# ---- muldiv_unit ----
## src/rtl/muldiv_unit.sv

```systemverilog
// Iterative RV32M multiply/divide unit: shift-add multiply, restoring divide,
// one bit per cycle, with a single-cycle fast path for divide special cases.
module muldiv_unit #(
    parameter int XLEN  = 32,
    parameter int CNT_W = $clog2(XLEN) + 1
) (
    input  logic            clk,
    input  logic            rst,
    input  logic            in_valid,
    output logic            in_ready,
    input  logic [2:0]      op,
    input  logic [XLEN-1:0] a,
    input  logic [XLEN-1:0] b,
    input  logic            flush,
    output logic            out_valid,
    input  logic            out_ready,
    output logic [XLEN-1:0] result,
    output logic            busy
);
    typedef enum logic [1:0] {IDLE, CALC, FIX, DONE} state_t;

    localparam logic [XLEN-1:0] ALL_ONES = '1;
    localparam logic [XLEN-1:0] MIN_NEG  = {1'b1, {(XLEN-1){1'b0}}};

    state_t              state;
    logic [2:0]          op_r;
    logic                neg_q;
    logic                neg_r;
    logic [CNT_W-1:0]    cnt;
    logic [XLEN-1:0]     opnd;
    logic [2*XLEN-1:0]   prod;

    logic                accept;
    logic                a_sgn;
    logic                b_sgn;
    logic                div_zero;
    logic                div_ovf;
    logic [XLEN-1:0]     mag_a;
    logic [XLEN-1:0]     mag_b;
    logic [XLEN-1:0]     fast_res;
    logic [XLEN:0]       mul_sum;
    logic [XLEN:0]       div_trial;
    logic [XLEN-1:0]     div_diff;
    logic                div_ge;
    logic [2*XLEN-1:0]   prod_fix;
    logic [XLEN-1:0]     fix_res;

    function automatic logic [XLEN-1:0] neg_if(input logic n, input logic [XLEN-1:0] v);
        return n ? -v : v;
    endfunction

    assign in_ready  = (state == IDLE);
    assign out_valid = (state == DONE);
    assign busy      = (state != IDLE);

    // Request decode: operand signedness per op, magnitudes, special cases
    assign accept   = in_valid & in_ready & ~flush;
    assign a_sgn    = (op == 3'b001 || op == 3'b010 || op == 3'b100 || op == 3'b110) && a[XLEN-1];
    assign b_sgn    = (op == 3'b001 || op == 3'b100 || op == 3'b110) && b[XLEN-1];
    assign mag_a    = neg_if(a_sgn, a);
    assign mag_b    = neg_if(b_sgn, b);
    assign div_zero = op[2] && (b == '0);
    assign div_ovf  = op[2] && !op[0] && (a == MIN_NEG) && (b == ALL_ONES);
    assign fast_res = div_zero ? (op[1] ? a : ALL_ONES) : (op[1] ? '0 : a);

    // One iteration step; prod holds {acc/rem, multiplier/dividend}
    assign mul_sum   = {1'b0, prod[2*XLEN-1:XLEN]} + (prod[0] ? {1'b0, opnd} : '0);
    assign div_trial = prod[2*XLEN-1:XLEN-1];
    assign div_ge    = (div_trial >= {1'b0, opnd});
    assign div_diff  = div_trial[XLEN-1:0] - opnd;

    assign prod_fix = neg_q ? -prod : prod;

    always_comb begin
        fix_res = '0;
        if (!op_r[2])
            fix_res = (op_r[1:0] == 2'b00) ? prod_fix[XLEN-1:0] : prod_fix[2*XLEN-1:XLEN];
        else if (!op_r[1])
            fix_res = neg_if(neg_q, prod[XLEN-1:0]);
        else
            fix_res = neg_if(neg_r, prod[2*XLEN-1:XLEN]);
    end

    always_ff @(posedge clk or posedge rst) begin
        if (rst) begin
            state  <= IDLE;
            cnt    <= '0;
            result <= '0;
            op_r   <= '0;
            neg_q  <= 1'b0;
            neg_r  <= 1'b0;
        end else if (flush) begin
            state  <= IDLE;
            cnt    <= '0;
            result <= '0;
        end else begin
            case (state)
                IDLE: begin
                    if (accept) begin
                        op_r  <= op;
                        neg_q <= a_sgn ^ b_sgn;
                        neg_r <= a_sgn;
                        cnt   <= '0;
                        if (div_zero || div_ovf) begin
                            state  <= DONE;
                            result <= fast_res;
                        end else begin
                            state <= CALC;
                        end
                    end
                end
                CALC: begin
                    cnt <= cnt + CNT_W'(1);
                    if (cnt == CNT_W'(XLEN - 1))
                        state <= FIX;
                end
                FIX: begin
                    result <= fix_res;
                    state  <= DONE;
                end
                DONE: begin
                    if (out_ready) begin
                        state  <= IDLE;
                        result <= '0;
                    end
                end
                default: state <= IDLE;
            endcase
        end
    end

    // Datapath registers carry no reset; they are always loaded on accept
    always_ff @(posedge clk) begin
        if (accept) begin
            opnd <= op[2] ? mag_b : mag_a;
            prod <= {{XLEN{1'b0}}, (op[2] ? mag_a : mag_b)};
        end else if (state == CALC) begin
            if (!op_r[2])
                prod <= {mul_sum, prod[XLEN-1:1]};
            else
                prod <= {(div_ge ? div_diff : div_trial[XLEN-1:0]), prod[XLEN-2:0], div_ge};
        end
    end
endmodule
```

## config.mk

```make
export PLATFORM = sky130hd
export DESIGN_NAME = muldiv_unit
export DESIGN_NICKNAME = d
export VERILOG_FILES = /design/src/rtl/muldiv_unit.sv
export SDC_FILE = /design/constraint.sdc
export NUM_CORES = 1
export LEC_CHECK = 0
export CORE_MARGIN = 2
export CORE_UTILIZATION = 47
export DETAILED_ROUTE_END_ITERATION = 10
export PLACE_DENSITY = 0.66
export SYNTH_ARGS = -nofsm -noshare
export SYNTH_HDL_FRONTEND = slang
export SYNTH_SLANG_ARGS = --single-unit
```

## constraint.sdc

```tcl
create_clock -name clk -period 4.6 [get_ports clk]
set_input_delay 0.69 -clock clk [delete_from_list [all_inputs] [get_ports clk]]
set_output_delay 0.69 -clock clk [all_outputs]
set_load 0.02 [all_outputs]
```

# ---- mac_2bit_stream_master ----
--- config.mk ---
export PLATFORM = sky130hd
export DESIGN_NAME = mac_2bit_stream_master
export DESIGN_NICKNAME = d
export VERILOG_FILES = /design/src/rtl/mac_2bit_stream_master.sv
export SDC_FILE = /design/constraint.sdc
export NUM_CORES = 1
export LEC_CHECK = 0
export ABC_AREA = 1
export CORE_AREA = 8 8 113 141
export DETAILED_ROUTE_END_ITERATION = 12
export DIE_AREA = 0 0 121 149
export GPL_ROUTABILITY_DRIVEN = 0
export HOLD_SLACK_MARGIN = 0.08
export PLACE_DENSITY = 0.9
export SYNTH_ARGS = -nofsm -noshare
export SYNTH_HDL_FRONTEND = slang
export SYNTH_SLANG_ARGS = --single-unit
--- constraint.sdc ---
create_clock -name ACLK -period 2.9 [get_ports ACLK]
set_input_delay 0.29 -clock ACLK [delete_from_list [all_inputs] [get_ports ACLK]]
set_output_delay 0.29 -clock ACLK [all_outputs]
set_load 0.05 [all_outputs]
--- src/rtl/mac_2bit_stream_master.sv ---
// mac_2bit_stream_master
// Host-side initiator for the 2-bit MAC. It takes a job command and a stream
// of operand pairs, sends one bias beat and then LEN operand beats to the MAC
// over AXI-Stream, and holds the 32-bit result until the host takes it.
// Operands are buffered in a small FIFO that can be filled ahead of the command.
module mac_2bit_stream_master #(
    parameter int C_DATA_WIDTH = 2,
    parameter int FIFO_DEPTH   = 8,
    parameter int LEN_WIDTH    = 8
) (
    input  logic                      ACLK,
    input  logic                      ARESET,
    // job command
    input  logic                      CMD_VALID,
    output logic                      CMD_READY,
    input  logic [2*C_DATA_WIDTH-1:0] CMD_BIAS,
    input  logic [LEN_WIDTH-1:0]      CMD_LEN,
    input  logic [31:0]               CMD_TAG,
    // operand pairs
    input  logic                      OP_VALID,
    output logic                      OP_READY,
    input  logic [C_DATA_WIDTH-1:0]   OP_A,
    input  logic [C_DATA_WIDTH-1:0]   OP_B,
    // stream toward the MAC
    output logic                      MO_AXIS_TVALID,
    input  logic                      MO_AXIS_TREADY,
    output logic [2*C_DATA_WIDTH-1:0] MO_AXIS_TDATA,
    output logic                      MO_AXIS_TLAST,
    output logic [31:0]               MO_AXIS_TUSER,
    // result stream from the MAC
    input  logic                      SD_AXIS_TVALID,
    output logic                      SD_AXIS_TREADY,
    input  logic [31:0]               SD_AXIS_TDATA,
    input  logic                      SD_AXIS_TLAST,
    // result toward the host
    output logic                      RES_VALID,
    input  logic                      RES_READY,
    output logic [31:0]               RES_DATA,
    output logic [31:0]               RES_TAG,
    output logic                      RES_ERR
);

    localparam int BEAT_W = 2 * C_DATA_WIDTH;
    localparam int PTR_W  = $clog2(FIFO_DEPTH);

    typedef enum logic [2:0] {
        S_IDLE,
        S_BIAS,
        S_OPS,
        S_WAIT_RES,
        S_RESP
    } state_t;

    state_t state, state_nxt;

    // operand FIFO
    logic [BEAT_W-1:0] fifo_mem [FIFO_DEPTH];
    logic [PTR_W-1:0]  wr_ptr, rd_ptr;
    logic [PTR_W:0]    fifo_count;
    logic              fifo_full, fifo_empty;
    logic              push, pop;

    // job context captured at command acceptance
    logic [BEAT_W-1:0]    bias_q;
    logic [LEN_WIDTH-1:0] len_q;
    logic [LEN_WIDTH-1:0] remaining_q;
    logic [31:0]          tag_q;

    logic cmd_fire, res_capture;

    assign fifo_full  = (fifo_count == (PTR_W + 1)'(FIFO_DEPTH));
    assign fifo_empty = (fifo_count == '0);
    assign OP_READY   = !fifo_full;

    assign push        = OP_VALID && !fifo_full;
    // In OPS the beat is only offered while the FIFO holds data, so a pop
    // never underflows.
    assign pop         = (state == S_OPS) && !fifo_empty && MO_AXIS_TREADY;
    assign cmd_fire    = (state == S_IDLE) && CMD_VALID;
    assign res_capture = (state == S_WAIT_RES) && SD_AXIS_TVALID;

    // Operand storage: written on push, read combinationally at the head.
    // NOTE: the storage array is deliberately left without a reset; the count
    // and pointers define which entries are live, so stale words are never seen.
    always_ff @(posedge ACLK) begin
        if (push) begin
            fifo_mem[wr_ptr] <= {OP_A, OP_B};
        end
    end

    // FIFO pointers and occupancy; power-of-two depth lets pointers wrap freely.
    always_ff @(posedge ACLK) begin
        if (ARESET) begin
            wr_ptr     <= '0;
            rd_ptr     <= '0;
            fifo_count <= '0;
        end else begin
            if (push) wr_ptr <= wr_ptr + PTR_W'(1);
            if (pop)  rd_ptr <= rd_ptr + PTR_W'(1);
            case ({push, pop})
                2'b10:   fifo_count <= fifo_count + (PTR_W + 1)'(1);
                2'b01:   fifo_count <= fifo_count - (PTR_W + 1)'(1);
                default: fifo_count <= fifo_count;
            endcase
        end
    end

    // State register.
    // NOTE: every clocked register uses non-blocking assignment so all flops
    // update together from the values present before the edge.
    always_ff @(posedge ACLK) begin
        if (ARESET) begin
            state <= S_IDLE;
        end else begin
            state <= state_nxt;
        end
    end

    // Job context: latch on command, count operand beats down to zero.
    always_ff @(posedge ACLK) begin
        if (ARESET) begin
            bias_q      <= '0;
            len_q       <= '0;
            tag_q       <= '0;
            remaining_q <= '0;
        end else if (cmd_fire) begin
            bias_q      <= CMD_BIAS;
            len_q       <= CMD_LEN;
            tag_q       <= CMD_TAG;
            remaining_q <= CMD_LEN;
        end else if (pop && (remaining_q != '0)) begin
            remaining_q <= remaining_q - LEN_WIDTH'(1);
        end
    end

    // Result capture: hold data, tag and framing error until the next job.
    always_ff @(posedge ACLK) begin
        if (ARESET) begin
            RES_DATA <= '0;
            RES_TAG  <= '0;
            RES_ERR  <= 1'b0;
        end else if (res_capture) begin
            RES_DATA <= SD_AXIS_TDATA;
            RES_TAG  <= tag_q;
            RES_ERR  <= ~SD_AXIS_TLAST;
        end
    end

    // Next-state and handshake outputs for the job sequence.
    // NOTE: every output and the next state get a default first, so no path
    // through the case can leave a value unassigned and infer a latch.
    always_comb begin
        state_nxt      = state;
        CMD_READY      = 1'b0;
        MO_AXIS_TVALID = 1'b0;
        MO_AXIS_TDATA  = '0;
        MO_AXIS_TLAST  = 1'b0;
        MO_AXIS_TUSER  = '0;
        SD_AXIS_TREADY = 1'b0;
        RES_VALID      = 1'b0;

        case (state)
            S_IDLE: begin
                CMD_READY = 1'b1;
                if (CMD_VALID) state_nxt = S_BIAS;
            end
            S_BIAS: begin
                MO_AXIS_TVALID = 1'b1;
                MO_AXIS_TDATA  = bias_q;
                MO_AXIS_TLAST  = (len_q == '0);
                MO_AXIS_TUSER  = tag_q;
                if (MO_AXIS_TREADY) begin
                    state_nxt = (len_q == '0) ? S_WAIT_RES : S_OPS;
                end
            end
            S_OPS: begin
                // Head data only changes on a pop, so it stays stable while stalled.
                MO_AXIS_TVALID = !fifo_empty;
                MO_AXIS_TDATA  = fifo_mem[rd_ptr];
                MO_AXIS_TLAST  = (remaining_q == LEN_WIDTH'(1));
                MO_AXIS_TUSER  = tag_q;
                if (pop && (remaining_q == LEN_WIDTH'(1))) state_nxt = S_WAIT_RES;
            end
            S_WAIT_RES: begin
                SD_AXIS_TREADY = 1'b1;
                MO_AXIS_TUSER  = tag_q;
                if (SD_AXIS_TVALID) state_nxt = S_RESP;
            end
            S_RESP: begin
                RES_VALID     = 1'b1;
                MO_AXIS_TUSER = tag_q;
                if (RES_READY) state_nxt = S_IDLE;
            end
            default: state_nxt = S_IDLE;
        endcase
    end

endmodule

==> mac_2bit_stream_master/port_nets.png <==
Drawn at 2 px/um.
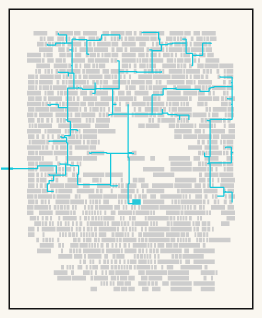
cyan -> SD_AXIS_TREADY  # direction output, end cells 1, wire 771 um

==> out/results.ini, mac_2bit_stream_master <==
[grt]
grt_pass1_vias = 6336
grtUsageTotal = 0.2266
overflow = 0
grtUsageMet3 = 0.05871
grt_use_met2 = 0.3858

[finish]
lay_top_count = clkdlybuf4s50_1
fill_cells = 995

[critical_path]
r2r_cells = 11
cp-end-kind = output pin
crit_fanout = 7

[pwr]
intPower_mw = 5.021
ir_drop_mv = 0.4239
p_clk_mw = 2.29

[clock_network]
root_buffer = clkbuf_16
cts_max_level = 4

[drt]
ant_nets = 0
maxUsedRoutingLayer = met4

[yosys]
mappedNetlistNets = 948
ys_sh_xor = 0.005152
synth_stat.cells = 852

[floorplanning]
initial_utilization = 0.4988
io_pins = 195
die_area_sq_um = 18030
dieWidth_um = 121

[outcome]
status = completed

[sta]
setup_viol = 0

## mac_2bit_stream_master: cell type report
cell class / instances / area, sq um / share of cell area
timing repair buffer: 203 / 2352 / 0.2424
tap: 175 / 219.0 / 0.02256
sequential: 165 / 3623 / 0.3733
clock buffer: 18 / 430.4 / 0.04435
multi-input combinational: 560 / 2640 / 0.2720
inverter: 74 / 277.8 / 0.02862
clock inverter: 14 / 162.7 / 0.01676
## mac_2bit_stream_master: worst max-delay path: stages (launching register included)
cell	delay, ns
dfxtp_1	0.38
nand2_1	0.11
nor2_4	0.24
inv_2	0.10
o21ai_0	0.25
clkdlybuf4s50_1	0.85
==> muldiv_unit/met2.png <==
Drawn at 2 px/um.
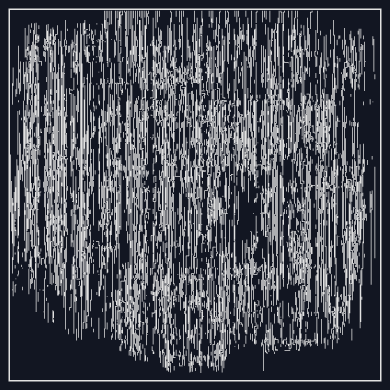
share of all routed wire = 45%
wire length on this layer = 26.7 mm
nets with wire on the layer = 1,807
main direction = vertical
longest straight run = 128 um

==> out/results.ini, muldiv_unit <==
[worst_hold_path]
holdCritPathClass = register to register

[sta]
fin_crit_sh = 0.8911
fmax_mhz = 244.0
relSlewSlack = 0.3324

[finish]
fin_area_sq_um = 17420
inverters = 67
clock_buffer_count = 17
final_cell_count_no_fill = 2481

[drt]
wl_um = 59470

[critical_path]
startpoint_type = register
cp-end-kind = register
cpMostUsedCell = o21ai_0
endpoint = prod[57]$_SDFFE_PP0P_
arrival_ns = 4.43

[grt]
grt_pass1_vias = 14848
grt_pass1_wl_um = 89510

[place]
place_congestion = 0.9636
place_area_sq_um = 16840
port_buffers = 106
dpl.cell_count = 2449

[yosys]
synth_flops = 141
syn_area_per_cell_sq_um = 7.738

[clock_network]
cts_resized = 0
cts.sinks = 141

[outcome]
status = completed

[floorplanning]
core_area_sq_um = 32370

[job]
tool_warnings = 30

## muldiv_unit: report_power, final
part	switching [mW]	internal (mW)
Clock	0.659	0.767
Combinational	4.25	2.63
Sequential	0.775	1.79
Total	5.68	5.19
## muldiv_unit: logic make-up after synthesis
logic type,share of synthesized area
AND-OR/OR-AND,0.2470
XOR/XNOR,0.1057
adder cells (fa/ha/maj),0.08023
buffers and inverters,0.05157
flip-flops,0.2394
multiplexers,0.06700
AND/OR/NAND/NOR,0.2091
## muldiv_unit: registers in the layout (all words and copies together), names as in the netlist
signal	cells
op_r	3
cnt	6
prod	64
neg_r	1
neg_q	1
result	32
state	2
opnd	32

# ---- mmu_router ----
[src/rtl/mmu_pkg.sv]
// Shared types and helpers for the region-table MMU router.
package mmu_pkg;

  localparam int unsigned MEM_W_DEFAULT = 32;

  typedef enum logic [1:0] {
    IDLE,
    ISSUE,
    WAIT,
    RESP
  } state_t;

  typedef struct packed {
    logic [31:0] base;
    logic [5:0]  size_log2;
    logic        ro;
  } region_cfg_t;

  function automatic int unsigned clog2_min1(input int unsigned n);
    return (n < 2) ? 1 : $clog2(n);
  endfunction

endpackage

[src/rtl/mmu_region_decoder.sv]
// Combinational address decoder: lowest-index matching region wins.
module mmu_region_decoder
  import mmu_pkg::*;
#(
  parameter int unsigned NUM_REGIONS = 4
) (
  input  logic [31:0]                    addr,
  input  region_cfg_t [NUM_REGIONS-1:0]  cfg,
  output logic                           hit,
  output logic [NUM_REGIONS-1:0]         sel,
  output logic [31:0]                    offset,
  output logic                           ro
);

  logic [NUM_REGIONS-1:0][31:0] mask;

  for (genvar g = 0; g < NUM_REGIONS; g++) begin : g_mask
    assign mask[g] = (cfg[g].size_log2 >= 6'd32) ? 32'h0 : (32'hFFFF_FFFF << cfg[g].size_log2);
  end

  always_comb begin
    hit    = 1'b0;
    sel    = '0;
    offset = '0;
    ro     = 1'b0;
    for (int unsigned i = 0; i < NUM_REGIONS; i++) begin
      if (!hit && ((addr & mask[i]) == (cfg[i].base & mask[i]))) begin
        hit    = 1'b1;
        sel[i] = 1'b1;
        offset = addr & ~mask[i];
        ro     = cfg[i].ro;
      end
    end
  end

endmodule

[src/rtl/mmu_router.sv]
// Routes single-outstanding host requests to region-mapped device ports,
// with read-only protection, response timeout/abort and error responses.
module mmu_router
  import mmu_pkg::*;
#(
  parameter int unsigned                   MEM_W            = MEM_W_DEFAULT,
  parameter int unsigned                   NUM_REGIONS      = 4,
  parameter logic [NUM_REGIONS-1:0][31:0]  REGION_BASE      = {32'h0100_0000, 32'h0000_2000, 32'h0000_1000, 32'h0000_0100},
  parameter logic [NUM_REGIONS-1:0][31:0]  REGION_SIZE_LOG2 = {32'd24, 32'd13, 32'd12, 32'd8},
  parameter logic [NUM_REGIONS-1:0]        REGION_RO        = '0,
  parameter int unsigned                   TIMEOUT_CYCLES   = 256
) (
  input  logic                           clk,
  input  logic                           rst,
  input  logic                           req_i,
  input  logic [31:0]                    addr_i,
  input  logic                           we_i,
  input  logic [MEM_W/8-1:0]             be_i,
  input  logic [MEM_W-1:0]               wdata_i,
  output logic                           gnt_o,
  output logic                           rvalid_o,
  output logic                           err_o,
  output logic [MEM_W-1:0]               rdata_o,
  output logic [NUM_REGIONS-1:0]         dev_req_o,
  output logic [31:0]                    dev_addr_o,
  output logic                           dev_we_o,
  output logic [MEM_W/8-1:0]             dev_be_o,
  output logic [MEM_W-1:0]               dev_wdata_o,
  output logic [NUM_REGIONS-1:0]         dev_abort_o,
  input  logic [NUM_REGIONS-1:0]         dev_rvalid_i,
  input  logic [NUM_REGIONS-1:0]         dev_err_i,
  input  logic [NUM_REGIONS*MEM_W-1:0]   dev_rdata_i
);

  localparam int unsigned BE_W  = MEM_W / 8;
  localparam int unsigned CNT_W = clog2_min1(TIMEOUT_CYCLES);

  if (MEM_W == 0 || (MEM_W % 8) != 0) begin : g_bad_mem_w
    $fatal(1, "mmu_router: MEM_W must be a non-zero multiple of 8");
  end
  if (NUM_REGIONS < 1 || NUM_REGIONS > 16) begin : g_bad_num
    $fatal(1, "mmu_router: NUM_REGIONS must be 1..16");
  end
  if (TIMEOUT_CYCLES < 2) begin : g_bad_timeout
    $fatal(1, "mmu_router: TIMEOUT_CYCLES must be >= 2");
  end

  region_cfg_t [NUM_REGIONS-1:0] cfg;

  for (genvar g = 0; g < NUM_REGIONS; g++) begin : g_cfg
    if (REGION_SIZE_LOG2[g] > 32) begin : g_bad_size
      $fatal(1, "mmu_router: REGION_SIZE_LOG2[%0d] exceeds 32", g);
    end
    if ((REGION_BASE[g] & ~(32'hFFFF_FFFF << REGION_SIZE_LOG2[g])) != 32'h0) begin : g_bad_align
      $fatal(1, "mmu_router: REGION_BASE[%0d] not aligned to its size", g);
    end
    assign cfg[g] = '{base: REGION_BASE[g], size_log2: REGION_SIZE_LOG2[g][5:0], ro: REGION_RO[g]};
  end

  logic                   dec_hit;
  logic [NUM_REGIONS-1:0] dec_sel;
  logic [31:0]            dec_offset;
  logic                   dec_ro;

  mmu_region_decoder #(
    .NUM_REGIONS(NUM_REGIONS)
  ) u_decoder (
    .addr   (addr_i),
    .cfg    (cfg),
    .hit    (dec_hit),
    .sel    (dec_sel),
    .offset (dec_offset),
    .ro     (dec_ro)
  );

  state_t                 state, state_next;
  logic [CNT_W-1:0]       cnt;
  logic [31:0]            addr_q;
  logic                   we_q;
  logic [BE_W-1:0]        be_q;
  logic [MEM_W-1:0]       wdata_q;
  logic [NUM_REGIONS-1:0] sel_q;
  logic                   err_q;
  logic [MEM_W-1:0]       rdata_q;

  logic                   rv_sel;
  logic                   err_sel;
  logic [MEM_W-1:0]       rdata_sel;
  logic                   timeout;

  assign rv_sel  = |(dev_rvalid_i & sel_q);
  assign err_sel = |(dev_err_i & sel_q);

  always_comb begin
    rdata_sel = '0;
    for (int unsigned i = 0; i < NUM_REGIONS; i++) begin
      if (sel_q[i]) rdata_sel = dev_rdata_i[i*MEM_W +: MEM_W];
    end
  end

  // A response in the final counted cycle takes precedence over the timeout.
  assign timeout = (state == WAIT) && !rv_sel && (cnt == CNT_W'(TIMEOUT_CYCLES - 1));

  always_ff @(posedge clk or negedge rst) begin
    if (!rst) state <= IDLE;
    else      state <= state_next;
  end

  always_comb begin
    state_next = state;
    case (state)
      IDLE:  if (req_i) state_next = (!dec_hit || (we_i && dec_ro)) ? RESP : ISSUE;
      ISSUE: state_next = rv_sel ? RESP : WAIT;
      WAIT:  if (rv_sel || timeout) state_next = RESP;
      RESP:  state_next = IDLE;
      default: state_next = IDLE;
    endcase
  end

  always_ff @(posedge clk or negedge rst) begin
    if (!rst) begin
      cnt     <= '0;
      addr_q  <= '0;
      we_q    <= 1'b0;
      be_q    <= '0;
      wdata_q <= '0;
      sel_q   <= '0;
      err_q   <= 1'b0;
      rdata_q <= '0;
    end else begin
      case (state)
        IDLE: if (req_i) begin
          addr_q  <= dec_offset;
          we_q    <= we_i;
          be_q    <= be_i;
          wdata_q <= wdata_i;
          sel_q   <= dec_sel;
          err_q   <= !dec_hit || (we_i && dec_ro);
          rdata_q <= '0;
        end
        ISSUE: begin
          cnt <= '0;
          if (rv_sel) begin
            err_q   <= err_sel;
            rdata_q <= rdata_sel;
          end
        end
        WAIT: begin
          cnt <= cnt + 1'b1;
          if (rv_sel) begin
            err_q   <= err_sel;
            rdata_q <= rdata_sel;
          end else if (timeout) begin
            err_q <= 1'b1;
          end
        end
        default: ;
      endcase
    end
  end

  assign gnt_o       = (state == IDLE);
  assign rvalid_o    = (state == RESP);
  assign err_o       = (state == RESP) && err_q;
  assign rdata_o     = ((state == RESP) && !err_q && !we_q) ? rdata_q : '0;
  assign dev_req_o   = (state == ISSUE) ? sel_q : '0;
  assign dev_abort_o = timeout ? sel_q : '0;
  assign dev_addr_o  = addr_q;
  assign dev_we_o    = we_q;
  assign dev_be_o    = be_q;
  assign dev_wdata_o = wdata_q;

endmodule

[config.mk]
export PLATFORM = sky130hd
export DESIGN_NAME = mmu_router
export DESIGN_NICKNAME = d
export VERILOG_FILES = /design/src/rtl/mmu_pkg.sv /design/src/rtl/mmu_region_decoder.sv /design/src/rtl/mmu_router.sv
export SDC_FILE = /design/constraint.sdc
export NUM_CORES = 1
export LEC_CHECK = 0
export ABC_AREA = 1
export CORE_MARGIN = 1
export CORE_UTILIZATION = 28
export CTS_BUF_LIST = sky130_fd_sc_hd__clkbuf_2 sky130_fd_sc_hd__clkbuf_4 sky130_fd_sc_hd__clkbuf_8
export DETAILED_ROUTE_END_ITERATION = 8
export GPL_TIMING_DRIVEN = 0
export PLACE_DENSITY_LB_ADDON = 0.12
export SETUP_SLACK_MARGIN = 0.2
export SLEW_MARGIN = 20
export SYNTH_ARGS = -nofsm -noshare
export SYNTH_HDL_FRONTEND = slang
export SYNTH_SLANG_ARGS = --single-unit
[constraint.sdc]
create_clock -name clk -period 1.95 [get_ports clk]
set_input_delay 0.39 -clock clk [delete_from_list [all_inputs] [get_ports clk]]
set_output_delay 0.39 -clock clk [all_outputs]
set_load 0.02 [all_outputs]
# ---- int_to_fp8_encoder ----
<file path="src/rtl/int_to_fp8_encoder.sv">
// Signed integer to fp8 (1/4/3, bias 7) converter: one normalise shift per cycle,
// then round-to-nearest-even, with saturation to {sign,7'h7F} on exponent overflow.
//
// state | meaning
// IDLE  | waiting to accept in_data
// NORM  | shifting mag left until its MSB is set
// ROUND | RNE on the normalised mantissa, produce out_fp/out_ovf
// DONE  | out_fp presented, waiting for out_ready
module int_to_fp8_encoder #(
    parameter int IN_W = 8
) (
    input  logic            clk,
    input  logic            rst,
    input  logic            ena,
    input  logic            in_valid,
    output logic            in_ready,
    input  logic [IN_W-1:0] in_data,
    output logic            out_valid,
    input  logic            out_ready,
    output logic [7:0]      out_fp,
    output logic            out_ovf
);

    localparam int EW = IN_W + 6;
    localparam logic [EW-1:0] EXP_INIT = EW'(IN_W + 6);
    localparam logic [EW-1:0] EXP_MAX  = EW'(14);

    typedef enum logic [1:0] {
        IDLE  = 2'd0,
        NORM  = 2'd1,
        ROUND = 2'd2,
        DONE  = 2'd3
    } state_t;

    state_t          state;
    logic            sign;
    logic [IN_W-1:0] mag;
    logic [EW-1:0]   exp_r;

    logic [IN_W-1:0] in_abs;
    logic [2:0]      m;
    logic            g;
    logic            s;
    logic            rnd;
    logic [3:0]      m_sum;
    logic [EW-1:0]   exp_fin;

    assign in_ready  = (state == IDLE) && ena;
    assign out_valid = (state == DONE) && ena;

    // Magnitude is unsigned IN_W bits, so the most negative input maps to 2^(IN_W-1).
    always_comb begin
        in_abs  = in_data[IN_W-1] ? (~in_data + IN_W'(1)) : in_data;
        m       = mag[IN_W-2 -: 3];
        g       = mag[IN_W-5];
        s       = |mag[IN_W-6:0];
        rnd     = g & (s | m[0]);
        m_sum   = {1'b0, m} + {3'b000, rnd};
        exp_fin = exp_r + {{(EW-1){1'b0}}, m_sum[3]};
    end

    always_ff @(posedge clk) begin
        if (rst) begin
            state   <= IDLE;
            sign    <= 1'b0;
            mag     <= '0;
            exp_r   <= '0;
            out_fp  <= 8'h00;
            out_ovf <= 1'b0;
        end else if (ena) begin
            case (state)
                IDLE: begin
                    if (in_valid) begin
                        sign  <= in_data[IN_W-1];
                        mag   <= in_abs;
                        exp_r <= EXP_INIT;
                        if (in_abs == '0) begin
                            out_fp  <= 8'h00;
                            out_ovf <= 1'b0;
                            state   <= DONE;
                        end else begin
                            state <= NORM;
                        end
                    end
                end
                NORM: begin
                    if (!mag[IN_W-1]) begin
                        mag   <= mag << 1;
                        exp_r <= exp_r - EW'(1);
                    end else begin
                        state <= ROUND;
                    end
                end
                ROUND: begin
                    if (exp_fin > EXP_MAX) begin
                        out_fp  <= {sign, 7'h7F};
                        out_ovf <= 1'b1;
                    end else begin
                        out_fp  <= {sign, exp_fin[3:0], m_sum[2:0]};
                        out_ovf <= 1'b0;
                    end
                    state <= DONE;
                end
                DONE: begin
                    if (out_ready) state <= IDLE;
                end
                default: state <= IDLE;
            endcase
        end
    end

endmodule

</file>
<file path="config.mk">
export PLATFORM = sky130hd
export DESIGN_NAME = int_to_fp8_encoder
export DESIGN_NICKNAME = d
export VERILOG_FILES = /design/src/rtl/int_to_fp8_encoder.sv
export SDC_FILE = /design/constraint.sdc
export NUM_CORES = 1
export LEC_CHECK = 0
export ABC_AREA = 0
export CAP_MARGIN = 20
export CORE_ASPECT_RATIO = 0.6
export CORE_MARGIN = 2
export CORE_UTILIZATION = 40
export CTS_BUF_LIST = sky130_fd_sc_hd__clkbuf_8
export CTS_CLUSTER_SIZE = 14
export DETAILED_ROUTE_END_ITERATION = 7
export MAX_ROUTING_LAYER = met4
export PLACE_DENSITY = 0.63
export SKIP_LAST_GASP = 1
export SLEW_MARGIN = 10
export SYNTH_ARGS = -nofsm -noshare
export SYNTH_HDL_FRONTEND = slang
export SYNTH_SLANG_ARGS = --single-unit
</file>
<file path="constraint.sdc">
create_clock -name clk -period 3.9 [get_ports clk]
set_input_delay 0.39 -clock clk [delete_from_list [all_inputs] [get_ports clk]]
set_output_delay 0.39 -clock clk [all_outputs]
set_load 0.005 [all_outputs]
</file>
# ---- id_ex_stage_reg ----
[config.mk]
export PLATFORM = sky130hd
export DESIGN_NAME = id_ex_stage_reg
export DESIGN_NICKNAME = d
export VERILOG_FILES = /design/src/rtl/id_ex_stage_reg.sv
export SDC_FILE = /design/constraint.sdc
export NUM_CORES = 1
export LEC_CHECK = 0
export CAP_MARGIN = 0
export CORE_MARGIN = 2
export CORE_UTILIZATION = 42
export DETAILED_ROUTE_END_ITERATION = 6
export PLACE_DENSITY_LB_ADDON = 0.12
export SLEW_MARGIN = 40
export SYNTH_ARGS = -nofsm -noshare
export SYNTH_HDL_FRONTEND = slang
export SYNTH_SLANG_ARGS = --single-unit
[constraint.sdc]
create_clock -name clk_i -period 2.16 [get_ports clk_i]
set_input_delay 0.324 -clock clk_i [delete_from_list [all_inputs] [get_ports clk_i]]
set_output_delay 0.324 -clock clk_i [all_outputs]
set_load 0.01 [all_outputs]
[src/rtl/id_ex_stage_reg.sv]
// ID/EX pipeline register with flush/bubble/freeze control and a saturating stall counter.
// Priority per edge: flush, then bubble, then freeze, then load.
module id_ex_stage_reg (
  input  logic        clk_i,
  input  logic        rst_ni,
  input  logic        freeze_i,
  input  logic        flush_i,
  input  logic        bubble_i,
  input  logic        valid_i,
  input  logic [8:0]  ctrl_i,
  input  logic [31:0] pc_i,
  input  logic [31:0] val1_i,
  input  logic [31:0] val_rm_i,
  input  logic        imm_i,
  input  logic [11:0] shift_operand_i,
  input  logic [23:0] signed_imm24_i,
  input  logic [3:0]  dest_i,
  input  logic        carry_i,
  output logic        valid_o,
  output logic [8:0]  ctrl_o,
  output logic [31:0] pc_o,
  output logic [31:0] val1_o,
  output logic [31:0] val_rm_o,
  output logic        imm_o,
  output logic [11:0] shift_operand_o,
  output logic [23:0] signed_imm24_o,
  output logic [3:0]  dest_o,
  output logic        carry_o,
  output logic [7:0]  stall_count_o
);

  logic        valid_q, valid_d;
  logic [8:0]  ctrl_q, ctrl_d;
  logic [31:0] pc_q, pc_d;
  logic [31:0] val1_q, val1_d;
  logic [31:0] val_rm_q, val_rm_d;
  logic        imm_q, imm_d;
  logic [11:0] shift_operand_q, shift_operand_d;
  logic [23:0] signed_imm24_q, signed_imm24_d;
  logic [3:0]  dest_q, dest_d;
  logic        carry_q, carry_d;
  logic [7:0]  stall_count_q, stall_count_d;

  always_comb begin
    valid_d         = valid_q;
    ctrl_d          = ctrl_q;
    pc_d            = pc_q;
    val1_d          = val1_q;
    val_rm_d        = val_rm_q;
    imm_d           = imm_q;
    shift_operand_d = shift_operand_q;
    signed_imm24_d  = signed_imm24_q;
    dest_d          = dest_q;
    carry_d         = carry_q;

    if (flush_i) begin
      valid_d         = 1'b0;
      ctrl_d          = '0;
      pc_d            = '0;
      val1_d          = '0;
      val_rm_d        = '0;
      imm_d           = 1'b0;
      shift_operand_d = '0;
      signed_imm24_d  = '0;
      dest_d          = '0;
      carry_d         = 1'b0;
    end else if (bubble_i) begin
      // NOP into EX: kill control only, data operands stay as they were
      valid_d = 1'b0;
      ctrl_d  = '0;
    end else if (!freeze_i) begin
      valid_d         = valid_i;
      // An invalid slot must never carry side-effecting control bits
      ctrl_d          = valid_i ? ctrl_i : '0;
      pc_d            = pc_i;
      val1_d          = val1_i;
      val_rm_d        = val_rm_i;
      imm_d           = imm_i;
      shift_operand_d = shift_operand_i;
      signed_imm24_d  = signed_imm24_i;
      dest_d          = dest_i;
      carry_d         = carry_i;
    end
  end

  always_comb begin
    stall_count_d = stall_count_q;
    if (!flush_i && (freeze_i || bubble_i) && (stall_count_q != 8'hFF)) begin
      stall_count_d = stall_count_q + 8'd1;
    end
  end

  always_ff @(posedge clk_i or negedge rst_ni) begin
    if (!rst_ni) begin
      valid_q         <= 1'b0;
      ctrl_q          <= '0;
      pc_q            <= '0;
      val1_q          <= '0;
      val_rm_q        <= '0;
      imm_q           <= 1'b0;
      shift_operand_q <= '0;
      signed_imm24_q  <= '0;
      dest_q          <= '0;
      carry_q         <= 1'b0;
      stall_count_q   <= '0;
    end else begin
      valid_q         <= valid_d;
      ctrl_q          <= ctrl_d;
      pc_q            <= pc_d;
      val1_q          <= val1_d;
      val_rm_q        <= val_rm_d;
      imm_q           <= imm_d;
      shift_operand_q <= shift_operand_d;
      signed_imm24_q  <= signed_imm24_d;
      dest_q          <= dest_d;
      carry_q         <= carry_d;
      stall_count_q   <= stall_count_d;
    end
  end

  assign valid_o         = valid_q;
  assign ctrl_o          = ctrl_q;
  assign pc_o            = pc_q;
  assign val1_o          = val1_q;
  assign val_rm_o        = val_rm_q;
  assign imm_o           = imm_q;
  assign shift_operand_o = shift_operand_q;
  assign signed_imm24_o  = signed_imm24_q;
  assign dest_o          = dest_q;
  assign carry_o         = carry_q;
  assign stall_count_o   = stall_count_q;

endmodule

# ---- regfile_sb ----
--- src/rtl/regfile_sb.sv ---
// rtl/regfile_sb.sv - parametrised register file with byte enables and write scoreboard (optional REGS_BYPASS_EN write-through)
module regfile_sb #(
    parameter int DATA_W = 32,
    parameter int ADDR_W = 5,
    parameter int CNT_W  = ADDR_W + 1
) (
    input  logic                  clk,
    input  logic                  rst,
    input  logic                  we,
    input  logic [ADDR_W-1:0]     rw,
    input  logic [DATA_W-1:0]     din,
    input  logic [DATA_W/8-1:0]   wbe,
    input  logic [ADDR_W-1:0]     rs,
    input  logic [ADDR_W-1:0]     rt,
    output logic [DATA_W-1:0]     a,
    output logic [DATA_W-1:0]     b,
    input  logic                  iss,
    input  logic [ADDR_W-1:0]     iss_rd,
    output logic                  busy_rs,
    output logic                  busy_rt,
    output logic [CNT_W-1:0]      pend_cnt
);
    localparam int DEPTH = 1 << ADDR_W;
    localparam int NB    = DATA_W / 8;

    logic [DATA_W-1:0] regs [DEPTH];
    logic [DEPTH-1:0]  busy;
    logic [DEPTH-1:0]  busy_nxt;
    logic [CNT_W-1:0]  cnt_nxt;
    logic              wr_go;
    logic              iss_go;

    // Register 0 is never a legal destination for either a write or a reservation.
    assign wr_go  = we && (rw != '0);
    assign iss_go = iss && (iss_rd != '0);

    // Next busy vector: writeback clears, issue sets; a same-edge issue wins over the clear.
    always_comb begin
        busy_nxt = busy;
        if (wr_go) begin
            busy_nxt[rw] = 1'b0;
        end
        if (iss_go) begin
            busy_nxt[iss_rd] = 1'b1;
        end
        busy_nxt[0] = 1'b0;
    end

    // Population count of the next busy vector so pend_cnt moves on the same edge as busy.
    always_comb begin
        cnt_nxt = '0;
        for (int i = 0; i < DEPTH; i++) begin
            cnt_nxt = cnt_nxt + CNT_W'(busy_nxt[i]);
        end
    end

    // Register array, busy bits and pending count; byte-masked writes.
    always_ff @(posedge clk or posedge rst) begin
        if (rst) begin
            for (int i = 0; i < DEPTH; i++) begin
                regs[i] <= '0;
            end
            busy     <= '0;
            pend_cnt <= '0;
        end else begin
            busy     <= busy_nxt;
            pend_cnt <= cnt_nxt;
            if (wr_go) begin
                for (int i = 0; i < NB; i++) begin
                    if (wbe[i]) begin
                        regs[rw][8*i +: 8] <= din[8*i +: 8];
                    end
                end
            end
        end
    end

`ifdef REGS_BYPASS_EN
    function automatic logic [DATA_W-1:0] merge(input logic [DATA_W-1:0] old,
                                                input logic [DATA_W-1:0] nw,
                                                input logic [NB-1:0] be);
        logic [DATA_W-1:0] r;
        r = old;
        for (int i = 0; i < NB; i++) begin
            if (be[i]) begin
                r[8*i +: 8] = nw[8*i +: 8];
            end
        end
        return r;
    endfunction

    logic hit_a;
    logic hit_b;
    assign hit_a = wr_go && (rw == rs);
    assign hit_b = wr_go && (rw == rt);

    // Read ports with same-cycle write-through; a completing write hides the busy bit
    // unless the same register is being re-reserved this cycle. Held at zero during reset.
    always_comb begin
        a       = '0;
        b       = '0;
        busy_rs = 1'b0;
        busy_rt = 1'b0;
        if (!rst) begin
            if (rs != '0) a = hit_a ? merge(regs[rs], din, wbe) : regs[rs];
            if (rt != '0) b = hit_b ? merge(regs[rt], din, wbe) : regs[rt];
            busy_rs = busy[rs] && !(hit_a && !(iss && (iss_rd == rs)));
            busy_rt = busy[rt] && !(hit_b && !(iss && (iss_rd == rt)));
        end
    end
`else
    // Read ports show stored state only; register 0 forced to zero.
    always_comb begin
        a       = (rs == '0) ? '0 : regs[rs];
        b       = (rt == '0) ? '0 : regs[rt];
        busy_rs = busy[rs];
        busy_rt = busy[rt];
    end
`endif

endmodule

--- config.mk ---
export PLATFORM = sky130hd
export DESIGN_NAME = regfile_sb
export DESIGN_NICKNAME = d
export VERILOG_FILES = /design/src/rtl/regfile_sb.sv
export SDC_FILE = /design/constraint.sdc
export NUM_CORES = 2
export LEC_CHECK = 0
export CORE_MARGIN = 4
export CORE_UTILIZATION = 55
export DETAILED_ROUTE_END_ITERATION = 6
export PLACE_DENSITY = 0.72
export REMOVE_ABC_BUFFERS = 1
export SLEW_MARGIN = 20
export SYNTH_ARGS = -nofsm -noshare
export SYNTH_HDL_FRONTEND = slang
export SYNTH_SLANG_ARGS = --single-unit
--- constraint.sdc ---
create_clock -name clk -period 40.1 [get_ports clk]
set_input_delay 4.01 -clock clk [delete_from_list [all_inputs] [get_ports clk]]
set_output_delay 4.01 -clock clk [all_outputs]
set_load 0.05 [all_outputs]
==> regfile_sb/metal_stack.png <==
Drawn at 1 px/um. Only two layers are drawn.
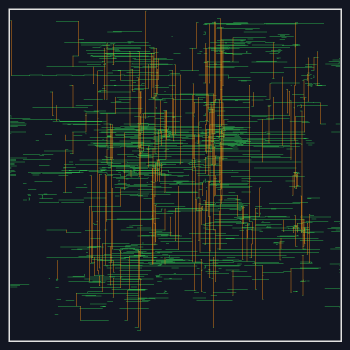
green -> met3  # wire length 16,600 um
orange -> met4  # wire length 8,360 um

==> regfile_sb/met2.png <==
Drawn at 1.5 px/um.
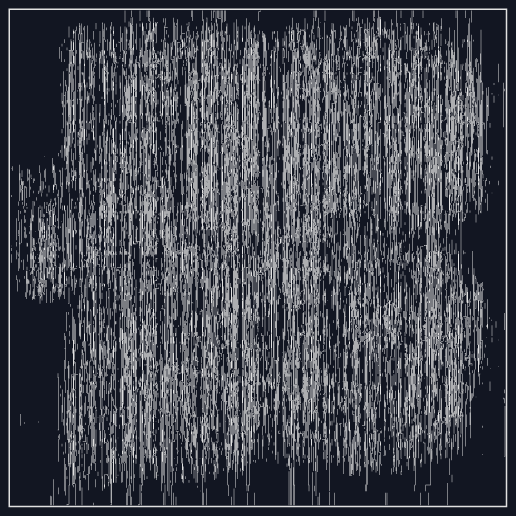
share of all routed wire = 47%
longest straight run = 107 um
nets with wire on the layer = 3,663
wire length on this layer = 82.0 mm

==> out/results.ini, regfile_sb <==
[clock_network]
cts_hold_buf = 0
cts_buffer_depth = 3
post-cts-setup-buffers = 0

[sta]
final.min_clock_period_ns = 12.84
rsz0062_at_grt = false
hold_viol_final = 0

[finish]
nMultiInputCombCells = 2468
sh_seq_area = 0.4214
fill_cells = 7863

[critical_path]
r2r_cells = 15
r2r_slack_ns = 34.84

[floorplanning]
placementRows = 118
die_area_sq_um = 109200

[yosys]
simple_gate_share = 0.02833
yosysUniqueCellTypes = 38
ys_area_sq_um = 57200
edf_count = 0

[pwr]
switching_share = 0.2982
switchingPower_uw = 977.5
intPower_mw = 2.301

[drt]
first_pass_iters = 7
avgRoutedWirePerCell_um = 32.80
wl_um = 175500

[outcome]
status = completed

## regfile_sb: per-layer routing
| metal | vias to the layer above | part of all wire | global-route usage | wire length, um |
|---|---|---|---|---|
| li1 | 15105 | - | - | - |
| met1 | 20221 | 0.39 | 0.4404 | 68450 |
| met2 | 2052 | 0.47 | 0.4970 | 82040 |
| met3 | 467 | 0.095 | 0.08014 | 16600 |
| met4 | 4 | 0.048 | 0.1391 | 8361 |
| met5 | - | 0.00015 | 0 | 27 |
## regfile_sb: flip-flops by register name, summed over array words and instances (netlist names)
name	cells
busy	31
pend_cnt	6
regs	1024
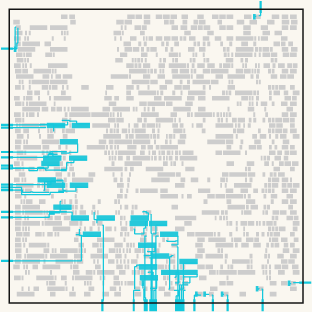
(mmu_router/port_nets.png)
Drawn at 2 px/um.
cyan -> dev_addr_o  # direction output, end cells 32, wire 1,010 um

==> mmu_router/met2.png <==
Drawn at 3 px/um.
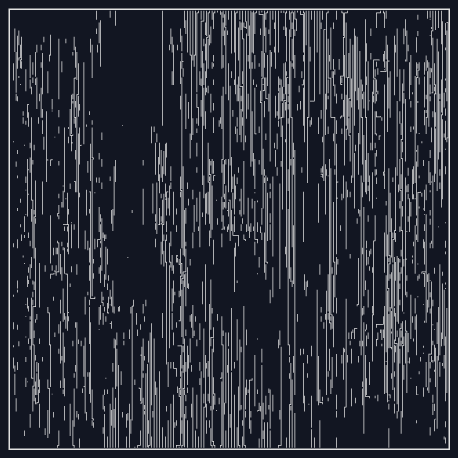
main direction = vertical
nets with wire on the layer = 1,055

==> out/results.ini, mmu_router <==
[outcome]
status = finished, violations left
violations = negative setup slack

[critical_path]
crit_cells = 6
r2r_cells = 11

[sta]
setup_viol = 48
setup_slack_ns = -0.3612

[pwr]
p_comb_frac = 0.530
clkPwrFrac = 0.171

[drt]
wl_um = 22490
drt_iter0_drc = 223
first_pass_iters = 6
avgViaCountPerCell = 4.484
avgRoutedWirePerCell_um = 15.88
ant_nets = 0

[floorplanning]
die_h_um = 146.2
die_area_sq_um = 21360

[clock_network]
post-cts-setup-buffers = 13

[yosys]
syn-instance-count = 792

[finish]
syn2layout_area_growth_pct = 76.00

[place]
port_buffers = 311

## mmu_router: kinds of logic after synthesis
logic type,synth area share
AOI/OAI and AO/OA,0.1523
other,0.0006445
xor gates and xnor gates,0.001506
adders and majority gates,0.01075
buffers and inverters,0.09677
DFF,0.4645
and+or+nand+nor,0.2736
## mmu_router: cell type report
cell class	instances	area, sq um	share of cell area
flip-flops and latches	108	2706	0.2643
plain buffers	56	457.9	0.04472
clock buffers	10	131.4	0.01283
clock inverters	6	111.4	0.01087
multi-input cells	564	2958	0.2889
well taps	270	337.8	0.03299
repair buffers	330	3264	0.3188
inverters	72	272.8	0.02664
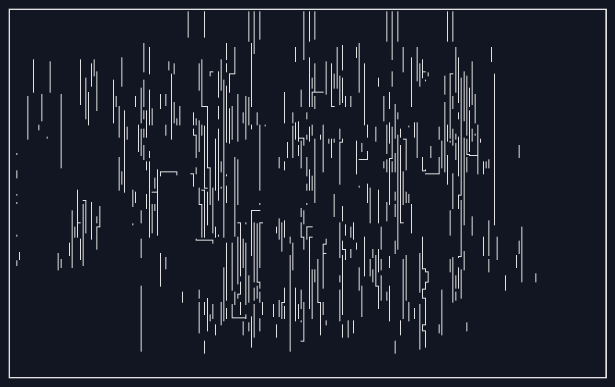
(int_to_fp8_encoder/met2.png)
Drawn at 6 px/um.
main direction = vertical
nets with wire on the layer = 219
share of all routed wire = 33%
longest straight run = 26.2 um

==> out/results.ini, int_to_fp8_encoder <==
[yosys]
ys_area_sq_um = 2177
yosys.area.top_type = dfxtp_1
top_cells_by_count = dfxtp_1 (34), nor2_1 (23), xnor2_1 (16)
yosysMostFrequentCell = dfxtp_1
netlist.area_leader.share = 0.3126
fa_ha_area_frac = 0.05172
logic_family = simple AND/OR/NAND/NOR gates
edf_count = 0

[drt]
first_pass_iters = 4
avgViaCountPerCell = 5.606
avgRoutedWirePerCell_um = 15.22

[job]
tool_warnings = 30
maxCapViolCount = 0

[place]
place_congestion = 0.8425

[clock_network]
cts_max_level = 2
insertion_delay_ns = 0.30
post-cts-setup-buffers = 0
cts_buffer_depth = 2

[finish]
sh_comb_area = 0.5388
final_cell_count_no_fill = 340
final-comb-area_sq_um = 1364
clkCellAreaFrac = 0.04350

[worst_hold_path]
worst_hold_startpoint = exp_r[0]$_SDFFE_PP0P_
hold_end = exp_r[0]$_SDFFE_PP0P_

[pwr]
switching_share = 0.3570

[critical_path]
critPathKind = register to register
crit_fanout = 8

[sta]
relSlewSlack = 0.5657

[outcome]
status = completed

[grt]
grt_pass1_wl_um = 8631

## int_to_fp8_encoder: metal layers
metal,part of all wire,track usage
met1,0.59,0.3230
met2,0.33,0.2046
met3,0.064,0.06129
met4,0.0081,0.03523
met5,0,-
## int_to_fp8_encoder: sequential cells by signal, summed over array words and instances (netlist names)
register	cells
exp_r	14
out_fp	8
out_ovf	1
mag	8
state	2
sign	1
## int_to_fp8_encoder: through the flow
step	power, mW	setup WS, ns
finish	1.153	1.200
global route	1.229	0.9990
CTS	1.149	1.236
detailed placement	0.8343	1.092
global placement	0.8357	1.129
floorplan	0.7418	1.452
==> id_ex_stage_reg/port_nets.png <==
Drawn at 2 px/um.
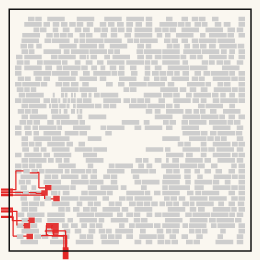
red -> ctrl_i  # direction input, end cells 9, wire 167 um

==> out/results.ini, id_ex_stage_reg <==
[floorplanning]
dieWidth_um = 120.1

[outcome]
status = completed

[critical_path]
r2r_start = stall_count_o[3]$_DFFE_PN0P_
cp.required_ns = 1.84

[grt]
grtUsageMet3 = 0.07937
antenna_found_initial = 0

[clock_network]
cts.sinks = 156

[drt]
maxUsedRoutingLayer = met4
wl_um = 17340

[sta]
setup_viol = 0
finalSetupTns_ns = 0

[job]
tool_warnings = 26

[place]
dpl.cell_count = 834

[finish]
final-comb-area_sq_um = 1530
fin_area_sq_um = 9505

[pwr]
power_density_nw_per_um2 = 771.7

[yosys]
ff_type = dfrtp_1

id_ex_stage_reg: logic make-up (layout without fill, tap and decap cells):
family / Yosys count / after routing / synth area share
buf+inv: 32 / 354 / 0.04179
xor+xnor: 3 / 3 / 0.004644
mux: 4 / 4 / 0.007738
simple gates: 16 / 16 / 0.01769
flops: 156 / 156 / 0.6898
compound gates: 154 / 154 / 0.2361
fa+ha+maj: 1 / 1 / 0.002211
id_ex_stage_reg: power breakdown:
part           switching [mW]  total (mW)  internal (mW)
Combinational           0.480        1.21          0.733
Clock                    1.09        2.86           1.77
Sequential              0.151        3.26           3.11
Total                    1.72        7.34           5.61

==> screenshots <==
I/O pins on the die edge.
picture 1
Drawn at 6 px/um. Pins as bars across the die edge, other pins in grey.
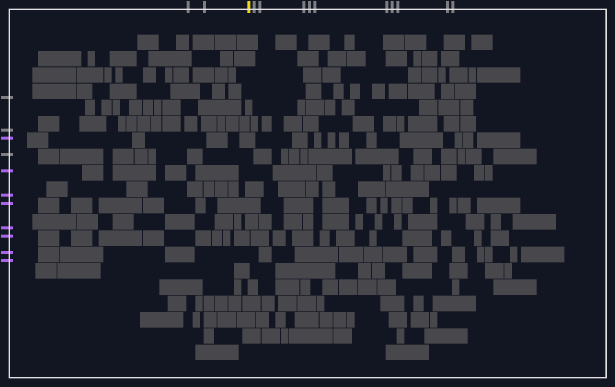
picture 2
Drawn at 3 px/um. Pins as bars across the die edge, other pins in grey.
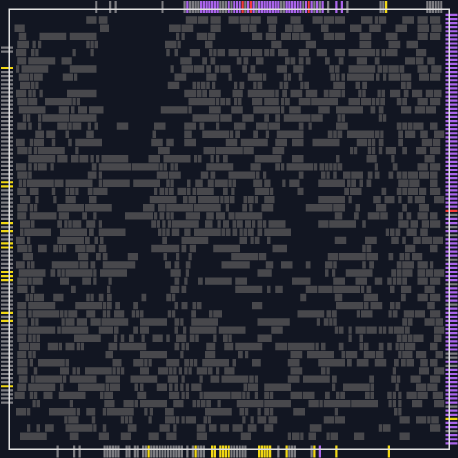
picture 3
Drawn at 1.5 px/um. Pins as bars across the die edge, other pins in grey.
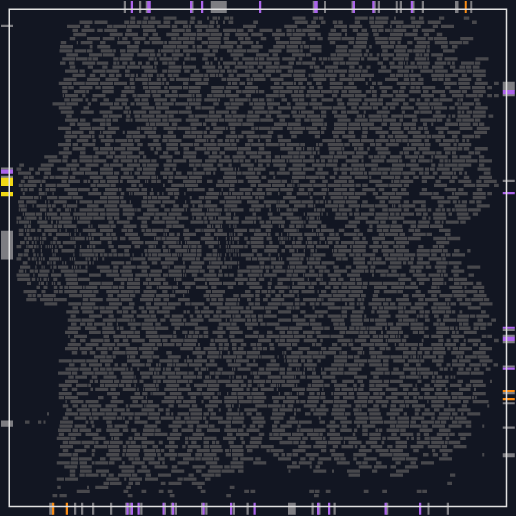
picture 4
Drawn at 4 px/um. Pins as bars across the die edge, other pins in grey.
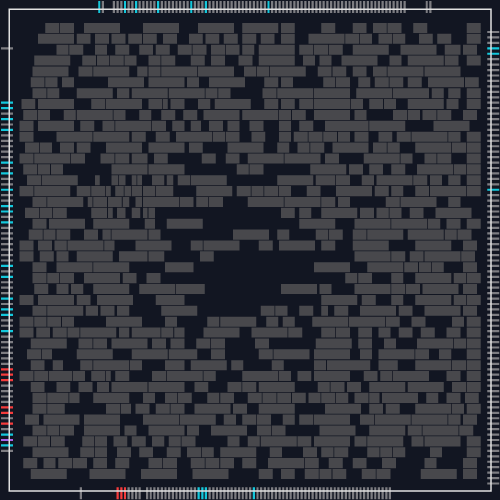
For id_ex_stage_reg, see picture 4.
For int_to_fp8_encoder, see picture 1.
For regfile_sb, see picture 3.
For mmu_router, see picture 2.
Of these, smallest die: picture 1


# ---- versatile_interface_adapter ----
==> versatile_interface_adapter/metal_stack.png <==
Drawn at 2 px/um. Only two layers are drawn.
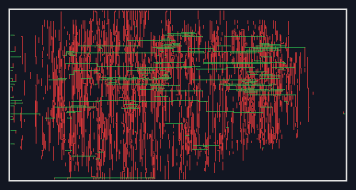

--- src/rtl/interface_adapter_pkg.sv ---
// Shared definitions for the versatile interface adapter: register map,
// interrupt flag bit positions and timer state encoding.
package interface_adapter_pkg;

  typedef enum logic [3:0] {
    REG_OR0  = 4'd0,
    REG_DDR0 = 4'd1,
    REG_OR1  = 4'd2,
    REG_DDR1 = 4'd3,
    REG_OR2  = 4'd4,
    REG_DDR2 = 4'd5,
    REG_OR3  = 4'd6,
    REG_DDR3 = 4'd7,
    REG_IFR  = 4'd8,
    REG_IER  = 4'd9,
    REG_T_LO = 4'd10,
    REG_T_HI = 4'd11,
    REG_ACR  = 4'd12,
    REG_PCR  = 4'd13
  } ia_reg_e;

  localparam int IFR_TIMER = 6;
  localparam int IFR_ANY   = 7;

  typedef enum logic {
    TMR_STOPPED = 1'b0,
    TMR_RUNNING = 1'b1
  } timer_state_e;

  // Port p occupies address 2p (OR/IR) and 2p+1 (DDR).
  function automatic logic [3:0] port_reg_addr(input int p, input logic is_ddr);
    return 4'(2 * p) | {3'b000, is_ddr};
  endfunction

endpackage

--- src/rtl/ia_input_sync.sv ---
// Two-flop synchroniser for asynchronous pins. In level mode the output is the
// synchronised value (inverted where polarity is 0); in edge mode it pulses one
// cycle per synchronised rising (polarity 1) or falling (polarity 0) edge.
module ia_input_sync #(
  parameter int WIDTH   = 8,
  parameter bit EDGE_EN = 1'b0
) (
  input  logic             clk,
  input  logic             reset,
  input  logic [WIDTH-1:0] d_i,
  input  logic [WIDTH-1:0] polarity_i,
  output logic [WIDTH-1:0] q_o
);

  logic [WIDTH-1:0] meta_q;
  logic [WIDTH-1:0] sync_q;

  always_ff @(posedge clk or negedge reset) begin
    if (!reset) begin
      meta_q <= '0;
      sync_q <= '0;
    end else begin
      meta_q <= d_i;
      sync_q <= meta_q;
    end
  end

  if (EDGE_EN) begin : g_edge
    logic [WIDTH-1:0] prev_q;

    always_ff @(posedge clk or negedge reset) begin
      if (!reset) prev_q <= '0;
      else        prev_q <= sync_q;
    end

    assign q_o = (sync_q & ~prev_q & polarity_i) | (~sync_q & prev_q & ~polarity_i);
  end else begin : g_level
    assign q_o = ~(sync_q ^ polarity_i);
  end

endmodule

--- src/rtl/versatile_interface_adapter.sv ---
// CPU-bus I/O adapter: NUM_PORTS 8-bit ports with per-bit direction, edge
// triggered control lines, a down-counting interval timer and a masked IRQ.
module versatile_interface_adapter
  import interface_adapter_pkg::*;
#(
  parameter int NUM_PORTS   = 2,
  parameter int TIMER_WIDTH = 16
) (
  input  logic                      clk,
  input  logic                      reset,
  input  logic                      chip_en,
  input  logic                      readb_write,
  input  logic [3:0]                register_select,
  input  logic [7:0]                data_in,
  output logic [7:0]                data_out,
  input  logic [NUM_PORTS-1:0][7:0] port_in,
  output logic [NUM_PORTS-1:0][7:0] port_out,
  output logic [NUM_PORTS-1:0][7:0] port_oe,
  input  logic [NUM_PORTS-1:0]      ctrl_in,
  output logic                      irq_n
);

  localparam int TW = TIMER_WIDTH;

  logic [NUM_PORTS-1:0][7:0] or_q, or_d;
  logic [NUM_PORTS-1:0][7:0] ddr_q, ddr_d;
  logic [6:0]                ifr_q, ifr_d;
  logic [6:0]                ier_q, ier_d;
  logic [7:0]                acr_q, acr_d;
  logic [7:0]                pcr_q, pcr_d;
  logic [TW-1:0]             latch_q, latch_d;
  logic [TW-1:0]             cnt_q, cnt_d;
  timer_state_e              tmr_q, tmr_d;

  logic [NUM_PORTS*8-1:0]    pin_sync;
  logic [NUM_PORTS-1:0]      ctrl_edge;
  logic [NUM_PORTS-1:0][7:0] ir;
  logic [6:0]                ifr_set;
  logic [6:0]                ifr_clr;
  logic [15:0]               cnt_ext;
  logic                      irq_any;
  logic                      wr;
  logic                      rd;

  assign wr      = chip_en & ~readb_write;
  assign rd      = chip_en & readb_write;
  assign cnt_ext = 16'(cnt_q);
  assign irq_any = |(ifr_q & ier_q);
  assign irq_n   = ~irq_any;

  assign port_out = or_q;
  assign port_oe  = ddr_q;

  ia_input_sync #(.WIDTH(NUM_PORTS * 8), .EDGE_EN(1'b0)) u_pin_sync (
    .clk        (clk),
    .reset      (reset),
    .d_i        (port_in),
    .polarity_i ({(NUM_PORTS * 8){1'b1}}),
    .q_o        (pin_sync)
  );

  ia_input_sync #(.WIDTH(NUM_PORTS), .EDGE_EN(1'b1)) u_ctrl_sync (
    .clk        (clk),
    .reset      (reset),
    .d_i        (ctrl_in),
    .polarity_i (pcr_q[NUM_PORTS-1:0]),
    .q_o        (ctrl_edge)
  );

  // Output bits read back the register, input bits read the synchronised pin.
  always_comb begin
    for (int p = 0; p < NUM_PORTS; p++) begin
      ir[p] = (or_q[p] & ddr_q[p]) | (pin_sync[p*8 +: 8] & ~ddr_q[p]);
    end
  end

  always_comb begin
    or_d    = or_q;
    ddr_d   = ddr_q;
    ier_d   = ier_q;
    acr_d   = acr_q;
    pcr_d   = pcr_q;
    latch_d = latch_q;
    cnt_d   = cnt_q;
    tmr_d   = tmr_q;
    ifr_set = '0;
    ifr_clr = '0;

    for (int p = 0; p < NUM_PORTS; p++) begin
      if (wr && register_select == port_reg_addr(p, 1'b0)) or_d[p]  = data_in;
      if (wr && register_select == port_reg_addr(p, 1'b1)) ddr_d[p] = data_in;
      if (rd && register_select == port_reg_addr(p, 1'b0)) ifr_clr[p] = 1'b1;
      ifr_set[p] = ctrl_edge[p];
    end

    if (tmr_q == TMR_RUNNING) begin
      if (cnt_q == '0) begin
        ifr_set[IFR_TIMER] = 1'b1;
        if (acr_q[0]) cnt_d = latch_q;
        else          tmr_d = TMR_STOPPED;
      end else begin
        cnt_d = cnt_q - TW'(1);
      end
    end

    if (wr) begin
      case (register_select)
        REG_IFR:  ifr_clr = ifr_clr | data_in[6:0];
        REG_IER:  ier_d = data_in[7] ? (ier_q | data_in[6:0]) : (ier_q & ~data_in[6:0]);
        REG_T_LO: latch_d[7:0] = data_in;
        REG_T_HI: begin
          latch_d[TW-1:8] = data_in[TW-9:0];
          cnt_d           = {data_in[TW-9:0], latch_q[7:0]};
          tmr_d           = TMR_RUNNING;
        end
        REG_ACR:  acr_d = data_in;
        REG_PCR:  pcr_d = data_in;
        default:  ;
      endcase
    end

    if (rd && register_select == REG_T_LO) ifr_clr[IFR_TIMER] = 1'b1;

    // Hardware sets win over software clears; a T_HI write restarts the
    // timer and discards any underflow that coincides with it.
    ifr_d = (ifr_q & ~ifr_clr) | ifr_set;
    if (wr && register_select == REG_T_HI) ifr_d[IFR_TIMER] = 1'b0;
  end

  always_comb begin
    data_out = '0;
    if (rd) begin
      for (int p = 0; p < NUM_PORTS; p++) begin
        if (register_select == port_reg_addr(p, 1'b0)) data_out = ir[p];
        if (register_select == port_reg_addr(p, 1'b1)) data_out = ddr_q[p];
      end
      case (register_select)
        REG_IFR:  data_out = {irq_any, ifr_q};
        REG_IER:  data_out = {1'b1, ier_q};
        REG_T_LO: data_out = cnt_ext[7:0];
        REG_T_HI: data_out = cnt_ext[15:8];
        REG_ACR:  data_out = acr_q;
        REG_PCR:  data_out = pcr_q;
        default:  ;
      endcase
    end
  end

  always_ff @(posedge clk or negedge reset) begin
    if (!reset) begin
      or_q    <= '0;
      ddr_q   <= '0;
      ifr_q   <= '0;
      ier_q   <= '0;
      acr_q   <= '0;
      pcr_q   <= '0;
      latch_q <= '0;
      cnt_q   <= '0;
      tmr_q   <= TMR_STOPPED;
    end else begin
      or_q    <= or_d;
      ddr_q   <= ddr_d;
      ifr_q   <= ifr_d;
      ier_q   <= ier_d;
      acr_q   <= acr_d;
      pcr_q   <= pcr_d;
      latch_q <= latch_d;
      cnt_q   <= cnt_d;
      tmr_q   <= tmr_d;
    end
  end

endmodule

--- config.mk ---
export PLATFORM = sky130hd
export DESIGN_NAME = versatile_interface_adapter
export DESIGN_NICKNAME = d
export VERILOG_FILES = /design/src/rtl/interface_adapter_pkg.sv /design/src/rtl/ia_input_sync.sv /design/src/rtl/versatile_interface_adapter.sv
export SDC_FILE = /design/constraint.sdc
export NUM_CORES = 1
export LEC_CHECK = 0
export CORE_ASPECT_RATIO = 0.5
export CORE_UTILIZATION = 45
export DETAILED_ROUTE_END_ITERATION = 10
export PLACE_DENSITY = 0.77
export SYNTH_ARGS = -nofsm -noshare
export SYNTH_HDL_FRONTEND = slang
export SYNTH_SLANG_ARGS = --single-unit
--- constraint.sdc ---
create_clock -name clk -period 2.9 [get_ports clk]
set_clock_uncertainty 0.15 [all_clocks]
set_input_delay 0.58 -clock clk [delete_from_list [all_inputs] [get_ports clk]]
set_output_delay 0.58 -clock clk [all_outputs]
set_load 0.03 [all_outputs]
# ---- shuffle_mem_fsm ----
**src/rtl/shuffle_mem_fsm.sv**
```systemverilog
// RC4 key-scheduling shuffle engine.
// Walks i = 0..255 over a 256x8 S-memory that already holds s[i] = i.
// For each i: j += s[i] + key[i mod KEY_LENGTH], then s[i] and s[j] are swapped.
// The memory is synchronous: mem_q shows s[mem_address] one cycle after the address is presented.
// Each iteration therefore takes six cycles: read i, wait, read j, wait, write i, write j.
module shuffle_mem_fsm #(
   parameter int KEY_LENGTH = 3
) (
   input  logic                      CLOCK_50,
   input  logic                      reset,
   input  logic                      start_shuffle,
   input  logic [8*KEY_LENGTH-1:0]   secret_key,
   input  logic [7:0]                mem_q,
   output logic [7:0]                mem_address,
   output logic [7:0]                mem_data,
   output logic                      mem_wren,
   output logic                      busy,
   output logic                      shuffle_mem_finished
);

   localparam int KW = (KEY_LENGTH > 1) ? $clog2(KEY_LENGTH) : 1;
   localparam logic [KW-1:0] K_LAST = KW'(KEY_LENGTH - 1);

   typedef enum logic [2:0] {
      IDLE,
      RD_I,
      LAT_I,
      RD_J,
      LAT_J,
      WR_I,
      WR_J,
      DONE
   } state_t;

   state_t                    state;
   logic [7:0]                i;
   logic [7:0]                j;
   logic [7:0]                si;
   logic [KW-1:0]             k;
   logic [8*KEY_LENGTH-1:0]   key_reg;
   logic [7:0]                j_next;

   // Key byte 0 sits in the most significant byte of the key word.
   function automatic logic [7:0] key_byte(input logic [8*KEY_LENGTH-1:0] key,
                                           input logic [KW-1:0] idx);
      return key[(8*KEY_LENGTH-1) - 8*int'(idx) -: 8];
   endfunction

   // Next j: s[i] arrives on mem_q in LAT_I; the sum wraps modulo 256.
   always_comb begin
      j_next = j + mem_q + key_byte(key_reg, k);
   end

   // Shuffle sequencer; memory controls are registered so they are valid for the whole named state.
   always_ff @(posedge CLOCK_50) begin
      if (reset) begin
         state                <= IDLE;
         i                    <= 8'd0;
         j                    <= 8'd0;
         k                    <= '0;
         si                   <= 8'd0;
         mem_address          <= 8'd0;
         mem_data             <= 8'd0;
         mem_wren             <= 1'b0;
         busy                 <= 1'b0;
         shuffle_mem_finished <= 1'b0;
      end else begin
         case (state)
            IDLE, DONE: begin
               if (start_shuffle) begin
                  state                <= RD_I;
                  key_reg              <= secret_key;
                  i                    <= 8'd0;
                  j                    <= 8'd0;
                  k                    <= '0;
                  mem_address          <= 8'd0;
                  mem_wren             <= 1'b0;
                  busy                 <= 1'b1;
                  shuffle_mem_finished <= 1'b0;
               end
            end
            RD_I: begin
               state <= LAT_I;
            end
            LAT_I: begin
               si          <= mem_q;
               j           <= j_next;
               mem_address <= j_next;
               state       <= RD_J;
            end
            RD_J: begin
               state <= LAT_J;
            end
            LAT_J: begin
               // s[j] goes straight into the write-data register for the s[i] write.
               mem_address <= i;
               mem_data    <= mem_q;
               mem_wren    <= 1'b1;
               state       <= WR_I;
            end
            WR_I: begin
               mem_address <= j;
               mem_data    <= si;
               state       <= WR_J;
            end
            WR_J: begin
               mem_wren <= 1'b0;
               if (i == 8'd255) begin
                  busy                 <= 1'b0;
                  shuffle_mem_finished <= 1'b1;
                  state                <= DONE;
               end else begin
                  i           <= i + 8'd1;
                  k           <= (k == K_LAST) ? '0 : k + 1'b1;
                  mem_address <= i + 8'd1;
                  state       <= RD_I;
               end
            end
            default: begin
               state <= IDLE;
            end
         endcase
      end
   end

endmodule

```
**config.mk**
```make
export PLATFORM = sky130hd
export DESIGN_NAME = shuffle_mem_fsm
export DESIGN_NICKNAME = d
export VERILOG_FILES = /design/src/rtl/shuffle_mem_fsm.sv
export SDC_FILE = /design/constraint.sdc
export NUM_CORES = 1
export LEC_CHECK = 0
export CAP_MARGIN = 20
export CORE_ASPECT_RATIO = 0.7
export CORE_MARGIN = 1.5
export CORE_UTILIZATION = 45
export DETAILED_ROUTE_END_ITERATION = 12
export PLACE_DENSITY_LB_ADDON = 0.08
export SETUP_SLACK_MARGIN = 0.02
export SYNTH_ARGS = -nofsm -noshare
export SYNTH_HDL_FRONTEND = slang
export SYNTH_SLANG_ARGS = --single-unit
```
**constraint.sdc**
```tcl
create_clock -name CLOCK_50 -period 9.5 [get_ports CLOCK_50]
set_input_delay 2.85 -clock CLOCK_50 [delete_from_list [all_inputs] [get_ports CLOCK_50]]
set_output_delay 2.85 -clock CLOCK_50 [all_outputs]
set_load 0.1 [all_outputs]
```
# ---- arq_tx ----
==> config.mk <==
export PLATFORM = sky130hd
export DESIGN_NAME = arq_tx
export DESIGN_NICKNAME = d
export VERILOG_FILES = /design/src/rtl/arq_tx.sv
export SDC_FILE = /design/constraint.sdc
export NUM_CORES = 1
export LEC_CHECK = 0
export ABC_AREA = 1
export CAP_MARGIN = 30
export CORE_UTILIZATION = 51
export CTS_CLUSTER_DIAMETER = 150
export DETAILED_ROUTE_END_ITERATION = 6
export PLACE_DENSITY_LB_ADDON = 0.08
export SLEW_MARGIN = 30
export SYNTH_ARGS = -nofsm -noshare
export SYNTH_HDL_FRONTEND = slang
export SYNTH_SLANG_ARGS = --single-unit
==> constraint.sdc <==
create_clock -name clk -period 2.5 [get_ports clk]
set_clock_uncertainty 0.15 [all_clocks]
set_input_delay 0.375 -clock clk [delete_from_list [all_inputs] [get_ports clk]]
set_output_delay 0.375 -clock clk [all_outputs]
set_load 0.01 [all_outputs]
==> src/rtl/arq_tx.sv <==
// Transmit-side ARQ engine: sends one buffered word with even parity, then
// retransmits on nack or timeout until the retry budget is spent.
module arq_tx #(
    parameter int DATA_WIDTH = 8,
    parameter int MAX_RETRY  = 3,
    parameter int TIMEOUT    = 15
) (
    input  logic                  clk,
    input  logic                  rst,
    input  logic                  src_valid,
    input  logic [DATA_WIDTH-1:0] src_data,
    output logic                  src_ready,
    output logic                  tx_valid,
    output logic [DATA_WIDTH-1:0] tx_data,
    output logic                  tx_parity,
    input  logic                  ack,
    input  logic                  nack,
    output logic                  busy,
    output logic                  done,
    output logic                  fail,
    output logic [3:0]            retry_cnt
);

    localparam logic [1:0] ST_IDLE = 2'd0;
    localparam logic [1:0] ST_SEND = 2'd1;
    localparam logic [1:0] ST_WAIT = 2'd2;

    // Nine bits covers the largest timer value (TIMEOUT-1 = 255).
    localparam int              TW        = 9;
    localparam logic [TW-1:0]   TMO_LAST  = TW'(TIMEOUT - 1);
    localparam logic [3:0]      RETRY_MAX = 4'(MAX_RETRY);

    logic [1:0]            state_q, state_d;
    logic [DATA_WIDTH-1:0] buf_q, buf_d;
    logic [3:0]            retry_q, retry_d;
    logic [TW-1:0]         timer_q, timer_d;
    logic                  done_q, done_d;
    logic                  fail_q, fail_d;

    always_comb begin
        state_d = state_q;
        buf_d   = buf_q;
        retry_d = retry_q;
        timer_d = timer_q;
        done_d  = 1'b0;
        fail_d  = 1'b0;
        case (state_q)
            ST_IDLE: begin
                if (src_valid) begin
                    buf_d   = src_data;
                    retry_d = '0;
                    state_d = ST_SEND;
                end
            end
            ST_SEND: begin
                timer_d = '0;
                state_d = ST_WAIT;
            end
            ST_WAIT: begin
                timer_d = timer_q + 1'b1;
                // ack has priority over both nack and an expiring timer.
                if (ack) begin
                    state_d = ST_IDLE;
                    done_d  = 1'b1;
                end else if (nack || (timer_q == TMO_LAST)) begin
                    if (retry_q < RETRY_MAX) begin
                        retry_d = retry_q + 4'd1;
                        state_d = ST_SEND;
                    end else begin
                        state_d = ST_IDLE;
                        fail_d  = 1'b1;
                    end
                end
            end
            default: state_d = ST_IDLE;
        endcase
    end

    always_ff @(posedge clk) begin
        if (rst) begin
            state_q <= ST_IDLE;
            buf_q   <= '0;
            retry_q <= '0;
            timer_q <= '0;
            done_q  <= 1'b0;
            fail_q  <= 1'b0;
        end else begin
            state_q <= state_d;
            buf_q   <= buf_d;
            retry_q <= retry_d;
            timer_q <= timer_d;
            done_q  <= done_d;
            fail_q  <= fail_d;
        end
    end

    // Parity as an explicit XOR chain over the buffered word.
    logic [DATA_WIDTH:0] par_chain;
    assign par_chain[0] = 1'b0;
    for (genvar gi = 0; gi < DATA_WIDTH; gi++) begin : g_par
        assign par_chain[gi+1] = par_chain[gi] ^ buf_q[gi];
    end

    assign src_ready = (state_q == ST_IDLE);
    assign busy      = (state_q != ST_IDLE);
    assign tx_valid  = (state_q == ST_SEND);
    assign tx_data   = buf_q;
    assign tx_parity = par_chain[DATA_WIDTH];
    assign done      = done_q;
    assign fail      = fail_q;
    assign retry_cnt = retry_q;

endmodule

# ---- store_log_fifo ----
==> config.mk <==
export PLATFORM = sky130hd
export DESIGN_NAME = store_log_fifo
export DESIGN_NICKNAME = d
export VERILOG_FILES = /design/src/rtl/store_checker_pkg.sv /design/src/rtl/store_log_fifo.sv
export SDC_FILE = /design/constraint.sdc
export NUM_CORES = 1
export LEC_CHECK = 0
export CAP_MARGIN = 20
export CORE_MARGIN = 4
export CORE_UTILIZATION = 40
export DETAILED_ROUTE_END_ITERATION = 8
export SETUP_SLACK_MARGIN = 0.15
export SYNTH_ARGS = -nofsm -noshare
export SYNTH_HDL_FRONTEND = slang
export SYNTH_SLANG_ARGS = --single-unit
export TNS_END_PERCENT = 5
==> constraint.sdc <==
create_clock -name clk -period 8.15 [get_ports clk]
set_input_delay 1.2225 -clock clk [delete_from_list [all_inputs] [get_ports clk]]
set_output_delay 1.2225 -clock clk [all_outputs]
set_load 0.05 [all_outputs]
==> src/rtl/store_checker_pkg.sv <==
// Shared types and sizing helpers for the store checker and its trace log.
package store_checker_pkg;

  typedef enum logic [2:0] {
    ST_IDLE = 3'd0,
    ST_RUN  = 3'd1,
    ST_PASS = 3'd2,
    ST_FAIL = 3'd3,
    ST_TOUT = 3'd4
  } state_t;

  // One log entry packs {address, data}.
  function automatic int entry_w(input int aw, input int dw);
    return aw + dw;
  endfunction

  // Occupancy counter must hold the value DEPTH itself.
  function automatic int count_w(input int depth);
    return $clog2(depth) + 1;
  endfunction

endpackage

==> src/rtl/store_log_fifo.sv <==
// Synchronous first-word-fall-through FIFO holding {addr, data} store entries,
// with a sticky overflow flag for pushes dropped while full.
module store_log_fifo
  import store_checker_pkg::*;
#(
  parameter int AW    = 32,
  parameter int DW    = 32,
  parameter int DEPTH = 8
) (
  input  logic                      clk,
  input  logic                      reset,
  input  logic                      push,
  input  logic                      pop,
  input  logic [AW-1:0]             in_addr,
  input  logic [DW-1:0]             in_data,
  output logic                      empty,
  output logic                      full,
  output logic [count_w(DEPTH)-1:0] count,
  output logic                      ovf,
  output logic [AW-1:0]             out_addr,
  output logic [DW-1:0]             out_data
);

  localparam int PW = $clog2(DEPTH);
  localparam int CW = count_w(DEPTH);
  localparam int EW = entry_w(AW, DW);

  logic [EW-1:0] mem [DEPTH];
  logic [PW-1:0] wr_ptr, rd_ptr;
  logic          do_push, do_pop;
  logic [EW-1:0] head;

  assign empty   = (count == '0);
  assign full    = (count == CW'(DEPTH));
  assign do_pop  = pop && !empty;
  // A pop on the same edge frees the slot, so a push at full is still accepted.
  assign do_push = push && (!full || do_pop);

  always_ff @(posedge clk or negedge reset) begin
    if (!reset) begin
      wr_ptr <= '0;
      rd_ptr <= '0;
      count  <= '0;
      ovf    <= 1'b0;
    end else begin
      if (do_push) wr_ptr <= wr_ptr + 1'b1;
      if (do_pop)  rd_ptr <= rd_ptr + 1'b1;
      if (do_push && !do_pop)      count <= count + 1'b1;
      else if (do_pop && !do_push) count <= count - 1'b1;
      if (push && !do_push) ovf <= 1'b1;
    end
  end

  // NOTE: storage array has no reset; only pointers and count define validity,
  // which keeps it mappable to RAM.
  always_ff @(posedge clk) begin
    if (do_push) mem[wr_ptr] <= {in_addr, in_data};
  end

  assign head                 = mem[rd_ptr];
  assign {out_addr, out_data} = empty ? '0 : head;

endmodule

# ---- slice_sequencer_flat ----
**config.mk**
```make
export PLATFORM = sky130hd
export DESIGN_NAME = slice_sequencer_flat
export DESIGN_NICKNAME = d
export VERILOG_FILES = /design/src/rtl/slice_sequencer_if.sv /design/src/rtl/slice_sequencer.sv /design/src/flat_wrapper.sv
export SDC_FILE = /design/constraint.sdc
export NUM_CORES = 1
export LEC_CHECK = 0
export ABC_AREA = 1
export ABC_CLOCK_PERIOD_IN_PS = 1800
export CORE_MARGIN = 2
export CORE_UTILIZATION = 48
export CTS_CLUSTER_DIAMETER = 200
export DETAILED_ROUTE_END_ITERATION = 16
export PLACE_DENSITY = 0.77
export RECOVER_POWER = 25
export SETUP_SLACK_MARGIN = 0.1
export SLEW_MARGIN = 20
export SYNTH_ARGS = -nofsm -noshare
export SYNTH_HDL_FRONTEND = slang
export SYNTH_SLANG_ARGS = --single-unit
```
**constraint.sdc**
```tcl
create_clock -name clk -period 1.8 [get_ports clk]
set_input_delay 0.27 -clock clk [delete_from_list [all_inputs] [get_ports clk]]
set_output_delay 0.27 -clock clk [all_outputs]
set_load 0.1 [all_outputs]
```
**src/rtl/slice_sequencer_if.sv**
```systemverilog
// ============================================================================
// Module      : slice_sequencer_if
// Description : Producer/consumer handshake bundle for slice_sequencer.
//               The slave modport is the sequencer; the master modport is the
//               producer/consumer environment around it.
// Revision    : 1.0 - initial release
// ============================================================================
`default_nettype none

interface slice_sequencer_if #(
   parameter int INPUT_DATA_WIDTH = 32,
   parameter int FIELD_WIDTH      = 8,
   parameter int NUM_FIELDS       = 4
);
   localparam int IDX_W = (NUM_FIELDS > 1) ? $clog2(NUM_FIELDS) : 1;

   logic [INPUT_DATA_WIDTH-1:0] data_in;
   logic                        data_in_valid;
   logic                        data_in_ready;
   logic [FIELD_WIDTH-1:0]      data_out;
   logic                        data_out_valid;
   logic                        data_out_ready;
   logic [IDX_W-1:0]            field_index;
   logic                        last;

   modport slave (
      input  data_in, data_in_valid, data_out_ready,
      output data_in_ready, data_out, data_out_valid, field_index, last
   );

   modport master (
      output data_in, data_in_valid, data_out_ready,
      input  data_in_ready, data_out, data_out_valid, field_index, last
   );
endinterface

`default_nettype wire

```
**src/rtl/slice_sequencer.sv**
```systemverilog
// ============================================================================
// Module      : slice_sequencer
// Description : Splits each wide input word into NUM_FIELDS fixed-width fields
//               and emits them one per cycle with valid/ready on both sides.
//               Consecutive words stream with no idle cycle between them.
//               Optional feature macro: SLICE_SEQUENCER_STATS_EN adds a 16-bit
//               word_count output counting completed words.
// Revision    : 1.0 - initial release
// ============================================================================
`default_nettype none

module slice_sequencer #(
   parameter int INPUT_DATA_WIDTH  = 32,
   parameter int FIELD_WIDTH       = 8,
   parameter int NUM_FIELDS        = 4,
   parameter bit OFFSET_REL_TO_MSB = 1'b1
) (
   input  wire logic        clk,
   input  wire logic        rst,
`ifdef SLICE_SEQUENCER_STATS_EN
   output      logic [15:0] word_count,
`endif
   slice_sequencer_if.slave bus
);

   localparam int IDX_W = (NUM_FIELDS > 1) ? $clog2(NUM_FIELDS) : 1;
   localparam logic [IDX_W-1:0] LAST_IDX = IDX_W'(NUM_FIELDS - 1);

   // Reject configurations where the fields do not fit in the input word.
   generate
      if (NUM_FIELDS < 1 || NUM_FIELDS * FIELD_WIDTH > INPUT_DATA_WIDTH) begin : g_bad_params
         $error("slice_sequencer: NUM_FIELDS*FIELD_WIDTH must be <= INPUT_DATA_WIDTH");
      end
   endgenerate

   typedef enum logic [0:0] {
      ST_IDLE = 1'b0,
      ST_BUSY = 1'b1
   } state_t;

   state_t                      state_q, state_d;
   logic [IDX_W-1:0]            idx_q, idx_d;
   logic [INPUT_DATA_WIDTH-1:0] hold_q, hold_d;

   logic                        w_busy;
   logic                        w_last;
   logic                        w_in_ready;
   logic                        w_in_xfer;
   logic                        w_out_xfer;
   logic [FIELD_WIDTH-1:0]      w_fields [NUM_FIELDS];
   logic [FIELD_WIDTH-1:0]      w_field;
   logic                        w_unused_hold;

   assign w_busy     = (state_q == ST_BUSY);
   assign w_last     = w_busy & (idx_q == LAST_IDX);
   // Accepting while the last field leaves is what makes back-to-back words bubble-free.
   assign w_in_ready = ~w_busy | (w_last & bus.data_out_ready);
   assign w_in_xfer  = bus.data_in_valid & w_in_ready;
   assign w_out_xfer = w_busy & bus.data_out_ready;

   // Fixed slice offsets of the hold register, one per field.
   generate
      for (genvar g = 0; g < NUM_FIELDS; g++) begin : g_field
         if (OFFSET_REL_TO_MSB) begin : g_msb
            assign w_fields[g] = hold_q[INPUT_DATA_WIDTH-1-g*FIELD_WIDTH -: FIELD_WIDTH];
         end else begin : g_lsb
            assign w_fields[g] = hold_q[g*FIELD_WIDTH +: FIELD_WIDTH];
         end
      end
   endgenerate

   // Bits outside every field are intentionally dropped.
   assign w_unused_hold = ^hold_q;

   // Select the field addressed by the index register.
   always_comb begin
      w_field = '0;
      for (int i = 0; i < NUM_FIELDS; i++) begin
         if (idx_q == IDX_W'(i)) begin
            w_field = w_fields[i];
         end
      end
   end

   // Next-state: load on input transfer, advance or retire on output transfer.
   always_comb begin
      state_d = state_q;
      idx_d   = idx_q;
      hold_d  = hold_q;
      if (w_in_xfer) begin
         hold_d  = bus.data_in;
         idx_d   = '0;
         state_d = ST_BUSY;
      end else if (w_out_xfer) begin
         if (w_last) begin
            idx_d   = '0;
            state_d = ST_IDLE;
         end else begin
            idx_d   = idx_q + IDX_W'(1);
         end
      end
   end

   // State, index and hold registers; reset wins over any handshake.
   always_ff @(posedge clk) begin
      if (rst) begin
         state_q <= ST_IDLE;
         idx_q   <= '0;
         hold_q  <= '0;
      end else begin
         state_q <= state_d;
         idx_q   <= idx_d;
         hold_q  <= hold_d;
      end
   end

   assign bus.data_in_ready  = w_in_ready;
   assign bus.data_out       = w_field;
   assign bus.data_out_valid = w_busy;
   assign bus.field_index    = idx_q;
   assign bus.last           = w_last;

`ifdef SLICE_SEQUENCER_STATS_EN
   logic [15:0] count_q, count_d;

   // Count words whose final field has been handed to the consumer; wraps at 16 bits.
   always_comb begin
      count_d = count_q;
      if (w_out_xfer & w_last) begin
         count_d = count_q + 16'd1;
      end
   end

   // Completed-word counter register.
   always_ff @(posedge clk) begin
      if (rst) begin
         count_q <= '0;
      end else begin
         count_q <= count_d;
      end
   end

   assign word_count = count_q;
`endif

endmodule

`default_nettype wire
```
**src/flat_wrapper.sv**
```systemverilog
// flat-port wrapper written by rule: the top's interface ports become plain ports
module slice_sequencer_flat 
#(
   parameter int INPUT_DATA_WIDTH  = 32,
   parameter int FIELD_WIDTH       = 8,
   parameter int NUM_FIELDS        = 4,
   parameter bit OFFSET_REL_TO_MSB = 1'b1
)
  (clk, rst, bus_data_in, bus_data_in_valid, bus_data_out_ready, bus_data_in_ready, bus_data_out, bus_data_out_valid, bus_field_index, bus_last);
  slice_sequencer_if #(.INPUT_DATA_WIDTH(INPUT_DATA_WIDTH), .FIELD_WIDTH(FIELD_WIDTH), .NUM_FIELDS(NUM_FIELDS)) bus_i ();
  input  wire logic clk;
  input  wire logic rst;
  input wire logic [$bits(bus_i.data_in)-1:0] bus_data_in;
  input wire logic [$bits(bus_i.data_in_valid)-1:0] bus_data_in_valid;
  input wire logic [$bits(bus_i.data_out_ready)-1:0] bus_data_out_ready;
  output wire logic [$bits(bus_i.data_in_ready)-1:0] bus_data_in_ready;
  output wire logic [$bits(bus_i.data_out)-1:0] bus_data_out;
  output wire logic [$bits(bus_i.data_out_valid)-1:0] bus_data_out_valid;
  output wire logic [$bits(bus_i.field_index)-1:0] bus_field_index;
  output wire logic [$bits(bus_i.last)-1:0] bus_last;
  assign bus_i.data_in = bus_data_in;
  assign bus_i.data_in_valid = bus_data_in_valid;
  assign bus_i.data_out_ready = bus_data_out_ready;
  assign bus_data_in_ready = bus_i.data_in_ready;
  assign bus_data_out = bus_i.data_out;
  assign bus_data_out_valid = bus_i.data_out_valid;
  assign bus_field_index = bus_i.field_index;
  assign bus_last = bus_i.last;
  slice_sequencer #(.INPUT_DATA_WIDTH(INPUT_DATA_WIDTH), .FIELD_WIDTH(FIELD_WIDTH), .NUM_FIELDS(NUM_FIELDS), .OFFSET_REL_TO_MSB(OFFSET_REL_TO_MSB)) u_core (.clk(clk), .rst(rst), .bus(bus_i));
endmodule
```
==> shuffle_mem_fsm/pins.png <==
Drawn at 4 px/um. Pins as bars across the die edge, other pins in grey.
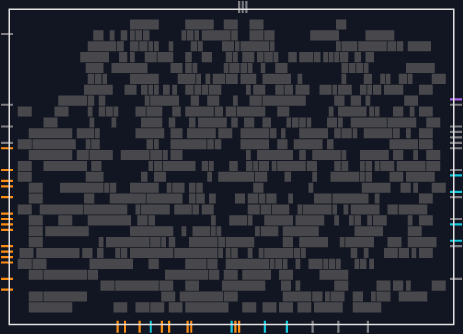
cyan -> mem_q  # pins 8, direction input, edge 4 right, 4 bottom
purple -> mem_wren  # pins 1, direction output, edge right
orange -> secret_key  # pins 24, direction input, edge 15 left, 9 bottom

==> shuffle_mem_fsm/met2.png <==
Drawn at 4 px/um.
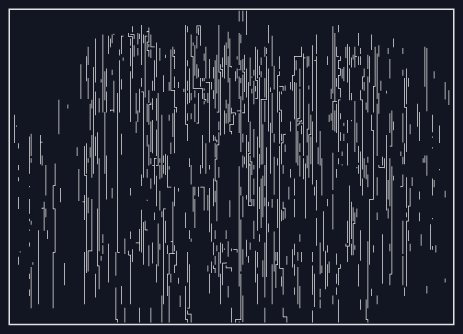
share of all routed wire = 43%
longest straight run = 39.8 um

==> out/results.ini, shuffle_mem_fsm <==
[grt]
overflow = 0
grt-busiest-layer = met1
grt_max_degree = 49

[sta]
fin_skew_ns = 0.008466
setup_viol = 0
worst_slew_pin_slew_ns = 0.9748
fin_crit_sh = 0.5728
fmax_mhz = 183.8

[critical_path]
cp-startpoint = mem_q[1]
startpoint_type = input port
r2r_start = k[0]$_SDFFE_PP0P_

[drt]
first_pass_iters = 5
vias = 2922

[pwr]
pg_seq_uw = 349
finalPower_uw = 849.9

[yosys]
netlist.area_leader.share = 0.2627
yosysSeqAreaShare = 0.4598

[outcome]
status = completed

[finish]
nMultiInputCombCells = 273
sh_comb_area = 0.3941

==> shuffle_mem_fsm: worst max-delay path by stage <==
stage	slack (ns)	to
after floorplan	4.40	mem_address[7]$_SDFFE_PP0P_
after global placement	3.76	mem_address[7]$_SDFFE_PP0P_
after detailed placement	3.74	mem_address[7]$_SDFFE_PP0P_
after CTS	4.06	mem_address[7]$_SDFFE_PP0P_
after global routing	3.93	mem_address[7]$_SDFFE_PP0P_
final	4.06	mem_address[7]$_SDFFE_PP0P_
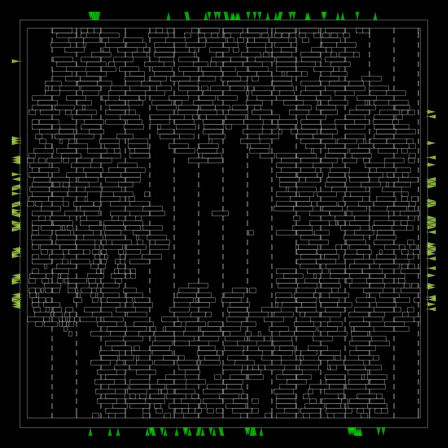
(store_log_fifo/final_placement.png)
Finished Layout Cells: 1,690
Util after Layout: 0.4814
sequential portion of the cell area: 0.6644
# Taps: 664

==> out/results.ini, store_log_fifo <==
[outcome]
status = completed

[floorplanning]
die_h_um = 230.4
placementRows = 81
die_area_sq_um = 53080
initial_utilization = 0.4041

[critical_path]
crit_fanout = 35
r2r_cells = 4
endpoint = out_data[21]
arrival_ns = 3.89

[yosys]
edf_count = 512
mappedNetlistNets = 888
syn_area_sq_um = 19780

[drt]
ant_nets = 0

[sta]
relSlewSlack = 0.2656
final.min_clock_period_ns = 5.117
fin_skew_ns = 0.007680
hold_viol_final = 0

[place]
port_buffers = 138

[pwr]
ir_drop_mv = 0.3268
finalPower_mw = 9.649
p_leak_nw = 7.451
power_density_nw_per_um2 = 409.4

[finish]
fill_cells = 3962
reg.largest.list = mem: 512 flops, count: 4 flops
sh_comb_area = 0.1662
inverters = 4

[job]
maxCapViolCount = 0

[clock_network]
cts_buffer_depth = 3
path_clk_slew_ns = 0.06

[grt]
grtUsageTotal = 0.1521

-- store_log_fifo: where the power goes --
group          internal [mW]  switching [mW]  leakage [nW]
Sequential              3.39           0.240          4.78
Clock                   1.29           0.951         0.780
Combinational           1.49            2.29          1.89
Total                   6.17            3.48          7.45
-- store_log_fifo: critical path: stages, from the launching register on --
cell             delay (ns)
dfrtp_1                0.49
or4_4                  0.21
inv_1                  0.07
nor2_4                 0.75
buf_4                  0.65
a22o_1                 0.27
clkdlybuf4s50_1        0.82
==> versatile_interface_adapter/met2.png <==
Drawn at 4 px/um.
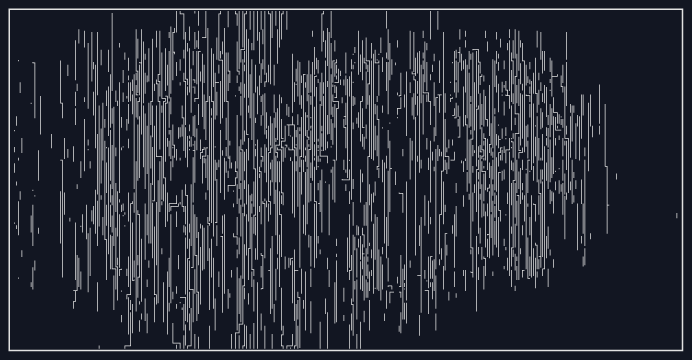
nets with wire on the layer = 608
main direction = vertical

Notes on versatile_interface_adapter/metal_stack.png above:
green -> met3  # wire length 1,390 um
red -> met2  # wire length 8,240 um

==> out/results.ini, versatile_interface_adapter <==
[outcome]
status = completed

[job]
tool_warnings = 27

[sta]
fin_crit_sh = 0.9890
rsz0062_at_grt = false

[yosys]
syn_area_per_cell_sq_um = 11.10
syn_area_sq_um = 6195
synth_warnings = 0
edf_count = 0

[clock_network]
cts_max_level = 4
root_buffer = clkbuf_16

[drt]
ant_nets = 0
avgViaCountPerCell = 6.124

[finish]
final-nonclk-buf-share = 0.1407
final-comb-area_sq_um = 2688
nMultiInputCombCells = 374

[pwr]
clkPwrFrac = 0.364
seq_power_share = 0.429
finalPower_mw = 6.059
intPower_mw = 4.089

[worst_hold_path]
whs_path_depth = 0

[critical_path]
crit_chain = clkdlybuf4s18_2 -> buf_4 -> o21a_1 -> o21ai_0 -> nand4_1 -> and3_1 -> buf_4

[grt]
grt_max_degree = 59
grtUsageTotal = 0.2649

[place]
dpl.cell_count = 804
place_area_sq_um = 7346

-- versatile_interface_adapter: logic make-up after synthesis --
| group | count (synthesis) | synth area share |
|---|---|---|
| adders and majority gates | 2 | 0.004039 |
| muxes | 70 | 0.1266 |
| buffers and inverters | 51 | 0.03454 |
| and+or+nand+nor | 191 | 0.1672 |
| DFF | 133 | 0.5373 |
| xor gates and xnor gates | 1 | 0.001414 |
| AOI/OAI and AO/OA | 110 | 0.1289 |
-- versatile_interface_adapter: timing repair --
action	in CTS	in global routing
pin swaps	1	1
setup buffers	0	0
hold buffers	1	0
hold endpoints to repair	16	0
gates resized	8	15
setup endpoints to repair	8	9
==> slice_sequencer_flat/port_nets.png <==
Drawn at 4 px/um.
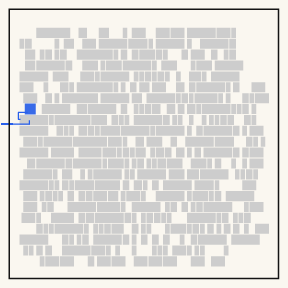
blue -> bus_last  # direction output, end cells 1, wire 9.70 um

==> out/results.ini, slice_sequencer_flat <==
[drt]
drt_iter0_drc = 153
wl_um = 5320

[pwr]
finalPower_mw = 2.114
p_comb_uw = 708
ir_drop_mv = 0.5486
p_clk_uw = 522

[yosys]
synth_stat.cells = 304
simple_gate_share = 0.3325
ys_sh_mux = 0
netlist.area_leader.share = 0.3687
ys_sh_xor = 0
yosysUniqueCellTypes = 11

[sta]
worst_slew_pin_slew_ns = 0.5424
fmax_mhz = 531.8
setup_slack_ns = -0.08050
fin_crit_sh = 1.045
setup_viol = 8

[outcome]
violations = negative setup slack
status = finished, violations left

[critical_path]
crit_cells = 8
critPathTopFamily = buffers and inverters
path_buffers = 3

[worst_hold_path]
holdCritPathClass = input port to register

[clock_network]
cts_resized = 26

[job]
tool_warnings = 32

[grt]
grtUsageTotal = 0.2512

[finish]
fin_nets = 394

slice_sequencer_flat: per-layer routing:
layer / global-route usage / share of wire / vias to the layer above
li1: - / - / 1048
met4: 0.07908 / 0.013 / 0
met5: 0 / 0 / -
met2: 0.4200 / 0.49 / 77
met1: 0.3102 / 0.43 / 952
met3: 0.07095 / 0.070 / 7
slice_sequencer_flat: layout make-up:
type,count,area [sq um],area share
Clock buffer,6,72.57,0.02480
Inverter,43,180.2,0.06156
Multi-Input combinational cell,205,1155,0.3946
Sequential cell,35,708.2,0.2420
Tap cell,48,60.06,0.02052
Timing Repair Buffer,64,750.7,0.2565
==> arq_tx/met2.png <==
Drawn at 10 px/um.
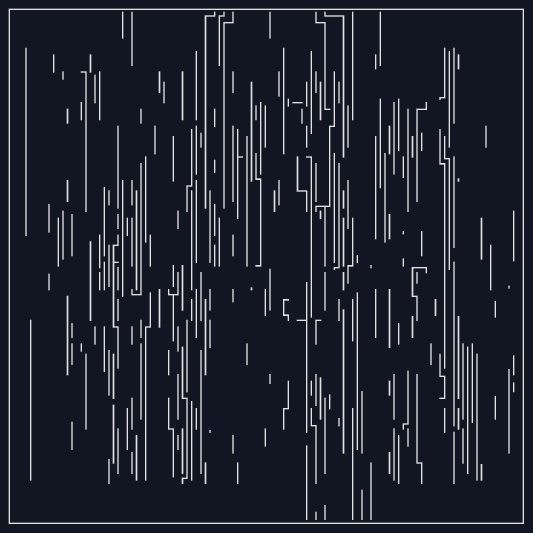
main direction = vertical
longest straight run = 20.4 um
share of all routed wire = 48%
nets with wire on the layer = 187
wire length on this layer = 1,260 um

==> arq_tx/port_nets.png <==
Drawn at 6 px/um.
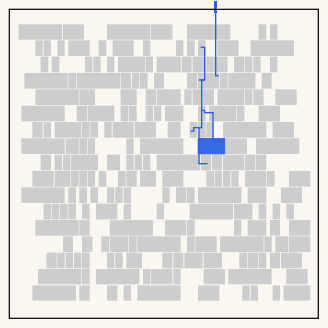
blue -> src_ready  # direction output, end cells 1, wire 45.0 um

==> out/results.ini, arq_tx <==
[outcome]
status = completed

[worst_hold_path]
hold_end = retry_cnt[3]$_SDFFE_PP0P_

[job]
maxCapViolCount = 0

[finish]
syn2layout_area_growth_pct = 29.12
largest_register_ffs = 9

[sta]
fin_crit_sh = 0.8935
rsz0062_at_grt = false
hold_ws_ns = 0.3122
final.min_clock_period_ns = 2.234
final_max_slew_viol_count = 0

[floorplanning]
core_area_sq_um = 2255
io_pins = 31

[yosys]
area_leaders = dfxtp_1 (40%), nor2_1 (11%), nand2_1 (10%)
yosysSeqAreaShare = 0.4044
yosys.area.top_type = dfxtp_1

[drt]
avgRoutedWirePerCell_um = 11.16

[pwr]
p_comb_frac = 0.478
power_density_nw_per_um2 = 819.6

[clock_network]
cts_buffer_depth = 2

[place]
dp_hpwl_um = 2040

[grt]
antenna_found_initial = 0

[arq_tx: worst reg2reg max path, delay by kind of cell (launching register included)]
| kind | cells | cell delay [ns] |
|---|---|---|
| simple gates | 5 | 0.72 |
| fa+ha+maj | 1 | 0.35 |
| flops | 1 | 0.41 |
| buf+inv | 1 | 0.08 |
[arq_tx: cell type report]
cell class	count	area [sq um]	area share
clock buffers	4	26.28	0.01644
inverters	26	97.59	0.06108
multi-input cells	121	635.6	0.3978
flip-flops and latches	25	500.5	0.3132
well taps	28	35.03	0.02193
repair buffers	30	302.8	0.1895

==> screenshots <==
Wiring by layer.
shot_01.png
Drawn at 4 px/um. Only two layers are drawn.
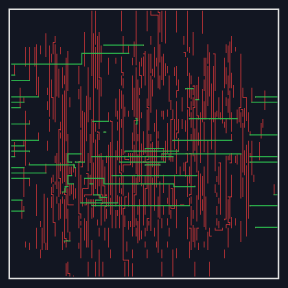
shot_02.png
Drawn at 1 px/um. Only two layers are drawn.
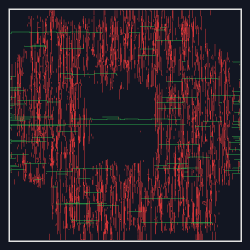
shot_03.png
Drawn at 6 px/um. Only two layers are drawn.
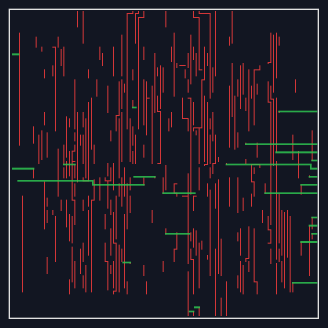
shot_04.png
Drawn at 2 px/um. Only two layers are drawn.
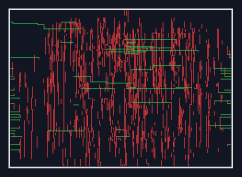
shot_03.png: arq_tx
shot_01.png: slice_sequencer_flat
shot_02.png: store_log_fifo
shot_04.png: shuffle_mem_fsm

Key to shot_04.png:
red -> met2  # wire length 3,520 um
green -> met3  # wire length 488 um


# ---- commit_monitor ----
==> commit_monitor/port_nets.png <==
Drawn at 1 px/um.
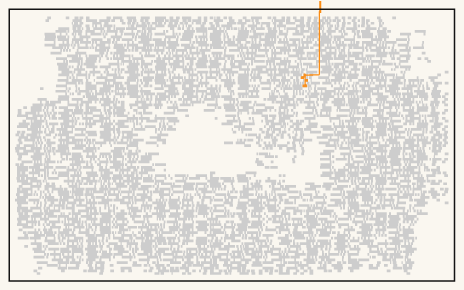

## src/rtl/monitor_pkg.sv

```systemverilog
// Shared types and constants for the commit monitor: FSM states, the
// end-of-test instruction encodings and the trace FIFO payload.
package monitor_pkg;

    typedef enum logic [2:0] {
        IDLE,
        RUN,
        DONE_PASS,
        DONE_FAIL,
        TIMEOUT
    } monitorState_t;

    localparam logic [31:0] INST_ECALL  = 32'h0000_0073;
    localparam logic [31:0] INST_EBREAK = 32'h0010_0073;

    typedef struct packed {
        logic [31:0] pc;
        logic [31:0] inst;
        logic [31:0] cycle;
        logic [31:0] seq;
    } trace_entry_t;

    // ecall and ebreak both terminate the test program
    function automatic logic isEndOfTest(input logic [31:0] inst);
        return (inst == INST_ECALL) || (inst == INST_EBREAK);
    endfunction

endpackage

```

## src/rtl/commit_fifo.sv

```systemverilog
// Trace FIFO with a registered head entry; a push into an empty FIFO becomes
// visible on the head one cycle later, never in the same cycle.
module commit_fifo
    import monitor_pkg::*;
#(
    parameter int DEPTH = 8
)
(
    input  logic         clock,
    input  logic         reset,
    input  logic         push,
    input  trace_entry_t pushData,
    input  logic         pop,
    output logic         headValid,
    output trace_entry_t headData,
    output logic         full,
    output logic         empty
);

    localparam int AW = $clog2(DEPTH);
    localparam logic [AW:0] PTR_ONE = (AW + 1)'(1);

    trace_entry_t mem [DEPTH];
    logic [AW:0]  wrPtr;
    logic [AW:0]  rdPtr;
    logic [AW:0]  wrPtrNext;
    logic [AW:0]  rdPtrNext;
    logic         doPush;
    logic         doPop;
    logic         headFromPush;

    // The extra pointer bit tells a full FIFO apart from an empty one
    assign full  = (wrPtr[AW] != rdPtr[AW]) && (wrPtr[AW-1:0] == rdPtr[AW-1:0]);
    assign empty = (wrPtr == rdPtr);

    assign doPop  = pop && headValid;
    assign doPush = push && (!full || doPop);

    assign wrPtrNext = doPush ? (wrPtr + PTR_ONE) : wrPtr;
    assign rdPtrNext = doPop  ? (rdPtr + PTR_ONE) : rdPtr;

    // The slot being written this cycle is the next head only when the FIFO drains to it
    assign headFromPush = doPush && (wrPtr[AW-1:0] == rdPtrNext[AW-1:0]);

    always_ff @(posedge clock or posedge reset) begin
        if (reset) begin
            wrPtr <= '0;
            rdPtr <= '0;
        end else begin
            wrPtr <= wrPtrNext;
            rdPtr <= rdPtrNext;
        end
    end

    always_ff @(posedge clock) begin
        if (doPush) begin
            mem[wrPtr[AW-1:0]] <= pushData;
        end
    end

    always_ff @(posedge clock or posedge reset) begin
        if (reset) begin
            headValid <= 1'b0;
            headData  <= '0;
        end else begin
            headValid <= (rdPtrNext != wrPtrNext);
            if (rdPtrNext != wrPtrNext) begin
                headData <= headFromPush ? pushData : mem[rdPtrNext[AW-1:0]];
            end
        end
    end

endmodule

```

## src/rtl/commit_monitor.sv

```systemverilog
// Watches the core's commit stream: traces every committed instruction,
// grades the test on ecall/ebreak from a0 and flags a stalled core.
module commit_monitor
    import monitor_pkg::*;
#(
    parameter int FIFO_DEPTH     = 8,
    parameter int TIMEOUT_CYCLES = 4096
)
(
    input  logic        clock,
    input  logic        reset,
    input  logic        io_in_start,
    input  logic        commit_valid,
    input  logic [31:0] commit_pc,
    input  logic [31:0] commit_inst,
    input  logic [31:0] reg_a0,
    input  logic [31:0] mcycle,
    output logic        trace_valid,
    input  logic        trace_ready,
    output logic [31:0] trace_pc,
    output logic [31:0] trace_inst,
    output logic [31:0] trace_cycle,
    output logic [31:0] trace_seq,
    output logic        overflow,
    output logic [31:0] commit_count,
    output logic        done,
    output logic        pass,
    output logic        timeout
);

    localparam int WD_W = $clog2(TIMEOUT_CYCLES) + 1;
    localparam logic [WD_W-1:0] WD_LAST = WD_W'(TIMEOUT_CYCLES - 1);
    localparam logic [WD_W-1:0] WD_ONE  = WD_W'(1);

    monitorState_t  state;
    monitorState_t  stateNext;
    logic [WD_W-1:0] watchdog;
    logic [WD_W-1:0] watchdogNext;
    logic           acceptCommit;
    logic           fifoFull;
    logic           fifoEmpty;
    logic           popNow;
    trace_entry_t   pushEntry;
    trace_entry_t   headEntry;

    assign acceptCommit = (state == RUN) && commit_valid;
    assign popNow       = !fifoEmpty && trace_ready;

    assign pushEntry = '{pc: commit_pc, inst: commit_inst, cycle: mcycle, seq: commit_count};

    commit_fifo #(
        .DEPTH (FIFO_DEPTH)
    ) traceFifo (
        .clock     (clock),
        .reset     (reset),
        .push      (acceptCommit),
        .pushData  (pushEntry),
        .pop       (trace_ready),
        .headValid (trace_valid),
        .headData  (headEntry),
        .full      (fifoFull),
        .empty     (fifoEmpty)
    );

    assign trace_pc    = headEntry.pc;
    assign trace_inst  = headEntry.inst;
    assign trace_cycle = headEntry.cycle;
    assign trace_seq   = headEntry.seq;

    always_ff @(posedge clock or posedge reset) begin
        if (reset) begin
            state    <= IDLE;
            watchdog <= '0;
        end else begin
            state    <= stateNext;
            watchdog <= watchdogNext;
        end
    end

    // Terminal states have no exits; only reset leaves them
    always_comb begin
        stateNext    = state;
        watchdogNext = watchdog;
        case (state)
            IDLE: begin
                if (io_in_start) begin
                    stateNext    = RUN;
                    watchdogNext = '0;
                end
            end
            RUN: begin
                if (commit_valid) begin
                    watchdogNext = '0;
                    if (isEndOfTest(commit_inst)) begin
                        stateNext = (reg_a0 == 32'd0) ? DONE_PASS : DONE_FAIL;
                    end
                end else if (watchdog == WD_LAST) begin
                    stateNext = TIMEOUT;
                end else begin
                    watchdogNext = watchdog + WD_ONE;
                end
            end
            default: begin
                stateNext = state;
            end
        endcase
    end

    // A dropped commit still consumes a sequence number
    always_ff @(posedge clock or posedge reset) begin
        if (reset) begin
            commit_count <= '0;
            overflow     <= 1'b0;
        end else begin
            if (acceptCommit) begin
                commit_count <= commit_count + 32'd1;
            end
            if (acceptCommit && fifoFull && !popNow) begin
                overflow <= 1'b1;
            end
        end
    end

    always_ff @(posedge clock or posedge reset) begin
        if (reset) begin
            done    <= 1'b0;
            pass    <= 1'b0;
            timeout <= 1'b0;
        end else begin
            done    <= (stateNext == DONE_PASS) || (stateNext == DONE_FAIL) || (stateNext == TIMEOUT);
            pass    <= (stateNext == DONE_PASS);
            timeout <= (stateNext == TIMEOUT);
        end
    end

endmodule

```

## config.mk

```make
export PLATFORM = sky130hd
export DESIGN_NAME = commit_monitor
export DESIGN_NICKNAME = d
export VERILOG_FILES = /design/src/rtl/monitor_pkg.sv /design/src/rtl/commit_fifo.sv /design/src/rtl/commit_monitor.sv
export SDC_FILE = /design/constraint.sdc
export NUM_CORES = 1
export LEC_CHECK = 0
export ABC_AREA = 0
export CELL_PAD_IN_SITES_DETAIL_PLACEMENT = 1
export CELL_PAD_IN_SITES_GLOBAL_PLACEMENT = 1
export CORE_ASPECT_RATIO = 0.6
export CORE_MARGIN = 5
export CORE_UTILIZATION = 45
export DETAILED_ROUTE_END_ITERATION = 16
export GPL_TIMING_DRIVEN = 1
export PLACE_DENSITY = 0.77
export SETUP_SLACK_MARGIN = 0.4
export SYNTH_ARGS = -nofsm -noshare
export SYNTH_HDL_FRONTEND = slang
export SYNTH_SLANG_ARGS = --single-unit
```

## constraint.sdc

```tcl
create_clock -name clock -period 18.9 [get_ports clock]
set_input_delay 3.78 -clock clock [delete_from_list [all_inputs] [get_ports clock]]
set_output_delay 3.78 -clock clock [all_outputs]
set_load 0.05 [all_outputs]
```

# ---- reaction_ctrl ----
[src/rtl/reaction_ctrl.sv]
// rtl/reaction_ctrl.sv - reaction-timer sequencer driving random_wait and timing the react press
// Optional feature macro: BEST_TIME_EN (tracks the minimum valid reaction time on best_time)
module reaction_ctrl #(
  parameter int TICKS_PER_MS = 100000,
  parameter int MAX_MS       = 999,
  parameter int RT_W         = 10
) (
  input  logic            clk,
  input  logic            rst,
  input  logic            start,
  input  logic            react,
  input  logic            rwait_done,
  output logic            start_wait,
  output logic            led,
  output logic            busy,
  output logic [RT_W-1:0] rtime,
  output logic            rtime_valid,
  output logic            early,
  output logic            timeout,
  output logic [RT_W-1:0] best_time
);

  localparam int              PW         = (TICKS_PER_MS > 2) ? $clog2(TICKS_PER_MS) : 1;
  localparam logic [PW-1:0]   PRESC_LAST = PW'(TICKS_PER_MS - 1);
  localparam logic [RT_W-1:0] MS_LAST    = RT_W'(MAX_MS - 1);
  localparam logic [RT_W-1:0] MS_MAX     = RT_W'(MAX_MS);

  typedef enum logic [2:0] {
    S_IDLE  = 3'd0,
    S_WAIT  = 3'd1,
    S_TIME  = 3'd2,
    S_DONE  = 3'd3,
    S_EARLY = 3'd4,
    S_TOUT  = 3'd5
  } state_t;

  state_t          state, state_nxt;
  logic [PW-1:0]   presc, presc_nxt;
  logic [RT_W-1:0] ms_cnt, ms_cnt_nxt;
  logic [RT_W-1:0] rtime_nxt;
  logic            start_wait_nxt, rtime_valid_nxt, early_nxt, timeout_nxt;
  logic            led_nxt, busy_nxt;
  logic            wrap;

  assign wrap = (presc == PRESC_LAST);

  always_ff @(posedge clk) begin
    if (rst) begin
      state       <= S_IDLE;
      presc       <= '0;
      ms_cnt      <= '0;
      start_wait  <= 1'b0;
      led         <= 1'b0;
      busy        <= 1'b0;
      rtime       <= '0;
      rtime_valid <= 1'b0;
      early       <= 1'b0;
      timeout     <= 1'b0;
    end else begin
      state       <= state_nxt;
      presc       <= presc_nxt;
      ms_cnt      <= ms_cnt_nxt;
      start_wait  <= start_wait_nxt;
      led         <= led_nxt;
      busy        <= busy_nxt;
      rtime       <= rtime_nxt;
      rtime_valid <= rtime_valid_nxt;
      early       <= early_nxt;
      timeout     <= timeout_nxt;
    end
  end

  // Every output is computed one cycle ahead from the next state so it can be registered.
  always_comb begin
    state_nxt       = state;
    presc_nxt       = presc;
    ms_cnt_nxt      = ms_cnt;
    rtime_nxt       = rtime;
    start_wait_nxt  = 1'b0;
    rtime_valid_nxt = 1'b0;
    early_nxt       = early;
    timeout_nxt     = timeout;

    case (state)
      S_IDLE, S_DONE, S_EARLY, S_TOUT: begin
        if (start) begin
          state_nxt      = S_WAIT;
          start_wait_nxt = 1'b1;
          early_nxt      = 1'b0;
          timeout_nxt    = 1'b0;
        end
      end
      S_WAIT: begin
        if (react) begin
          state_nxt = S_EARLY;
          early_nxt = 1'b1;
          rtime_nxt = '0;
        end else if (rwait_done) begin
          state_nxt  = S_TIME;
          presc_nxt  = '0;
          ms_cnt_nxt = '0;
        end
      end
      S_TIME: begin
        presc_nxt = wrap ? '0 : presc + 1'b1;
        if (wrap && (ms_cnt < MS_MAX)) begin
          ms_cnt_nxt = ms_cnt + 1'b1;
        end
        // A press on the final wrap still counts as a valid reaction.
        if (react) begin
          state_nxt       = S_DONE;
          rtime_nxt       = ms_cnt;
          rtime_valid_nxt = 1'b1;
        end else if (wrap && (ms_cnt == MS_LAST)) begin
          state_nxt       = S_TOUT;
          rtime_nxt       = MS_MAX;
          timeout_nxt     = 1'b1;
          rtime_valid_nxt = 1'b1;
        end
      end
      default: begin
        state_nxt = S_IDLE;
      end
    endcase

    led_nxt  = (state_nxt == S_TIME);
    busy_nxt = (state_nxt == S_WAIT) || (state_nxt == S_TIME);
  end

`ifdef BEST_TIME_EN
  // Survives new trials; only reset restores the all-ones "no result yet" value.
  always_ff @(posedge clk) begin
    if (rst) begin
      best_time <= '1;
    end else if ((state == S_TIME) && (state_nxt == S_DONE) && (rtime_nxt < best_time)) begin
      best_time <= rtime_nxt;
    end
  end
`else
  assign best_time = '0;
`endif

endmodule

[config.mk]
export PLATFORM = sky130hd
export DESIGN_NAME = reaction_ctrl
export DESIGN_NICKNAME = d
export VERILOG_FILES = /design/src/rtl/reaction_ctrl.sv
export SDC_FILE = /design/constraint.sdc
export NUM_CORES = 1
export LEC_CHECK = 0
export ABC_AREA = 0
export CAP_MARGIN = 20
export CORE_MARGIN = 1.5
export CORE_UTILIZATION = 40
export DETAILED_ROUTE_END_ITERATION = 10
export GPL_TIMING_DRIVEN = 0
export SLEW_MARGIN = 30
export SYNTH_ARGS = -nofsm -noshare
export SYNTH_HDL_FRONTEND = slang
export SYNTH_SLANG_ARGS = --single-unit
[constraint.sdc]
create_clock -name clk -period 2.86 [get_ports clk]
set_input_delay 0.286 -clock clk [delete_from_list [all_inputs] [get_ports clk]]
set_output_delay 0.286 -clock clk [all_outputs]
set_load 0.05 [all_outputs]
# ---- mem_port_arbiter ----
--- src/rtl/mem_arb_pkg.sv ---
// rtl/mem_arb_pkg.sv - shared encodings for the memory port arbiter
//
// Purpose: FSM state encoding, fault bit positions, requester ids and the
//          latched request record used by mem_port_arbiter and mem_arb_select.
package mem_arb_pkg;

  localparam logic [1:0] IDLE   = 2'd0;
  localparam logic [1:0] ACTIVE = 2'd1;
  localparam logic [1:0] RESP   = 2'd2;

  localparam int FLT_OP      = 0;
  localparam int FLT_ADDR    = 1;
  localparam int FLT_ACCESS  = 2;
  localparam int FLT_TIMEOUT = 3;

  localparam logic REQ_M0 = 1'b0;
  localparam logic REQ_M1 = 1'b1;

  typedef struct packed {
    logic        write;
    logic        mode;
    logic [1:0]  size;
    logic [31:0] addr;
    logic [31:0] wdata;
  } mem_req_t;

endpackage

--- src/rtl/mem_arb_select.sv ---
// rtl/mem_arb_select.sv - fixed-priority requester select with starvation guard
//
// Purpose: picks which requester wins when the arbiter is idle. m0 wins ties
//          until m1 has been passed over STARVE_LIMIT times in a row.
// Ports:
//   clk, reset        clock, synchronous active-high reset
//   m0_req, m1_req    pending requests
//   grant             the arbiter is accepting the current selection this cycle
//   sel_valid         at least one request is pending
//   sel_id            selected requester (REQ_M0 / REQ_M1)
module mem_arb_select
  import mem_arb_pkg::*;
#(
  parameter int STARVE_LIMIT = 4
) (
  input  logic clk,
  input  logic reset,
  input  logic m0_req,
  input  logic m1_req,
  input  logic grant,
  output logic sel_valid,
  output logic sel_id
);

  logic [3:0] starve_cnt;

  always_comb begin
    sel_valid = m0_req | m1_req;
    if (m0_req && m1_req) begin
      sel_id = (starve_cnt == 4'(STARVE_LIMIT)) ? REQ_M1 : REQ_M0;
    end else if (m1_req) begin
      sel_id = REQ_M1;
    end else begin
      sel_id = REQ_M0;
    end
  end

  // Counts m0 wins that left m1 waiting; any grant with m1 idle, or to m1,
  // means m1 is not being starved.
  always_ff @(posedge clk) begin
    if (reset) begin
      starve_cnt <= 4'd0;
    end else if (grant) begin
      if (sel_id == REQ_M1 || !m1_req) begin
        starve_cnt <= 4'd0;
      end else if (starve_cnt != 4'(STARVE_LIMIT)) begin
        starve_cnt <= starve_cnt + 4'd1;
      end
    end
  end

endmodule

--- src/rtl/mem_port_arbiter.sv ---
// rtl/mem_port_arbiter.sv - two-master arbiter for the core's single memory port
//
// Purpose: grants m0 (high priority) or m1 the memory port, latches the
//          granted request, drives mem_* until the memory completes, and
//          returns registered read data and fault status to the owner.
// Optional: MEM_PORT_ARBITER_TIMEOUT_EN adds an ACTIVE-cycle watchdog that
//          ends a stuck access with fault 4'b1000 and rdata 0.
// Ports:
//   clk, reset                      clock, synchronous active-high reset
//   mX_req/write/mode/size/addr/wdata  requester X access fields
//   mX_gnt                          1-cycle pulse, fields latched
//   mX_done                         1-cycle pulse, mX_rdata/mX_fault valid
//   mX_rdata, mX_fault              held until that port's next done
//   mem_enable/write/mode/size/addr/wdata  memory port command
//   mem_rdata, mem_busy, mem_*_fault       memory port response
module mem_port_arbiter
  import mem_arb_pkg::*;
#(
  parameter int STARVE_LIMIT   = 4,
  parameter int TIMEOUT_CYCLES = 64
) (
  input  logic        clk,
  input  logic        reset,
  input  logic        m0_req,
  input  logic        m0_write,
  input  logic        m0_mode,
  input  logic [1:0]  m0_size,
  input  logic [31:0] m0_addr,
  input  logic [31:0] m0_wdata,
  input  logic        m1_req,
  input  logic        m1_write,
  input  logic        m1_mode,
  input  logic [1:0]  m1_size,
  input  logic [31:0] m1_addr,
  input  logic [31:0] m1_wdata,
  output logic        m0_gnt,
  output logic        m1_gnt,
  output logic        m0_done,
  output logic        m1_done,
  output logic [31:0] m0_rdata,
  output logic [31:0] m1_rdata,
  output logic [3:0]  m0_fault,
  output logic [3:0]  m1_fault,
  output logic        mem_enable,
  output logic        mem_write,
  output logic        mem_mode,
  output logic [1:0]  mem_size,
  output logic [31:0] mem_addr,
  output logic [31:0] mem_wdata,
  input  logic [31:0] mem_rdata,
  input  logic        mem_busy,
  input  logic        mem_op_fault,
  input  logic        mem_addr_fault,
  input  logic        mem_access_fault
);

  logic [1:0] state;
  logic       owner;
  mem_req_t   lat;
  mem_req_t   req_sel;
  logic       sel_valid;
  logic       sel_id;
  logic       grant;
  logic       active;
  logic [3:0] fault_now;
  logic       complete;
  logic       timed_out;

  mem_arb_select #(
    .STARVE_LIMIT(STARVE_LIMIT)
  ) u_select (
    .clk      (clk),
    .reset    (reset),
    .m0_req   (m0_req),
    .m1_req   (m1_req),
    .grant    (grant),
    .sel_valid(sel_valid),
    .sel_id   (sel_id)
  );

  // Grant is suppressed while reset is held so no pulse is seen for a
  // request the FSM will not latch.
  assign grant  = (state == IDLE) && sel_valid && !reset;
  assign m0_gnt = grant && (sel_id == REQ_M0);
  assign m1_gnt = grant && (sel_id == REQ_M1);

  always_comb begin
    if (sel_id == REQ_M1) begin
      req_sel = '{write: m1_write, mode: m1_mode, size: m1_size, addr: m1_addr, wdata: m1_wdata};
    end else begin
      req_sel = '{write: m0_write, mode: m0_mode, size: m0_size, addr: m0_addr, wdata: m0_wdata};
    end
  end

  // Memory command is only presented while ACTIVE; otherwise the port is quiet.
  assign active     = (state == ACTIVE);
  assign mem_enable = active;
  assign mem_write  = active & lat.write;
  assign mem_mode   = active & lat.mode;
  assign mem_size   = active ? lat.size  : 2'd0;
  assign mem_addr   = active ? lat.addr  : 32'd0;
  assign mem_wdata  = active ? lat.wdata : 32'd0;

  assign m0_done = (state == RESP) && (owner == REQ_M0);
  assign m1_done = (state == RESP) && (owner == REQ_M1);

  always_comb begin
    fault_now              = 4'd0;
    fault_now[FLT_OP]      = mem_op_fault;
    fault_now[FLT_ADDR]    = mem_addr_fault;
    fault_now[FLT_ACCESS]  = mem_access_fault;
  end

  // Any fault ends the access even if the memory still reports busy.
  assign complete = !mem_busy || (|fault_now);

`ifdef MEM_PORT_ARBITER_TIMEOUT_EN
  logic [6:0] wd_cnt;

  // wd_cnt holds (ACTIVE cycles so far - 1), so the limit fires on the
  // TIMEOUT_CYCLES-th ACTIVE cycle; a real completion in that cycle wins.
  assign timed_out = active && !complete && (wd_cnt == 7'(TIMEOUT_CYCLES - 1));

  always_ff @(posedge clk) begin
    if (reset) begin
      wd_cnt <= 7'd0;
    end else if (grant) begin
      wd_cnt <= 7'd0;
    end else if (active) begin
      wd_cnt <= wd_cnt + 7'd1;
    end
  end
`else
  logic unused_timeout_cfg;
  assign unused_timeout_cfg = ^TIMEOUT_CYCLES;
  assign timed_out          = 1'b0;
`endif

  always_ff @(posedge clk) begin
    if (reset) begin
      state    <= IDLE;
      owner    <= REQ_M0;
      lat      <= '0;
      m0_rdata <= 32'd0;
      m1_rdata <= 32'd0;
      m0_fault <= 4'd0;
      m1_fault <= 4'd0;
    end else begin
      case (state)
        IDLE: begin
          if (grant) begin
            owner <= sel_id;
            lat   <= req_sel;
            state <= ACTIVE;
          end
        end
        ACTIVE: begin
          if (complete || timed_out) begin
            if (owner == REQ_M1) begin
              m1_rdata <= timed_out ? 32'd0 : mem_rdata;
              m1_fault <= timed_out ? 4'b1000 : fault_now;
            end else begin
              m0_rdata <= timed_out ? 32'd0 : mem_rdata;
              m0_fault <= timed_out ? 4'b1000 : fault_now;
            end
            state <= RESP;
          end
        end
        RESP:    state <= IDLE;
        default: state <= IDLE;
      endcase
    end
  end

endmodule

--- config.mk ---
export PLATFORM = sky130hd
export DESIGN_NAME = mem_port_arbiter
export DESIGN_NICKNAME = d
export VERILOG_FILES = /design/src/rtl/mem_arb_pkg.sv /design/src/rtl/mem_arb_select.sv /design/src/rtl/mem_port_arbiter.sv
export SDC_FILE = /design/constraint.sdc
export NUM_CORES = 1
export LEC_CHECK = 0
export CAP_MARGIN = 20
export CORE_AREA = 10 10 134 136
export DETAILED_ROUTE_END_ITERATION = 12
export DIE_AREA = 0 0 144 146
export PLACE_DENSITY = 0.86
export SLEW_MARGIN = 25
export SYNTH_ARGS = -nofsm -noshare
export SYNTH_HDL_FRONTEND = slang
export SYNTH_SLANG_ARGS = --single-unit
--- constraint.sdc ---
create_clock -name clk -period 3.3 [get_ports clk]
set_input_delay 0.33 -clock clk [delete_from_list [all_inputs] [get_ports clk]]
set_output_delay 0.33 -clock clk [all_outputs]
set_load 0.05 [all_outputs]
# ---- is_array_ctrl ----
File: config.mk
export PLATFORM = sky130hd
export DESIGN_NAME = is_array_ctrl
export DESIGN_NICKNAME = d
export VERILOG_FILES = /design/src/rtl/is_array_ctrl.sv
export SDC_FILE = /design/constraint.sdc
export NUM_CORES = 1
export LEC_CHECK = 0
export CAP_MARGIN = 10
export CORE_MARGIN = 4
export CORE_UTILIZATION = 45
export CTS_CLUSTER_DIAMETER = 100
export DETAILED_ROUTE_END_ITERATION = 6
export DONT_BUFFER_PORTS = 1
export GPL_ROUTABILITY_DRIVEN = 0
export SLEW_MARGIN = 15
export SYNTH_ARGS = -nofsm -noshare
export SYNTH_HDL_FRONTEND = slang
export SYNTH_SLANG_ARGS = --single-unit
File: constraint.sdc
create_clock -name clk -period 4.11 [get_ports clk]
set_input_delay 0.411 -clock clk [delete_from_list [all_inputs] [get_ports clk]]
set_output_delay 0.411 -clock clk [all_outputs]
set_load 0.02 [all_outputs]
File: src/rtl/is_array_ctrl.sv
// is_array_ctrl: run sequencer for an input-stationary systolic PE grid.
// It loads the stationary inputs row by row, then streams k_len weight vectors
// with per-row skew, drains the array and raises per-column capture strobes.
// It also gates the PE fault mask to a bounded window of stream indices.
module is_array_ctrl #(
  parameter int ROWS = 4,
  parameter int COLS = 4,
  parameter int K_W  = 16,
  localparam int RW  = (ROWS > 1) ? $clog2(ROWS) : 1
) (
  input  logic            clk,
  input  logic            rst,
  input  logic            start,
  input  logic            abort,
  input  logic [K_W-1:0]  k_len,
  input  logic [K_W-1:0]  fault_start,
  input  logic [K_W-1:0]  fault_len,
  output logic            busy,
  output logic            done,
  output logic            cfg_err,
  output logic            load_we,
  output logic [RW-1:0]   load_row,
  output logic [ROWS-1:0] stream_valid,
  output logic [K_W-1:0]  stream_idx,
  output logic [COLS-1:0] out_valid,
  output logic            fault_en,
  output logic [1:0]      state
);

  // Skew chain length: the last column's strobe lags row 0 by ROWS+COLS-1.
  localparam int SKEW_W = ROWS + COLS - 1;
  localparam logic [K_W-1:0] ROWS_M1  = K_W'(ROWS - 1);
  localparam logic [K_W-1:0] DRAIN_M1 = K_W'(ROWS + COLS - 2);
  localparam logic [K_W-1:0] ONE      = K_W'(1);

  typedef enum logic [1:0] {
    IDLE   = 2'd0,
    LOAD   = 2'd1,
    STREAM = 2'd2,
    DRAIN  = 2'd3
  } state_t;

  state_t          cur, nxt;
  logic [K_W-1:0]  cnt, cnt_nxt;
  logic [K_W-1:0]  k_len_q, fault_start_q, fault_len_q;
  logic            load_cfg;
  logic            done_q, done_nxt;
  logic            cfg_err_q, cfg_err_nxt;
  logic            sv0;
  logic            run_abort;
  logic [SKEW_W-1:0] skew_p;
  logic [SKEW_W:0]   taps;
  logic [K_W:0]      fault_end;

  assign run_abort = abort && (cur != IDLE);

  // State, phase counter and one-cycle status pulses.
  always_ff @(posedge clk or posedge rst) begin
    if (rst) begin
      cur       <= IDLE;
      cnt       <= '0;
      done_q    <= 1'b0;
      cfg_err_q <= 1'b0;
    end else begin
      cur       <= nxt;
      cnt       <= cnt_nxt;
      done_q    <= done_nxt;
      cfg_err_q <= cfg_err_nxt;
    end
  end

  // Run configuration, captured only when a start is accepted.
  always_ff @(posedge clk or posedge rst) begin
    if (rst) begin
      k_len_q       <= '0;
      fault_start_q <= '0;
      fault_len_q   <= '0;
    end else if (load_cfg) begin
      k_len_q       <= k_len;
      fault_start_q <= fault_start;
      fault_len_q   <= fault_len;
    end
  end

  // Next-state logic; abort overrides every non-IDLE transition.
  always_comb begin
    nxt         = cur;
    cnt_nxt     = cnt;
    done_nxt    = 1'b0;
    cfg_err_nxt = 1'b0;
    load_cfg    = 1'b0;
    case (cur)
      IDLE: begin
        cnt_nxt = '0;
        if (start) begin
          if (k_len != '0) begin
            nxt      = LOAD;
            load_cfg = 1'b1;
          end else begin
            cfg_err_nxt = 1'b1;
          end
        end
      end
      LOAD: begin
        if (cnt == ROWS_M1) begin
          nxt     = STREAM;
          cnt_nxt = '0;
        end else begin
          cnt_nxt = cnt + ONE;
        end
      end
      STREAM: begin
        if (cnt == k_len_q - ONE) begin
          nxt     = DRAIN;
          cnt_nxt = '0;
        end else begin
          cnt_nxt = cnt + ONE;
        end
      end
      DRAIN: begin
        if (cnt == DRAIN_M1) begin
          nxt      = IDLE;
          cnt_nxt  = '0;
          done_nxt = 1'b1;
        end else begin
          cnt_nxt = cnt + ONE;
        end
      end
      default: begin
        nxt     = IDLE;
        cnt_nxt = '0;
      end
    endcase
    if (run_abort) begin
      nxt      = IDLE;
      cnt_nxt  = '0;
      done_nxt = 1'b0;
    end
  end

  assign sv0 = (cur == STREAM);

  // Skew chain: tap j is row-0 stream valid delayed j cycles; cleared on abort.
  always_ff @(posedge clk or posedge rst) begin
    if (rst) begin
      skew_p <= '0;
    end else if (run_abort) begin
      skew_p <= '0;
    end else begin
      skew_p <= {skew_p[SKEW_W-2:0], sv0};
    end
  end

  assign taps         = {skew_p, sv0};
  assign stream_valid = taps[ROWS-1:0];
  assign out_valid    = taps[ROWS+COLS-1:ROWS];

  // Window end is formed one bit wider so a large fault_len cannot wrap.
  assign fault_end  = {1'b0, fault_start_q} + {1'b0, fault_len_q};
  assign fault_en   = sv0 && (cnt >= fault_start_q) && ({1'b0, cnt} < fault_end);

  assign busy       = (cur != IDLE);
  assign done       = done_q;
  assign cfg_err    = cfg_err_q;
  assign load_we    = (cur == LOAD);
  assign load_row   = load_we ? cnt[RW-1:0] : '0;
  assign stream_idx = sv0 ? cnt : '0;
  assign state      = cur;

endmodule

==> reaction_ctrl/pins.png <==
Drawn at 6 px/um. Pins as bars across the die edge, other pins in grey.
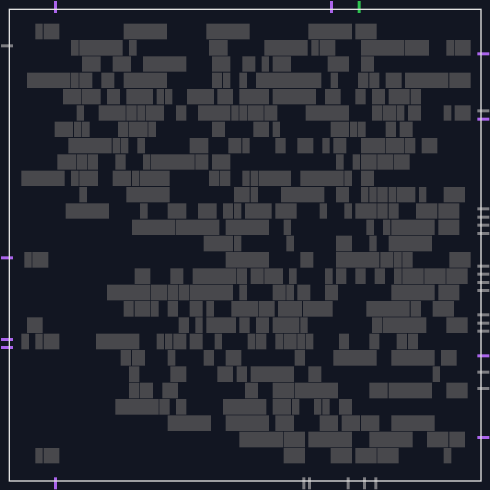
purple -> best_time  # pins 10, direction output, edge 4 right, 3 left, 2 top, 1 bottom
green -> led  # pins 1, direction output, edge top
all pins by edge = 18 right, 6 bottom, 4 left, 3 top

==> reaction_ctrl/port_nets.png <==
Drawn at 4 px/um.
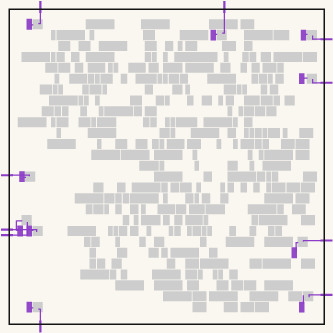
purple -> best_time  # direction output, end cells 10, wire 59.3 um

==> out/results.ini, reaction_ctrl <==
[outcome]
status = completed

[pwr]
switching_share = 0.2557
p_leak_nw = 0.9601

[grt]
grt-busiest-layer = met2
grt_max_degree = 14

[yosys]
yosysUniqueCellTypes = 50
yosysMostFrequentCell = dfxtp_1
simple_gate_share = 0.2550

[finish]
final-comb-area_sq_um = 1235
syn2layout_area_growth_pct = 18.94
seq_cell_count = 46
final-nonclk-buf-share = 0.1213

[clock_network]
cts.sinks = 46

[drt]
maxUsedRoutingLayer = met4

[sta]
fin_crit_sh = 0.8147
worst_slew_pin_slew_ns = 0.7536
fin_skew_ns = 0.006937

[floorplanning]
dieWidth_um = 78.37

[critical_path]
crit_cells = 6
startpoint_type = register

==> reaction_ctrl: metrics by stage <==
| step | hold WS [ns] | utilization | setup slack [ns] | area, sq um | power (mW) |
|---|---|---|---|---|---|
| floorplan | 0.4231 | - | 0.8116 | 2306 | 0.8111 |
| global placement | 0.4642 | 0.4715 | 0.2300 | 2596 | 0.8535 |
| detailed placement | 0.4640 | 0.4715 | 0.2317 | 2596 | 0.8524 |
| CTS | 0.4882 | 0.4908 | 0.5237 | 2703 | 1.321 |
| global route | 0.4995 | 0.4908 | 0.3589 | 2703 | 1.369 |
| finish | 0.4813 | 0.4908 | 0.5299 | 2703 | 1.305 |
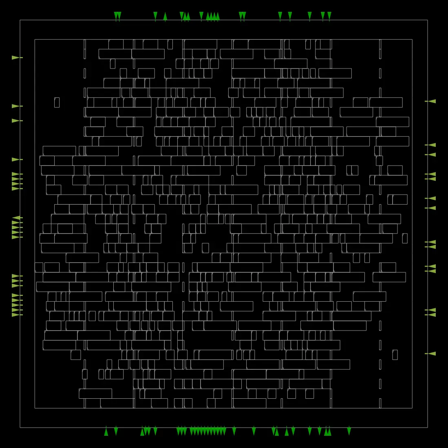
(is_array_ctrl/final_placement.png)
sequential portion of the cell area: 0.3286
Row Count: 38
Util after Layout: 0.5223
Core ar.: 10,940 sq um

==> out/results.ini, is_array_ctrl <==
[yosys]
logic_family = simple AND/OR/NAND/NOR gates
area_leaders = dfrtp_1 (37%), ha_1 (13%), mux2_2 (6.9%)
yosysSeqAreaShare = 0.3695

[pwr]
finalPower_mw = 4.726
ir_drop_mv = 0.4682
clkPwrFrac = 0.194
switchingPower_mw = 1.947
p_comb_frac = 0.530

[finish]
seq_cell_count = 75
flop_area_sq_um = 1877
lay_top_count = dfrtp_1
clkCellAreaFrac = 0.06002

[floorplanning]
die_area_sq_um = 13050
tapCellCount = 140
die_h_um = 114.2

[clock_network]
post-cts-setup-buffers = 2
cts_hold_buf = 0
root_buffer = clkbuf_16

[grt]
grt_pass1_vias = 3924
grtUsageTotal = 0.1917

[drt]
wl_met3_um = 663
ant_nets = 0

[outcome]
status = completed

[critical_path]
crit_cells = 14
crit_fanout = 3

[sta]
fin_skew_ns = 0.006303

is_array_ctrl: metal layers:
layer | vias to the layer above | global-route usage
li1 | 1874 | -
met1 | 1818 | 0.2333
met2 | 74 | 0.3212
met3 | 18 | 0.06554
met4 | 0 | 0.05859
met5 | - | 0
is_array_ctrl: flip-flops by register name, summed over array words and instances (netlist names):
register / flops
cnt: 16
fault_len_q: 16
fault_start_q: 16
k_len_q: 16
skew_p: 7
state: 2
cfg_err: 1
done: 1
==> mem_port_arbiter/final_placement.png <==
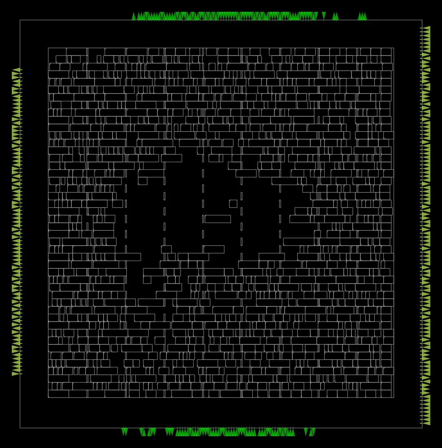
# Taps: 192
Util after Layout: 0.6820
sequential portion of the cell area: 0.2749
flip-flops: 145
Fillers: 1,210

==> out/results.ini, mem_port_arbiter <==
[yosys]
fa_ha_area_frac = 0.003700
synth_warnings = 0
syn_area_per_cell_sq_um = 8.349
simple_gate_share = 0.2533
yosysSeqAreaShare = 0.4292
yosysUniqueCellTypes = 35
synth_stat.cells = 810
ys_sh_xor = 0
aoi_share = 0.2477

[outcome]
status = completed

[sta]
hold_viol_final = 0
relSlewSlack = 0.4231

[critical_path]
r2r_end = m1_rdata[30]$_SDFFE_PP0P_
cp-startpoint = state[1]$_SDFFE_PP0P_
cp.required_ns = 2.97

[place]
pre_cts_ws_ns = 0.6758

[floorplanning]
placementRows = 46
io_pins = 321

[drt]
avgViaCountPerCell = 5.118
first_pass_iters = 4

[clock_network]
cts_buffer_depth = 2

[finish]
flop_area_sq_um = 2903
clkCellAreaFrac = 0.05972

[pwr]
p_comb_frac = 0.189
switching_share = 0.2766
power_density_nw_per_um2 = 462.7

[mem_port_arbiter: worst max path at each step]
stage,endpoint,cells past startpoint
final,mem_addr[24],5
after detailed placement,mem_addr[29],5
after CTS,mem_addr[29],5
after global routing,mem_addr[19],5
after floorplan,mem_wdata[22],4
after global placement,mem_addr[24],5
[mem_port_arbiter: metal layers]
layer | global-route usage | share of wire | vias to the layer above
met5 | 0 | 0.00037 | -
met4 | 0.07252 | 0.020 | 2
met3 | 0.1126 | 0.12 | 38
met2 | 0.3684 | 0.48 | 267
met1 | 0.2440 | 0.38 | 3078
li1 | - | - | 3253
==> commit_monitor/metal_stack.png <==
Drawn at 1 px/um. Only two layers are drawn.
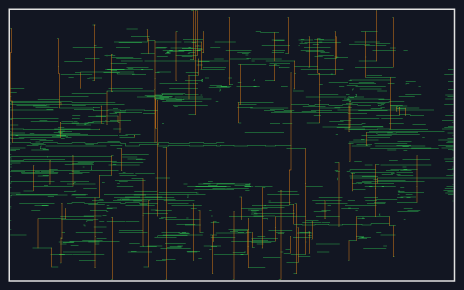
green -> met3  # wire length 12,600 um
orange -> met4  # wire length 3,580 um

==> commit_monitor/pins.png <==
Drawn at 1.5 px/um. Pins as bars across the die edge, other pins in grey.
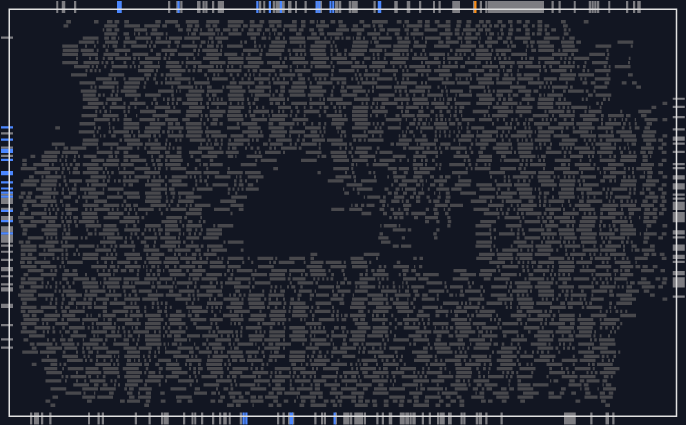
orange -> commit_valid  # pins 1, direction input, edge top
blue -> mcycle  # pins 32, direction input, edge 14 left, 13 top, 5 bottom
all pins by edge = 120 top, 89 bottom, 46 left, 43 right

About commit_monitor/port_nets.png:
orange -> commit_valid  # direction input, end cells 4, wire 98.3 um

==> out/results.ini, commit_monitor <==
[outcome]
status = completed

[finish]
num-nonclk-buffers = 357
n_antenna_cell = 6
nMultiInputCombCells = 2167

[critical_path]
arrival_ns = 8.93
endpoint = traceFifo.headData[53]$_DFFE_PP0P_
r2r_slack_ns = 13.87

[floorplanning]
die_area_sq_um = 120000
initial_utilization = 0.4534
tapCellCount = 1503

[clock_network]
cts.sinks = 1213
insertion_delay_ns = 0.73

[job]
maxCapViolCount = 0
tool_warnings = 54

[grt]
grt_use_met1 = 0.3734
grt_pass1_wl_um = 241800

[yosys]
mappedNetlistNets = 4014
yosysMostFrequentCell = edfxtp_1
netlist.area_leader.share = 0.6051
synth_stat.cells = 3877

[pwr]
p_leak_nw = 20.28
switching_share = 0.3948
intPower_mw = 6.048

[drt]
avgRoutedWirePerCell_um = 28.84
vias = 35794

[place]
place_congestion = 0.7645

[sta]
rsz0062_at_grt = false

==> commit_monitor: logic make-up after synthesis <==
family	Yosys count	share of synthesized area
flops	1213	0.6981
simple gates	1046	0.1106
compound gates	807	0.08745
buf+inv	497	0.03890
mux	257	0.05446
xor+xnor	53	0.009430
fa+ha+maj	4	0.0009849
==> commit_monitor: state kept, by name (all words and copies together), names as in the netlist <==
register / cells
traceFifo.mem: 1024
traceFifo.headValid: 1
state: 3
timeout: 1
pass: 1
overflow: 1
watchdog: 13
traceFifo.rdPtr: 4
commit_count: 32
traceFifo.headData: 128
done: 1
traceFifo.wrPtr: 4

==> screenshots <==
Metal 2.
panel A
Drawn at 6 px/um.
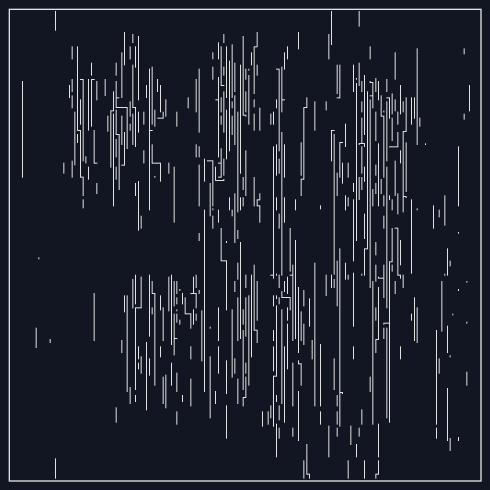
panel B
Drawn at 3 px/um.
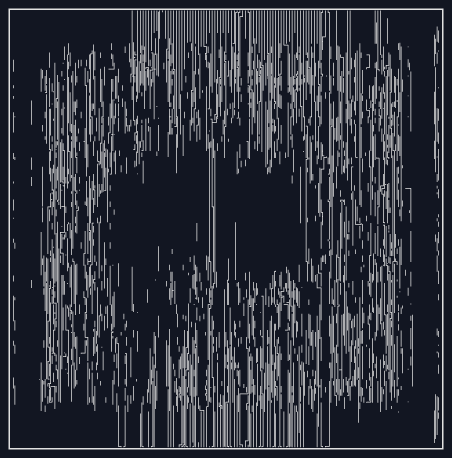
panel C
Drawn at 1.5 px/um.
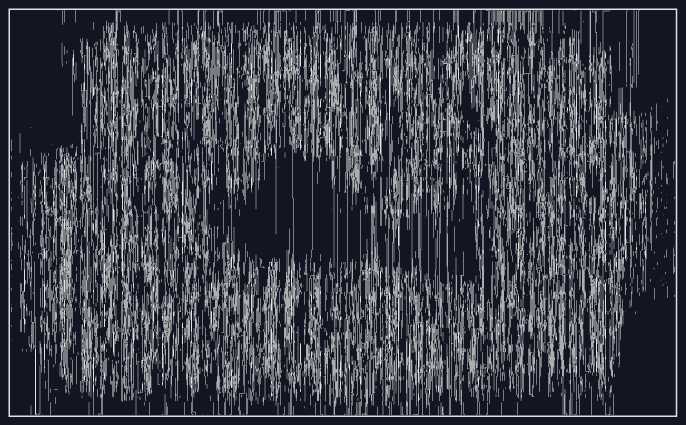
panel D
Drawn at 4 px/um.
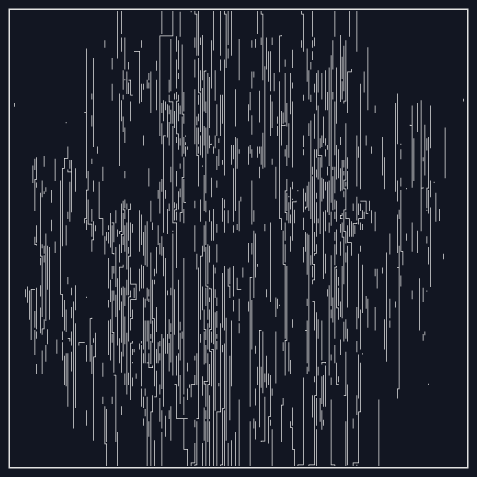
| from | picture |
|---|---|
| commit_monitor | panel C |
| reaction_ctrl | panel A |
| mem_port_arbiter | panel B |
| is_array_ctrl | panel D |
- smallest die: panel A
- largest die: panel C



==> layout pictures side by side <==
Placed standard cells.
image #1
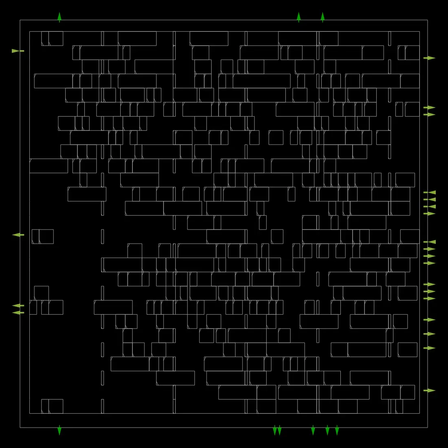
image #2
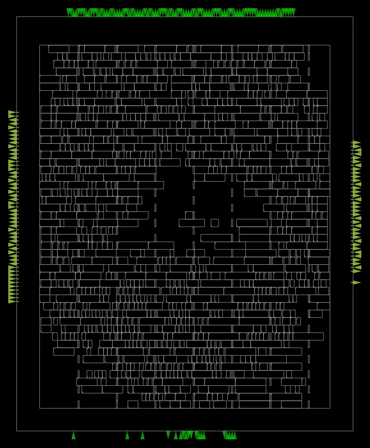
image #3
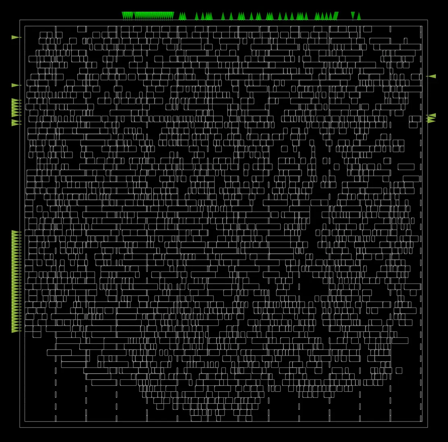
image #4
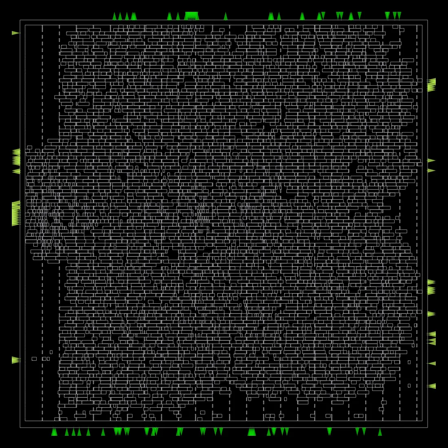
image #5
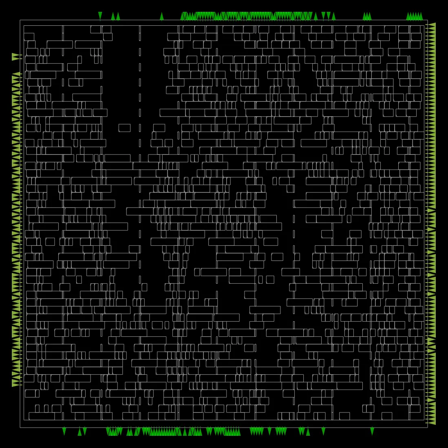
image #6
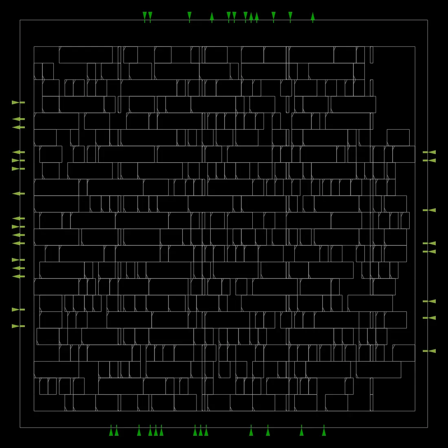
- image #2 = mac_2bit_stream_master
- image #5 = mmu_router
- image #4 = regfile_sb
- image #6 = slice_sequencer_flat
- image #3 = muldiv_unit
- image #1 = reaction_ctrl
The one with the most sequential cells is image #4.
The one with the most cells is image #4.


==> gallery <==
Wiring by layer.
Plate I
Drawn at 1.5 px/um. Only two layers are drawn.
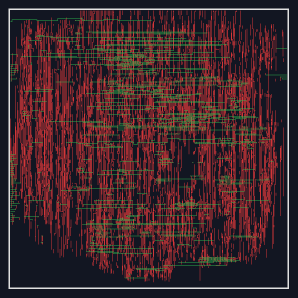
Plate II
Drawn at 4 px/um. Only two layers are drawn.
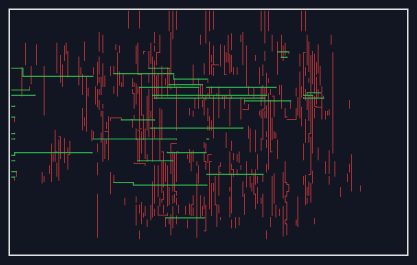
Plate III
Drawn at 4 px/um. Only two layers are drawn.
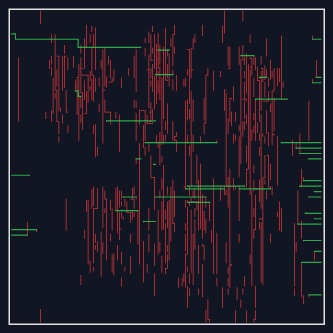
Plate IV
Drawn at 2 px/um. Only two layers are drawn.
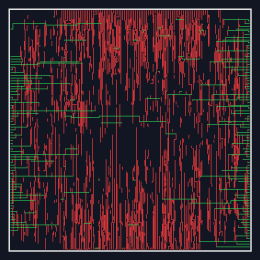
Plate V
Drawn at 2 px/um. Only two layers are drawn.
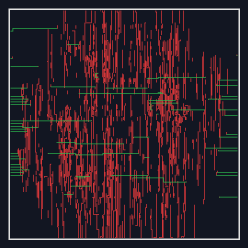
Plate VI
Drawn at 2 px/um. Only two layers are drawn.
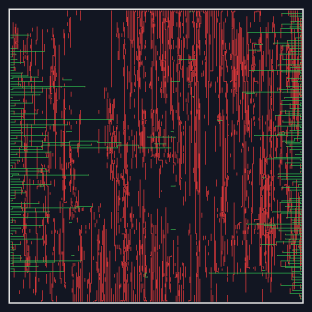
The one with the largest die is Plate I.
The one with the most wire is Plate I.
Plate IV -> id_ex_stage_reg
Plate V -> is_array_ctrl
Plate VI -> mmu_router
Plate I -> muldiv_unit
Plate II -> int_to_fp8_encoder
Plate III -> reaction_ctrl

Key to Plate II:
red -> met2  # wire length 1,730 um
green -> met3  # wire length 329 um

No activity file was given, so power comes from the tool's default toggle rates.
